==================== design 1
$ cat config.mk
export PLATFORM = sky130hd
export DESIGN_NAME = vga_axil_regfile
export DESIGN_NICKNAME = d
export VERILOG_FILES = /design/src/rtl/vga_axil_pkg.sv /design/src/rtl/vga_axil_regfile_wr_ctrl.sv /design/src/rtl/vga_axil_regfile.sv
export SDC_FILE = /design/constraint.sdc
export NUM_CORES = 1
export LEC_CHECK = 0
export CAP_MARGIN = 10
export CORE_AREA = 10 10 431 433
export CTS_BUF_LIST = sky130_fd_sc_hd__clkbuf_4 sky130_fd_sc_hd__clkbuf_8
export CTS_CLUSTER_DIAMETER = 150
export DETAILED_ROUTE_END_ITERATION = 10
export DIE_AREA = 0 0 441 443
export GPL_ROUTABILITY_DRIVEN = 0
export GPL_TIMING_DRIVEN = 0
export SLEW_MARGIN = 25
export SYNTH_ARGS = -nofsm -noshare
export SYNTH_HDL_FRONTEND = slang
export SYNTH_SLANG_ARGS = --single-unit
$ cat constraint.sdc
create_clock -name clk -period 2.6 [get_ports clk]
set_clock_uncertainty 0.2 [all_clocks]
set_input_delay 0.26 -clock clk [delete_from_list [all_inputs] [get_ports clk]]
set_output_delay 0.26 -clock clk [all_outputs]
set_load 0.01 [all_outputs]
$ cat src/rtl/vga_axil_pkg.sv
// Shared AXI4-Lite types for the VGA control/status register space.
// Holds the default-width address/data types, the response code enum and
// the address+data bus payload used by the register file.
package vga_axil_pkg;

    parameter int unsigned AXIL_ADDR_W = 8;
    parameter int unsigned AXIL_DATA_W = 32;

    typedef logic [AXIL_ADDR_W-1:0] axil_addr_t;
    typedef logic [AXIL_DATA_W-1:0] axil_data_t;

    typedef enum logic [1:0] {
        OKAY   = 2'd0,
        EXOKAY = 2'd1,
        SLVERR = 2'd2,
        DECERR = 2'd3
    } axil_resp_e;

    typedef struct packed {
        axil_addr_t addr;
        axil_data_t data;
    } axil_addr_data_t;

endpackage

$ cat src/rtl/vga_axil_regfile_wr_ctrl.sv
// Write-side control for the AXI4-Lite register file.
// Latches AW and W independently, decides the write response, issues a
// single-cycle commit (index, byte mask, masked data) to the register
// array and runs the B channel.
// Ports:
//   clk, rst                 clock, synchronous active-high reset
//   awaddr/awvalid/awready   AW channel
//   wdata/wstrb/wvalid/wready W channel
//   bresp/bvalid/bready      B channel
//   commit_c                 write the register array this cycle
//   index_c                  register index being written
//   mask_c                   bit mask expanded from the byte strobes
//   data_c                   write data already ANDed with mask_c
import vga_axil_pkg::*;

module vga_axil_regfile_wr_ctrl #(
    parameter int unsigned DATA_W   = 32,
    parameter int unsigned ADDR_W   = 8,
    parameter int unsigned NUM_REGS = 16,
    parameter logic [NUM_REGS-1:0] RO_MASK = '0,
    localparam int unsigned STRB_W = DATA_W / 8,
    localparam int unsigned OFF_W  = $clog2(STRB_W),
    localparam int unsigned IDX_W  = ADDR_W - OFF_W
) (
    input  logic              clk,
    input  logic              rst,
    input  logic [ADDR_W-1:0] awaddr,
    input  logic              awvalid,
    output logic              awready,
    input  logic [DATA_W-1:0] wdata,
    input  logic [STRB_W-1:0] wstrb,
    input  logic              wvalid,
    output logic              wready,
    output logic [1:0]        bresp,
    output logic              bvalid,
    input  logic              bready,
    output logic              commit_c,
    output logic [IDX_W-1:0]  index_c,
    output logic [DATA_W-1:0] mask_c,
    output logic [DATA_W-1:0] data_c
);

    // Read-only mask widened to cover every decodable index.
    localparam int unsigned IDX_N = 1 << IDX_W;
    localparam logic [IDX_N-1:0] RO_EXT = IDX_N'(RO_MASK);

    typedef enum logic {W_IDLE, W_RESP} w_state_e;

    w_state_e          state;
    logic              aw_held;
    logic              w_held;
    logic [IDX_W-1:0]  aw_idx_q;
    logic [DATA_W-1:0] wdata_q;
    logic [STRB_W-1:0] wstrb_q;
    axil_resp_e        bresp_q;
    logic              bvalid_q;

    logic              aw_hs;
    logic              w_hs;
    logic              fire;
    logic [IDX_W-1:0]  cur_idx;
    logic [DATA_W-1:0] cur_data;
    logic [STRB_W-1:0] cur_strb;
    logic [DATA_W-1:0] mask;
    axil_resp_e        resp;

    // Byte-offset address bits carry no information for word registers.
    logic unused_addr_lsb;
    assign unused_addr_lsb = ^awaddr[OFF_W-1:0];

    // Ready depends only on registered state and reset, never on bready.
    assign awready = (state == W_IDLE) && !aw_held && !rst;
    assign wready  = (state == W_IDLE) && !w_held && !rst;
    assign aw_hs   = awvalid && awready;
    assign w_hs    = wvalid && wready;

    // A held beat wins over the live bus; otherwise the live beat is used.
    assign cur_idx  = aw_held ? aw_idx_q : awaddr[ADDR_W-1:OFF_W];
    assign cur_data = w_held ? wdata_q : wdata;
    assign cur_strb = w_held ? wstrb_q : wstrb;

    assign fire = (state == W_IDLE) && !rst
                  && (aw_held || aw_hs) && (w_held || w_hs);

    // Response decode: out-of-range index first, then read-only check.
    always_comb begin
        resp = OKAY;
        if (32'(cur_idx) >= NUM_REGS) begin
            resp = DECERR;
        end else if (RO_EXT[cur_idx]) begin
            resp = SLVERR;
        end
    end

    // Expand byte strobes to a bit mask.
    always_comb begin
        mask = '0;
        for (int b = 0; b < int'(STRB_W); b++) begin
            mask[b*8 +: 8] = {8{cur_strb[b]}};
        end
    end

    // Error responses never touch the register array.
    assign commit_c = fire && (resp == OKAY);
    assign index_c  = cur_idx;
    assign mask_c   = mask;
    assign data_c   = cur_data & mask;

    assign bresp  = bresp_q;
    assign bvalid = bvalid_q;

    // Write FSM with AW/W latching and registered B channel.
    always_ff @(posedge clk) begin
        if (rst) begin
            state    <= W_IDLE;
            aw_held  <= 1'b0;
            w_held   <= 1'b0;
            aw_idx_q <= '0;
            wdata_q  <= '0;
            wstrb_q  <= '0;
            bresp_q  <= OKAY;
            bvalid_q <= 1'b0;
        end else begin
            case (state)
                W_IDLE: begin
                    if (fire) begin
                        state    <= W_RESP;
                        bvalid_q <= 1'b1;
                        bresp_q  <= resp;
                    end else begin
                        if (aw_hs) begin
                            aw_held  <= 1'b1;
                            aw_idx_q <= awaddr[ADDR_W-1:OFF_W];
                        end
                        if (w_hs) begin
                            w_held  <= 1'b1;
                            wdata_q <= wdata;
                            wstrb_q <= wstrb;
                        end
                    end
                end
                W_RESP: begin
                    if (bready) begin
                        state    <= W_IDLE;
                        bvalid_q <= 1'b0;
                        aw_held  <= 1'b0;
                        w_held   <= 1'b0;
                    end
                end
                default: state <= W_IDLE;
            endcase
        end
    end

endmodule

$ cat src/rtl/vga_axil_regfile.sv
// AXI4-Lite register file for the VGA controller control/status space.
// NUM_REGS word registers with byte strobes; registers flagged in RO_MASK
// are read-only and return the matching hw_i slice. Write handling lives
// in vga_axil_regfile_wr_ctrl; this level holds the array and read FSM.
// Ports:
//   clk, rst                     clock, synchronous active-high reset
//   aw*/w*/b*                    AXI4-Lite write channels
//   ar*/r*                       AXI4-Lite read channels
//   hw_i                         status values for read-only registers
//   regs_o                       register contents (read-only slices are 0)
import vga_axil_pkg::*;

module vga_axil_regfile #(
    parameter int unsigned DATA_W   = 32,
    parameter int unsigned ADDR_W   = 8,
    parameter int unsigned NUM_REGS = 16,
    parameter logic [NUM_REGS-1:0] RO_MASK   = '0,
    parameter logic [DATA_W-1:0]   RESET_VAL = '0
) (
    input  logic                         clk,
    input  logic                         rst,
    input  logic [ADDR_W-1:0]            awaddr,
    input  logic                         awvalid,
    output logic                         awready,
    input  logic [DATA_W-1:0]            wdata,
    input  logic [DATA_W/8-1:0]          wstrb,
    input  logic                         wvalid,
    output logic                         wready,
    output logic [1:0]                   bresp,
    output logic                         bvalid,
    input  logic                         bready,
    input  logic [ADDR_W-1:0]            araddr,
    input  logic                         arvalid,
    output logic                         arready,
    output logic [DATA_W-1:0]            rdata,
    output logic [1:0]                   rresp,
    output logic                         rvalid,
    input  logic                         rready,
    input  logic [NUM_REGS*DATA_W-1:0]   hw_i,
    output logic [NUM_REGS*DATA_W-1:0]   regs_o
);

    localparam int unsigned STRB_W = DATA_W / 8;
    localparam int unsigned OFF_W  = $clog2(STRB_W);
    localparam int unsigned IDX_W  = ADDR_W - OFF_W;

    typedef enum logic {R_IDLE, R_RESP} r_state_e;

    logic              commit_c;
    logic [IDX_W-1:0]  index_c;
    logic [DATA_W-1:0] mask_c;
    logic [DATA_W-1:0] data_c;

    r_state_e          r_state;
    logic              rvalid_q;
    logic [DATA_W-1:0] rdata_q;
    axil_resp_e        rresp_q;

    logic              ar_hs;
    logic [IDX_W-1:0]  ar_idx;
    logic [DATA_W-1:0] rd_val;
    axil_resp_e        rd_resp;

    // Byte-offset read address bits and status slices of writable
    // registers are intentionally ignored.
    logic unused_rd;
    assign unused_rd = ^{araddr[OFF_W-1:0], hw_i};

    vga_axil_regfile_wr_ctrl #(
        .DATA_W   (DATA_W),
        .ADDR_W   (ADDR_W),
        .NUM_REGS (NUM_REGS),
        .RO_MASK  (RO_MASK)
    ) u_wr_ctrl (
        .clk      (clk),
        .rst      (rst),
        .awaddr   (awaddr),
        .awvalid  (awvalid),
        .awready  (awready),
        .wdata    (wdata),
        .wstrb    (wstrb),
        .wvalid   (wvalid),
        .wready   (wready),
        .bresp    (bresp),
        .bvalid   (bvalid),
        .bready   (bready),
        .commit_c (commit_c),
        .index_c  (index_c),
        .mask_c   (mask_c),
        .data_c   (data_c)
    );

    // Register array: writable registers update on commit, read-only
    // slots are constant zero.
    for (genvar k = 0; k < int'(NUM_REGS); k++) begin : g_reg
        if (RO_MASK[k]) begin : g_ro
            assign regs_o[k*DATA_W +: DATA_W] = '0;
        end else begin : g_rw
            logic [DATA_W-1:0] q;
            always_ff @(posedge clk) begin
                if (rst) begin
                    q <= RESET_VAL;
                end else if (commit_c && (index_c == IDX_W'(k))) begin
                    q <= (q & ~mask_c) | data_c;
                end
            end
            assign regs_o[k*DATA_W +: DATA_W] = q;
        end
    end

    assign arready = (r_state == R_IDLE) && !rst;
    assign ar_hs   = arvalid && arready;
    assign ar_idx  = araddr[ADDR_W-1:OFF_W];

    // Read mux; regs_o is the pre-commit value so a same-edge write is
    // not visible to the read.
    always_comb begin
        rd_resp = OKAY;
        rd_val  = '0;
        if (32'(ar_idx) >= NUM_REGS) begin
            rd_resp = DECERR;
        end else begin
            for (int k = 0; k < int'(NUM_REGS); k++) begin
                if (ar_idx == IDX_W'(k)) begin
                    rd_val = RO_MASK[k] ? hw_i[k*DATA_W +: DATA_W]
                                        : regs_o[k*DATA_W +: DATA_W];
                end
            end
        end
    end

    assign rvalid = rvalid_q;
    assign rdata  = rdata_q;
    assign rresp  = rresp_q;

    // Read FSM: capture on AR handshake, hold until R handshake.
    always_ff @(posedge clk) begin
        if (rst) begin
            r_state  <= R_IDLE;
            rvalid_q <= 1'b0;
            rdata_q  <= '0;
            rresp_q  <= OKAY;
        end else begin
            case (r_state)
                R_IDLE: begin
                    if (ar_hs) begin
                        r_state  <= R_RESP;
                        rvalid_q <= 1'b1;
                        rdata_q  <= rd_val;
                        rresp_q  <= rd_resp;
                    end
                end
                R_RESP: begin
                    if (rready) begin
                        r_state  <= R_IDLE;
                        rvalid_q <= 1'b0;
                    end
                end
                default: r_state <= R_IDLE;
            endcase
        end
    end

endmodule

==================== design 2
## config.mk

```make
export PLATFORM = sky130hd
export DESIGN_NAME = gbt_page_scheduler
export DESIGN_NICKNAME = d
export VERILOG_FILES = /design/src/rtl/ckrs_pkg.sv /design/src/rtl/gbt_page_scheduler.sv
export SDC_FILE = /design/constraint.sdc
export NUM_CORES = 1
export LEC_CHECK = 0
export CAP_MARGIN = 15
export CELL_PAD_IN_SITES_DETAIL_PLACEMENT = 0
export CELL_PAD_IN_SITES_GLOBAL_PLACEMENT = 1
export CORE_AREA = 2 2 337 339
export DETAILED_ROUTE_END_ITERATION = 10
export DIE_AREA = 0 0 339 341
export GPL_ROUTABILITY_DRIVEN = 0
export PLACE_DENSITY_LB_ADDON = 0.1
export SETUP_SLACK_MARGIN = 0.2
export SYNTH_ARGS = -nofsm -noshare
export SYNTH_HDL_FRONTEND = slang
export SYNTH_SLANG_ARGS = --single-unit
```

## constraint.sdc

```tcl
create_clock -name ClkRs_ix -period 5.3 [get_ports ClkRs_ix]
set_clock_uncertainty 0.15 [all_clocks]
set_input_delay 1.06 -clock ClkRs_ix [delete_from_list [all_inputs] [get_ports ClkRs_ix]]
set_output_delay 1.06 -clock ClkRs_ix [all_outputs]
set_load 0.02 [all_outputs]
```

## src/rtl/ckrs_pkg.sv

```systemverilog
// Clock/reset bundle shared by the GBT frame-clock-domain blocks.
package ckrs_pkg;
    typedef struct packed {
        logic clk;
        logic reset;
    } ckrs_t;
endpackage

```

## src/rtl/gbt_page_scheduler.sv

```systemverilog
// Sequences register pages onto the serial TX word; manual or auto-scan page selection.
// Latency: request at t -> tx_load_o at t+3 when TX is idle.
// Backpressure: holds in WAIT_IDLE while tx_busy_i is high, re-snapshotting on newer requests.
module gbt_page_scheduler
    import ckrs_pkg::*;
#(
    parameter int          NUM_PAGES   = 24,
    parameter int          ACK_TIMEOUT = 1024,
    parameter logic [31:0] BAD_PAGE    = 32'hdeadbeef
) (
    input  ckrs_t                     ClkRs_ix,
    input  logic [31:0]               req_ib32,
    input  logic                      req_valid_i,
    input  logic [32*NUM_PAGES-1:0]   pages_ib32,
    input  logic                      tx_busy_i,
    output logic [31:0]               tx_data_ob32,
    output logic                      tx_load_o,
    output logic [7:0]                cur_page_ob8,
    output logic [31:0]               frames_ob32,
    output logic                      scanning_o,
    output logic                      timeout_o
);

    localparam int             CW       = $clog2(ACK_TIMEOUT);
    localparam logic [CW-1:0]  ACK_LAST = CW'(ACK_TIMEOUT - 2);
    localparam logic [7:0]     LAST_IDX = 8'(NUM_PAGES - 1);

    typedef enum logic [2:0] {
        IDLE,
        SNAP,
        WAIT_IDLE,
        LOAD,
        WAIT_ACK,
        WAIT_DONE
    } state_t;

    state_t          state;
    logic            pending;
    logic            scan_hold;
    logic [7:0]      man_idx;
    logic [7:0]      scan_idx;
    logic [CW-1:0]   ack_cnt;
    logic [7:0]      snap_idx;
    logic [31:0]     sel_word;
    logic            unused_req;

    assign unused_req = ^req_ib32[30:8];
    assign snap_idx   = scanning_o ? scan_idx : man_idx;

    // Full 8-bit compare: indices at or beyond NUM_PAGES fall through to BAD_PAGE.
    always_comb begin
        sel_word = BAD_PAGE;
        for (int k = 0; k < NUM_PAGES; k++) begin
            if (snap_idx == 8'(k)) begin
                sel_word = pages_ib32[32*k +: 32];
            end
        end
    end

    always_ff @(posedge ClkRs_ix.clk) begin
        if (ClkRs_ix.reset) begin
            state        <= IDLE;
            pending      <= 1'b0;
            scan_hold    <= 1'b0;
            man_idx      <= '0;
            scan_idx     <= '0;
            ack_cnt      <= '0;
            tx_data_ob32 <= '0;
            tx_load_o    <= 1'b0;
            cur_page_ob8 <= '0;
            frames_ob32  <= '0;
            scanning_o   <= 1'b0;
            timeout_o    <= 1'b0;
        end else begin
            tx_load_o <= 1'b0;
            unique case (state)
                IDLE: begin
                    if (pending || scanning_o) begin
                        state <= SNAP;
                    end
                end
                SNAP: begin
                    tx_data_ob32 <= sel_word;
                    cur_page_ob8 <= snap_idx;
                    pending      <= 1'b0;
                    scan_hold    <= 1'b0;
                    if (tx_busy_i) begin
                        state <= WAIT_IDLE;
                    end else begin
                        state     <= LOAD;
                        tx_load_o <= 1'b1;
                    end
                end
                WAIT_IDLE: begin
                    // Nothing is loaded yet, so a newer manual request replaces the snapshot.
                    if (pending) begin
                        state <= SNAP;
                    end else if (!tx_busy_i) begin
                        state     <= LOAD;
                        tx_load_o <= 1'b1;
                    end
                end
                LOAD: begin
                    state   <= WAIT_ACK;
                    ack_cnt <= '0;
                end
                WAIT_ACK: begin
                    if (tx_busy_i) begin
                        state <= WAIT_DONE;
                    end else if (ack_cnt == ACK_LAST) begin
                        timeout_o <= 1'b1;
                        state     <= IDLE;
                    end else begin
                        ack_cnt <= ack_cnt + CW'(1);
                    end
                end
                WAIT_DONE: begin
                    if (!tx_busy_i) begin
                        frames_ob32 <= frames_ob32 + 32'd1;
                        state       <= IDLE;
                        if (scanning_o && !scan_hold) begin
                            scan_idx <= (scan_idx == LAST_IDX) ? 8'd0 : scan_idx + 8'd1;
                        end
                    end
                end
                default: state <= IDLE;
            endcase

            // Requests override anything the FSM did to the selection state this cycle.
            if (req_valid_i) begin
                scanning_o <= req_ib32[31];
                man_idx    <= req_ib32[7:0];
                timeout_o  <= 1'b0;
                pending    <= !req_ib32[31];
                if (req_ib32[31]) begin
                    scan_idx  <= '0;
                    scan_hold <= 1'b1;
                end
            end
        end
    end

endmodule

```

==================== design 3
--- src/rtl/ir_word_loader_pkg.sv ---
// Shared types and default widths for the nibble-at-a-time instruction loader.
package ir_word_loader_pkg;

    localparam int unsigned DATA_W_DEF       = 16;
    localparam int unsigned ADDR_W_DEF       = 8;
    localparam int unsigned DEBOUNCE_DEF     = 50000;
    localparam int unsigned NIB_PER_WORD     = DATA_W_DEF / 4;

    typedef enum logic [1:0] {
        S_COLLECT,
        S_WRITE,
        S_READ,
        S_ADV
    } loader_state_e;

endpackage

--- src/rtl/ir_word_loader_if.sv ---
// Instruction-memory req/ack port between the loader (master) and memory (slave).
interface ir_word_loader_if
    import ir_word_loader_pkg::*;
#(
    parameter int unsigned DATA_W = DATA_W_DEF,
    parameter int unsigned ADDR_W = ADDR_W_DEF
) ();

    logic              Mem_Req;
    logic              Mem_We;
    logic [ADDR_W-1:0] Mem_Addr;
    logic [DATA_W-1:0] Mem_Wdata;
    logic              Mem_Ack;
    logic [DATA_W-1:0] Mem_Rdata;

    modport master (
        output Mem_Req, Mem_We, Mem_Addr, Mem_Wdata,
        input  Mem_Ack, Mem_Rdata
    );

    modport slave (
        input  Mem_Req, Mem_We, Mem_Addr, Mem_Wdata,
        output Mem_Ack, Mem_Rdata
    );

endinterface

--- src/rtl/ir_word_loader_key_pulse.sv ---
// Step key conditioner: 2-flop synchronizer, symmetric debounce, one pulse per press.
module ir_word_loader_key_pulse #(
    parameter int unsigned DEBOUNCE_CYCLES = 50000
) (
    input  logic Clk,
    input  logic Reset_n,
    input  logic Key_n,
    output logic step
);

    localparam int unsigned CNT_W = $clog2(DEBOUNCE_CYCLES + 1);
    localparam logic [CNT_W-1:0] CNT_LAST = CNT_W'(DEBOUNCE_CYCLES - 1);

    logic             sync1_q, sync2_q;
    logic [CNT_W-1:0] cnt_q;
    logic             pressed_q;
    logic             pulse_q;

    // Idle counts consecutive lows; pressed counts consecutive highs before re-arming.
    always_ff @(posedge Clk) begin
        if (!Reset_n) begin
            sync1_q   <= 1'b1;
            sync2_q   <= 1'b1;
            cnt_q     <= '0;
            pressed_q <= 1'b0;
            pulse_q   <= 1'b0;
        end else begin
            sync1_q <= Key_n;
            sync2_q <= sync1_q;
            pulse_q <= 1'b0;
            if (sync2_q == pressed_q) begin
                if (cnt_q == CNT_LAST) begin
                    cnt_q     <= '0;
                    pressed_q <= ~pressed_q;
                    pulse_q   <= ~pressed_q;
                end else begin
                    cnt_q <= cnt_q + CNT_W'(1);
                end
            end else begin
                cnt_q <= '0;
            end
        end
    end

    assign step = pulse_q;

endmodule

--- src/rtl/ir_word_loader.sv ---
// Operator program loader: builds words from switch nibbles and writes them to instruction
// memory with auto-increment. Define LOADER_READBACK_EN to verify each write by reading back.
module ir_word_loader
    import ir_word_loader_pkg::*;
#(
    parameter int unsigned DATA_W          = DATA_W_DEF,
    parameter int unsigned ADDR_W          = ADDR_W_DEF,
    parameter int unsigned DEBOUNCE_CYCLES = DEBOUNCE_DEF
) (
    input  logic              Clk,
    input  logic              Reset_n,
    input  logic              Key_n,
    input  logic [3:0]        Nibble_In,
    input  logic              Addr_Clr,
    ir_word_loader_if.master  mem,
    output logic [DATA_W-1:0] Word_Disp,
    output logic [1:0]        Nib_Cnt,
    output logic              Busy,
    output logic              Err
);

    localparam logic [1:0] LAST_NIB = 2'(NIB_PER_WORD - 1);

    loader_state_e     state_q;
    logic              step;
    logic              req_q, we_q, err_q;
    logic [ADDR_W-1:0] addr_q;
    logic [DATA_W-1:0] wdata_q, word_q;
    logic [1:0]        cnt_q;

    ir_word_loader_key_pulse #(
        .DEBOUNCE_CYCLES(DEBOUNCE_CYCLES)
    ) u_key_pulse (
        .Clk    (Clk),
        .Reset_n(Reset_n),
        .Key_n  (Key_n),
        .step   (step)
    );

    always_ff @(posedge Clk) begin
        if (!Reset_n) begin
            state_q <= S_COLLECT;
            req_q   <= 1'b0;
            we_q    <= 1'b0;
            err_q   <= 1'b0;
            addr_q  <= '0;
            wdata_q <= '0;
            word_q  <= '0;
            cnt_q   <= '0;
        end else begin
            unique case (state_q)
                S_COLLECT: begin
                    // Clear takes priority over a coincident step.
                    if (Addr_Clr) begin
                        addr_q <= '0;
                        word_q <= '0;
                        cnt_q  <= '0;
                        err_q  <= 1'b0;
                    end else if (step) begin
                        if (cnt_q == LAST_NIB) begin
                            wdata_q <= {word_q[DATA_W-5:0], Nibble_In};
                            word_q  <= '0;
                            cnt_q   <= '0;
                            req_q   <= 1'b1;
                            we_q    <= 1'b1;
                            state_q <= S_WRITE;
                        end else begin
                            word_q <= {word_q[DATA_W-5:0], Nibble_In};
                            cnt_q  <= cnt_q + 2'd1;
                        end
                    end
                end
                S_WRITE: begin
                    if (mem.Mem_Ack) begin
`ifdef LOADER_READBACK_EN
                        we_q    <= 1'b0;
                        state_q <= S_READ;
`else
                        req_q   <= 1'b0;
                        we_q    <= 1'b0;
                        state_q <= S_ADV;
`endif
                    end
                end
`ifdef LOADER_READBACK_EN
                S_READ: begin
                    if (mem.Mem_Ack) begin
                        if (mem.Mem_Rdata != wdata_q) begin
                            err_q <= 1'b1;
                        end
                        req_q   <= 1'b0;
                        state_q <= S_ADV;
                    end
                end
`endif
                S_ADV: begin
                    addr_q  <= addr_q + ADDR_W'(1);
                    state_q <= S_COLLECT;
                end
                default: begin
                    req_q   <= 1'b0;
                    we_q    <= 1'b0;
                    state_q <= S_COLLECT;
                end
            endcase
        end
    end

    assign mem.Mem_Req   = req_q;
    assign mem.Mem_We    = we_q;
    assign mem.Mem_Addr  = addr_q;
    assign mem.Mem_Wdata = wdata_q;
    assign Word_Disp     = word_q;
    assign Nib_Cnt       = cnt_q;
    assign Busy          = (state_q != S_COLLECT);
    assign Err           = err_q;

endmodule

--- src/flat_wrapper.sv ---
// flat-port wrapper written by rule: the top's interface ports become plain ports
module ir_word_loader_flat import ir_word_loader_pkg::*;
#(
    parameter int unsigned DATA_W          = DATA_W_DEF,
    parameter int unsigned ADDR_W          = ADDR_W_DEF,
    parameter int unsigned DEBOUNCE_CYCLES = DEBOUNCE_DEF
)
  (Clk, Reset_n, Key_n, Nibble_In, Addr_Clr, Word_Disp, Nib_Cnt, Busy, Err, mem_Mem_Req, mem_Mem_We, mem_Mem_Addr, mem_Mem_Wdata, mem_Mem_Ack, mem_Mem_Rdata);
  ir_word_loader_if #(.DATA_W(DATA_W), .ADDR_W(ADDR_W)) mem_i ();
  input  logic Clk;
  input  logic Reset_n;
  input  logic Key_n;
  input  logic [3:0] Nibble_In;
  input  logic Addr_Clr;
  output logic [DATA_W-1:0] Word_Disp;
  output logic [1:0] Nib_Cnt;
  output logic Busy;
  output logic Err;
  output wire logic [$bits(mem_i.Mem_Req)-1:0] mem_Mem_Req;
  output wire logic [$bits(mem_i.Mem_We)-1:0] mem_Mem_We;
  output wire logic [$bits(mem_i.Mem_Addr)-1:0] mem_Mem_Addr;
  output wire logic [$bits(mem_i.Mem_Wdata)-1:0] mem_Mem_Wdata;
  input wire logic [$bits(mem_i.Mem_Ack)-1:0] mem_Mem_Ack;
  input wire logic [$bits(mem_i.Mem_Rdata)-1:0] mem_Mem_Rdata;
  assign mem_Mem_Req = mem_i.Mem_Req;
  assign mem_Mem_We = mem_i.Mem_We;
  assign mem_Mem_Addr = mem_i.Mem_Addr;
  assign mem_Mem_Wdata = mem_i.Mem_Wdata;
  assign mem_i.Mem_Ack = mem_Mem_Ack;
  assign mem_i.Mem_Rdata = mem_Mem_Rdata;
  ir_word_loader #(.DATA_W(DATA_W), .ADDR_W(ADDR_W), .DEBOUNCE_CYCLES(DEBOUNCE_CYCLES)) u_core (.Clk(Clk), .Reset_n(Reset_n), .Key_n(Key_n), .Nibble_In(Nibble_In), .Addr_Clr(Addr_Clr), .mem(mem_i), .Word_Disp(Word_Disp), .Nib_Cnt(Nib_Cnt), .Busy(Busy), .Err(Err));
endmodule
--- config.mk ---
export PLATFORM = sky130hd
export DESIGN_NAME = ir_word_loader_flat
export DESIGN_NICKNAME = d
export VERILOG_FILES = /design/src/rtl/ir_word_loader_pkg.sv /design/src/rtl/ir_word_loader_if.sv /design/src/rtl/ir_word_loader_key_pulse.sv /design/src/rtl/ir_word_loader.sv /design/src/flat_wrapper.sv
export SDC_FILE = /design/constraint.sdc
export NUM_CORES = 1
export LEC_CHECK = 0
export CORE_ASPECT_RATIO = 1.1
export CORE_UTILIZATION = 51
export CTS_BUF_LIST = sky130_fd_sc_hd__clkbuf_8
export CTS_CLUSTER_SIZE = 30
export DETAILED_ROUTE_END_ITERATION = 8
export PLACE_DENSITY = 0.84
export SYNTH_ARGS = -nofsm -noshare
export SYNTH_HDL_FRONTEND = slang
export SYNTH_SLANG_ARGS = --single-unit
export TNS_END_PERCENT = 100
--- constraint.sdc ---
create_clock -name Clk -period 2.7 [get_ports Clk]
set_input_delay 0.27 -clock Clk [delete_from_list [all_inputs] [get_ports Clk]]
set_output_delay 0.27 -clock Clk [all_outputs]
set_load 0.02 [all_outputs]
==================== design 4
**config.mk**
```make
export PLATFORM = sky130hd
export DESIGN_NAME = dmem_b_store_buf
export DESIGN_NICKNAME = d
export VERILOG_FILES = /design/src/rtl/dmem_b_store_buf.sv
export SDC_FILE = /design/constraint.sdc
export NUM_CORES = 1
export LEC_CHECK = 0
export CAP_MARGIN = 20
export CORE_UTILIZATION = 54
export DETAILED_ROUTE_END_ITERATION = 16
export GPL_TIMING_DRIVEN = 0
export PLACE_DENSITY_LB_ADDON = 0.05
export SYNTH_ARGS = -nofsm -noshare
export SYNTH_HDL_FRONTEND = slang
export SYNTH_SLANG_ARGS = --single-unit
export TNS_END_PERCENT = 20
```
**constraint.sdc**
```tcl
create_clock -name clk -period 5.4 [get_ports clk]
set_input_delay 0.81 -clock clk [delete_from_list [all_inputs] [get_ports clk]]
set_output_delay 0.81 -clock clk [all_outputs]
set_load 0.01 [all_outputs]
```
**src/rtl/dmem_b_store_buf.sv**
```systemverilog
// Data-memory store buffer: queues byte-masked stores in a FIFO that drains to the
// SRAM write port, and forwards pending store bytes to same-cycle loads.
module dmem_b_store_buf #(
    parameter int DEPTH  = 4,
    parameter int DROP_W = 8
) (
    input  logic              clk,
    input  logic              rst_n,
    input  logic [31:0]       addr_b,
    input  logic [3:0]        addr_b_start,
    input  logic [31:0]       addr_b_write,
    output logic [31:0]       addr_b_read,
    output logic              buf_full,
    output logic              buf_empty,
    output logic              mem_req,
    input  logic              mem_ack,
    output logic [29:0]       mem_waddr,
    output logic [3:0]        mem_be,
    output logic [31:0]       mem_wdata,
    output logic [29:0]       mem_raddr,
    input  logic [31:0]       mem_rdata,
    output logic [DROP_W-1:0] drop_cnt
);

    localparam int PTR_W = (DEPTH > 1) ? $clog2(DEPTH) : 1;
    localparam int CNT_W = PTR_W + 1;

    logic [29:0]       addr_mem [DEPTH];
    logic [3:0]        be_mem   [DEPTH];
    logic [31:0]       data_mem [DEPTH];

    logic [DEPTH-1:0]  valid_q, valid_d;
    logic [PTR_W-1:0]  head_q, head_d;
    logic [PTR_W-1:0]  tail_q, tail_d;
    logic [CNT_W-1:0]  count_q, count_d;
    logic [DROP_W-1:0] drop_q, drop_d;

    logic              store_s;
    logic              full_s;
    logic              empty_s;
    logic              pop_s;
    logic              push_s;
    logic              drop_s;
    logic [PTR_W-1:0]  age_slot_s [DEPTH];
    logic [31:0]       fwd_data_s;

    assign full_s  = (count_q == CNT_W'(DEPTH));
    assign empty_s = (count_q == {CNT_W{1'b0}});
    assign store_s = (addr_b_start != 4'b0000);
    assign pop_s   = !empty_s && mem_ack;
    assign push_s  = store_s && (!full_s || pop_s);
    assign drop_s  = store_s && full_s && !pop_s;

    // Pointer, count, valid and drop-counter next state; a pop frees its slot before a push may reuse it.
    always_comb begin
        head_d  = head_q;
        tail_d  = tail_q;
        count_d = count_q;
        valid_d = valid_q;
        drop_d  = drop_q;
        if (pop_s) begin
            head_d          = head_q + PTR_W'(1);
            valid_d[head_q] = 1'b0;
        end else begin
            head_d = head_q;
        end
        if (push_s) begin
            tail_d          = tail_q + PTR_W'(1);
            valid_d[tail_q] = 1'b1;
        end else begin
            tail_d = tail_q;
        end
        case ({push_s, pop_s})
            2'b10:   count_d = count_q + CNT_W'(1);
            2'b01:   count_d = count_q - CNT_W'(1);
            default: count_d = count_q;
        endcase
        if (drop_s && (drop_q != {DROP_W{1'b1}})) begin
            drop_d = drop_q + DROP_W'(1);
        end else begin
            drop_d = drop_q;
        end
    end

    // Control state registers, cleared asynchronously.
    always_ff @(posedge clk or negedge rst_n) begin
        if (!rst_n) begin
            valid_q <= {DEPTH{1'b0}};
            head_q  <= {PTR_W{1'b0}};
            tail_q  <= {PTR_W{1'b0}};
            count_q <= {CNT_W{1'b0}};
            drop_q  <= {DROP_W{1'b0}};
        end else begin
            valid_q <= valid_d;
            head_q  <= head_d;
            tail_q  <= tail_d;
            count_q <= count_d;
            drop_q  <= drop_d;
        end
    end

    // Entry payload storage; stale contents are masked by valid_q.
    always_ff @(posedge clk) begin
        if (push_s) begin
            addr_mem[tail_q] <= addr_b[31:2];
            be_mem[tail_q]   <= addr_b_start;
            data_mem[tail_q] <= addr_b_write;
        end
    end

    for (genvar g = 0; g < DEPTH; g++) begin : g_age
        assign age_slot_s[g] = head_q + PTR_W'(g);
    end

    // Walk entries oldest to youngest so the youngest matching byte lane wins.
    always_comb begin
        fwd_data_s = mem_rdata;
        for (int k = 0; k < DEPTH; k++) begin
            for (int i = 0; i < 4; i++) begin
                fwd_data_s[8*i +: 8] =
                    (valid_q[age_slot_s[k]] &&
                     (addr_mem[age_slot_s[k]] == addr_b[31:2]) &&
                     be_mem[age_slot_s[k]][i])
                    ? data_mem[age_slot_s[k]][8*i +: 8]
                    : fwd_data_s[8*i +: 8];
            end
        end
    end

    assign addr_b_read = fwd_data_s;
    assign mem_raddr   = addr_b[31:2];
    assign buf_full    = full_s;
    assign buf_empty   = empty_s;
    assign mem_req     = !empty_s;
    assign mem_waddr   = addr_mem[head_q];
    assign mem_be      = be_mem[head_q];
    assign mem_wdata   = data_mem[head_q];
    assign drop_cnt    = drop_q;

endmodule
```
Design 2, PDN straps and rails:
(1.5 px per µm) Pins as bars on the die edge. Tap cells in gray.
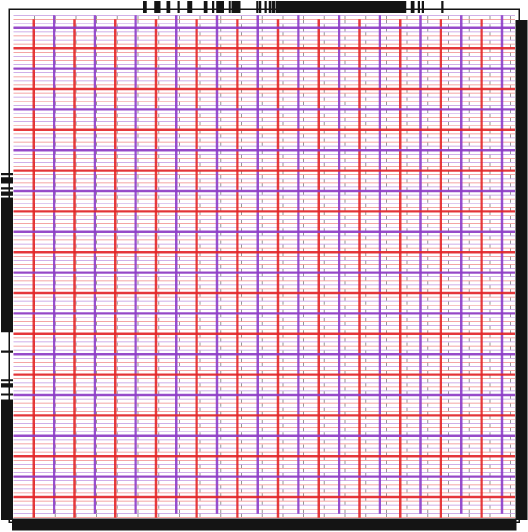
Key: VSS = red; VDD = purple
24 straps on met4. The core has 123 rows. 1500 tap cells.
die width: 339 µm
die height: 341 µm

==> impl_metrics.csv, design 2 <==
group,metric,value,unit
worst_hold_path,hold_path_end,"man_idx[1]$_SDFFE_PP0P_",
run_status,violations,"hold timing",
synthesis,yosys_cells,1471,
finish,comb_share,33.07,%
floorplan,initial_utilization,9.021,%
synthesis,ys_ff,106,
finish,buffers,954,
synthesis,aoi_share,38.86,%
power,p_seq_share,11.4,%
global_route,busiest_layer,"met2",
synthesis,syn_area_per_cell,6.862,µm²
finish,nets,3178,
worst_setup_path,cp_num_buf_inv,3,
final_timing,hold_ws,-0.06981,ns
worst_hold_path,hold_class,"clock port to flop",
routing,drc_errors,0,
run_status,status,"finished, violations left",
synthesis,common_cells,"203 x nor2_1, 176 x o22ai_1, 106 x dfxtp_1, 99 x nand2_1, 81 x clkbuf_1",
synthesis,synthCells,1471,
finish,inv_count,10,
cts,cts_setup_buffers,0,
final_timing,timing.final.ws_setup,0.5935,ns
routing,drtIter0Drc,1638,
final_timing,hold_viol,66,
synthesis,edf_count,0,
synthesis,syn_nets,2279,
floorplan,coreArea,0.1119,mm²
worst_hold_path,holdPathStages,3,
finish,clock_buffers,79,
final_timing,setup-violations-final,0,
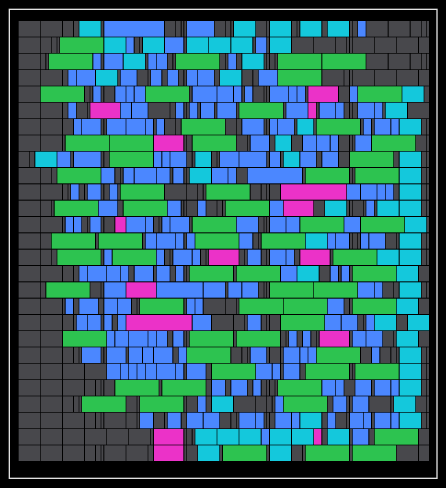
Design 3: placed cells, one color a class
(6 px per µm) Fill, decap, tap and diode cells in gray.
Key: sequential cells = green [cells 65, share of their area 39%]; remaining buffers and delay cells = cyan [cells 57, share of their area 17%]; remaining logic cells = blue [cells 209, share of their area 38%]; clock drivers and dummy loads = magenta [cells 15, share of their area 6.2%]
Core ar.: 0.005034 mm²
Cell Rows: 27
flop share of the area: 37.83%

==> impl_metrics.csv, design 3 <==
group,metric,value,unit
routing,wl_met2,2.647,mm
routing,drtIter0Drc,143,
power,pg_seq,0.961,mW
routing,vias,2198,
worst_hold_path,holdPathStages,1,
worst_hold_path,hold_path_end,"u_core.u_key_pulse.sync2_q$_SDFF_PN1_",
finish,instances_no_fill,404,
cts,h-tree-depth,3,
synthesis,top_area_cell,"dfxtp_1",
worst_setup_path,r2r_end,"u_core.u_key_pulse.cnt_q[9]$_SDFF_PP0_",
worst_setup_path,worstSetupPathType,"flop to flop",
synthesis,logic_family,"simple AND/OR/NAND/NOR gates",
synthesis,edf_count,0,
global_route,use_met2,34.81,%
synthesis,adder_share,1.404,%
finish,clock_buffers,10,
routing,drc_errors,6,
run_status,status,"finished, violations left",
finish,lay_top_count,"dfxtp_1",
run_status,violations,"DRC",
synthesis,yosys_warnings,0,
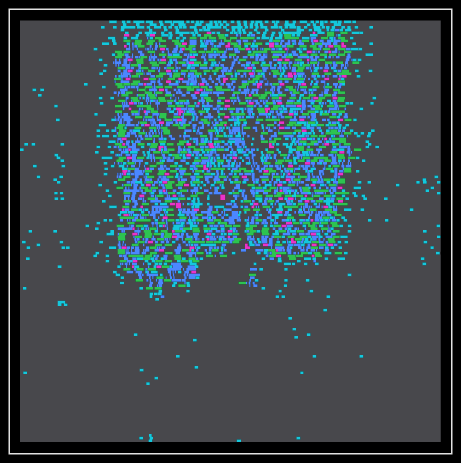
Design 1: placed cells, one color a class
(1 px per µm) Fill, decap, tap and diode cells in gray.
Key: remaining buffers and delay cells = cyan [cells 1058, share of their area 26%]; clock drivers and dummy loads = magenta [cells 173, share of their area 5.4%]; sequential cells = green [cells 594, share of their area 31%]; remaining logic cells = blue [cells 2140, share of their area 38%]
Core ar.: 0.1773 mm²
final instance area: 0.04108 mm²
Cell Rows: 155
fin util: 23.18%

==> impl_metrics.csv, design 1 <==
group,metric,value,unit
final_timing,timing.final.ws_setup,-0.1328,ns
global_route,grt_usage,21.16,%
worst_setup_path,cp.depth,9,
worst_setup_path,rrSetupSlack,-0.10,ns
worst_hold_path,min_from,"wstrb[2]",
run_status,violations,"setup timing",
finish,inv_count,10,
synthesis,yosys_warnings,0,
power,leakage,13.11,nW
routing,top_layer_used,"met5",
finish,area_growth,59.64,%
routing,drtIter0Drc,5191,
run_status,status,"finished, violations left",
final_timing,max_slew_margin,32.66,%
power,powerComb,2.42,mW
final_timing,setup-violations-final,98,
routing,wl_met3,39.27,mm
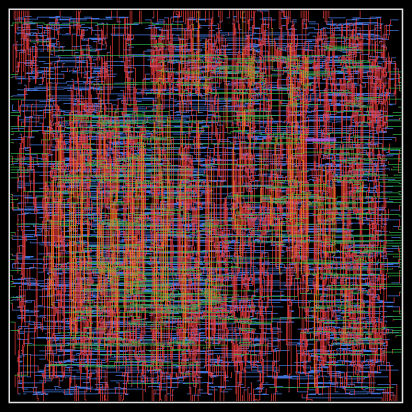
Design 4: routed metal, one color a layer
(2 px per µm)
Key: M1 = blue [wire length 27.5 mm]; M5 = purple [wire length 13.8 µm]; M3 = green [wire length 8350 µm]; M2 = red [wire length 34.7 mm]; M4 = orange [wire length 4760 µm]
Overall Global Routing Usage: 39.84%
Detailed Route WL: 75.25 mm
via count: 16730

==> impl_metrics.csv, design 4 <==
group,metric,value,unit
synthesis,topCellsByArea,"edfxtp_1 39%, mux4_2 24%, mux2i_1 5.4%",
global_route,gr-usage-met3,8.699,%
worst_setup_path,cpMaxStageDelayCell,"a2111o_1",
worst_hold_path,min_from,"count_q[2]$_DFFE_PN0P_",
global_route,antenna_found_initial,3,
finish,clock_cell_area_share,4.470,%
synthesis,aoi_share,9.516,%
finish,inv_count,52,
synthesis,synth_area,0.02029,mm²
cts,cts_setup_buffers,75,
power,power.total,18.80,mW
synthesis,ys_area,0.02029,mm²
worst_hold_path,hold_path_end,"count_q[2]$_DFFE_PN0P_",
power,internal-power,10.78,mW
run_status,status,"complete, no violations",
final_timing,setup_tns,0,ns
power,peakVddDrop,0.4076,mV
worst_setup_path,cp_num_buf_inv,8,
synthesis,adder_share,0.7154,%
finish,area_growth,29.41,%
final_timing,finClkSkew,0.02216,ns
finish,largest_class,"combinational gates",
finish,clock_buffers,43,
power,switching_share,42.63,%

==================== design 5
Design 5, routing congestion map:
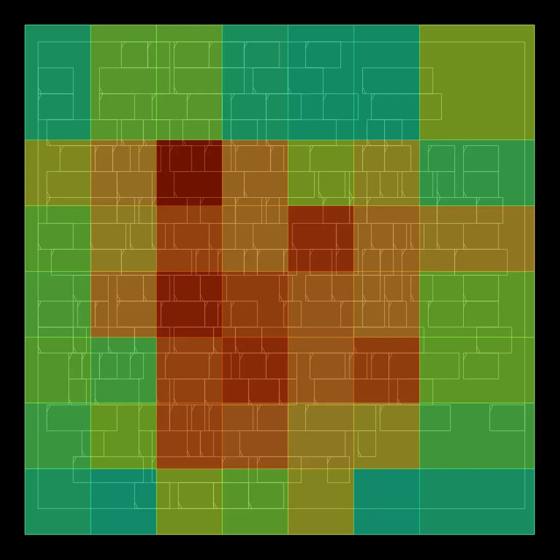

--- src/rtl/tetris_pkg.sv ---
// Shared Tetris types: shape codes, widths, queue occupancy states.
// Used by the randomiser, piece_queue and the game FSM.
package tetris_pkg;

  localparam int SHAPE_W    = 3;
  localparam int NUM_SHAPES = 7;

  typedef logic [SHAPE_W-1:0] shape_t;

  localparam shape_t SHAPE_NONE = 3'd7;

  typedef enum logic [SHAPE_W-1:0] {
    SH_I    = 3'd0,
    SH_O    = 3'd1,
    SH_T    = 3'd2,
    SH_S    = 3'd3,
    SH_Z    = 3'd4,
    SH_J    = 3'd5,
    SH_L    = 3'd6,
    SH_NONE = 3'd7
  } shape_e;

  typedef enum logic [1:0] {
    Q_EMPTY,
    Q_FILLING,
    Q_FULL
  } q_state_e;

  // One-hot shape bit; SHAPE_NONE shifts out and yields zero.
  function automatic logic [NUM_SHAPES-1:0] shape_bit(
    input shape_t s
  );
    logic [NUM_SHAPES:0] w;
    w = (NUM_SHAPES+1)'(1) << s;
    return w[NUM_SHAPES-1:0];
  endfunction

endpackage

--- src/rtl/piece_queue_if.sv ---
// Randomiser/FSM side of the piece queue: shape in, pop req, previews out.
// master = driver of rand_id/req, slave = the queue itself.
interface piece_queue_if
  import tetris_pkg::*;
#(
  parameter int DEPTH = 3
) ();

  shape_t                  rand_id;
  logic                    req;
  logic                    piece_valid;
  shape_t                  piece_id;
  logic [3*DEPTH-1:0]      preview_ids;
  logic [2:0]              count;
  logic [NUM_SHAPES-1:0]   bag_mask;

  modport master (
    output rand_id,
    output req,
    input  piece_valid,
    input  piece_id,
    input  preview_ids,
    input  count,
    input  bag_mask
  );

  modport slave (
    input  rand_id,
    input  req,
    output piece_valid,
    output piece_id,
    output preview_ids,
    output count,
    output bag_mask
  );

endinterface

--- src/rtl/piece_bag_filter.sv ---
// Shape legality check plus the 7-bag "already dealt" mask.
// Ports: clock/reset, rand_id_i, push_i (accepted push), legal_o, bag_mask_o.
module piece_bag_filter
  import tetris_pkg::*;
#(
  parameter int BAG_MODE = 1
) (
  input  logic                  clock,
  input  logic                  reset,
  input  shape_t                rand_id_i,
  input  logic                  push_i,
  output logic                  legal_o,
  output logic [NUM_SHAPES-1:0] bag_mask_o
);

  logic [NUM_SHAPES-1:0] bag_q;
  logic [NUM_SHAPES-1:0] bag_d;
  logic [NUM_SHAPES-1:0] id_bit;
  logic [NUM_SHAPES-1:0] bag_or;
  logic                  dealt;

  assign id_bit = shape_bit(rand_id_i);
  assign dealt  = (BAG_MODE != 0) && ((bag_q & id_bit) != '0);

  assign legal_o    = (rand_id_i != SHAPE_NONE) && !dealt;
  assign bag_mask_o = bag_q;

  assign bag_or = bag_q | id_bit;

  // Completing the bag clears it on the same edge.
  always_comb begin
    bag_d = bag_q;
    if ((BAG_MODE != 0) && push_i) begin
      if (bag_or == '1) begin
        bag_d = '0;
      end else begin
        bag_d = bag_or;
      end
    end
  end

  always_ff @(posedge clock) begin
    if (reset) begin
      bag_q <= '0;
    end else begin
      bag_q <= bag_d;
    end
  end

endmodule

--- src/rtl/piece_queue.sv ---
// Shift-register preview queue of upcoming Tetris pieces.
// Ports: clock, reset, q (slave: rand_id/req in; head, previews, count, bag out).
module piece_queue
  import tetris_pkg::*;
#(
  parameter int DEPTH    = 3,
  parameter int BAG_MODE = 1
) (
  input  logic          clock,
  input  logic          reset,
  piece_queue_if.slave  q
);

  localparam logic [2:0] DEPTH_C = 3'(DEPTH);

  shape_t             slots_q [DEPTH];
  shape_t             slots_d [DEPTH];
  logic [2:0]         cnt_q;
  logic [2:0]         cnt_d;
  logic               valid_q;
  logic               valid_d;
  logic [3*DEPTH-1:0] preview;

  q_state_e           state;
  logic               legal;
  logic               pop;
  logic               push;
  logic [2:0]         wr_idx;

  piece_bag_filter #(
    .BAG_MODE (BAG_MODE)
  ) u_bag (
    .clock      (clock),
    .reset      (reset),
    .rand_id_i  (q.rand_id),
    .push_i     (push),
    .legal_o    (legal),
    .bag_mask_o (q.bag_mask)
  );

  // Occupancy state is a pure decode of the count.
  always_comb begin
    state = Q_FILLING;
    unique case (1'b1)
      (cnt_q == 3'd0):    state = Q_EMPTY;
      (cnt_q == DEPTH_C): state = Q_FULL;
      default:            state = Q_FILLING;
    endcase
  end

  assign pop  = q.req && (state != Q_EMPTY);
  assign push = legal && ((state != Q_FULL) || q.req);

  // After a pop the append slot moves down by one.
  assign wr_idx = pop ? (cnt_q - 3'd1) : cnt_q;

  always_comb begin
    slots_d = slots_q;
    if (pop) begin
      for (int k = 0; k < DEPTH - 1; k++) begin
        slots_d[k] = slots_q[k+1];
      end
      slots_d[DEPTH-1] = SHAPE_NONE;
    end
    if (push) begin
      for (int k = 0; k < DEPTH; k++) begin
        if (3'(k) == wr_idx) begin
          slots_d[k] = q.rand_id;
        end
      end
    end
  end

  always_comb begin
    cnt_d = cnt_q;
    unique case ({push, pop})
      2'b10:   cnt_d = cnt_q + 3'd1;
      2'b01:   cnt_d = cnt_q - 3'd1;
      default: cnt_d = cnt_q;
    endcase
  end

  assign valid_d = (cnt_d != 3'd0);

  always_ff @(posedge clock) begin
    if (reset) begin
      for (int k = 0; k < DEPTH; k++) begin
        slots_q[k] <= SHAPE_NONE;
      end
      cnt_q   <= 3'd0;
      valid_q <= 1'b0;
    end else begin
      slots_q <= slots_d;
      cnt_q   <= cnt_d;
      valid_q <= valid_d;
    end
  end

  always_comb begin
    preview = '1;
    for (int k = 0; k < DEPTH; k++) begin
      preview[3*k +: 3] = slots_q[k];
    end
  end

  assign q.preview_ids = preview;
  assign q.piece_id    = slots_q[0];
  assign q.count       = cnt_q;
  assign q.piece_valid = valid_q;

endmodule

--- src/flat_wrapper.sv ---
// flat-port wrapper written by rule: the top's interface ports become plain ports
module piece_queue_flat import tetris_pkg::*;
#(
  parameter int DEPTH    = 3,
  parameter int BAG_MODE = 1
)
  (clock, reset, q_rand_id, q_req, q_piece_valid, q_piece_id, q_preview_ids, q_count, q_bag_mask);
  piece_queue_if #(.DEPTH(DEPTH)) q_i ();
  input  logic clock;
  input  logic reset;
  input wire logic [$bits(q_i.rand_id)-1:0] q_rand_id;
  input wire logic [$bits(q_i.req)-1:0] q_req;
  output wire logic [$bits(q_i.piece_valid)-1:0] q_piece_valid;
  output wire logic [$bits(q_i.piece_id)-1:0] q_piece_id;
  output wire logic [$bits(q_i.preview_ids)-1:0] q_preview_ids;
  output wire logic [$bits(q_i.count)-1:0] q_count;
  output wire logic [$bits(q_i.bag_mask)-1:0] q_bag_mask;
  assign q_i.rand_id = q_rand_id;
  assign q_i.req = q_req;
  assign q_piece_valid = q_i.piece_valid;
  assign q_piece_id = q_i.piece_id;
  assign q_preview_ids = q_i.preview_ids;
  assign q_count = q_i.count;
  assign q_bag_mask = q_i.bag_mask;
  piece_queue #(.DEPTH(DEPTH), .BAG_MODE(BAG_MODE)) u_core (.clock(clock), .reset(reset), .q(q_i));
endmodule
--- config.mk ---
export PLATFORM = sky130hd
export DESIGN_NAME = piece_queue_flat
export DESIGN_NICKNAME = d
export VERILOG_FILES = /design/src/rtl/tetris_pkg.sv /design/src/rtl/piece_queue_if.sv /design/src/rtl/piece_bag_filter.sv /design/src/rtl/piece_queue.sv /design/src/flat_wrapper.sv
export SDC_FILE = /design/constraint.sdc
export NUM_CORES = 1
export LEC_CHECK = 0
export ABC_AREA = 0
export CORE_UTILIZATION = 50
export DETAILED_ROUTE_END_ITERATION = 8
export PLACE_DENSITY = 0.89
export RECOVER_POWER = 100
export SYNTH_ARGS = -nofsm -noshare
export SYNTH_HDL_FRONTEND = slang
export SYNTH_HIERARCHICAL = 1
export SYNTH_SLANG_ARGS = --single-unit
--- constraint.sdc ---
create_clock -name clock -period 2.95 [get_ports clock]
set_input_delay 0.4425 -clock clock [delete_from_list [all_inputs] [get_ports clock]]
set_output_delay 0.4425 -clock clock [all_outputs]
set_load 0.01 [all_outputs]
==================== design 6
$ cat config.mk
export PLATFORM = sky130hd
export DESIGN_NAME = encode8_rr
export DESIGN_NICKNAME = d
export VERILOG_FILES = /design/src/rtl/encode8_rr_pkg.sv /design/src/rtl/encode8_rr_pick8.sv /design/src/rtl/encode8_rr.sv
export SDC_FILE = /design/constraint.sdc
export NUM_CORES = 1
export LEC_CHECK = 0
export ABC_AREA = 1
export CORE_MARGIN = 4
export CORE_UTILIZATION = 55
export CTS_BUF_LIST = sky130_fd_sc_hd__clkbuf_8
export DETAILED_ROUTE_END_ITERATION = 8
export PLACE_DENSITY = 0.82
export SLEW_MARGIN = 20
export SYNTH_ARGS = -nofsm -noshare
export SYNTH_HDL_FRONTEND = slang
export SYNTH_SLANG_ARGS = --single-unit
$ cat constraint.sdc
create_clock -name clk -period 5.5 [get_ports clk]
set_input_delay 0.825 -clock clk [delete_from_list [all_inputs] [get_ports clk]]
set_output_delay 0.825 -clock clk [all_outputs]
set_load 0.03 [all_outputs]
$ cat src/rtl/encode8_rr_pkg.sv
// Shared sizes, FSM encoding and a bit-count helper for the encode8_rr arbiter.
package encode8_pkg;

  localparam int N_SRC = 8;
  localparam int IDX_W = 3;
  localparam int CNT_W = 8;

  typedef enum logic {
    ST_IDLE  = 1'b0,
    ST_OFFER = 1'b1
  } state_t;

  function automatic logic [IDX_W:0] popcount8(input logic [N_SRC-1:0] v);
    logic [IDX_W:0] c;
    c = '0;
    for (int i = 0; i < N_SRC; i++) begin
      c = c + {{IDX_W{1'b0}}, v[i]};
    end
    return c;
  endfunction

endpackage

$ cat src/rtl/encode8_rr_pick8.sv
// Wrapped priority search: first set bit of vec_i scanning start_i..7, 0..start_i-1.
module rr_pick8
  import encode8_pkg::*;
(
  input  logic [N_SRC-1:0] vec_i,
  input  logic [IDX_W-1:0] start_i,
  output logic [IDX_W-1:0] index_o,
  output logic             found_o
);

  logic [N_SRC-1:0] rot;
  logic [IDX_W-1:0] offset;
  logic             found;

  // Rotate so that the start position lands on bit 0; wrap falls out of 3-bit addition.
  genvar gi;
  generate
    for (gi = 0; gi < N_SRC; gi++) begin : g_rot
      assign rot[gi] = vec_i[start_i + IDX_W'(gi)];
    end
  endgenerate

  always_comb begin
    offset = '0;
    found  = 1'b0;
    for (int i = N_SRC - 1; i >= 0; i--) begin
      if (rot[i]) begin
        found  = 1'b1;
        offset = IDX_W'(i);
      end
    end
  end

  assign index_o = start_i + offset;
  assign found_o = found;

endmodule

$ cat src/rtl/encode8_rr.sv
// Sticky 8-source request encoder with registered index/valid offer, round-robin
// or fixed-priority selection and a saturating count of coalesced (dropped) requests.
module encode8_rr
  import encode8_pkg::*;
#(
  parameter int ROUND_ROBIN = 1
) (
  input  logic             clk,
  input  logic             rst_n,
  input  logic [N_SRC-1:0] req,
  input  logic             clear,
  input  logic             ack,
  output logic [IDX_W-1:0] index_out,
  output logic             valid,
  output logic [N_SRC-1:0] pending,
  output logic [CNT_W-1:0] drop_cnt
);

  state_t           state_q, state_d;
  logic [IDX_W-1:0] index_q, index_d;
  logic [IDX_W-1:0] ptr_q, ptr_d, ptr_upd;
  logic             valid_q, valid_d;
  logic [N_SRC-1:0] pend_q, pend_d, pend_upd;
  logic [N_SRC-1:0] ack_mask, drop_vec;
  logic [CNT_W-1:0] drop_q, drop_d;
  logic [CNT_W:0]   drop_sum;
  logic             accept;
  logic [IDX_W-1:0] pick_idx;
  logic             pick_found;

  assign accept   = valid_q & ack & ~clear;
  assign ack_mask = accept ? (N_SRC'(1) << index_q) : '0;
  // A request arriving on the bit being acknowledged re-arms it rather than being lost.
  assign pend_upd = (pend_q & ~ack_mask) | req;
  assign drop_vec = req & pend_q & ~ack_mask;
  assign drop_sum = {1'b0, drop_q} + (CNT_W + 1)'(popcount8(drop_vec));
  assign ptr_upd  = (ROUND_ROBIN != 0 && accept) ? index_q + 1'b1 : ptr_q;

  rr_pick8 u_pick (
    .vec_i   (pend_upd),
    .start_i (ptr_upd),
    .index_o (pick_idx),
    .found_o (pick_found)
  );

  always_comb begin
    state_d = state_q;
    index_d = index_q;
    pend_d  = pend_upd;
    ptr_d   = ptr_upd;
    drop_d  = drop_sum[CNT_W] ? '1 : drop_sum[CNT_W-1:0];
    case (state_q)
      ST_IDLE: begin
        if (pick_found) begin
          state_d = ST_OFFER;
          index_d = pick_idx;
        end
      end
      ST_OFFER: begin
        if (accept) begin
          if (pick_found) index_d = pick_idx;
          else            state_d = ST_IDLE;
        end
      end
      default: state_d = ST_IDLE;
    endcase
    if (clear) begin
      state_d = ST_IDLE;
      index_d = index_q;
      pend_d  = '0;
      ptr_d   = ptr_q;
      drop_d  = drop_q;
    end
    valid_d = (state_d == ST_OFFER);
  end

  always_ff @(posedge clk) begin
    if (!rst_n) begin
      state_q <= ST_IDLE;
      index_q <= '0;
      ptr_q   <= '0;
      valid_q <= 1'b0;
      pend_q  <= '0;
      drop_q  <= '0;
    end else begin
      state_q <= state_d;
      index_q <= index_d;
      ptr_q   <= ptr_d;
      valid_q <= valid_d;
      pend_q  <= pend_d;
      drop_q  <= drop_d;
    end
  end

  assign index_out = index_q;
  assign valid     = valid_q;
  assign pending   = pend_q;
  assign drop_cnt  = drop_q;

endmodule

==================== design 7
$ cat src/rtl/bist_pkg.sv
// Shared BIST definitions: controller/checker state encoding and default test geometry.
package bist_pkg;

    typedef enum logic [1:0] {
        ST_IDLE    = 2'd0,
        ST_COMPACT = 2'd1,
        ST_EVAL    = 2'd2,
        ST_DONE    = 2'd3
    } bist_state_t;

    localparam int unsigned BIST_WIDTH  = 16;
    localparam logic [15:0] BIST_POLY   = 16'h1021;
    localparam int unsigned BIST_NCLOCK = 650;

endpackage

$ cat src/rtl/bist_misr.sv
// Multiple-input signature register: shifts left, folds the MSB back through POLY, XORs in din.
module bist_misr
    import bist_pkg::*;
#(
    parameter int unsigned      WIDTH = BIST_WIDTH,
    parameter logic [WIDTH-1:0] POLY  = WIDTH'(BIST_POLY),
    parameter logic [WIDTH-1:0] SEED  = '1
) (
    input  logic             clk,
    input  logic             reset,
    input  logic             load,
    input  logic             en,
    input  logic [WIDTH-1:0] din,
    output logic [WIDTH-1:0] sig
);

    logic [WIDTH-1:0] r_sig;

    function automatic logic [WIDTH-1:0] misr_next(input logic [WIDTH-1:0] s,
                                                   input logic [WIDTH-1:0] d);
        return {s[WIDTH-2:0], 1'b0} ^ (s[WIDTH-1] ? POLY : '0) ^ d;
    endfunction

    always_ff @(posedge clk or posedge reset) begin
        if (reset) begin
            r_sig <= SEED;
        end else if (load) begin
            r_sig <= SEED;
        end else if (en) begin
            r_sig <= misr_next(r_sig, din);
        end
    end

    assign sig = r_sig;

endmodule

$ cat config.mk
export PLATFORM = sky130hd
export DESIGN_NAME = bist_misr
export DESIGN_NICKNAME = d
export VERILOG_FILES = /design/src/rtl/bist_pkg.sv /design/src/rtl/bist_misr.sv
export SDC_FILE = /design/constraint.sdc
export NUM_CORES = 1
export LEC_CHECK = 0
export CORE_AREA = 2 2 48 50
export CTS_BUF_LIST = sky130_fd_sc_hd__clkbuf_8
export DETAILED_ROUTE_END_ITERATION = 6
export DIE_AREA = 0 0 50 52
export PLACE_DENSITY = 0.81
export RECOVER_POWER = 100
export SYNTH_ARGS = -nofsm -noshare
export SYNTH_HDL_FRONTEND = slang
export SYNTH_SLANG_ARGS = --single-unit
$ cat constraint.sdc
create_clock -name clk -period 1.38 [get_ports clk]
set_input_delay 0.345 -clock clk [delete_from_list [all_inputs] [get_ports clk]]
set_output_delay 0.345 -clock clk [all_outputs]
set_load 0.05 [all_outputs]
==================== design 8
<file path="src/rtl/cache_port_arbiter.sv">
// ---------------------------------------------------------------------------
// cache_port_arbiter
//
// Purpose:
//   Arbitrates between two CPU-side requesters (port 0: load unit, port 1:
//   store unit) for the single request port of the L1_D cache. One request
//   is accepted, issued to the cache as a one-cycle strobe, and the cache's
//   completion (with 128-bit read data) is returned to the requester that
//   was served as a one-cycle response pulse.
//
//   Sequence: IDLE -> ISSUE -> WAIT -> RESP -> IDLE.
//   When both requesters ask at once, the one not served last wins; the
//   last-served pointer resets to port 1, so port 0 wins the first tie.
//
// Optional feature (compile-time macro CACHE_ARB_TIMEOUT_EN):
//   Defined   : WAIT is bounded by TIMEOUT cycles; on expiry the response
//               carries resp_err = 1 and resp_data = 0.
//   Undefined : WAIT lasts until cache_done; resp_err is tied to 0.
//
// Ports:
//   clk, rst_n                clock, asynchronous active-low reset
//   reqN/weN/addrN/wdataN/
//   sizeN/clfN  (N = 0,1)     requester N request and request fields
//   ackN                      one-cycle pulse, request N accepted
//   respN_valid               one-cycle pulse, request N complete
//   resp_err, resp_data       response status / read data
//   cache_req                 one-cycle issue strobe to L1_D
//   cache_we/addr/wdata/
//   size/clf                  latched request fields to L1_D
//   cache_done, cache_rdata   L1_D completion pulse and read data
//   busy                      high whenever the FSM is not in IDLE
// ---------------------------------------------------------------------------
module cache_port_arbiter #(
    parameter int ADDR_W  = 64,
    parameter int WDATA_W = 64,
    parameter int RDATA_W = 128,
    parameter int TIMEOUT = 255
) (
    input  logic               clk,
    input  logic               rst_n,

    input  logic               req0,
    input  logic               we0,
    input  logic [ADDR_W-1:0]  addr0,
    input  logic [WDATA_W-1:0] wdata0,
    input  logic [2:0]         size0,
    input  logic               clf0,
    output logic               ack0,
    output logic               resp0_valid,

    input  logic               req1,
    input  logic               we1,
    input  logic [ADDR_W-1:0]  addr1,
    input  logic [WDATA_W-1:0] wdata1,
    input  logic [2:0]         size1,
    input  logic               clf1,
    output logic               ack1,
    output logic               resp1_valid,

    output logic               resp_err,
    output logic [RDATA_W-1:0] resp_data,

    output logic               cache_req,
    output logic               cache_we,
    output logic [ADDR_W-1:0]  cache_addr,
    output logic [WDATA_W-1:0] cache_wdata,
    output logic [2:0]         cache_size,
    output logic               cache_clf,
    input  logic               cache_done,
    input  logic [RDATA_W-1:0] cache_rdata,

    output logic               busy
);

    typedef enum logic [1:0] {
        IDLE  = 2'd0,
        ISSUE = 2'd1,
        WAIT  = 2'd2,
        RESP  = 2'd3
    } state_t;

    state_t state_q;
    state_t state_d;

    logic winner_q;     // port being served by the current transaction
    logic last_q;       // port served by the most recent completed issue
    logic sel;          // arbitration result for this cycle
    logic accept;
    logic timeout_hit;

    assign accept = (state_q == IDLE) && (req0 || req1);

    // A lone request wins outright; on a tie the port not served last wins.
    always_comb begin
        sel = req1;
        if (req0 && req1) begin
            sel = ~last_q;
        end
    end

    // ---------------- state register ----------------
    always_ff @(posedge clk or negedge rst_n) begin
        if (!rst_n) begin
            state_q <= IDLE;
        end else begin
            state_q <= state_d;
        end
    end

    // ---------------- next state and decoded strobes ----------------
    always_comb begin
        state_d     = state_q;
        ack0        = 1'b0;
        ack1        = 1'b0;
        cache_req   = 1'b0;
        resp0_valid = 1'b0;
        resp1_valid = 1'b0;
        busy        = 1'b1;
        case (state_q)
            IDLE: begin
                busy = 1'b0;
                if (req0 || req1) begin
                    state_d = ISSUE;
                end
            end
            ISSUE: begin
                cache_req = 1'b1;
                ack0      = ~winner_q;
                ack1      = winner_q;
                state_d   = WAIT;
            end
            WAIT: begin
                if (cache_done || timeout_hit) begin
                    state_d = RESP;
                end
            end
            RESP: begin
                resp0_valid = ~winner_q;
                resp1_valid = winner_q;
                state_d     = IDLE;
            end
            default: begin
                state_d = IDLE;
            end
        endcase
    end

    // ---------------- request latch, pointer and response data ----------------
    always_ff @(posedge clk or negedge rst_n) begin
        if (!rst_n) begin
            winner_q    <= 1'b0;
            last_q      <= 1'b1;
            cache_we    <= 1'b0;
            cache_addr  <= '0;
            cache_wdata <= '0;
            cache_size  <= '0;
            cache_clf   <= 1'b0;
            resp_data   <= '0;
        end else begin
            // Fields stay put from ISSUE until the next acceptance.
            if (accept) begin
                winner_q    <= sel;
                cache_we    <= sel ? we1    : we0;
                cache_addr  <= sel ? addr1  : addr0;
                cache_wdata <= sel ? wdata1 : wdata0;
                cache_size  <= sel ? size1  : size0;
                cache_clf   <= sel ? clf1   : clf0;
            end
            // Leaving WAIT: completion data wins over a simultaneous timeout,
            // and a timed-out response returns zero data.
            if ((state_q == WAIT) && (state_d == RESP)) begin
                last_q    <= winner_q;
                resp_data <= cache_done ? cache_rdata : '0;
            end
        end
    end

`ifdef CACHE_ARB_TIMEOUT_EN
    // The counter holds the number of WAIT cycles already spent without
    // completion, so it reaches TIMEOUT on the edge that ends the
    // TIMEOUT-th such cycle; that edge is where the FSM leaves for RESP.
    localparam logic [7:0] TIMEOUT_LAST = 8'(TIMEOUT - 1);

    logic [7:0] wait_cnt_q;
    logic       resp_err_q;

    assign timeout_hit = (state_q == WAIT) && !cache_done && (wait_cnt_q == TIMEOUT_LAST);
    assign resp_err    = resp_err_q;

    always_ff @(posedge clk or negedge rst_n) begin
        if (!rst_n) begin
            wait_cnt_q <= 8'd0;
            resp_err_q <= 1'b0;
        end else begin
            if (state_q == ISSUE) begin
                wait_cnt_q <= 8'd0;
            end else if ((state_q == WAIT) && !cache_done) begin
                wait_cnt_q <= wait_cnt_q + 8'd1;
            end
            if ((state_q == WAIT) && cache_done) begin
                resp_err_q <= 1'b0;
            end else if (timeout_hit) begin
                resp_err_q <= 1'b1;
            end
        end
    end
`else
    assign timeout_hit = 1'b0;
    assign resp_err    = 1'b0;
`endif

endmodule

</file>
<file path="config.mk">
export PLATFORM = sky130hd
export DESIGN_NAME = cache_port_arbiter
export DESIGN_NICKNAME = d
export VERILOG_FILES = /design/src/rtl/cache_port_arbiter.sv
export SDC_FILE = /design/constraint.sdc
export NUM_CORES = 1
export LEC_CHECK = 0
export ABC_AREA = 0
export CAP_MARGIN = 20
export CORE_AREA = 2 2 262 264
export CTS_BUF_LIST = sky130_fd_sc_hd__clkbuf_8
export CTS_CLUSTER_SIZE = 8
export DETAILED_ROUTE_END_ITERATION = 7
export DIE_AREA = 0 0 264 266
export PLACE_DENSITY = 0.54
export REMOVE_ABC_BUFFERS = 1
export SETUP_SLACK_MARGIN = 0.15
export SKIP_LAST_GASP = 1
export SLEW_MARGIN = 10
export SYNTH_ARGS = -nofsm -noshare
export SYNTH_HDL_FRONTEND = slang
export SYNTH_SLANG_ARGS = --single-unit
</file>
<file path="constraint.sdc">
create_clock -name clk -period 1.7 [get_ports clk]
set_input_delay 0.17 -clock clk [delete_from_list [all_inputs] [get_ports clk]]
set_output_delay 0.17 -clock clk [all_outputs]
set_load 0.02 [all_outputs]
</file>
==================== design 9
$ cat src/rtl/aha_ahb_code_sram_bridge.sv
// aha_ahb_code_sram_bridge
// Zero-wait-state AHB-Lite slave for CM3 merged I/D-Code traffic, driving one
// single-port synchronous SRAM (active-low enables). Writes are parked in a
// one-entry buffer and drained to SRAM when the port is free. Reads always
// win the port, and a read of the buffered word gets the buffered bytes
// merged over the SRAM data.
module aha_ahb_code_sram_bridge #(
    parameter int AW = 15
) (
    input  logic          HCLK,
    input  logic          HRESETn,
    input  logic          HSEL,
    input  logic          HREADY,
    input  logic [1:0]    HTRANS,
    input  logic [2:0]    HSIZE,
    input  logic          HWRITE,
    input  logic [31:0]   HADDR,
    input  logic [31:0]   HWDATA,
    output logic          HREADYOUT,
    output logic [1:0]    HRESP,
    output logic [31:0]   HRDATA,
    output logic          SRAM_CEN,
    output logic [3:0]    SRAM_WEN,
    output logic [AW-1:0] SRAM_A,
    output logic [31:0]   SRAM_D,
    input  logic [31:0]   SRAM_Q
);

    // Address-phase decode
    logic          acc;
    logic          rd_acc;
    logic          wr_acc;
    logic [AW-1:0] addr_word;
    logic [3:0]    mask;

    // Write buffer state
    logic          buf_valid;
    logic          wr_pend;
    logic [AW-1:0] buf_addr;
    logic [3:0]    buf_mask;
    logic [31:0]   buf_data;
    logic [31:0]   buf_data_eff;
    logic          flush;

    // Read data-phase state
    logic          rd_pend;
    logic          hit;
    logic [3:0]    hmask;

    // Last values driven onto the SRAM address/data pins (held while idle)
    logic [AW-1:0] sram_a_q;
    logic [31:0]   sram_d_q;

    // Address bits above the SRAM window and HTRANS[0] carry no meaning here
    logic          unused_bits;
    assign unused_bits = ^{HADDR[31:AW+2], HTRANS[0]};

    assign HREADYOUT = 1'b1;
    assign HRESP     = 2'b00;

    assign acc       = HSEL & HREADY & HTRANS[1];
    assign rd_acc    = acc & ~HWRITE;
    assign wr_acc    = acc & HWRITE;
    assign addr_word = HADDR[AW+1:2];

    // Byte lanes touched by the current transfer
    always_comb begin
        // NOTE: every always_comb output gets a default first so no path can leave it unassigned and infer a latch.
        mask = 4'b1111;
        if (HSIZE == 3'd0) begin
            mask = 4'b0001 << HADDR[1:0];
        end else if (HSIZE == 3'd1) begin
            mask = HADDR[1] ? 4'b1100 : 4'b0011;
        end
    end

    // Buffer contents with the in-flight write data merged in, so a drain that
    // lands on a write data phase (back-to-back writes) sends complete data
    always_comb begin
        buf_data_eff = buf_data;
        for (int i = 0; i < 4; i++) begin
            if (wr_pend && buf_mask[i]) begin
                buf_data_eff[8*i +: 8] = HWDATA[8*i +: 8];
            end
        end
    end

    // Drain when the port is free; a new write address phase forces the drain
    // of the older entry even while its data phase is still on HWDATA
    assign flush = buf_valid & ~rd_acc & (~wr_pend | wr_acc);

    // SRAM port mux: read first, then drain, else idle with pins held
    always_comb begin
        SRAM_CEN = 1'b1;
        SRAM_WEN = 4'hF;
        SRAM_A   = sram_a_q;
        SRAM_D   = sram_d_q;
        if (rd_acc) begin
            SRAM_CEN = 1'b0;
            SRAM_A   = addr_word;
        end else if (flush) begin
            SRAM_CEN = 1'b0;
            SRAM_WEN = ~buf_mask;
            SRAM_A   = buf_addr;
            SRAM_D   = buf_data_eff;
        end
    end

    // Remember the last SRAM address/data so idle cycles keep the pins stable
    always_ff @(posedge HCLK or negedge HRESETn) begin
        if (!HRESETn) begin
            sram_a_q <= '0;
            sram_d_q <= '0;
        end else begin
            // NOTE: sequential state uses non-blocking assignments so every flop samples pre-edge values.
            sram_a_q <= SRAM_A;
            sram_d_q <= SRAM_D;
        end
    end

    // Buffer control: valid bit and write data-phase tracking
    always_ff @(posedge HCLK or negedge HRESETn) begin
        if (!HRESETn) begin
            buf_valid <= 1'b0;
            wr_pend   <= 1'b0;
        end else begin
            wr_pend <= wr_acc;
            if (wr_acc) begin
                buf_valid <= 1'b1;
            end else if (flush) begin
                buf_valid <= 1'b0;
            end
        end
    end

    // Buffer payload: address and lane mask at the address phase, data at the data phase
    // NOTE: payload registers are qualified by buf_valid, so they carry no reset; a reset only clears the valid bit.
    always_ff @(posedge HCLK) begin
        if (wr_acc) begin
            buf_addr <= addr_word;
            buf_mask <= mask;
        end
        if (wr_pend) begin
            buf_data <= buf_data_eff;
        end
    end

    // Capture the forwarding decision at the read address phase
    always_ff @(posedge HCLK or negedge HRESETn) begin
        if (!HRESETn) begin
            rd_pend <= 1'b0;
            hit     <= 1'b0;
            hmask   <= 4'b0000;
        end else begin
            rd_pend <= rd_acc;
            if (rd_acc) begin
                hit   <= buf_valid && (buf_addr == addr_word);
                hmask <= buf_mask;
            end
        end
    end

    // Read data phase: buffered bytes override SRAM bytes on a hit
    always_comb begin
        HRDATA = 32'h0;
        if (rd_pend) begin
            for (int i = 0; i < 4; i++) begin
                HRDATA[8*i +: 8] = (hit && hmask[i]) ? buf_data[8*i +: 8] : SRAM_Q[8*i +: 8];
            end
        end
    end

endmodule

$ cat config.mk
export PLATFORM = sky130hd
export DESIGN_NAME = aha_ahb_code_sram_bridge
export DESIGN_NICKNAME = d
export VERILOG_FILES = /design/src/rtl/aha_ahb_code_sram_bridge.sv
export SDC_FILE = /design/constraint.sdc
export NUM_CORES = 1
export LEC_CHECK = 0
export CAP_MARGIN = 15
export CORE_UTILIZATION = 40
export DETAILED_ROUTE_END_ITERATION = 10
export PLACE_DENSITY = 0.74
export SLEW_MARGIN = 30
export SYNTH_ARGS = -nofsm -noshare
export SYNTH_HDL_FRONTEND = slang
export SYNTH_SLANG_ARGS = --single-unit
$ cat constraint.sdc
create_clock -name HCLK -period 2.9 [get_ports HCLK]
set_input_delay 0.58 -clock HCLK [delete_from_list [all_inputs] [get_ports HCLK]]
set_output_delay 0.58 -clock HCLK [all_outputs]
set_load 0.02 [all_outputs]
Design 6, routed clock nets over the placement:
(6 px per µm)
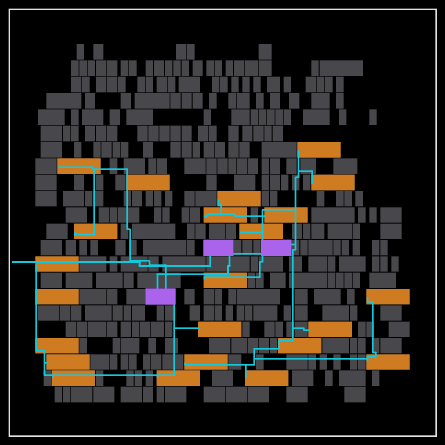
Key: flip-flops = orange [count 23]; clock wires = cyan [length 330 µm]; clock-net drivers = purple [count 3]
There are 4 routed clock nets.
Late-Pin Clk Latency: 0.27 ns
Worst Skew: 0.008766 ns
clock share of power: 22.2%

==> impl_metrics.csv, design 6 <==
group,metric,value,unit
run_status,status,"complete, no violations",
power,p_per_area,194.1,mW/mm²
final_timing,setup-violations-final,0,
synthesis,aoi_share,6.958,%
finish,logic_area,0.001494,mm²
power,peakVddDrop,0.1443,mV
finish,buf_share,13.23,%
routing,ant_nets,0,
floorplan,coreArea,0.003744,mm²
finish,largest_class,"combinational gates",
power,power_clock,0.111,mW
synthesis,synth_area,0.002176,mm²
power,top_power_group,"combinational cells",
place,port_buffers,31,
global_route,antenna_found_initial,0,
synthesis,syn_area_per_cell,6.757,µm²
worst_setup_path,worstPathMaxFanout,6,
cts,cts_tree,"built",
power,p_seq_share,37.1,%
finish,area_growth,18.23,%
finish,comb_share,58.07,%
power,pg_seq,0.185,mW
global_route,grt_pass1_wl,8.687,mm
routing,drt-met1-wl,2.492,mm
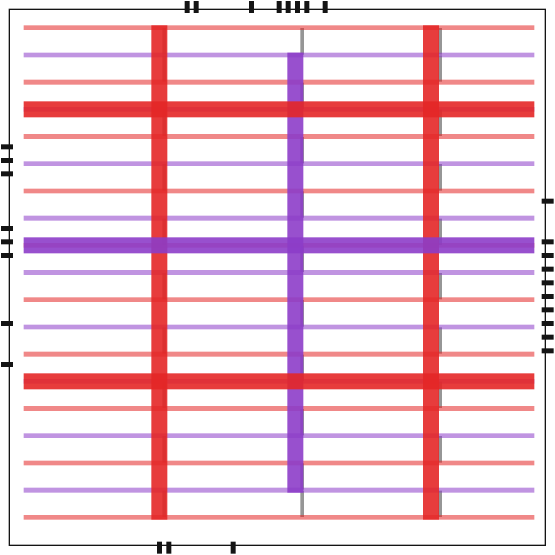
Design 5: PDN straps and rails
(10 px per µm) Pins as bars on the die edge. Tap cells in gray.
Key: VDD = purple; VSS = red
30 tap cells. 3 straps on met4. 3 straps on met5.
die width: 53.46 µm
Core ar.: 0.002500 mm²

About 'routing congestion map' of design 5:
M3 GR Usage: 5.172%
Overall Global Routing Usage: 25.86%

==> impl_metrics.csv, design 5 <==
group,metric,value,unit
run_status,status,"complete, no violations",
power,pg_seq,0.361,mW
cts,cts_setup_buffers,0,
routing,wl_per_cell,16.16,µm
power,powerComb,0.505,mW
finish,clock_cell_area_share,3.160,%
cts,clock_sink_count,20,
synthesis,ys_seq_share,30.25,%
finish,seq_cells,20,
power,switching_share,36.31,%
worst_setup_path,cpMostUsedCell,"a31oi_1",
worst_setup_path,r2r-start,"u_core/q.count[2]$_SDFF_PP0_",
synthesis,ys_area,0.001324,mm²
final_timing,max_slew_margin,44.82,%
place,port_buffers,28,
routing,vias,1264,
global_route,antenna_found_initial,0,
synthesis,synthCells,144,
global_route,grt-ovfl-total,0,
finish,final-seq-area,400.4,µm²
worst_setup_path,crit_arrival,2.92,ns
synthesis,logic_family,"simple AND/OR/NAND/NOR gates",
worst_setup_path,endpoint_kind,"flop",
final_timing,hold_viol,0,
cts,numCtsBuffers,3,
flow_run,maxCapViolCount,0,
flow_run,warnings,29,
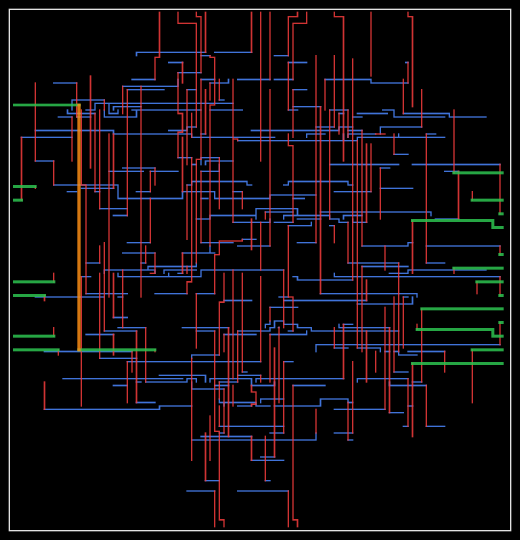
Design 7: routed metal, one color a layer
(10 px per µm)
Key: M3 = green [wire length 86.9 µm]; M2 = red [wire length 987 µm]; M1 = blue [wire length 785 µm]; M4 = orange [wire length 24.5 µm]
Overall Global Routing Usage: 16.42%
Detailed Route WL: 1.882 mm
Routed wire per std cell: 13.84 µm
via count: 663

==> impl_metrics.csv, design 7 <==
group,metric,value,unit
run_status,status,"finished, violations left",
run_status,violations,"setup timing",
power,p_seq_share,39.7,%
final_timing,post-route-min-period,1.382,ns
final_timing,timing.final.ws_setup,-0.001621,ns
worst_setup_path,rrSetupSlack,0.09,ns
place,preCtsSetupSlack,-0.1619,ns
routing,drtIter0Drc,15,
routing,drc_errors,0,
synthesis,async_flop_share,100.0,%
cts,numCtsBuffers,3,
worst_setup_path,path_cells,"buf_12",
global_route,grt_pass1_wl,3.160,mm
final_timing,setup-violations-final,1,
finish,postLayoutCoreUtil,66.37,%
worst_hold_path,hold_path_end,"sig[4]$_DFFE_PP1P_",
routing,wl_met3,86,µm
routing,drt-met1-wl,784,µm
worst_hold_path,hold_class,"flop to flop",
global_route,grtUsageMet1,19.05,%
finish,diodes,0,
finish,inv_count,1,
cts,cts_buffer_depth,2,
final_timing,fin_crit_sh,100.1,%
power,internal-power,1.043,mW
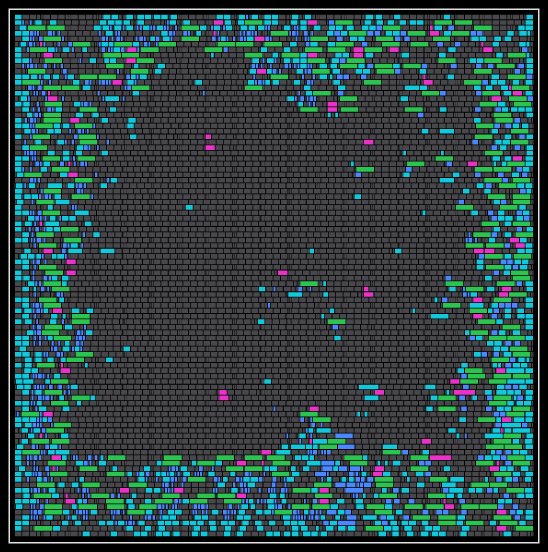
Design 8: placed cells, one color a class
(2 px per µm) Fill, decap, tap and diode cells in gray.
Key: clock drivers and dummy loads = magenta [cells 87, share of their area 5.4%]; remaining logic cells = blue [cells 690, share of their area 20%]; sequential cells = green [cells 265, share of their area 34%]; remaining buffers and delay cells = cyan [cells 778, share of their area 41%]
flop share of the area: 32.36%
Cell Rows: 96
final instance area: 0.02050 mm²
fin util: 30.26%

==> impl_metrics.csv, design 8 <==
group,metric,value,unit
run_status,status,"finished, violations left",
run_status,violations,"setup timing",
global_route,grt_max_degree,52,
power,pwr-share-comb,50.9,%
power,switching_share,40.44,%
routing,wl_met2,25.33,mm
synthesis,syn_area_per_cell,10.37,µm²
worst_setup_path,endpoint_kind,"flop",
finish,clock_buffers,64,
synthesis,ys_area,0.01081,mm²
finish,top_register,"resp_data",
worst_setup_path,cp-startpoint,"state_q[0]$_DFF_PN0_",
worst_setup_path,critical_path_required,2.20,ns
worst_setup_path,worst_r2r_path_depth,9,
final_timing,timing.final.ws_setup,-0.1635,ns
worst_setup_path,r2r_end,"resp_data[83]$_DFFE_PN0P_",
final_timing,hold_ws,0.07816,ns
finish,lay_top_cells,"413 x clkdlybuf4s50_1, 266 x nand2_1, 263 x dfrtp_1, 134 x nor2_1, 133 x a31oi_1",
finish,largest_class,"non-clock buffers",
final_timing,setup-violations-final,151,
final_timing,setup_tns,-12.54,ns
cts,clk_pin_slew,0.06,ns
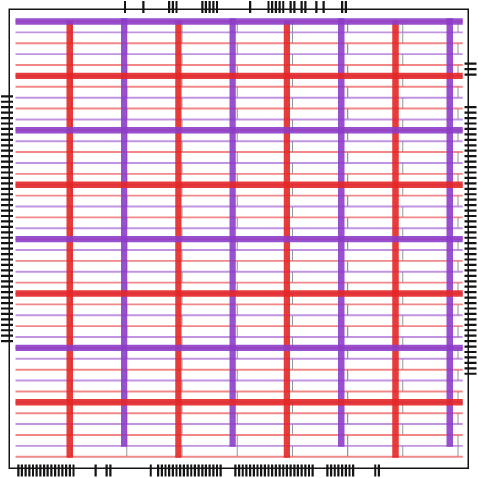
Design 9: PDN straps and rails
(4 px per µm) Pins as bars on the die edge. Tap cells in gray.
Key: VSS = red; VDD = purple
168 tap cells. 8 straps on met4. 8 straps on met5.
Core ar.: 0.01216 mm²
die height: 114.4 µm
worst-case vdd ir drop: 0.2885 mV

==> impl_metrics.csv, design 9 <==
group,metric,value,unit
run_status,status,"complete, no violations",
place,dp_cells,750,
synthesis,aoi_share,8.789,%
power,internal-power,2.993,mW
final_timing,timing.final.ws_setup,0.04048,ns
synthesis,synthCells,417,
finish,largest_class,"registers",
global_route,gr-usage-met3,4.182,%
finish,buf_share,25.35,%
final_timing,post-route-min-period,2.860,ns
floorplan,taps,168,
floorplan,io_pins,193,
final_timing,max_slew_margin,58.23,%
routing,drc_errors,0,
worst_setup_path,crit_end,"SRAM_D[20]",
worst_setup_path,path_cells,"clkdlybuf4s50_1, and3_4, nand2b_2, inv_4, nor2_8, buf_12, buf_4, mux2_4, buf_4",
final_timing,setup_tns,0,ns

==================== design 10
Design 10, routed metal, one color a layer:
(4 px per µm)
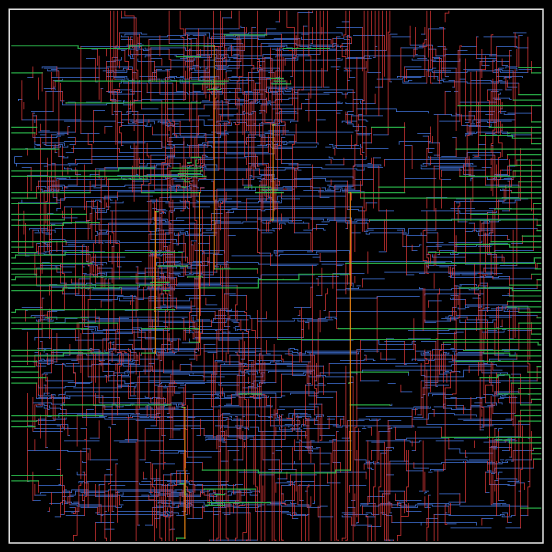

==> src/rtl/cpu_pkg.sv <==
// Shared definitions for the instruction-fetch stage: FSM states and reset constants.
package cpu_pkg;

  localparam int unsigned INSTR_WIDTH = 32;

  localparam logic [31:0] NOP_INSTR = 32'h0000_0000;
  localparam logic [31:0] RESET_PC  = 32'h0000_0000;

  typedef enum logic [1:0] {
    FETCH   = 2'd0,
    HOLD    = 2'd1,
    DISCARD = 2'd2
  } fetch_state_e;

endpackage

==> src/rtl/fetch_stage_unit_if.sv <==
// Hazard, redirect, instruction-memory and IF/ID signals of the fetch stage.
interface fetch_stage_unit_if #(
  parameter int unsigned ADDR_WIDTH = 32,
  parameter int unsigned CNT_WIDTH  = 16
);
  logic                  PCWrite;
  logic                  IF_IDWrite;
  logic                  branchTaken;
  logic [ADDR_WIDTH-1:0] branchTarget;
  logic                  imem_req;
  logic [ADDR_WIDTH-1:0] imem_addr;
  logic                  imem_ready;
  logic [31:0]           imem_rdata;
  logic [31:0]           IF_ID_instr;
  logic [ADDR_WIDTH-1:0] IF_ID_pc4;
  logic                  IF_ID_valid;
  logic                  fetchStall;
  logic [CNT_WIDTH-1:0]  stallCount;

  modport master (
    input  PCWrite, IF_IDWrite, branchTaken, branchTarget, imem_ready, imem_rdata,
    output imem_req, imem_addr, IF_ID_instr, IF_ID_pc4, IF_ID_valid, fetchStall, stallCount
  );

  modport slave (
    output PCWrite, IF_IDWrite, branchTaken, branchTarget, imem_ready, imem_rdata,
    input  imem_req, imem_addr, IF_ID_instr, IF_ID_pc4, IF_ID_valid, fetchStall, stallCount
  );
endinterface

==> src/rtl/if_id_register.sv <==
// IF/ID pipeline register: flush beats bubble beats a normal write; otherwise holds.
module if_id_register #(
  parameter int unsigned ADDR_WIDTH = 32,
  parameter logic [31:0] NOP_INSTR  = 32'h0000_0000
) (
  input  logic                  clk,
  input  logic                  rst_n,
  input  logic                  i_we,
  input  logic                  i_flush,
  input  logic                  i_bubble,
  input  logic [31:0]           i_instr,
  input  logic [ADDR_WIDTH-1:0] i_pc4,
  output logic [31:0]           o_instr,
  output logic [ADDR_WIDTH-1:0] o_pc4,
  output logic                  o_valid
);
  logic [31:0]           r_instr;
  logic [ADDR_WIDTH-1:0] r_pc4;
  logic                  r_valid;

  always_ff @(posedge clk or negedge rst_n) begin
    if (!rst_n) begin
      r_instr <= NOP_INSTR;
      r_pc4   <= '0;
      r_valid <= 1'b0;
    end else if (i_flush) begin
      r_instr <= NOP_INSTR;
      r_pc4   <= '0;
      r_valid <= 1'b0;
    end else if (i_bubble) begin
      r_instr <= NOP_INSTR;
      r_pc4   <= i_pc4;
      r_valid <= 1'b0;
    end else if (i_we) begin
      r_instr <= i_instr;
      r_pc4   <= i_pc4;
      r_valid <= 1'b1;
    end
  end

  assign o_instr = r_instr;
  assign o_pc4   = r_pc4;
  assign o_valid = r_valid;
endmodule

==> src/rtl/fetch_stage_unit.sv <==
// Instruction-fetch stage: PC, imem handshake FSM, stall counter and IF/ID register.
module fetch_stage_unit #(
  parameter int unsigned            ADDR_WIDTH = 32,
  parameter logic [ADDR_WIDTH-1:0]  RESET_PC   = ADDR_WIDTH'(cpu_pkg::RESET_PC),
  parameter int unsigned            CNT_WIDTH  = 16,
  parameter logic [31:0]            NOP_INSTR  = cpu_pkg::NOP_INSTR
) (
  input logic                clk,
  input logic                rst_n,
  fetch_stage_unit_if.master bus
);
  import cpu_pkg::*;

  fetch_state_e          r_state, w_state_nxt;
  logic [ADDR_WIDTH-1:0] r_pc, w_pc_nxt, w_pc4;
  logic [ADDR_WIDTH-1:0] r_redirect, w_redirect_nxt;
  logic [31:0]           r_hold_buf, w_hold_buf_nxt;
  logic [CNT_WIDTH-1:0]  r_stall_cnt;
  logic                  w_hz_stall, w_fetch_stall, w_we, w_flush, w_bubble, w_req;
  logic [31:0]           w_ifid_instr;

  assign w_hz_stall = !(bus.PCWrite & bus.IF_IDWrite);
  assign w_pc4      = r_pc + ADDR_WIDTH'(4);

  // Next state, PC/redirect/buffer updates and IF/ID control; branch outranks everything.
  always_comb begin
    w_state_nxt    = r_state;
    w_pc_nxt       = r_pc;
    w_redirect_nxt = r_redirect;
    w_hold_buf_nxt = r_hold_buf;
    w_we           = 1'b0;
    w_flush        = 1'b0;
    w_bubble       = 1'b0;
    w_fetch_stall  = 1'b0;
    w_req          = 1'b1;
    w_ifid_instr   = bus.imem_rdata;
    case (r_state)
      FETCH: begin
        if (bus.branchTaken) begin
          w_flush = 1'b1;
          if (bus.imem_ready) begin
            w_pc_nxt = bus.branchTarget;
          end else begin
            w_redirect_nxt = bus.branchTarget;
            w_state_nxt    = DISCARD;
          end
        end else if (bus.imem_ready) begin
          if (!w_hz_stall) begin
            w_we     = 1'b1;
            w_pc_nxt = w_pc4;
          end else begin
            w_hold_buf_nxt = bus.imem_rdata;
            w_state_nxt    = HOLD;
          end
        end else begin
          w_fetch_stall = 1'b1;
          w_bubble      = !w_hz_stall;
        end
      end
      HOLD: begin
        w_req = 1'b0;
        if (bus.branchTaken) begin
          w_flush     = 1'b1;
          w_pc_nxt    = bus.branchTarget;
          w_state_nxt = FETCH;
        end else if (!w_hz_stall) begin
          w_we         = 1'b1;
          w_ifid_instr = r_hold_buf;
          w_pc_nxt     = w_pc4;
          w_state_nxt  = FETCH;
        end
      end
      DISCARD: begin
        // Old request stays on the bus until it completes; its data is dropped.
        w_flush = bus.branchTaken;
        if (bus.imem_ready) begin
          w_pc_nxt    = bus.branchTaken ? bus.branchTarget : r_redirect;
          w_state_nxt = FETCH;
        end else if (bus.branchTaken) begin
          w_redirect_nxt = bus.branchTarget;
        end
      end
      default: w_state_nxt = FETCH;
    endcase
  end

  always_ff @(posedge clk or negedge rst_n) begin
    if (!rst_n) begin
      r_state    <= FETCH;
      r_pc       <= RESET_PC;
      r_redirect <= '0;
      r_hold_buf <= '0;
    end else begin
      r_state    <= w_state_nxt;
      r_pc       <= w_pc_nxt;
      r_redirect <= w_redirect_nxt;
      r_hold_buf <= w_hold_buf_nxt;
    end
  end

  // Saturating count of cycles lost to hazards, memory waits or discards.
  always_ff @(posedge clk or negedge rst_n) begin
    if (!rst_n) begin
      r_stall_cnt <= '0;
    end else if ((w_hz_stall | w_fetch_stall | (r_state == DISCARD)) & !bus.branchTaken
                 & (r_stall_cnt != {CNT_WIDTH{1'b1}})) begin
      r_stall_cnt <= r_stall_cnt + CNT_WIDTH'(1);
    end
  end

  if_id_register #(
    .ADDR_WIDTH (ADDR_WIDTH),
    .NOP_INSTR  (NOP_INSTR)
  ) u_if_id (
    .clk      (clk),
    .rst_n    (rst_n),
    .i_we     (w_we),
    .i_flush  (w_flush),
    .i_bubble (w_bubble),
    .i_instr  (w_ifid_instr),
    .i_pc4    (w_pc4),
    .o_instr  (bus.IF_ID_instr),
    .o_pc4    (bus.IF_ID_pc4),
    .o_valid  (bus.IF_ID_valid)
  );

  assign bus.imem_req   = w_req;
  assign bus.imem_addr  = r_pc;
  assign bus.fetchStall = w_fetch_stall;
  assign bus.stallCount = r_stall_cnt;
endmodule

==> src/flat_wrapper.sv <==
// flat-port wrapper written by rule: the top's interface ports become plain ports
module fetch_stage_unit_flat import cpu_pkg::*;
#(
  parameter int unsigned            ADDR_WIDTH = 32,
  parameter logic [ADDR_WIDTH-1:0]  RESET_PC   = ADDR_WIDTH'(cpu_pkg::RESET_PC),
  parameter int unsigned            CNT_WIDTH  = 16,
  parameter logic [31:0]            NOP_INSTR  = cpu_pkg::NOP_INSTR
)
  (clk, rst_n, bus_PCWrite, bus_IF_IDWrite, bus_branchTaken, bus_branchTarget, bus_imem_ready, bus_imem_rdata, bus_imem_req, bus_imem_addr, bus_IF_ID_instr, bus_IF_ID_pc4, bus_IF_ID_valid, bus_fetchStall, bus_stallCount);
  fetch_stage_unit_if #(.ADDR_WIDTH(ADDR_WIDTH), .CNT_WIDTH(CNT_WIDTH)) bus_i ();
  input logic clk;
  input logic rst_n;
  input wire logic [$bits(bus_i.PCWrite)-1:0] bus_PCWrite;
  input wire logic [$bits(bus_i.IF_IDWrite)-1:0] bus_IF_IDWrite;
  input wire logic [$bits(bus_i.branchTaken)-1:0] bus_branchTaken;
  input wire logic [$bits(bus_i.branchTarget)-1:0] bus_branchTarget;
  input wire logic [$bits(bus_i.imem_ready)-1:0] bus_imem_ready;
  input wire logic [$bits(bus_i.imem_rdata)-1:0] bus_imem_rdata;
  output wire logic [$bits(bus_i.imem_req)-1:0] bus_imem_req;
  output wire logic [$bits(bus_i.imem_addr)-1:0] bus_imem_addr;
  output wire logic [$bits(bus_i.IF_ID_instr)-1:0] bus_IF_ID_instr;
  output wire logic [$bits(bus_i.IF_ID_pc4)-1:0] bus_IF_ID_pc4;
  output wire logic [$bits(bus_i.IF_ID_valid)-1:0] bus_IF_ID_valid;
  output wire logic [$bits(bus_i.fetchStall)-1:0] bus_fetchStall;
  output wire logic [$bits(bus_i.stallCount)-1:0] bus_stallCount;
  assign bus_i.PCWrite = bus_PCWrite;
  assign bus_i.IF_IDWrite = bus_IF_IDWrite;
  assign bus_i.branchTaken = bus_branchTaken;
  assign bus_i.branchTarget = bus_branchTarget;
  assign bus_i.imem_ready = bus_imem_ready;
  assign bus_i.imem_rdata = bus_imem_rdata;
  assign bus_imem_req = bus_i.imem_req;
  assign bus_imem_addr = bus_i.imem_addr;
  assign bus_IF_ID_instr = bus_i.IF_ID_instr;
  assign bus_IF_ID_pc4 = bus_i.IF_ID_pc4;
  assign bus_IF_ID_valid = bus_i.IF_ID_valid;
  assign bus_fetchStall = bus_i.fetchStall;
  assign bus_stallCount = bus_i.stallCount;
  fetch_stage_unit #(.ADDR_WIDTH(ADDR_WIDTH), .RESET_PC(RESET_PC), .CNT_WIDTH(CNT_WIDTH), .NOP_INSTR(NOP_INSTR)) u_core (.clk(clk), .rst_n(rst_n), .bus(bus_i));
endmodule
==> config.mk <==
export PLATFORM = sky130hd
export DESIGN_NAME = fetch_stage_unit_flat
export DESIGN_NICKNAME = d
export VERILOG_FILES = /design/src/rtl/cpu_pkg.sv /design/src/rtl/fetch_stage_unit_if.sv /design/src/rtl/if_id_register.sv /design/src/rtl/fetch_stage_unit.sv /design/src/flat_wrapper.sv
export SDC_FILE = /design/constraint.sdc
export NUM_CORES = 1
export LEC_CHECK = 0
export CAP_MARGIN = 10
export CORE_UTILIZATION = 50
export DETAILED_ROUTE_END_ITERATION = 16
export DONT_BUFFER_PORTS = 1
export SETUP_SLACK_MARGIN = 0.02
export SYNTH_ARGS = -nofsm -noshare
export SYNTH_HDL_FRONTEND = slang
export SYNTH_SLANG_ARGS = --single-unit
export TNS_END_PERCENT = 1
==> constraint.sdc <==
create_clock -name clk -period 3.55 [get_ports clk]
set_input_delay 0.71 -clock clk [delete_from_list [all_inputs] [get_ports clk]]
set_output_delay 0.71 -clock clk [all_outputs]
set_load 0.005 [all_outputs]
==================== design 11
$ cat src/rtl/note_scroller_pkg.sv
// rtl/note_scroller_pkg.sv - shared state encodings and constants for the note scroller
// Purpose: FSM state type, default geometry and the blank-row value used by
//   note_scroller and note_row_shifter.
// Ports: none (package).
package note_scroller_pkg;

  typedef enum logic [1:0] {
    ST_IDLE  = 2'd0,
    ST_RUN   = 2'd1,
    ST_PAUSE = 2'd2,
    ST_DONE  = 2'd3
  } state_t;

  localparam int DEF_ROWS      = 8;
  localparam int DEF_NUM_BEATS = 64;

  localparam logic [3:0] BLANK_ROW = 4'h0;

endpackage

$ cat src/rtl/note_row_shifter.sv
// rtl/note_row_shifter.sv - ROWS x 4-bit falling-note shift register
// Purpose: holds the visible note rows; a shift moves every row one step toward
//   the bottom and loads load_row into row 0.
// Ports:
//   clk, rst_n   clock, synchronous active-low reset
//   clear        synchronous clear of all rows (song restart)
//   shift_en     shift one row down and load row 0
//   load_row     4-bit pattern entering at the top
//   rows         row r at [4r+3:4r]; row 0 = top, ROWS-1 = bottom
module note_row_shifter
  import note_scroller_pkg::*;
#(
  parameter int ROWS = DEF_ROWS
) (
  input  logic              clk,
  input  logic              rst_n,
  input  logic              clear,
  input  logic              shift_en,
  input  logic [3:0]        load_row,
  output logic [4*ROWS-1:0] rows
);

  always_ff @(posedge clk) begin
    if (!rst_n || clear) begin
      rows <= {ROWS{BLANK_ROW}};
    end else if (shift_en) begin
      // Row r moves to row r+1; the old bottom row falls off the screen.
      rows <= {rows[4*(ROWS-1)-1:0], load_row};
    end
  end

endmodule

$ cat src/rtl/note_scroller.sv
// rtl/note_scroller.sv - beat sequencer, falling-note buffer, key judge and score
// Purpose: holds the current 4-lane pattern for the external adder, pushes it into
//   the falling-note buffer on every beat, judges the bottom row against key
//   presses accumulated since the previous beat and keeps a saturating hit score.
// Ports:
//   clk, rst_n       clock, synchronous active-low reset
//   start            pulse: begin/restart song (IDLE/DONE only)
//   pause            level: hold while high
//   beat_tick        pulse per beat
//   key_press        debounced lane buttons (level)
//   next_pattern     adder result (current_pattern + 3)
//   current_pattern  to the adder
//   rows             falling-note buffer, row 0 at [3:0]
//   hit, miss        registered 1-cycle judgement pulses
//   score            saturating hit count
//   state            IDLE=0 RUN=1 PAUSE=2 DONE=3
module note_scroller
  import note_scroller_pkg::*;
#(
  parameter int         ROWS      = DEF_ROWS,
  parameter int         NUM_BEATS = DEF_NUM_BEATS,
  parameter logic [3:0] SEED      = 4'h0,
  parameter int         SCORE_W   = 8
) (
  input  logic               clk,
  input  logic               rst_n,
  input  logic               start,
  input  logic               pause,
  input  logic               beat_tick,
  input  logic [3:0]         key_press,
  input  logic [3:0]         next_pattern,
  output logic [3:0]         current_pattern,
  output logic [4*ROWS-1:0]  rows,
  output logic               hit,
  output logic               miss,
  output logic [SCORE_W-1:0] score,
  output logic [1:0]         state
);

  // Beat counter runs through the song and then ROWS blank beats of flush.
  localparam int               CNT_W     = $clog2(NUM_BEATS + ROWS + 1);
  localparam logic [CNT_W-1:0] SONG_END  = CNT_W'(NUM_BEATS);
  localparam logic [CNT_W-1:0] LAST_BEAT = CNT_W'(NUM_BEATS + ROWS - 1);

  state_t             st, st_nxt;
  logic [CNT_W-1:0]   beat_cnt;
  logic [3:0]         acc;
  logic               init, beat, accum;
  logic               emitting;
  logic [3:0]         bottom, judged;

  assign state    = st;
  assign emitting = (beat_cnt < SONG_END);
  assign bottom   = rows[4*ROWS-1 -: 4];
  // A key pressed in the beat cycle itself still counts for this judgement.
  assign judged   = acc | key_press;

  always_comb begin
    st_nxt = st;
    init   = 1'b0;
    beat   = 1'b0;
    accum  = 1'b0;
    case (st)
      ST_IDLE, ST_DONE: begin
        if (start) begin
          st_nxt = ST_RUN;
          init   = 1'b1;
        end
      end
      ST_RUN: begin
        if (pause) begin
          st_nxt = ST_PAUSE;
        end else if (beat_tick) begin
          beat = 1'b1;
          if (beat_cnt == LAST_BEAT) st_nxt = ST_DONE;
        end else begin
          accum = 1'b1;
        end
      end
      ST_PAUSE: begin
        if (!pause) st_nxt = ST_RUN;
      end
    endcase
  end

  always_ff @(posedge clk) begin
    if (!rst_n) begin
      st              <= ST_IDLE;
      current_pattern <= SEED;
      beat_cnt        <= '0;
      acc             <= 4'h0;
      score           <= '0;
      hit             <= 1'b0;
      miss            <= 1'b0;
    end else begin
      st   <= st_nxt;
      hit  <= 1'b0;
      miss <= 1'b0;
      if (init) begin
        current_pattern <= SEED;
        beat_cnt        <= '0;
        acc             <= 4'h0;
        score           <= '0;
      end else if (beat) begin
        if (bottom != BLANK_ROW) begin
          if (judged == bottom) begin
            hit <= 1'b1;
            if (score != {SCORE_W{1'b1}}) score <= score + SCORE_W'(1);
          end else begin
            miss <= 1'b1;
          end
        end
        // After the song only blanks enter, so the pattern stops advancing.
        if (emitting) current_pattern <= next_pattern;
        beat_cnt <= beat_cnt + CNT_W'(1);
        acc      <= 4'h0;
      end else if (accum) begin
        acc <= acc | key_press;
      end
    end
  end

  note_row_shifter #(.ROWS(ROWS)) u_rows (
    .clk      (clk),
    .rst_n    (rst_n),
    .clear    (init),
    .shift_en (beat),
    .load_row (emitting ? current_pattern : BLANK_ROW),
    .rows     (rows)
  );

endmodule

$ cat config.mk
export PLATFORM = sky130hd
export DESIGN_NAME = note_scroller
export DESIGN_NICKNAME = d
export VERILOG_FILES = /design/src/rtl/note_scroller_pkg.sv /design/src/rtl/note_row_shifter.sv /design/src/rtl/note_scroller.sv
export SDC_FILE = /design/constraint.sdc
export NUM_CORES = 1
export LEC_CHECK = 0
export ABC_AREA = 1
export CORE_AREA = 2 2 90 92
export DETAILED_ROUTE_END_ITERATION = 10
export DIE_AREA = 0 0 92 94
export GPL_TIMING_DRIVEN = 0
export PLACE_DENSITY = 0.65
export SKIP_LAST_GASP = 1
export SYNTH_ARGS = -nofsm -noshare
export SYNTH_HDL_FRONTEND = slang
export SYNTH_SLANG_ARGS = --single-unit
$ cat constraint.sdc
create_clock -name clk -period 3.2 [get_ports clk]
set_input_delay 0.32 -clock clk [delete_from_list [all_inputs] [get_ports clk]]
set_output_delay 0.32 -clock clk [all_outputs]
set_load 0.01 [all_outputs]
==================== design 12
<file path="src/rtl/dc_pipe_if.sv">
// dc_pipe_if: bundles the instruction-queue side and the dispatch side of the
// decode stage.
//
// Handshakes:
//   queue side    - the queue is first-word-fall-through. pc/instr are valid
//                   whenever is_empty_from_instr_queue is 0. The head is
//                   consumed at the clock edge when pop_to_instr_queue is 1.
//   dispatch side - valid/ready. The entry on *_to_reg transfers at the clock
//                   edge when valid_to_reg && ready_from_dispatch. While
//                   valid && !ready the outputs hold stable.
//
// Modports:
//   master - the decode stage (dc_pipe)
//   slave  - the environment (instruction queue + dispatch)
interface dc_pipe_if #(
    parameter int PcWidth     = 32,
    parameter int InstrWidth  = 32,
    parameter int RegIdxWidth = 5,
    parameter int DataWidth   = 32,
    parameter int OpWidth     = 6
);
    logic                   is_empty_from_instr_queue;
    logic [PcWidth-1:0]     pc_from_instr_queue;
    logic [InstrWidth-1:0]  instr_from_instr_queue;
    logic                   pop_to_instr_queue;
    logic                   ready_from_dispatch;
    logic                   valid_to_reg;
    logic [PcWidth-1:0]     pc_to_reg;
    logic [OpWidth-1:0]     op_to_reg;
    logic [RegIdxWidth-1:0] rd_to_reg;
    logic [RegIdxWidth-1:0] rs1_to_reg;
    logic [RegIdxWidth-1:0] rs2_to_reg;
    logic                   use_rs1_to_reg;
    logic                   use_rs2_to_reg;
    logic [DataWidth-1:0]   imm_to_reg;
    logic                   illegal_to_reg;

    modport master (
        input  is_empty_from_instr_queue, pc_from_instr_queue,
               instr_from_instr_queue, ready_from_dispatch,
        output pop_to_instr_queue, valid_to_reg, pc_to_reg, op_to_reg,
               rd_to_reg, rs1_to_reg, rs2_to_reg, use_rs1_to_reg,
               use_rs2_to_reg, imm_to_reg, illegal_to_reg
    );

    modport slave (
        output is_empty_from_instr_queue, pc_from_instr_queue,
               instr_from_instr_queue, ready_from_dispatch,
        input  pop_to_instr_queue, valid_to_reg, pc_to_reg, op_to_reg,
               rd_to_reg, rs1_to_reg, rs2_to_reg, use_rs1_to_reg,
               use_rs2_to_reg, imm_to_reg, illegal_to_reg
    );
endinterface

</file>
<file path="src/rtl/dc_pipe.sv">
// dc_pipe: registered RV32I decode stage with a 2-entry decoded-result FIFO.
//
// The queue head is decoded combinationally. When it is popped, the decoded
// result is written into the buffer at that clock edge. The oldest buffered
// entry drives the dispatch outputs.
//
// Ports:
//   clk  - clock
//   rst  - asynchronous active-low reset; clears the buffer and all outputs
//   clr  - synchronous flush; empties the buffer, blocks pop and transfer
//   bus  - dc_pipe_if.master (queue-side pop handshake, dispatch-side
//          valid/ready)
module dc_pipe #(
    parameter int PcWidth     = 32,
    parameter int InstrWidth  = 32,
    parameter int RegIdxWidth = 5,
    parameter int DataWidth   = 32,
    parameter int OpWidth     = 6
) (
    input logic        clk,
    input logic        rst,
    input logic        clr,
    dc_pipe_if.master  bus
);

    typedef struct packed {
        logic [PcWidth-1:0]     pc;
        logic [OpWidth-1:0]     op;
        logic [RegIdxWidth-1:0] rd;
        logic [RegIdxWidth-1:0] rs1;
        logic [RegIdxWidth-1:0] rs2;
        logic                   use_rs1;
        logic                   use_rs2;
        logic [DataWidth-1:0]   imm;
        logic                   illegal;
    } entry_t;

    // ------------------------------------------------------------------
    // Decode of the queue head
    // ------------------------------------------------------------------
    logic [31:0] ins;
    logic [6:0]  opc;
    logic [2:0]  f3;
    logic [6:0]  f7;
    logic [31:0] i_imm;

    assign ins   = bus.instr_from_instr_queue;
    assign opc   = ins[6:0];
    assign f3    = ins[14:12];
    assign f7    = ins[31:25];
    assign i_imm = {{20{ins[31]}}, ins[31:20]};

    logic [5:0]  op_n;
    logic        ill;
    logic        use_rd;
    logic        use_r1;
    logic        use_r2;
    logic [31:0] imm32;

    always_comb begin
        op_n   = '0;
        ill    = 1'b0;
        use_rd = 1'b0;
        use_r1 = 1'b0;
        use_r2 = 1'b0;
        imm32  = '0;
        case (opc)
            7'b0110111: begin  // LUI
                op_n   = 6'd1;
                use_rd = 1'b1;
                imm32  = {ins[31:12], 12'b0};
            end
            7'b0010111: begin  // AUIPC
                op_n   = 6'd2;
                use_rd = 1'b1;
                imm32  = {ins[31:12], 12'b0};
            end
            7'b1101111: begin  // JAL
                op_n   = 6'd3;
                use_rd = 1'b1;
                imm32  = {{12{ins[31]}}, ins[19:12], ins[20], ins[30:21], 1'b0};
            end
            7'b1100111: begin  // JALR
                op_n   = 6'd4;
                use_rd = 1'b1;
                use_r1 = 1'b1;
                imm32  = i_imm;
                ill    = (f3 != 3'b000);
            end
            7'b1100011: begin  // branches
                use_r1 = 1'b1;
                use_r2 = 1'b1;
                imm32  = {{20{ins[31]}}, ins[7], ins[30:25], ins[11:8], 1'b0};
                case (f3)
                    3'b000:  op_n = 6'd5;
                    3'b001:  op_n = 6'd6;
                    3'b100:  op_n = 6'd7;
                    3'b101:  op_n = 6'd8;
                    3'b110:  op_n = 6'd9;
                    3'b111:  op_n = 6'd10;
                    default: ill  = 1'b1;
                endcase
            end
            7'b0000011: begin  // loads
                use_rd = 1'b1;
                use_r1 = 1'b1;
                imm32  = i_imm;
                case (f3)
                    3'b000:  op_n = 6'd11;
                    3'b001:  op_n = 6'd12;
                    3'b010:  op_n = 6'd13;
                    3'b100:  op_n = 6'd14;
                    3'b101:  op_n = 6'd15;
                    default: ill  = 1'b1;
                endcase
            end
            7'b0100011: begin  // stores
                use_r1 = 1'b1;
                use_r2 = 1'b1;
                imm32  = {{20{ins[31]}}, ins[31:25], ins[11:7]};
                case (f3)
                    3'b000:  op_n = 6'd16;
                    3'b001:  op_n = 6'd17;
                    3'b010:  op_n = 6'd18;
                    default: ill  = 1'b1;
                endcase
            end
            7'b0010011: begin  // register-immediate ALU
                use_rd = 1'b1;
                use_r1 = 1'b1;
                imm32  = i_imm;
                case (f3)
                    3'b000: op_n = 6'd19;
                    3'b010: op_n = 6'd20;
                    3'b011: op_n = 6'd21;
                    3'b100: op_n = 6'd22;
                    3'b110: op_n = 6'd23;
                    3'b111: op_n = 6'd24;
                    3'b001: begin
                        // Shifts take a zero-extended shamt. The exact funct7
                        // match also rejects instr[25]=1 (64-bit shamt).
                        op_n  = 6'd25;
                        imm32 = {27'b0, ins[24:20]};
                        ill   = (f7 != 7'b0000000);
                    end
                    default: begin  // 3'b101: SRLI / SRAI
                        imm32 = {27'b0, ins[24:20]};
                        if (f7 == 7'b0000000)      op_n = 6'd26;
                        else if (f7 == 7'b0100000) op_n = 6'd27;
                        else                       ill  = 1'b1;
                    end
                endcase
            end
            7'b0110011: begin  // register-register ALU
                use_rd = 1'b1;
                use_r1 = 1'b1;
                use_r2 = 1'b1;
                case ({f7, f3})
                    {7'b0000000, 3'b000}: op_n = 6'd28;
                    {7'b0100000, 3'b000}: op_n = 6'd29;
                    {7'b0000000, 3'b001}: op_n = 6'd30;
                    {7'b0000000, 3'b010}: op_n = 6'd31;
                    {7'b0000000, 3'b011}: op_n = 6'd32;
                    {7'b0000000, 3'b100}: op_n = 6'd33;
                    {7'b0000000, 3'b101}: op_n = 6'd34;
                    {7'b0100000, 3'b101}: op_n = 6'd35;
                    {7'b0000000, 3'b110}: op_n = 6'd36;
                    {7'b0000000, 3'b111}: op_n = 6'd37;
                    default:              ill  = 1'b1;
                endcase
            end
            default: ill = 1'b1;
        endcase
        // An illegal instruction still flows downstream, carrying only its pc.
        if (ill) begin
            op_n   = '0;
            use_rd = 1'b0;
            use_r1 = 1'b0;
            use_r2 = 1'b0;
            imm32  = '0;
        end
    end

    entry_t dec;

    always_comb begin
        dec         = '0;
        dec.pc      = bus.pc_from_instr_queue;
        dec.op      = OpWidth'(op_n);
        dec.rd      = use_rd ? RegIdxWidth'(ins[11:7])  : '0;
        dec.rs1     = use_r1 ? RegIdxWidth'(ins[19:15]) : '0;
        dec.rs2     = use_r2 ? RegIdxWidth'(ins[24:20]) : '0;
        dec.use_rs1 = use_r1;
        dec.use_rs2 = use_r2;
        dec.imm     = DataWidth'($signed(imm32));
        dec.illegal = ill;
    end

    // ------------------------------------------------------------------
    // 2-entry result FIFO
    // ------------------------------------------------------------------
    entry_t     mem [2];
    logic [1:0] count;
    logic       head;
    logic       tail;
    logic       valid;
    logic       pop;
    logic       xfer;

    assign valid = (count != 2'd0);
    // When full, a pop is allowed only if the head leaves in the same cycle.
    // rst is included so that pop drops as soon as reset asserts.
    assign pop   = rst && !bus.is_empty_from_instr_queue && !clr &&
                   ((count != 2'd2) || bus.ready_from_dispatch);
    assign xfer  = valid && bus.ready_from_dispatch && !clr;

    always_ff @(posedge clk or negedge rst) begin
        if (!rst) begin
            count  <= '0;
            head   <= 1'b0;
            tail   <= 1'b0;
            mem[0] <= '0;
            mem[1] <= '0;
        end else if (clr) begin
            count <= '0;
            head  <= 1'b0;
            tail  <= 1'b0;
        end else begin
            // When full with a simultaneous transfer, tail == head. The old
            // head is read out this cycle while its slot is overwritten.
            if (pop) begin
                mem[tail] <= dec;
                tail      <= ~tail;
            end
            if (xfer) head <= ~head;
            count <= count + {1'b0, pop} - {1'b0, xfer};
        end
    end

    entry_t out_e;
    assign out_e = valid ? mem[head] : '0;

    assign bus.pop_to_instr_queue = pop;
    assign bus.valid_to_reg       = valid;
    assign bus.pc_to_reg          = out_e.pc;
    assign bus.op_to_reg          = out_e.op;
    assign bus.rd_to_reg          = out_e.rd;
    assign bus.rs1_to_reg         = out_e.rs1;
    assign bus.rs2_to_reg         = out_e.rs2;
    assign bus.use_rs1_to_reg     = out_e.use_rs1;
    assign bus.use_rs2_to_reg     = out_e.use_rs2;
    assign bus.imm_to_reg         = out_e.imm;
    assign bus.illegal_to_reg     = out_e.illegal;

endmodule

</file>
<file path="src/flat_wrapper.sv">
// flat-port wrapper written by rule: the top's interface ports become plain ports
module dc_pipe_flat 
#(
    parameter int PcWidth     = 32,
    parameter int InstrWidth  = 32,
    parameter int RegIdxWidth = 5,
    parameter int DataWidth   = 32,
    parameter int OpWidth     = 6
)
  (clk, rst, clr, bus_is_empty_from_instr_queue, bus_pc_from_instr_queue, bus_instr_from_instr_queue, bus_ready_from_dispatch, bus_pop_to_instr_queue, bus_valid_to_reg, bus_pc_to_reg, bus_op_to_reg, bus_rd_to_reg, bus_rs1_to_reg, bus_rs2_to_reg, bus_use_rs1_to_reg, bus_use_rs2_to_reg, bus_imm_to_reg, bus_illegal_to_reg);
  dc_pipe_if #(.PcWidth(PcWidth), .InstrWidth(InstrWidth), .RegIdxWidth(RegIdxWidth), .DataWidth(DataWidth), .OpWidth(OpWidth)) bus_i ();
  input logic clk;
  input logic rst;
  input logic clr;
  input wire logic [$bits(bus_i.is_empty_from_instr_queue)-1:0] bus_is_empty_from_instr_queue;
  input wire logic [$bits(bus_i.pc_from_instr_queue)-1:0] bus_pc_from_instr_queue;
  input wire logic [$bits(bus_i.instr_from_instr_queue)-1:0] bus_instr_from_instr_queue;
  input wire logic [$bits(bus_i.ready_from_dispatch)-1:0] bus_ready_from_dispatch;
  output wire logic [$bits(bus_i.pop_to_instr_queue)-1:0] bus_pop_to_instr_queue;
  output wire logic [$bits(bus_i.valid_to_reg)-1:0] bus_valid_to_reg;
  output wire logic [$bits(bus_i.pc_to_reg)-1:0] bus_pc_to_reg;
  output wire logic [$bits(bus_i.op_to_reg)-1:0] bus_op_to_reg;
  output wire logic [$bits(bus_i.rd_to_reg)-1:0] bus_rd_to_reg;
  output wire logic [$bits(bus_i.rs1_to_reg)-1:0] bus_rs1_to_reg;
  output wire logic [$bits(bus_i.rs2_to_reg)-1:0] bus_rs2_to_reg;
  output wire logic [$bits(bus_i.use_rs1_to_reg)-1:0] bus_use_rs1_to_reg;
  output wire logic [$bits(bus_i.use_rs2_to_reg)-1:0] bus_use_rs2_to_reg;
  output wire logic [$bits(bus_i.imm_to_reg)-1:0] bus_imm_to_reg;
  output wire logic [$bits(bus_i.illegal_to_reg)-1:0] bus_illegal_to_reg;
  assign bus_i.is_empty_from_instr_queue = bus_is_empty_from_instr_queue;
  assign bus_i.pc_from_instr_queue = bus_pc_from_instr_queue;
  assign bus_i.instr_from_instr_queue = bus_instr_from_instr_queue;
  assign bus_i.ready_from_dispatch = bus_ready_from_dispatch;
  assign bus_pop_to_instr_queue = bus_i.pop_to_instr_queue;
  assign bus_valid_to_reg = bus_i.valid_to_reg;
  assign bus_pc_to_reg = bus_i.pc_to_reg;
  assign bus_op_to_reg = bus_i.op_to_reg;
  assign bus_rd_to_reg = bus_i.rd_to_reg;
  assign bus_rs1_to_reg = bus_i.rs1_to_reg;
  assign bus_rs2_to_reg = bus_i.rs2_to_reg;
  assign bus_use_rs1_to_reg = bus_i.use_rs1_to_reg;
  assign bus_use_rs2_to_reg = bus_i.use_rs2_to_reg;
  assign bus_imm_to_reg = bus_i.imm_to_reg;
  assign bus_illegal_to_reg = bus_i.illegal_to_reg;
  dc_pipe #(.PcWidth(PcWidth), .InstrWidth(InstrWidth), .RegIdxWidth(RegIdxWidth), .DataWidth(DataWidth), .OpWidth(OpWidth)) u_core (.clk(clk), .rst(rst), .clr(clr), .bus(bus_i));
endmodule
</file>
<file path="config.mk">
export PLATFORM = sky130hd
export DESIGN_NAME = dc_pipe_flat
export DESIGN_NICKNAME = d
export VERILOG_FILES = /design/src/rtl/dc_pipe_if.sv /design/src/rtl/dc_pipe.sv /design/src/flat_wrapper.sv
export SDC_FILE = /design/constraint.sdc
export NUM_CORES = 1
export LEC_CHECK = 0
export CAP_MARGIN = 10
export CORE_ASPECT_RATIO = 1.75
export CORE_MARGIN = 2
export CORE_UTILIZATION = 53
export CTS_CLUSTER_SIZE = 16
export DETAILED_ROUTE_END_ITERATION = 10
export PLACE_DENSITY = 0.8
export SETUP_SLACK_MARGIN = 0.15
export SLEW_MARGIN = 20
export SYNTH_ARGS = -nofsm -noshare
export SYNTH_HDL_FRONTEND = slang
export SYNTH_SLANG_ARGS = --single-unit
</file>
<file path="constraint.sdc">
create_clock -name clk -period 2.35 [get_ports clk]
set_input_delay 0.235 -clock clk [delete_from_list [all_inputs] [get_ports clk]]
set_output_delay 0.235 -clock clk [all_outputs]
set_load 0.05 [all_outputs]
</file>
Design 11, routing congestion map:
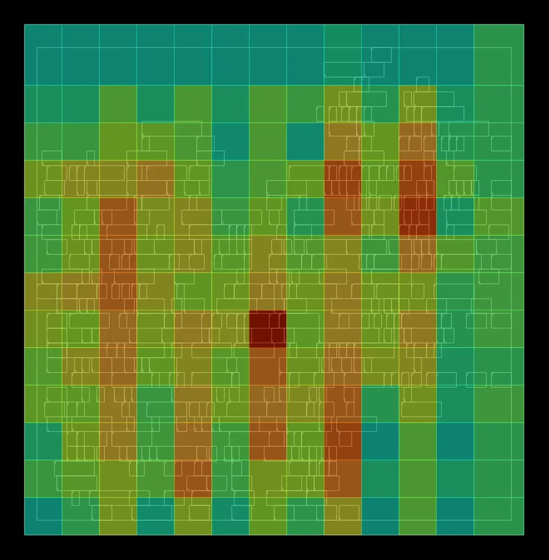
met1 global-route usage: 20.26%
fin util: 46.30%
Overall Global Routing Usage: 15.11%
M3 GR Usage: 4.575%

==> impl_metrics.csv, design 11 <==
group,metric,value,unit
floorplan,io_pins,61,
synthesis,synthMuxAreaShare,0,%
power,power_clock,0.769,mW
synthesis,ys_sh_simple,30.70,%
run_status,status,"complete, no violations",
worst_setup_path,max_stage_delay,0.35,ns
worst_setup_path,cp_num_buf_inv,2,
cts,cts_setup_buffers,0,
routing,wl_met3,404,µm
flow_run,warnings,27,
routing,drt-met1-wl,2.964,mm
finish,sh_seq_area,33.53,%
power,peakVddDrop,0.2418,mV
finish,lay_top_cells,"92 x nor2_1, 60 x clkdlybuf4s50_1, 59 x dfxtp_1, 41 x nand2_1, 37 x o21ai_0",
global_route,grt_max_degree,12,
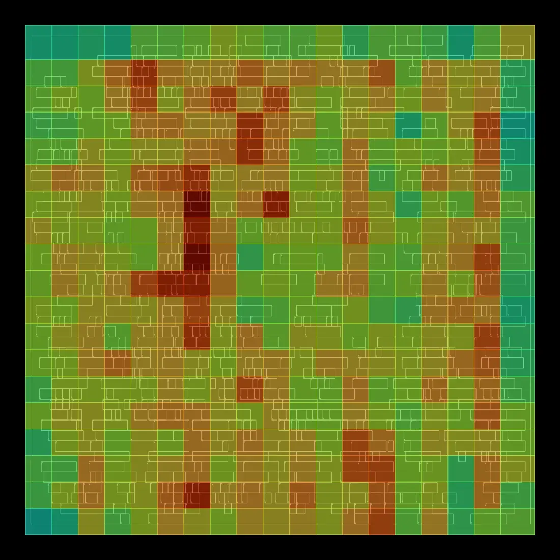
Design 10: routing congestion map
fin util: 56.41%
Routed wire per std cell: 20.23 µm
Overall Global Routing Usage: 24.62%
M3 GR Usage: 9.157%
busiest grt layer: met2

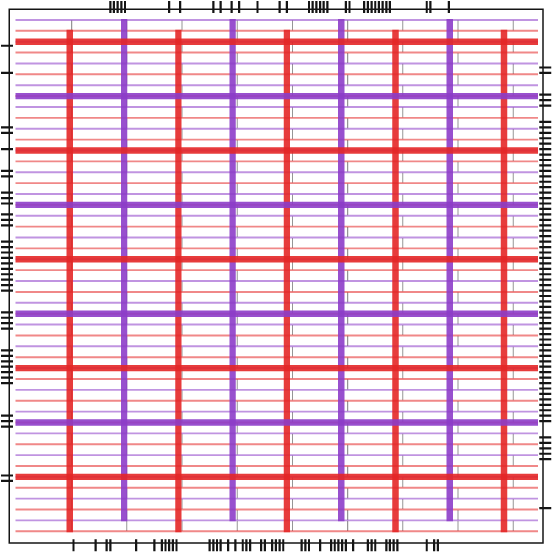
Design 10: PDN straps and rails
(4 px per µm) Pins as bars on the die edge. Tap cells in gray.
Key: VDD = purple; VSS = red
The core has 47 rows. 220 tap cells. 9 straps on met4. 48 met1 rails follow the rows.
die height: 133.0 µm
worst-case vdd ir drop: 0.3350 mV
die width: 133.0 µm

About 'routed metal, one color a layer' of design 10:
Key: M4 = orange [wire length 254 µm]; M2 = red [wire length 9110 µm]; M1 = blue [wire length 9450 µm]; M3 = green [wire length 1980 µm]
Detailed Route WL: 20.80 mm
via count: 6074

==> impl_metrics.csv, design 10 <==
group,metric,value,unit
finish,inv_count,9,
run_status,violations,"hold timing",
worst_setup_path,path_cells,"nand4_1, or3_1, nor4_4, o21ai_0, o2bb2ai_1",
worst_hold_path,hold_class,"primary input to asynchronous set/reset pin",
final_timing,hold_viol,179,
power,leakage,4.206,nW
routing,drc_errors,0,
worst_setup_path,start_kind,"flop",
place,preCtsSetupSlack,0.9997,ns
power,powerComb,0.732,mW
flow_run,maxCapViolCount,0,
global_route,grt_pass1_vias,5964,
synthesis,syn_nets,888,
synthesis,common_cells,"179 x dfrtp_1, 128 x nand2_1, 104 x o21ai_0, 67 x mux2_2, 36 x nor2_1",
floorplan,taps,220,
floorplan,coreArea,0.01670,mm²
power,clock_power_share,37.7,%
final_timing,hold_ws,-0.03611,ns
finish,lay_top_cells,"179 x dfrtp_1, 127 x nand2_1, 103 x o21ai_0, 67 x mux2_2",
worst_setup_path,cpMaxStageDelayCell,"or3_1",
synthesis,flop_cell,"dfrtp_1",
global_route,grt-ovfl-total,0,
final_timing,setup_tns,0,ns
power,power_clock,2.10,mW
synthesis,syn_area_per_cell,10.52,µm²
run_status,status,"finished, violations left",
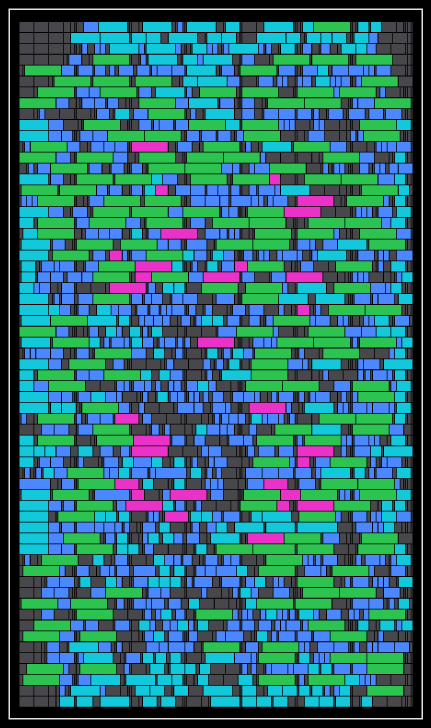
Design 12: placed cells, one color a class
(4 px per µm) Fill, decap, tap and diode cells in gray.
Key: remaining logic cells = blue [cells 642, share of their area 35%]; clock drivers and dummy loads = magenta [cells 31, share of their area 4.7%]; remaining buffers and delay cells = cyan [cells 251, share of their area 23%]; sequential cells = green [cells 180, share of their area 37%]
flop share of the area: 35.71%
Cell Rows: 63
final instance area: 0.01262 mm²

==> impl_metrics.csv, design 12 <==
group,metric,value,unit
worst_setup_path,endpoint_kind,"output pin",
global_route,gr-usage-met3,4.463,%
final_timing,worst_slew_pin_slew,0.7370,ns
global_route,grt_pass1_vias,7988,
floorplan,taps,227,
place,dpl-instance-area,0.01198,mm²
synthesis,ys_ff,180,
cts,cts_tree,"built",
routing,ant_nets,0,
synthesis,topCellsByArea,"dfrtp_1 50%, mux2i_1 9.7%, a22o_1 7.5%",
power,pwr-share-comb,20.3,%
routing,drtIter0Drc,350,
finish,fillers,1207,
synthesis,synth.top_cell.area_share,49.70,%
final_timing,timing.final.ws_setup,0.1526,ns
worst_setup_path,cpMaxStageDelayCell,"dfrtp_4",
cts,h-tree-depth,4,
run_status,status,"complete, no violations",
worst_setup_path,critical_path.top_delay_family,"flip-flops",
global_route,grt_max_degree,121,
final_timing,post-route-min-period,2.197,ns
floorplan,die_h,177.0,µm
cts,cts_resized,2,
power,peakVddDrop,0.4526,mV
synthesis,edf_count,0,
worst_setup_path,r2r_end,"u_core.mem[130]$_DFFE_PN0P_",
finish,nets,1163,

==================== design 13
Design 13, PDN straps and rails:
(4 px per µm) Pins as bars on the die edge. Tap cells in gray.
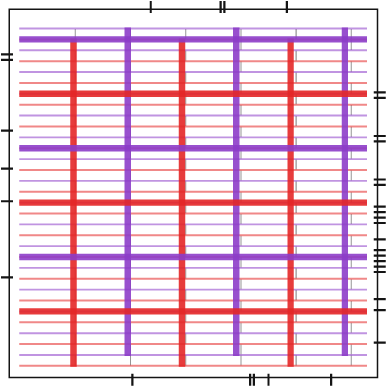

### src/rtl/branch_resolve_queue.sv
// In-flight branch prediction queue: pairs each resolved outcome with its oldest prediction.
// Optional statistics counters are enabled by defining BRQ_STATS_EN.
module branch_resolve_queue #(
  parameter int DEPTH = 8,
  parameter int PC_W  = 8,
  parameter int CNT_W = 16
) (
  input  logic                       clk,
  input  logic                       reset,
  input  logic                       pred_valid,
  input  logic [PC_W-1:0]            pred_pc,
  input  logic                       pred_taken,
  output logic                       pred_ready,
  input  logic                       res_valid,
  input  logic                       res_taken,
  input  logic                       flush,
  output logic                       upd_valid,
  output logic [PC_W-1:0]            upd_pc,
  output logic                       upd_outcome,
  output logic                       mispredict,
  output logic                       full,
  output logic                       empty,
  output logic [$clog2(DEPTH):0]     count,
  output logic                       underflow_err
`ifdef BRQ_STATS_EN
  ,
  output logic [CNT_W-1:0]           branch_count,
  output logic [CNT_W-1:0]           mispredict_count
`endif
);

  localparam int PTR_W = $clog2(DEPTH);
  localparam int OCC_W = PTR_W + 1;

  logic [PC_W-1:0]  pcMem    [DEPTH];
  logic             takenMem [DEPTH];

  logic [PTR_W-1:0] headPtr_q, headPtr_d;
  logic [PTR_W-1:0] tailPtr_q, tailPtr_d;
  logic [OCC_W-1:0] count_q, count_d;
  logic             updValid_q, updValid_d;
  logic [PC_W-1:0]  updPc_q, updPc_d;
  logic             updOutcome_q, updOutcome_d;
  logic             mispredict_q, mispredict_d;
  logic             underflow_q, underflow_d;

  logic doPush;
  logic doPop;

  assign full       = (count_q == OCC_W'(DEPTH));
  assign empty      = (count_q == '0);
  assign pred_ready = !full;

  // Flush wins over both a same-cycle push and pop; a pop never bypasses a push.
  assign doPush = pred_valid && pred_ready && !flush;
  assign doPop  = res_valid && !empty && !flush;

  always_comb begin
    headPtr_d    = headPtr_q;
    tailPtr_d    = tailPtr_q;
    count_d      = count_q;
    updValid_d   = doPop;
    updPc_d      = updPc_q;
    updOutcome_d = updOutcome_q;
    mispredict_d = mispredict_q;
    underflow_d  = underflow_q || (res_valid && empty);

    if (doPush) begin
      tailPtr_d = tailPtr_q + PTR_W'(1);
    end
    if (doPop) begin
      headPtr_d    = headPtr_q + PTR_W'(1);
      updPc_d      = pcMem[headPtr_q];
      updOutcome_d = res_taken;
      mispredict_d = takenMem[headPtr_q] != res_taken;
    end

    case ({doPush, doPop})
      2'b10:   count_d = count_q + OCC_W'(1);
      2'b01:   count_d = count_q - OCC_W'(1);
      default: count_d = count_q;
    endcase

    if (flush) begin
      headPtr_d = '0;
      tailPtr_d = '0;
      count_d   = '0;
    end
  end

  always_ff @(posedge clk) begin
    if (reset) begin
      headPtr_q    <= '0;
      tailPtr_q    <= '0;
      count_q      <= '0;
      updValid_q   <= 1'b0;
      updPc_q      <= '0;
      updOutcome_q <= 1'b0;
      mispredict_q <= 1'b0;
      underflow_q  <= 1'b0;
    end else begin
      headPtr_q    <= headPtr_d;
      tailPtr_q    <= tailPtr_d;
      count_q      <= count_d;
      updValid_q   <= updValid_d;
      updPc_q      <= updPc_d;
      updOutcome_q <= updOutcome_d;
      mispredict_q <= mispredict_d;
      underflow_q  <= underflow_d;
    end
  end

  // Entry storage carries no reset; occupancy tracking alone decides validity.
  always_ff @(posedge clk) begin
    if (doPush) begin
      pcMem[tailPtr_q]    <= pred_pc;
      takenMem[tailPtr_q] <= pred_taken;
    end
  end

  assign upd_valid     = updValid_q;
  assign upd_pc        = updPc_q;
  assign upd_outcome   = updOutcome_q;
  assign mispredict    = mispredict_q;
  assign count         = count_q;
  assign underflow_err = underflow_q;

`ifdef BRQ_STATS_EN
  logic [CNT_W-1:0] branchCnt_q, branchCnt_d;
  logic [CNT_W-1:0] mispCnt_q, mispCnt_d;

  // Saturating counters; flush deliberately leaves them alone.
  always_comb begin
    branchCnt_d = branchCnt_q;
    mispCnt_d   = mispCnt_q;
    if (doPop && branchCnt_q != '1) begin
      branchCnt_d = branchCnt_q + CNT_W'(1);
    end
    if (doPop && (takenMem[headPtr_q] != res_taken) && mispCnt_q != '1) begin
      mispCnt_d = mispCnt_q + CNT_W'(1);
    end
  end

  always_ff @(posedge clk) begin
    if (reset) begin
      branchCnt_q <= '0;
      mispCnt_q   <= '0;
    end else begin
      branchCnt_q <= branchCnt_d;
      mispCnt_q   <= mispCnt_d;
    end
  end

  assign branch_count     = branchCnt_q;
  assign mispredict_count = mispCnt_q;
`endif

endmodule

### config.mk
export PLATFORM = sky130hd
export DESIGN_NAME = branch_resolve_queue
export DESIGN_NICKNAME = d
export VERILOG_FILES = /design/src/rtl/branch_resolve_queue.sv
export SDC_FILE = /design/constraint.sdc
export NUM_CORES = 1
export LEC_CHECK = 0
export CAP_MARGIN = 5
export CORE_MARGIN = 2
export CORE_UTILIZATION = 50
export DETAILED_ROUTE_END_ITERATION = 8
export HOLD_SLACK_MARGIN = 0.08
export PLACE_DENSITY = 0.75
export SYNTH_ARGS = -nofsm -noshare
export SYNTH_HDL_FRONTEND = slang
export SYNTH_SLANG_ARGS = --single-unit
### constraint.sdc
create_clock -name clk -period 2.7 [get_ports clk]
set_input_delay 0.27 -clock clk [delete_from_list [all_inputs] [get_ports clk]]
set_output_delay 0.27 -clock clk [all_outputs]
set_load 0.05 [all_outputs]
==================== design 14
`src/rtl/key_expand_ctrl.sv`:
```
// AES-128 key-schedule sequencer: streams w[0..43] over a valid/ready beat interface,
// using an external combinational S-box and rcon stage.
module key_expand_ctrl #(
   parameter int unsigned NWORDS = 44,
   parameter int unsigned NK     = 4
) (
   input  logic         clk,
   input  logic         rst_n,
   input  logic         start,
   output logic         start_ready,
   input  logic [127:0] key_in,
   output logic         word_valid,
   input  logic         word_ready,
   output logic [31:0]  word_data,
   output logic [5:0]   word_index,
   output logic         busy,
   output logic         done,
   output logic [31:0]  sub_in,
   input  logic [31:0]  sub_out,
   output logic [31:0]  rcon_in,
   output logic [3:0]   rcon_round,
   input  logic [31:0]  rcon_out
);

   typedef enum logic [1:0] {StIdle, StEmit, StDone} state_e;

   localparam logic [5:0] LastIdx  = 6'(NWORDS - 1);
   localparam logic [5:0] FirstGen = 6'(NK - 1);
   localparam logic [5:0] LastRcon = 6'(NWORDS - 5);
   localparam logic [5:0] NkIdx    = 6'(NK);

   state_e      state_q, state_d;
   logic [31:0] win_q [NK];
   logic [31:0] win_d [NK];
   logic [31:0] word_q, word_d;
   logic [5:0]  idx_q, idx_d;
   logic [5:0]  next_idx;
   logic [31:0] new_word;

   assign next_idx = idx_q + 6'd1;

   // win_q[NK-1] is the most recent word once generation has begun.
   assign sub_in  = {win_q[NK-1][23:0], win_q[NK-1][31:24]};
   assign rcon_in = sub_out;

   always_comb begin
      rcon_round = 4'd0;
      if (idx_q >= FirstGen && idx_q <= LastRcon) begin
         rcon_round = next_idx[5:2] - 4'd1;
      end
   end

   assign new_word = (next_idx[1:0] == 2'b00) ? (win_q[0] ^ rcon_out)
                                              : (win_q[0] ^ win_q[NK-1]);

   always_comb begin
      state_d = state_q;
      win_d   = win_q;
      word_d  = word_q;
      idx_d   = idx_q;
      unique case (state_q)
         StIdle: begin
            if (start) begin
               for (int k = 0; k < NK; k++) begin
                  win_d[k] = key_in[127-32*k -: 32];
               end
               word_d  = key_in[127:96];
               idx_d   = 6'd0;
               state_d = StEmit;
            end
         end
         StEmit: begin
            if (word_ready) begin
               if (idx_q == LastIdx) begin
                  state_d = StDone;
               end else begin
                  idx_d = next_idx;
                  if (next_idx < NkIdx) begin
                     // Key words are replayed from the window without shifting.
                     word_d = win_q[next_idx[1:0]];
                  end else begin
                     word_d = new_word;
                     for (int k = 0; k < NK - 1; k++) begin
                        win_d[k] = win_q[k+1];
                     end
                     win_d[NK-1] = new_word;
                  end
               end
            end
         end
         StDone: begin
            state_d = StIdle;
         end
         default: begin
            state_d = StIdle;
         end
      endcase
   end

   always_ff @(posedge clk or negedge rst_n) begin
      if (!rst_n) begin
         state_q <= StIdle;
         word_q  <= 32'd0;
         idx_q   <= 6'd0;
         for (int k = 0; k < NK; k++) begin
            win_q[k] <= 32'd0;
         end
      end else begin
         state_q <= state_d;
         word_q  <= word_d;
         idx_q   <= idx_d;
         win_q   <= win_d;
      end
   end

   assign start_ready = (state_q == StIdle);
   assign word_valid  = (state_q == StEmit);
   assign busy        = (state_q == StEmit);
   assign done        = (state_q == StDone);
   assign word_data   = word_q;
   assign word_index  = idx_q;

endmodule

```
`config.mk`:
```
export PLATFORM = sky130hd
export DESIGN_NAME = key_expand_ctrl
export DESIGN_NICKNAME = d
export VERILOG_FILES = /design/src/rtl/key_expand_ctrl.sv
export SDC_FILE = /design/constraint.sdc
export NUM_CORES = 1
export LEC_CHECK = 0
export CAP_MARGIN = 20
export CORE_MARGIN = 2
export CORE_UTILIZATION = 35
export DETAILED_ROUTE_END_ITERATION = 8
export PLACE_DENSITY = 0.74
export SLEW_MARGIN = 20
export SYNTH_ARGS = -nofsm -noshare
export SYNTH_HDL_FRONTEND = slang
export SYNTH_SLANG_ARGS = --single-unit
```
`constraint.sdc`:
```
create_clock -name clk -period 3 [get_ports clk]
set_input_delay 0.45 -clock clk [delete_from_list [all_inputs] [get_ports clk]]
set_output_delay 0.45 -clock clk [all_outputs]
set_load 0.005 [all_outputs]
```
==================== design 15
==> config.mk <==
export PLATFORM = sky130hd
export DESIGN_NAME = aes_spi_frame_slave
export DESIGN_NICKNAME = d
export VERILOG_FILES = /design/src/rtl/aes_spi_frame_slave.sv
export SDC_FILE = /design/constraint.sdc
export NUM_CORES = 1
export LEC_CHECK = 0
export ABC_AREA = 0
export CORE_MARGIN = 4
export CORE_UTILIZATION = 53
export CTS_CLUSTER_DIAMETER = 120
export DETAILED_ROUTE_END_ITERATION = 7
export MAX_ROUTING_LAYER = met4
export PLACE_DENSITY = 0.8
export SYNTH_ARGS = -nofsm -noshare
export SYNTH_HDL_FRONTEND = slang
export SYNTH_SLANG_ARGS = --single-unit
==> constraint.sdc <==
create_clock -name clk -period 24.4 [get_ports clk]
set_input_delay 3.66 -clock clk [delete_from_list [all_inputs] [get_ports clk]]
set_output_delay 3.66 -clock clk [all_outputs]
set_load 0.05 [all_outputs]
==> src/rtl/aes_spi_frame_slave.sv <==
// aes_spi_frame_slave
// SPI slave front-end for an external AES cipher core. A frame carries a
// command byte, a 128-bit block and an optional key. The frame then starts the
// cipher, waits for its result and streams 128 result bits back on SDO.
// Optional feature macro: AES_SPI_STATUS_EN. When it is defined, an 8-bit
// status byte {1, err, decrypt, key_valid, 0000} is sent ahead of the result.
module aes_spi_frame_slave #(
    parameter int NK      = 4,
    parameter int TIMEOUT = 1023
) (
    input  logic             clk,
    input  logic             rst,
    input  logic             CS,
    input  logic             SDI,
    output logic             SDO,
    output logic [127:0]     aes_data,
    output logic [32*NK-1:0] aes_key,
    output logic             aes_decrypt,
    output logic             aes_start,
    input  logic             aes_done,
    input  logic [127:0]     aes_result,
    output logic             frame_done,
    output logic             err
);
    localparam int KW = 32 * NK;
    localparam int CW = $clog2(KW + 1);
    localparam int TW = $clog2(TIMEOUT + 1);

    typedef enum logic [2:0] {
        S_IDLE, S_CMD, S_DATA, S_KEY, S_START, S_WAIT, S_STAT, S_SHIFT
    } state_t;

    // State that follows a finished (or failed) cipher run.
`ifdef AES_SPI_STATUS_EN
    localparam state_t RES_ST = S_STAT;
`else
    localparam state_t RES_ST = S_SHIFT;
`endif

    state_t        state, next_state;
    logic [CW-1:0] bcnt;
    logic [TW-1:0] wcnt;
    logic [6:0]    cmd_sr;
    logic          load_key;
    logic          key_valid;
    logic          armed;
    logic [KW-2:0] key_sh;
    logic [127:0]  out_sr;
    logic [127:0]  res_cap;
    logic          frame_go, cmd_last, data_last, key_last, shift_last, wait_to;
    logic          captured, enter_res, err_set;
    logic          sdo_nxt, start_nxt, fd_nxt;
`ifdef AES_SPI_STATUS_EN
    logic [6:0]    stat_sr;
    logic          stat_last;

    assign stat_last = (bcnt == CW'(7));
`endif

    // A frame starts only once CS has been seen high since the previous one.
    assign frame_go   = !CS && (state == S_IDLE) && armed;
    // The first command bit is taken in IDLE, so CMD holds for 7 more bits.
    assign cmd_last   = (bcnt == CW'(6));
    assign data_last  = (bcnt == CW'(127));
    assign key_last   = (bcnt == CW'(KW - 1));
    assign shift_last = (bcnt == CW'(127));
    assign wait_to    = (wcnt == TW'(TIMEOUT - 1));
    assign captured   = (state == S_WAIT) && aes_done;
    // A failed run (no key or timeout) reports an all-zero result.
    assign res_cap    = captured ? aes_result : '0;
    assign enter_res  = !CS && (((state == S_START) && !key_valid) ||
                                ((state == S_WAIT) && (aes_done || wait_to)));
    assign err_set    = enter_res && !captured;

    // State register
    always_ff @(posedge clk or posedge rst) begin
        if (rst) state <= S_IDLE;
        else     state <= next_state;
    end

    // Next-state logic; CS high aborts from every state
    always_comb begin
        next_state = state;
        if (CS) begin
            next_state = S_IDLE;
        end else begin
            case (state)
                S_IDLE:  if (armed) next_state = S_CMD;
                S_CMD:   if (cmd_last) next_state = S_DATA;
                S_DATA:  if (data_last) next_state = load_key ? S_KEY : S_START;
                S_KEY:   if (key_last) next_state = S_START;
                S_START: next_state = key_valid ? S_WAIT : RES_ST;
                S_WAIT:  if (aes_done || wait_to) next_state = RES_ST;
`ifdef AES_SPI_STATUS_EN
                S_STAT:  if (stat_last) next_state = S_SHIFT;
`endif
                S_SHIFT: if (shift_last) next_state = S_IDLE;
                default: next_state = S_IDLE;
            endcase
        end
    end

    // Output logic: next values of the registered SDO / aes_start / frame_done
    always_comb begin
        sdo_nxt   = 1'b0;
        start_nxt = 1'b0;
        fd_nxt    = 1'b0;
        if (!CS) begin
            if (enter_res) begin
`ifdef AES_SPI_STATUS_EN
                sdo_nxt = 1'b1;
`else
                sdo_nxt = res_cap[127];
`endif
            end else if (state == S_SHIFT) begin
                sdo_nxt = shift_last ? 1'b0 : out_sr[127];
            end
`ifdef AES_SPI_STATUS_EN
            else if (state == S_STAT) begin
                sdo_nxt = stat_last ? out_sr[127] : stat_sr[6];
            end
`endif
            // A key committed on the last KEY bit already counts for START.
            start_nxt = (next_state == S_START) && (key_valid || (state == S_KEY));
            fd_nxt    = (state == S_SHIFT) && shift_last;
        end
    end

    // Registered outputs
    always_ff @(posedge clk or posedge rst) begin
        if (rst) begin
            SDO        <= 1'b0;
            aes_start  <= 1'b0;
            frame_done <= 1'b0;
        end else begin
            SDO        <= sdo_nxt;
            aes_start  <= start_nxt;
            frame_done <= fd_nxt;
        end
    end

    // Bit counter clears on each state change; wait counter runs only in WAIT
    always_ff @(posedge clk or posedge rst) begin
        if (rst) begin
            bcnt <= '0;
            wcnt <= '0;
        end else begin
            if ((state == S_IDLE) || (next_state != state)) bcnt <= '0;
            else                                            bcnt <= bcnt + CW'(1);
            if ((state == S_WAIT) && (next_state == S_WAIT)) wcnt <= wcnt + TW'(1);
            else                                              wcnt <= '0;
        end
    end

    // Frame datapath: command, block, key shadow, error flag and result shifter
    always_ff @(posedge clk or posedge rst) begin
        if (rst) begin
            armed       <= 1'b1;
            err         <= 1'b0;
            cmd_sr      <= '0;
            load_key    <= 1'b0;
            aes_decrypt <= 1'b0;
            aes_data    <= '0;
            key_sh      <= '0;
            aes_key     <= '0;
            key_valid   <= 1'b0;
            out_sr      <= '0;
        end else begin
            if (CS)            armed <= 1'b1;
            else if (frame_go) armed <= 1'b0;

            if (frame_go)     err <= 1'b0;
            else if (err_set) err <= 1'b1;

            if (frame_go || (!CS && (state == S_CMD)))
                cmd_sr <= {cmd_sr[5:0], SDI};
            if (!CS && (state == S_CMD) && cmd_last) begin
                load_key    <= cmd_sr[6];
                aes_decrypt <= cmd_sr[5];
            end

            if (!CS && (state == S_DATA))
                aes_data <= {aes_data[126:0], SDI};

            // The shadow only reaches aes_key on the final bit, so an abort
            // mid-key leaves the committed key and key_valid untouched.
            if (!CS && (state == S_KEY)) begin
                key_sh <= {key_sh[KW-3:0], SDI};
                if (key_last) begin
                    aes_key   <= {key_sh, SDI};
                    key_valid <= 1'b1;
                end
            end

`ifdef AES_SPI_STATUS_EN
            if (enter_res)
                out_sr <= res_cap;
            else if (!CS && ((state == S_SHIFT) || ((state == S_STAT) && stat_last)))
                out_sr <= {out_sr[126:0], 1'b0};
`else
            if (enter_res)
                out_sr <= {res_cap[126:0], 1'b0};
            else if (!CS && (state == S_SHIFT))
                out_sr <= {out_sr[126:0], 1'b0};
`endif
        end
    end

`ifdef AES_SPI_STATUS_EN
    // Status byte tail; the leading 1 goes straight to SDO on entry to STAT
    always_ff @(posedge clk or posedge rst) begin
        if (rst)
            stat_sr <= '0;
        else if (enter_res)
            stat_sr <= {err | err_set, aes_decrypt, key_valid, 4'b0000};
        else if (!CS && (state == S_STAT))
            stat_sr <= {stat_sr[5:0], 1'b0};
    end
`endif

endmodule

==================== design 16
`src/rtl/btn_step_ctrl.sv`:
```
// btn_step_ctrl
//
// Button-driven saturating parameter stepper. Takes two debounced button levels
// (up, down) and maintains a bounded parameter register. A press produces one
// step; holding a button auto-repeats after a long-press delay.
//
// Parameters:
//   WIDTH         - width of value_o
//   MIN_VAL       - lower saturation bound
//   MAX_VAL       - upper saturation bound
//   INIT_VAL      - reset value (MIN_VAL <= INIT_VAL <= MAX_VAL <= 2^WIDTH-1)
//   STEP          - increment/decrement amount (>= 1)
//   HOLD_CYCLES   - held cycles after the press before auto-repeat starts (>= 2)
//   REPEAT_CYCLES - cycles between auto-repeat steps (>= 1)
//
// Ports:
//   clk       in   system clock
//   rst_n     in   asynchronous active-low reset
//   up_i      in   debounced up button level, synchronous to clk
//   down_i    in   debounced down button level, synchronous to clk
//   value_o   out  current parameter value (registered)
//   changed_o out  one-cycle pulse in the cycle value_o takes a new value
//   at_min_o  out  registered, high when value_o == MIN_VAL
//   at_max_o  out  registered, high when value_o == MAX_VAL
module btn_step_ctrl #(
  parameter int unsigned WIDTH         = 8,
  parameter int unsigned MIN_VAL       = 0,
  parameter int unsigned MAX_VAL       = 63,
  parameter int unsigned INIT_VAL      = 16,
  parameter int unsigned STEP          = 1,
  parameter int unsigned HOLD_CYCLES   = 50_000_000,
  parameter int unsigned REPEAT_CYCLES = 5_000_000
) (
  input  logic             clk,
  input  logic             rst_n,
  input  logic             up_i,
  input  logic             down_i,
  output logic [WIDTH-1:0] value_o,
  output logic             changed_o,
  output logic             at_min_o,
  output logic             at_max_o
);

  // One counter width shared by both phases of both buttons.
  localparam int unsigned CntMax = (HOLD_CYCLES > REPEAT_CYCLES) ? HOLD_CYCLES : REPEAT_CYCLES;
  localparam int unsigned CntW   = $clog2(CntMax);

  // The counter restarts at 0 on the cycle after an event, so the event fires
  // when it reaches period-1.
  localparam logic [CntW-1:0] HoldLast = CntW'(HOLD_CYCLES - 1);
  localparam logic [CntW-1:0] RepLast  = CntW'(REPEAT_CYCLES - 1);

  localparam int unsigned BtnUp = 0;
  localparam int unsigned BtnDn = 1;

  typedef enum logic [1:0] {
    StIdle,
    StHold,
    StRepeat
  } state_e;

  // ---------------------------------------------------------------------------
  // Per-button press / hold / repeat FSMs
  // ---------------------------------------------------------------------------
  logic [1:0]      level;
  logic [1:0]      prev_q;
  logic [1:0]      ev_d, ev_q;
  state_e          state_q [2];
  state_e          state_d [2];
  logic [CntW-1:0] cnt_q   [2];
  logic [CntW-1:0] cnt_d   [2];

  assign level = {down_i, up_i};

  always_comb begin
    for (int b = 0; b < 2; b++) begin
      state_d[b] = state_q[b];
      cnt_d[b]   = cnt_q[b];
      ev_d[b]    = 1'b0;

      if (!level[b]) begin
        // Releasing from any state abandons the hold.
        state_d[b] = StIdle;
        cnt_d[b]   = '0;
      end else begin
        unique case (state_q[b])
          StIdle: begin
            // Only a low-to-high transition counts; prev_q resets high so a
            // button held across reset never fires.
            if (!prev_q[b]) begin
              ev_d[b]    = 1'b1;
              cnt_d[b]   = '0;
              state_d[b] = StHold;
            end
          end
          StHold: begin
            if (cnt_q[b] == HoldLast) begin
              ev_d[b]    = 1'b1;
              cnt_d[b]   = '0;
              state_d[b] = StRepeat;
            end else begin
              cnt_d[b] = cnt_q[b] + 1'b1;
            end
          end
          StRepeat: begin
            if (cnt_q[b] == RepLast) begin
              ev_d[b]  = 1'b1;
              cnt_d[b] = '0;
            end else begin
              cnt_d[b] = cnt_q[b] + 1'b1;
            end
          end
          default: begin
            state_d[b] = StIdle;
            cnt_d[b]   = '0;
          end
        endcase
      end
    end
  end

  always_ff @(posedge clk or negedge rst_n) begin
    if (!rst_n) begin
      prev_q <= 2'b11;
      ev_q   <= 2'b00;
      for (int b = 0; b < 2; b++) begin
        state_q[b] <= StIdle;
        cnt_q[b]   <= '0;
      end
    end else begin
      prev_q <= level;
      ev_q   <= ev_d;
      for (int b = 0; b < 2; b++) begin
        state_q[b] <= state_d[b];
        cnt_q[b]   <= cnt_d[b];
      end
    end
  end

  // ---------------------------------------------------------------------------
  // Saturating value register
  // ---------------------------------------------------------------------------
  logic [WIDTH-1:0] value_q, value_d;
  logic             changed_q, changed_d;
  logic             at_min_q, at_min_d;
  logic             at_max_q, at_max_d;
  logic [31:0]      cur;
  logic [WIDTH-1:0] up_res, dn_res;

  assign cur = 32'(value_q);

  // value_q is always inside [MIN_VAL, MAX_VAL], so the headroom differences
  // below never wrap, and the sums are only formed when they stay in range.
  always_comb begin
    up_res = value_q;
    dn_res = value_q;
    if ((MAX_VAL - cur) < STEP) begin
      up_res = WIDTH'(MAX_VAL);
    end else begin
      up_res = WIDTH'(cur + STEP);
    end
    if ((cur - MIN_VAL) < STEP) begin
      dn_res = WIDTH'(MIN_VAL);
    end else begin
      dn_res = WIDTH'(cur - STEP);
    end
  end

  always_comb begin
    value_d = value_q;
    // Coinciding up and down events cancel out.
    unique case (ev_q)
      2'b01:   value_d = up_res;
      2'b10:   value_d = dn_res;
      default: value_d = value_q;
    endcase
    changed_d = (value_d != value_q);
    at_min_d  = (32'(value_d) == MIN_VAL);
    at_max_d  = (32'(value_d) == MAX_VAL);
  end

  always_ff @(posedge clk or negedge rst_n) begin
    if (!rst_n) begin
      value_q   <= WIDTH'(INIT_VAL);
      changed_q <= 1'b0;
      at_min_q  <= (INIT_VAL == MIN_VAL);
      at_max_q  <= (INIT_VAL == MAX_VAL);
    end else begin
      value_q   <= value_d;
      changed_q <= changed_d;
      at_min_q  <= at_min_d;
      at_max_q  <= at_max_d;
    end
  end

  assign value_o   = value_q;
  assign changed_o = changed_q;
  assign at_min_o  = at_min_q;
  assign at_max_o  = at_max_q;

endmodule

```
`config.mk`:
```
export PLATFORM = sky130hd
export DESIGN_NAME = btn_step_ctrl
export DESIGN_NICKNAME = d
export VERILOG_FILES = /design/src/rtl/btn_step_ctrl.sv
export SDC_FILE = /design/constraint.sdc
export NUM_CORES = 1
export LEC_CHECK = 0
export CAP_MARGIN = 20
export CORE_MARGIN = 5
export CORE_UTILIZATION = 40
export DETAILED_ROUTE_END_ITERATION = 10
export GPL_ROUTABILITY_DRIVEN = 0
export HOLD_SLACK_MARGIN = 0.02
export PLACE_DENSITY = 0.62
export REMOVE_ABC_BUFFERS = 1
export SLEW_MARGIN = 0
export SYNTH_ARGS = -nofsm -noshare
export SYNTH_HDL_FRONTEND = slang
export SYNTH_SLANG_ARGS = --single-unit
```
`constraint.sdc`:
```
create_clock -name clk -period 2.8 [get_ports clk]
set_clock_uncertainty 0.1 [all_clocks]
set_input_delay 0.7 -clock clk [delete_from_list [all_inputs] [get_ports clk]]
set_output_delay 0.7 -clock clk [all_outputs]
set_load 0.005 [all_outputs]
```
Design 16, routing congestion map:
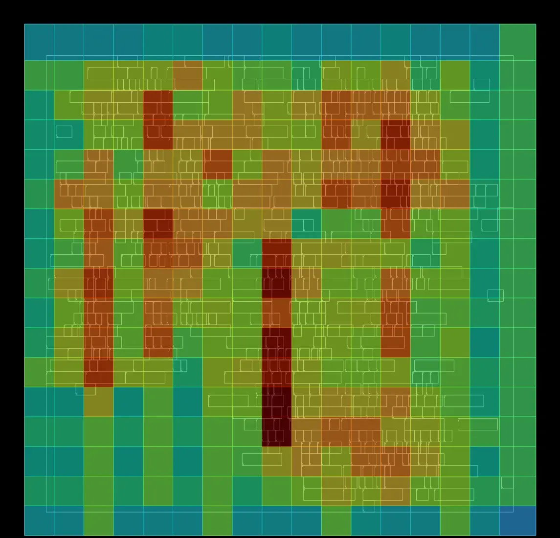
busiest grt layer: met2
Overall Global Routing Usage: 16.95%

==> impl_metrics.csv, design 16 <==
group,metric,value,unit
run_status,status,"complete, no violations",
worst_setup_path,critical_path.top_delay_family,"AND-OR/OR-AND gates",
synthesis,ys_area,0.004738,mm²
finish,comb_share,49.44,%
synthesis,yosys.cell_types.count,66,
power,power.total,3.538,mW
synthesis,ys_ff,71,
synthesis,ys_seq_share,37.58,%
worst_setup_path,worstSetupPathType,"flop to flop",
power,pg_seq,1.16,mW
synthesis,ys_sh_simple,28.07,%
power,internal-power,2.370,mW
synthesis,adder_share,4.489,%
flow_run,warnings,36,
finish,buf_share,7.551,%
synthesis,synthXorXnorAreaFrac,1.109,%
power,powerComb,1.15,mW
worst_setup_path,max_stage_delay,0.49,ns
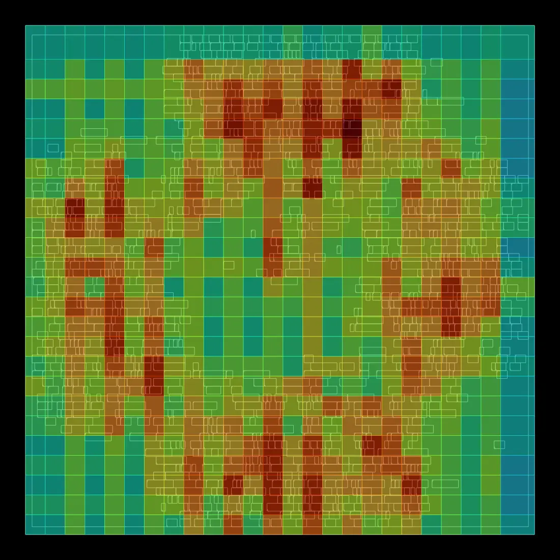
Design 14: routing congestion map
busiest grt layer: met2
Routed wire per std cell: 19.44 µm
met1 global-route usage: 26.67%
fin util: 45.97%
met2 usage: 31.42%

==> impl_metrics.csv, design 14 <==
group,metric,value,unit
run_status,status,"complete, no violations",
global_route,grt_usage,19.98,%
power,top_power_group,"combinational cells",
floorplan,rows,63,
synthesis,aoi_share,8.717,%
finish,instances_no_fill,1607,
floorplan,die_w,177.4,µm
synthesis,yosys_warnings,0,
routing,drc_errors,0,
final_timing,worst_slew_pin_slew,0.9869,ns
synthesis,flop_cell,"dfrtp_1",
power,p_per_area,1120,mW/mm²
worst_setup_path,max_stage_delay,0.44,ns
synthesis,edf_count,0,
finish,lay_top_count,"clkdlybuf4s50_1",
worst_hold_path,hold_class,"primary input to asynchronous set/reset pin",
final_timing,hold_ws,0.003951,ns
power,pwr-share-comb,55.5,%
routing,wl_met3,2.102,mm
global_route,antenna_found_initial,2,
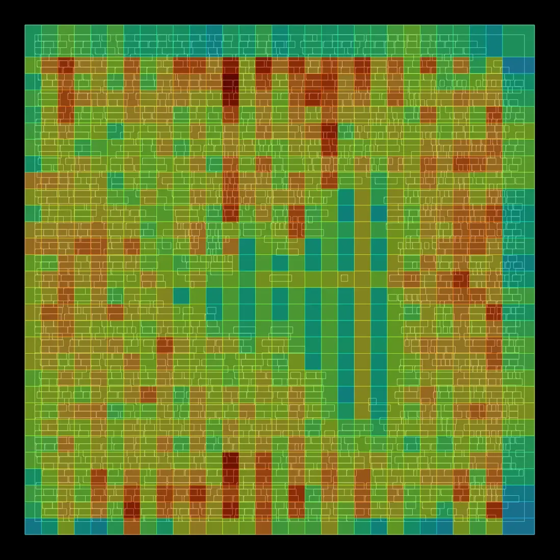
Design 15: routing congestion map
met1 global-route usage: 27.70%
met2 usage: 34.23%
M3 GR Usage: 5.033%

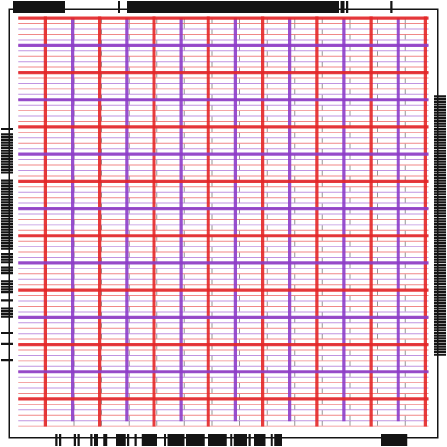
Design 15: PDN straps and rails
(2 px per µm) Pins as bars on the die edge. Tap cells in gray.
Key: VSS = red; VDD = purple
15 straps on met4. The core has 75 rows. 15 straps on met5. 394 signal pins sit on the boundary.
worst-case vdd ir drop: 0.05649 mV
die height: 213.5 µm
die width: 213.5 µm
Core ar.: 0.04185 mm²

==> impl_metrics.csv, design 15 <==
group,metric,value,unit
run_status,status,"complete, no violations",
final_timing,hold_viol,0,
synthesis,top_area_cell,"dfrtp_1",
synthesis,flop_cell,"dfrtp_1",
synthesis,yosys.cell_types.count,52,
routing,drt-met1-wl,20.22,mm
routing,routed_via_density,5.425,
routing,first_pass_iters,5,
global_route,grt-ovfl-total,0,
synthesis,top_cell,"dfrtp_1",
finish,instances_no_fill,2491,
global_route,grt_pass1_vias,14300,
synthesis,adder_share,0.2236,%
finish,largest_class,"registers",
routing,finalWirelength,48.42,mm
power,clock_power_share,43.0,%
final_timing,fmax,143.9,MHz
place,port_buffers,393,
power,pg_seq,0.993,mW
synthesis,ys_ff,546,
worst_setup_path,crit_end,"aes_key[71]$_DFFE_PP0P_",
routing,ant_nets,0,
finish,postLayoutCoreUtil,67.33,%
global_route,antenna_found_initial,0,
worst_hold_path,holdPathStages,1,
floorplan,taps,539,
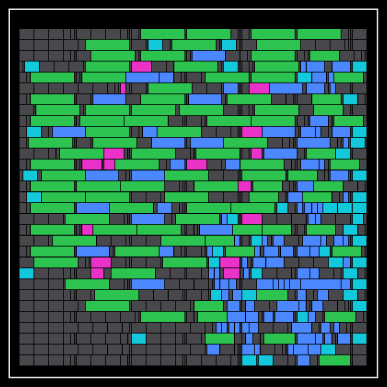
Design 13: placed cells, one color a class
(4 px per µm) Fill, decap, tap and diode cells in gray.
Key: sequential cells = green [cells 97, share of their area 61%]; remaining logic cells = blue [cells 117, share of their area 26%]; clock drivers and dummy loads = magenta [cells 16, share of their area 4.1%]; remaining buffers and delay cells = cyan [cells 43, share of their area 9.3%]
Cell Rows: 31
final instance area: 0.004504 mm²

About 'PDN straps and rails' of design 13:
Key: VDD = purple; VSS = red
34 signal pins sit on the boundary. 32 met1 rails follow the rows. The core has 31 rows. 6 straps on met4. 6 straps on met5.
die height: 91.68 µm
Core ar.: 0.007331 mm²
die width: 91.68 µm

==> impl_metrics.csv, design 13 <==
group,metric,value,unit
global_route,grt-ovfl-total,0,
worst_setup_path,cpMaxStageDelayCell,"or4b_4",
place,post-dp-hpwl,4.385,mm
power,pg_seq,1.62,mW
cts,cts_setup_buffers,0,
power,p_seq_share,61.7,%
finish,nets,288,
finish,comb_share,24.67,%
power,p_per_area,583.1,mW/mm²
worst_hold_path,holdPathStages,2,
global_route,use_met2,28.13,%
routing,first_pass_iters,4,
finish,seq_cells,97,
cts,clk_latency,0.35,ns
synthesis,top_cell,"edfxtp_1",
synthesis,logic_family,"multiplexers",
finish,final-seq-area,0.002668,mm²
synthesis,synth.top_cell.area_share,56.25,%
worst_hold_path,hold_class,"flop to flop",
synthesis,common_cells,"72 x edfxtp_1, 26 x nor2_1, 25 x dfxtp_1, 18 x mux4_2, 11 x mux2i_1",
final_timing,hold_ws,0.4654,ns
finish,diodes,0,
finish,clock_cell_area_share,3.972,%
synthesis,synthMuxAreaShare,13.70,%
synthesis,synthXorXnorAreaFrac,1.595,%
synthesis,syn_area_per_cell,17.16,µm²
synthesis,top_area_cell,"edfxtp_1",
global_route,gr-usage-met3,3.533,%
run_status,status,"complete, no violations",


## Gallery

Routed metal, one color a layer.
shot_01.png
(2 px per µm)
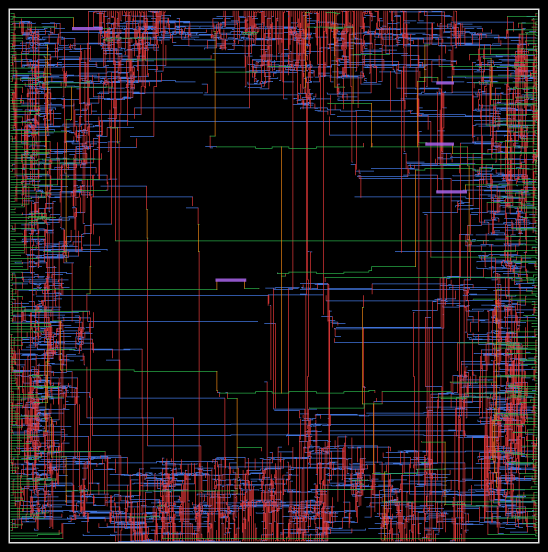
shot_02.png
(1 px per µm)
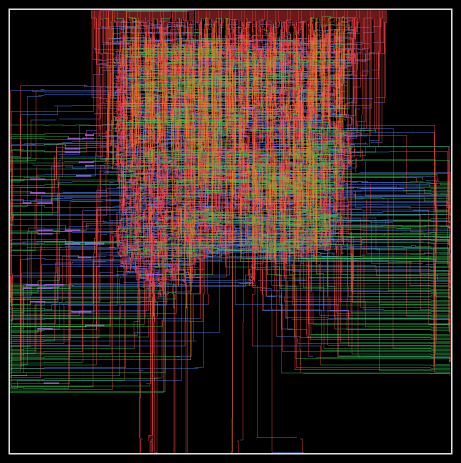
shot_03.png
(6 px per µm)
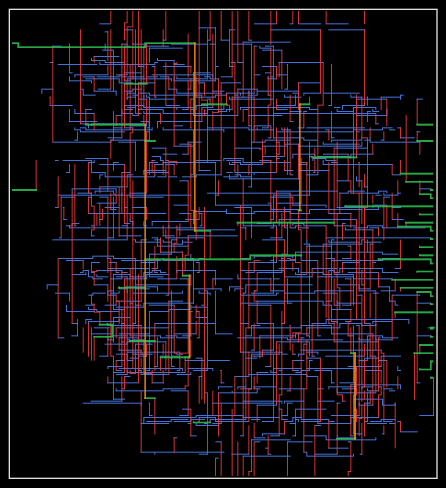
shot_04.png
(4 px per µm)
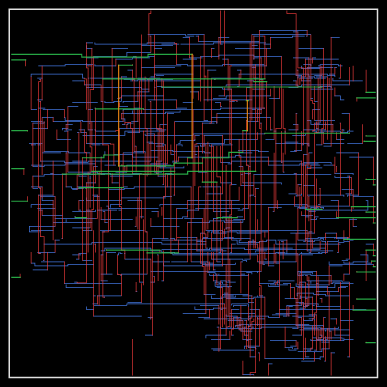
shot_05.png
(2 px per µm)
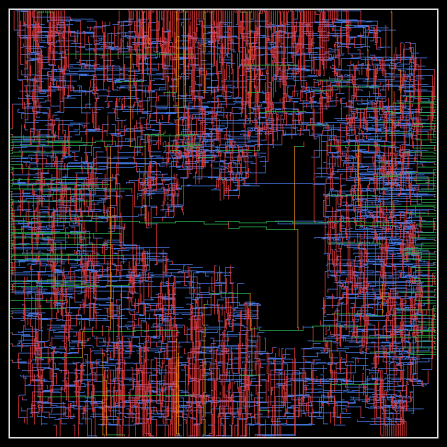
shot_06.png
(10 px per µm)
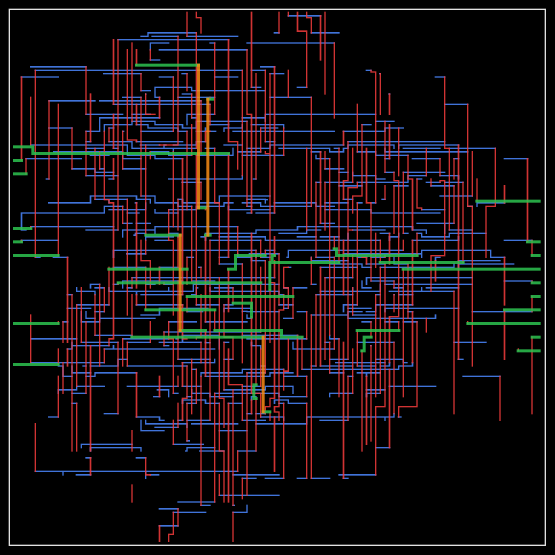
The one with the largest die is shot_02.png.
design 8 -> shot_01.png
design 5 -> shot_06.png
design 1 -> shot_02.png
design 15 -> shot_05.png
design 13 -> shot_04.png
design 3 -> shot_03.png


==> screenshots <==
Routed clock nets over the placement.
panel A
(2 px per µm)
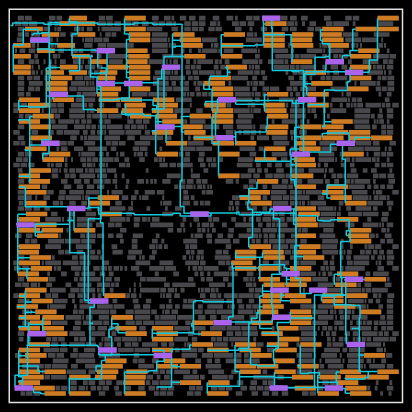
panel B
(2 px per µm)
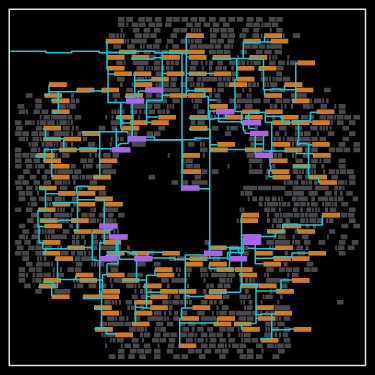
panel C
(3 px per µm)
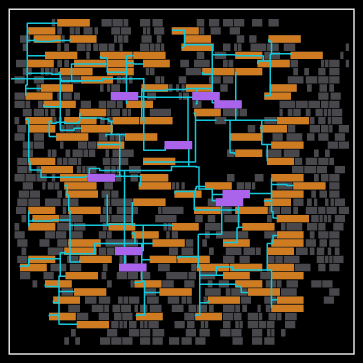
panel D
(4 px per µm)
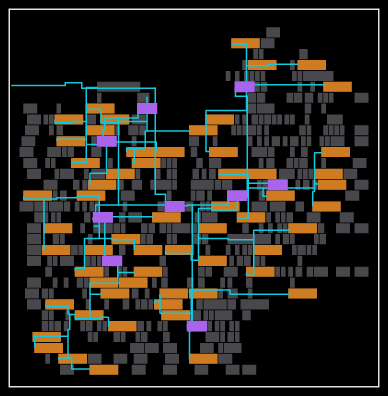
panel E
(1.5 px per µm)
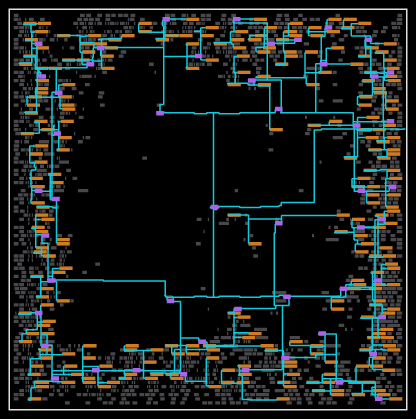
panel F
(8 px per µm)
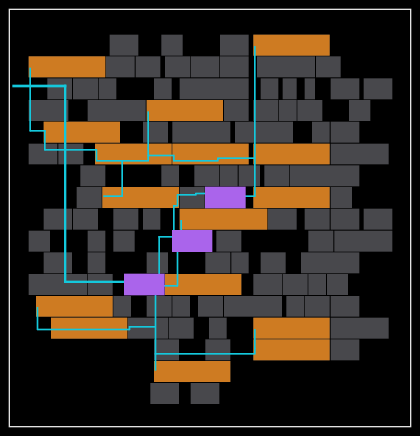
| from | picture |
|---|---|
| design 7 | panel F |
| design 9 | panel C |
| design 11 | panel D |
| design 8 | panel E |
| design 4 | panel A |
| design 14 | panel B |
- fewest sequential cells: panel F
- largest die: panel E

Power is estimated from default activity; no workload was simulated.
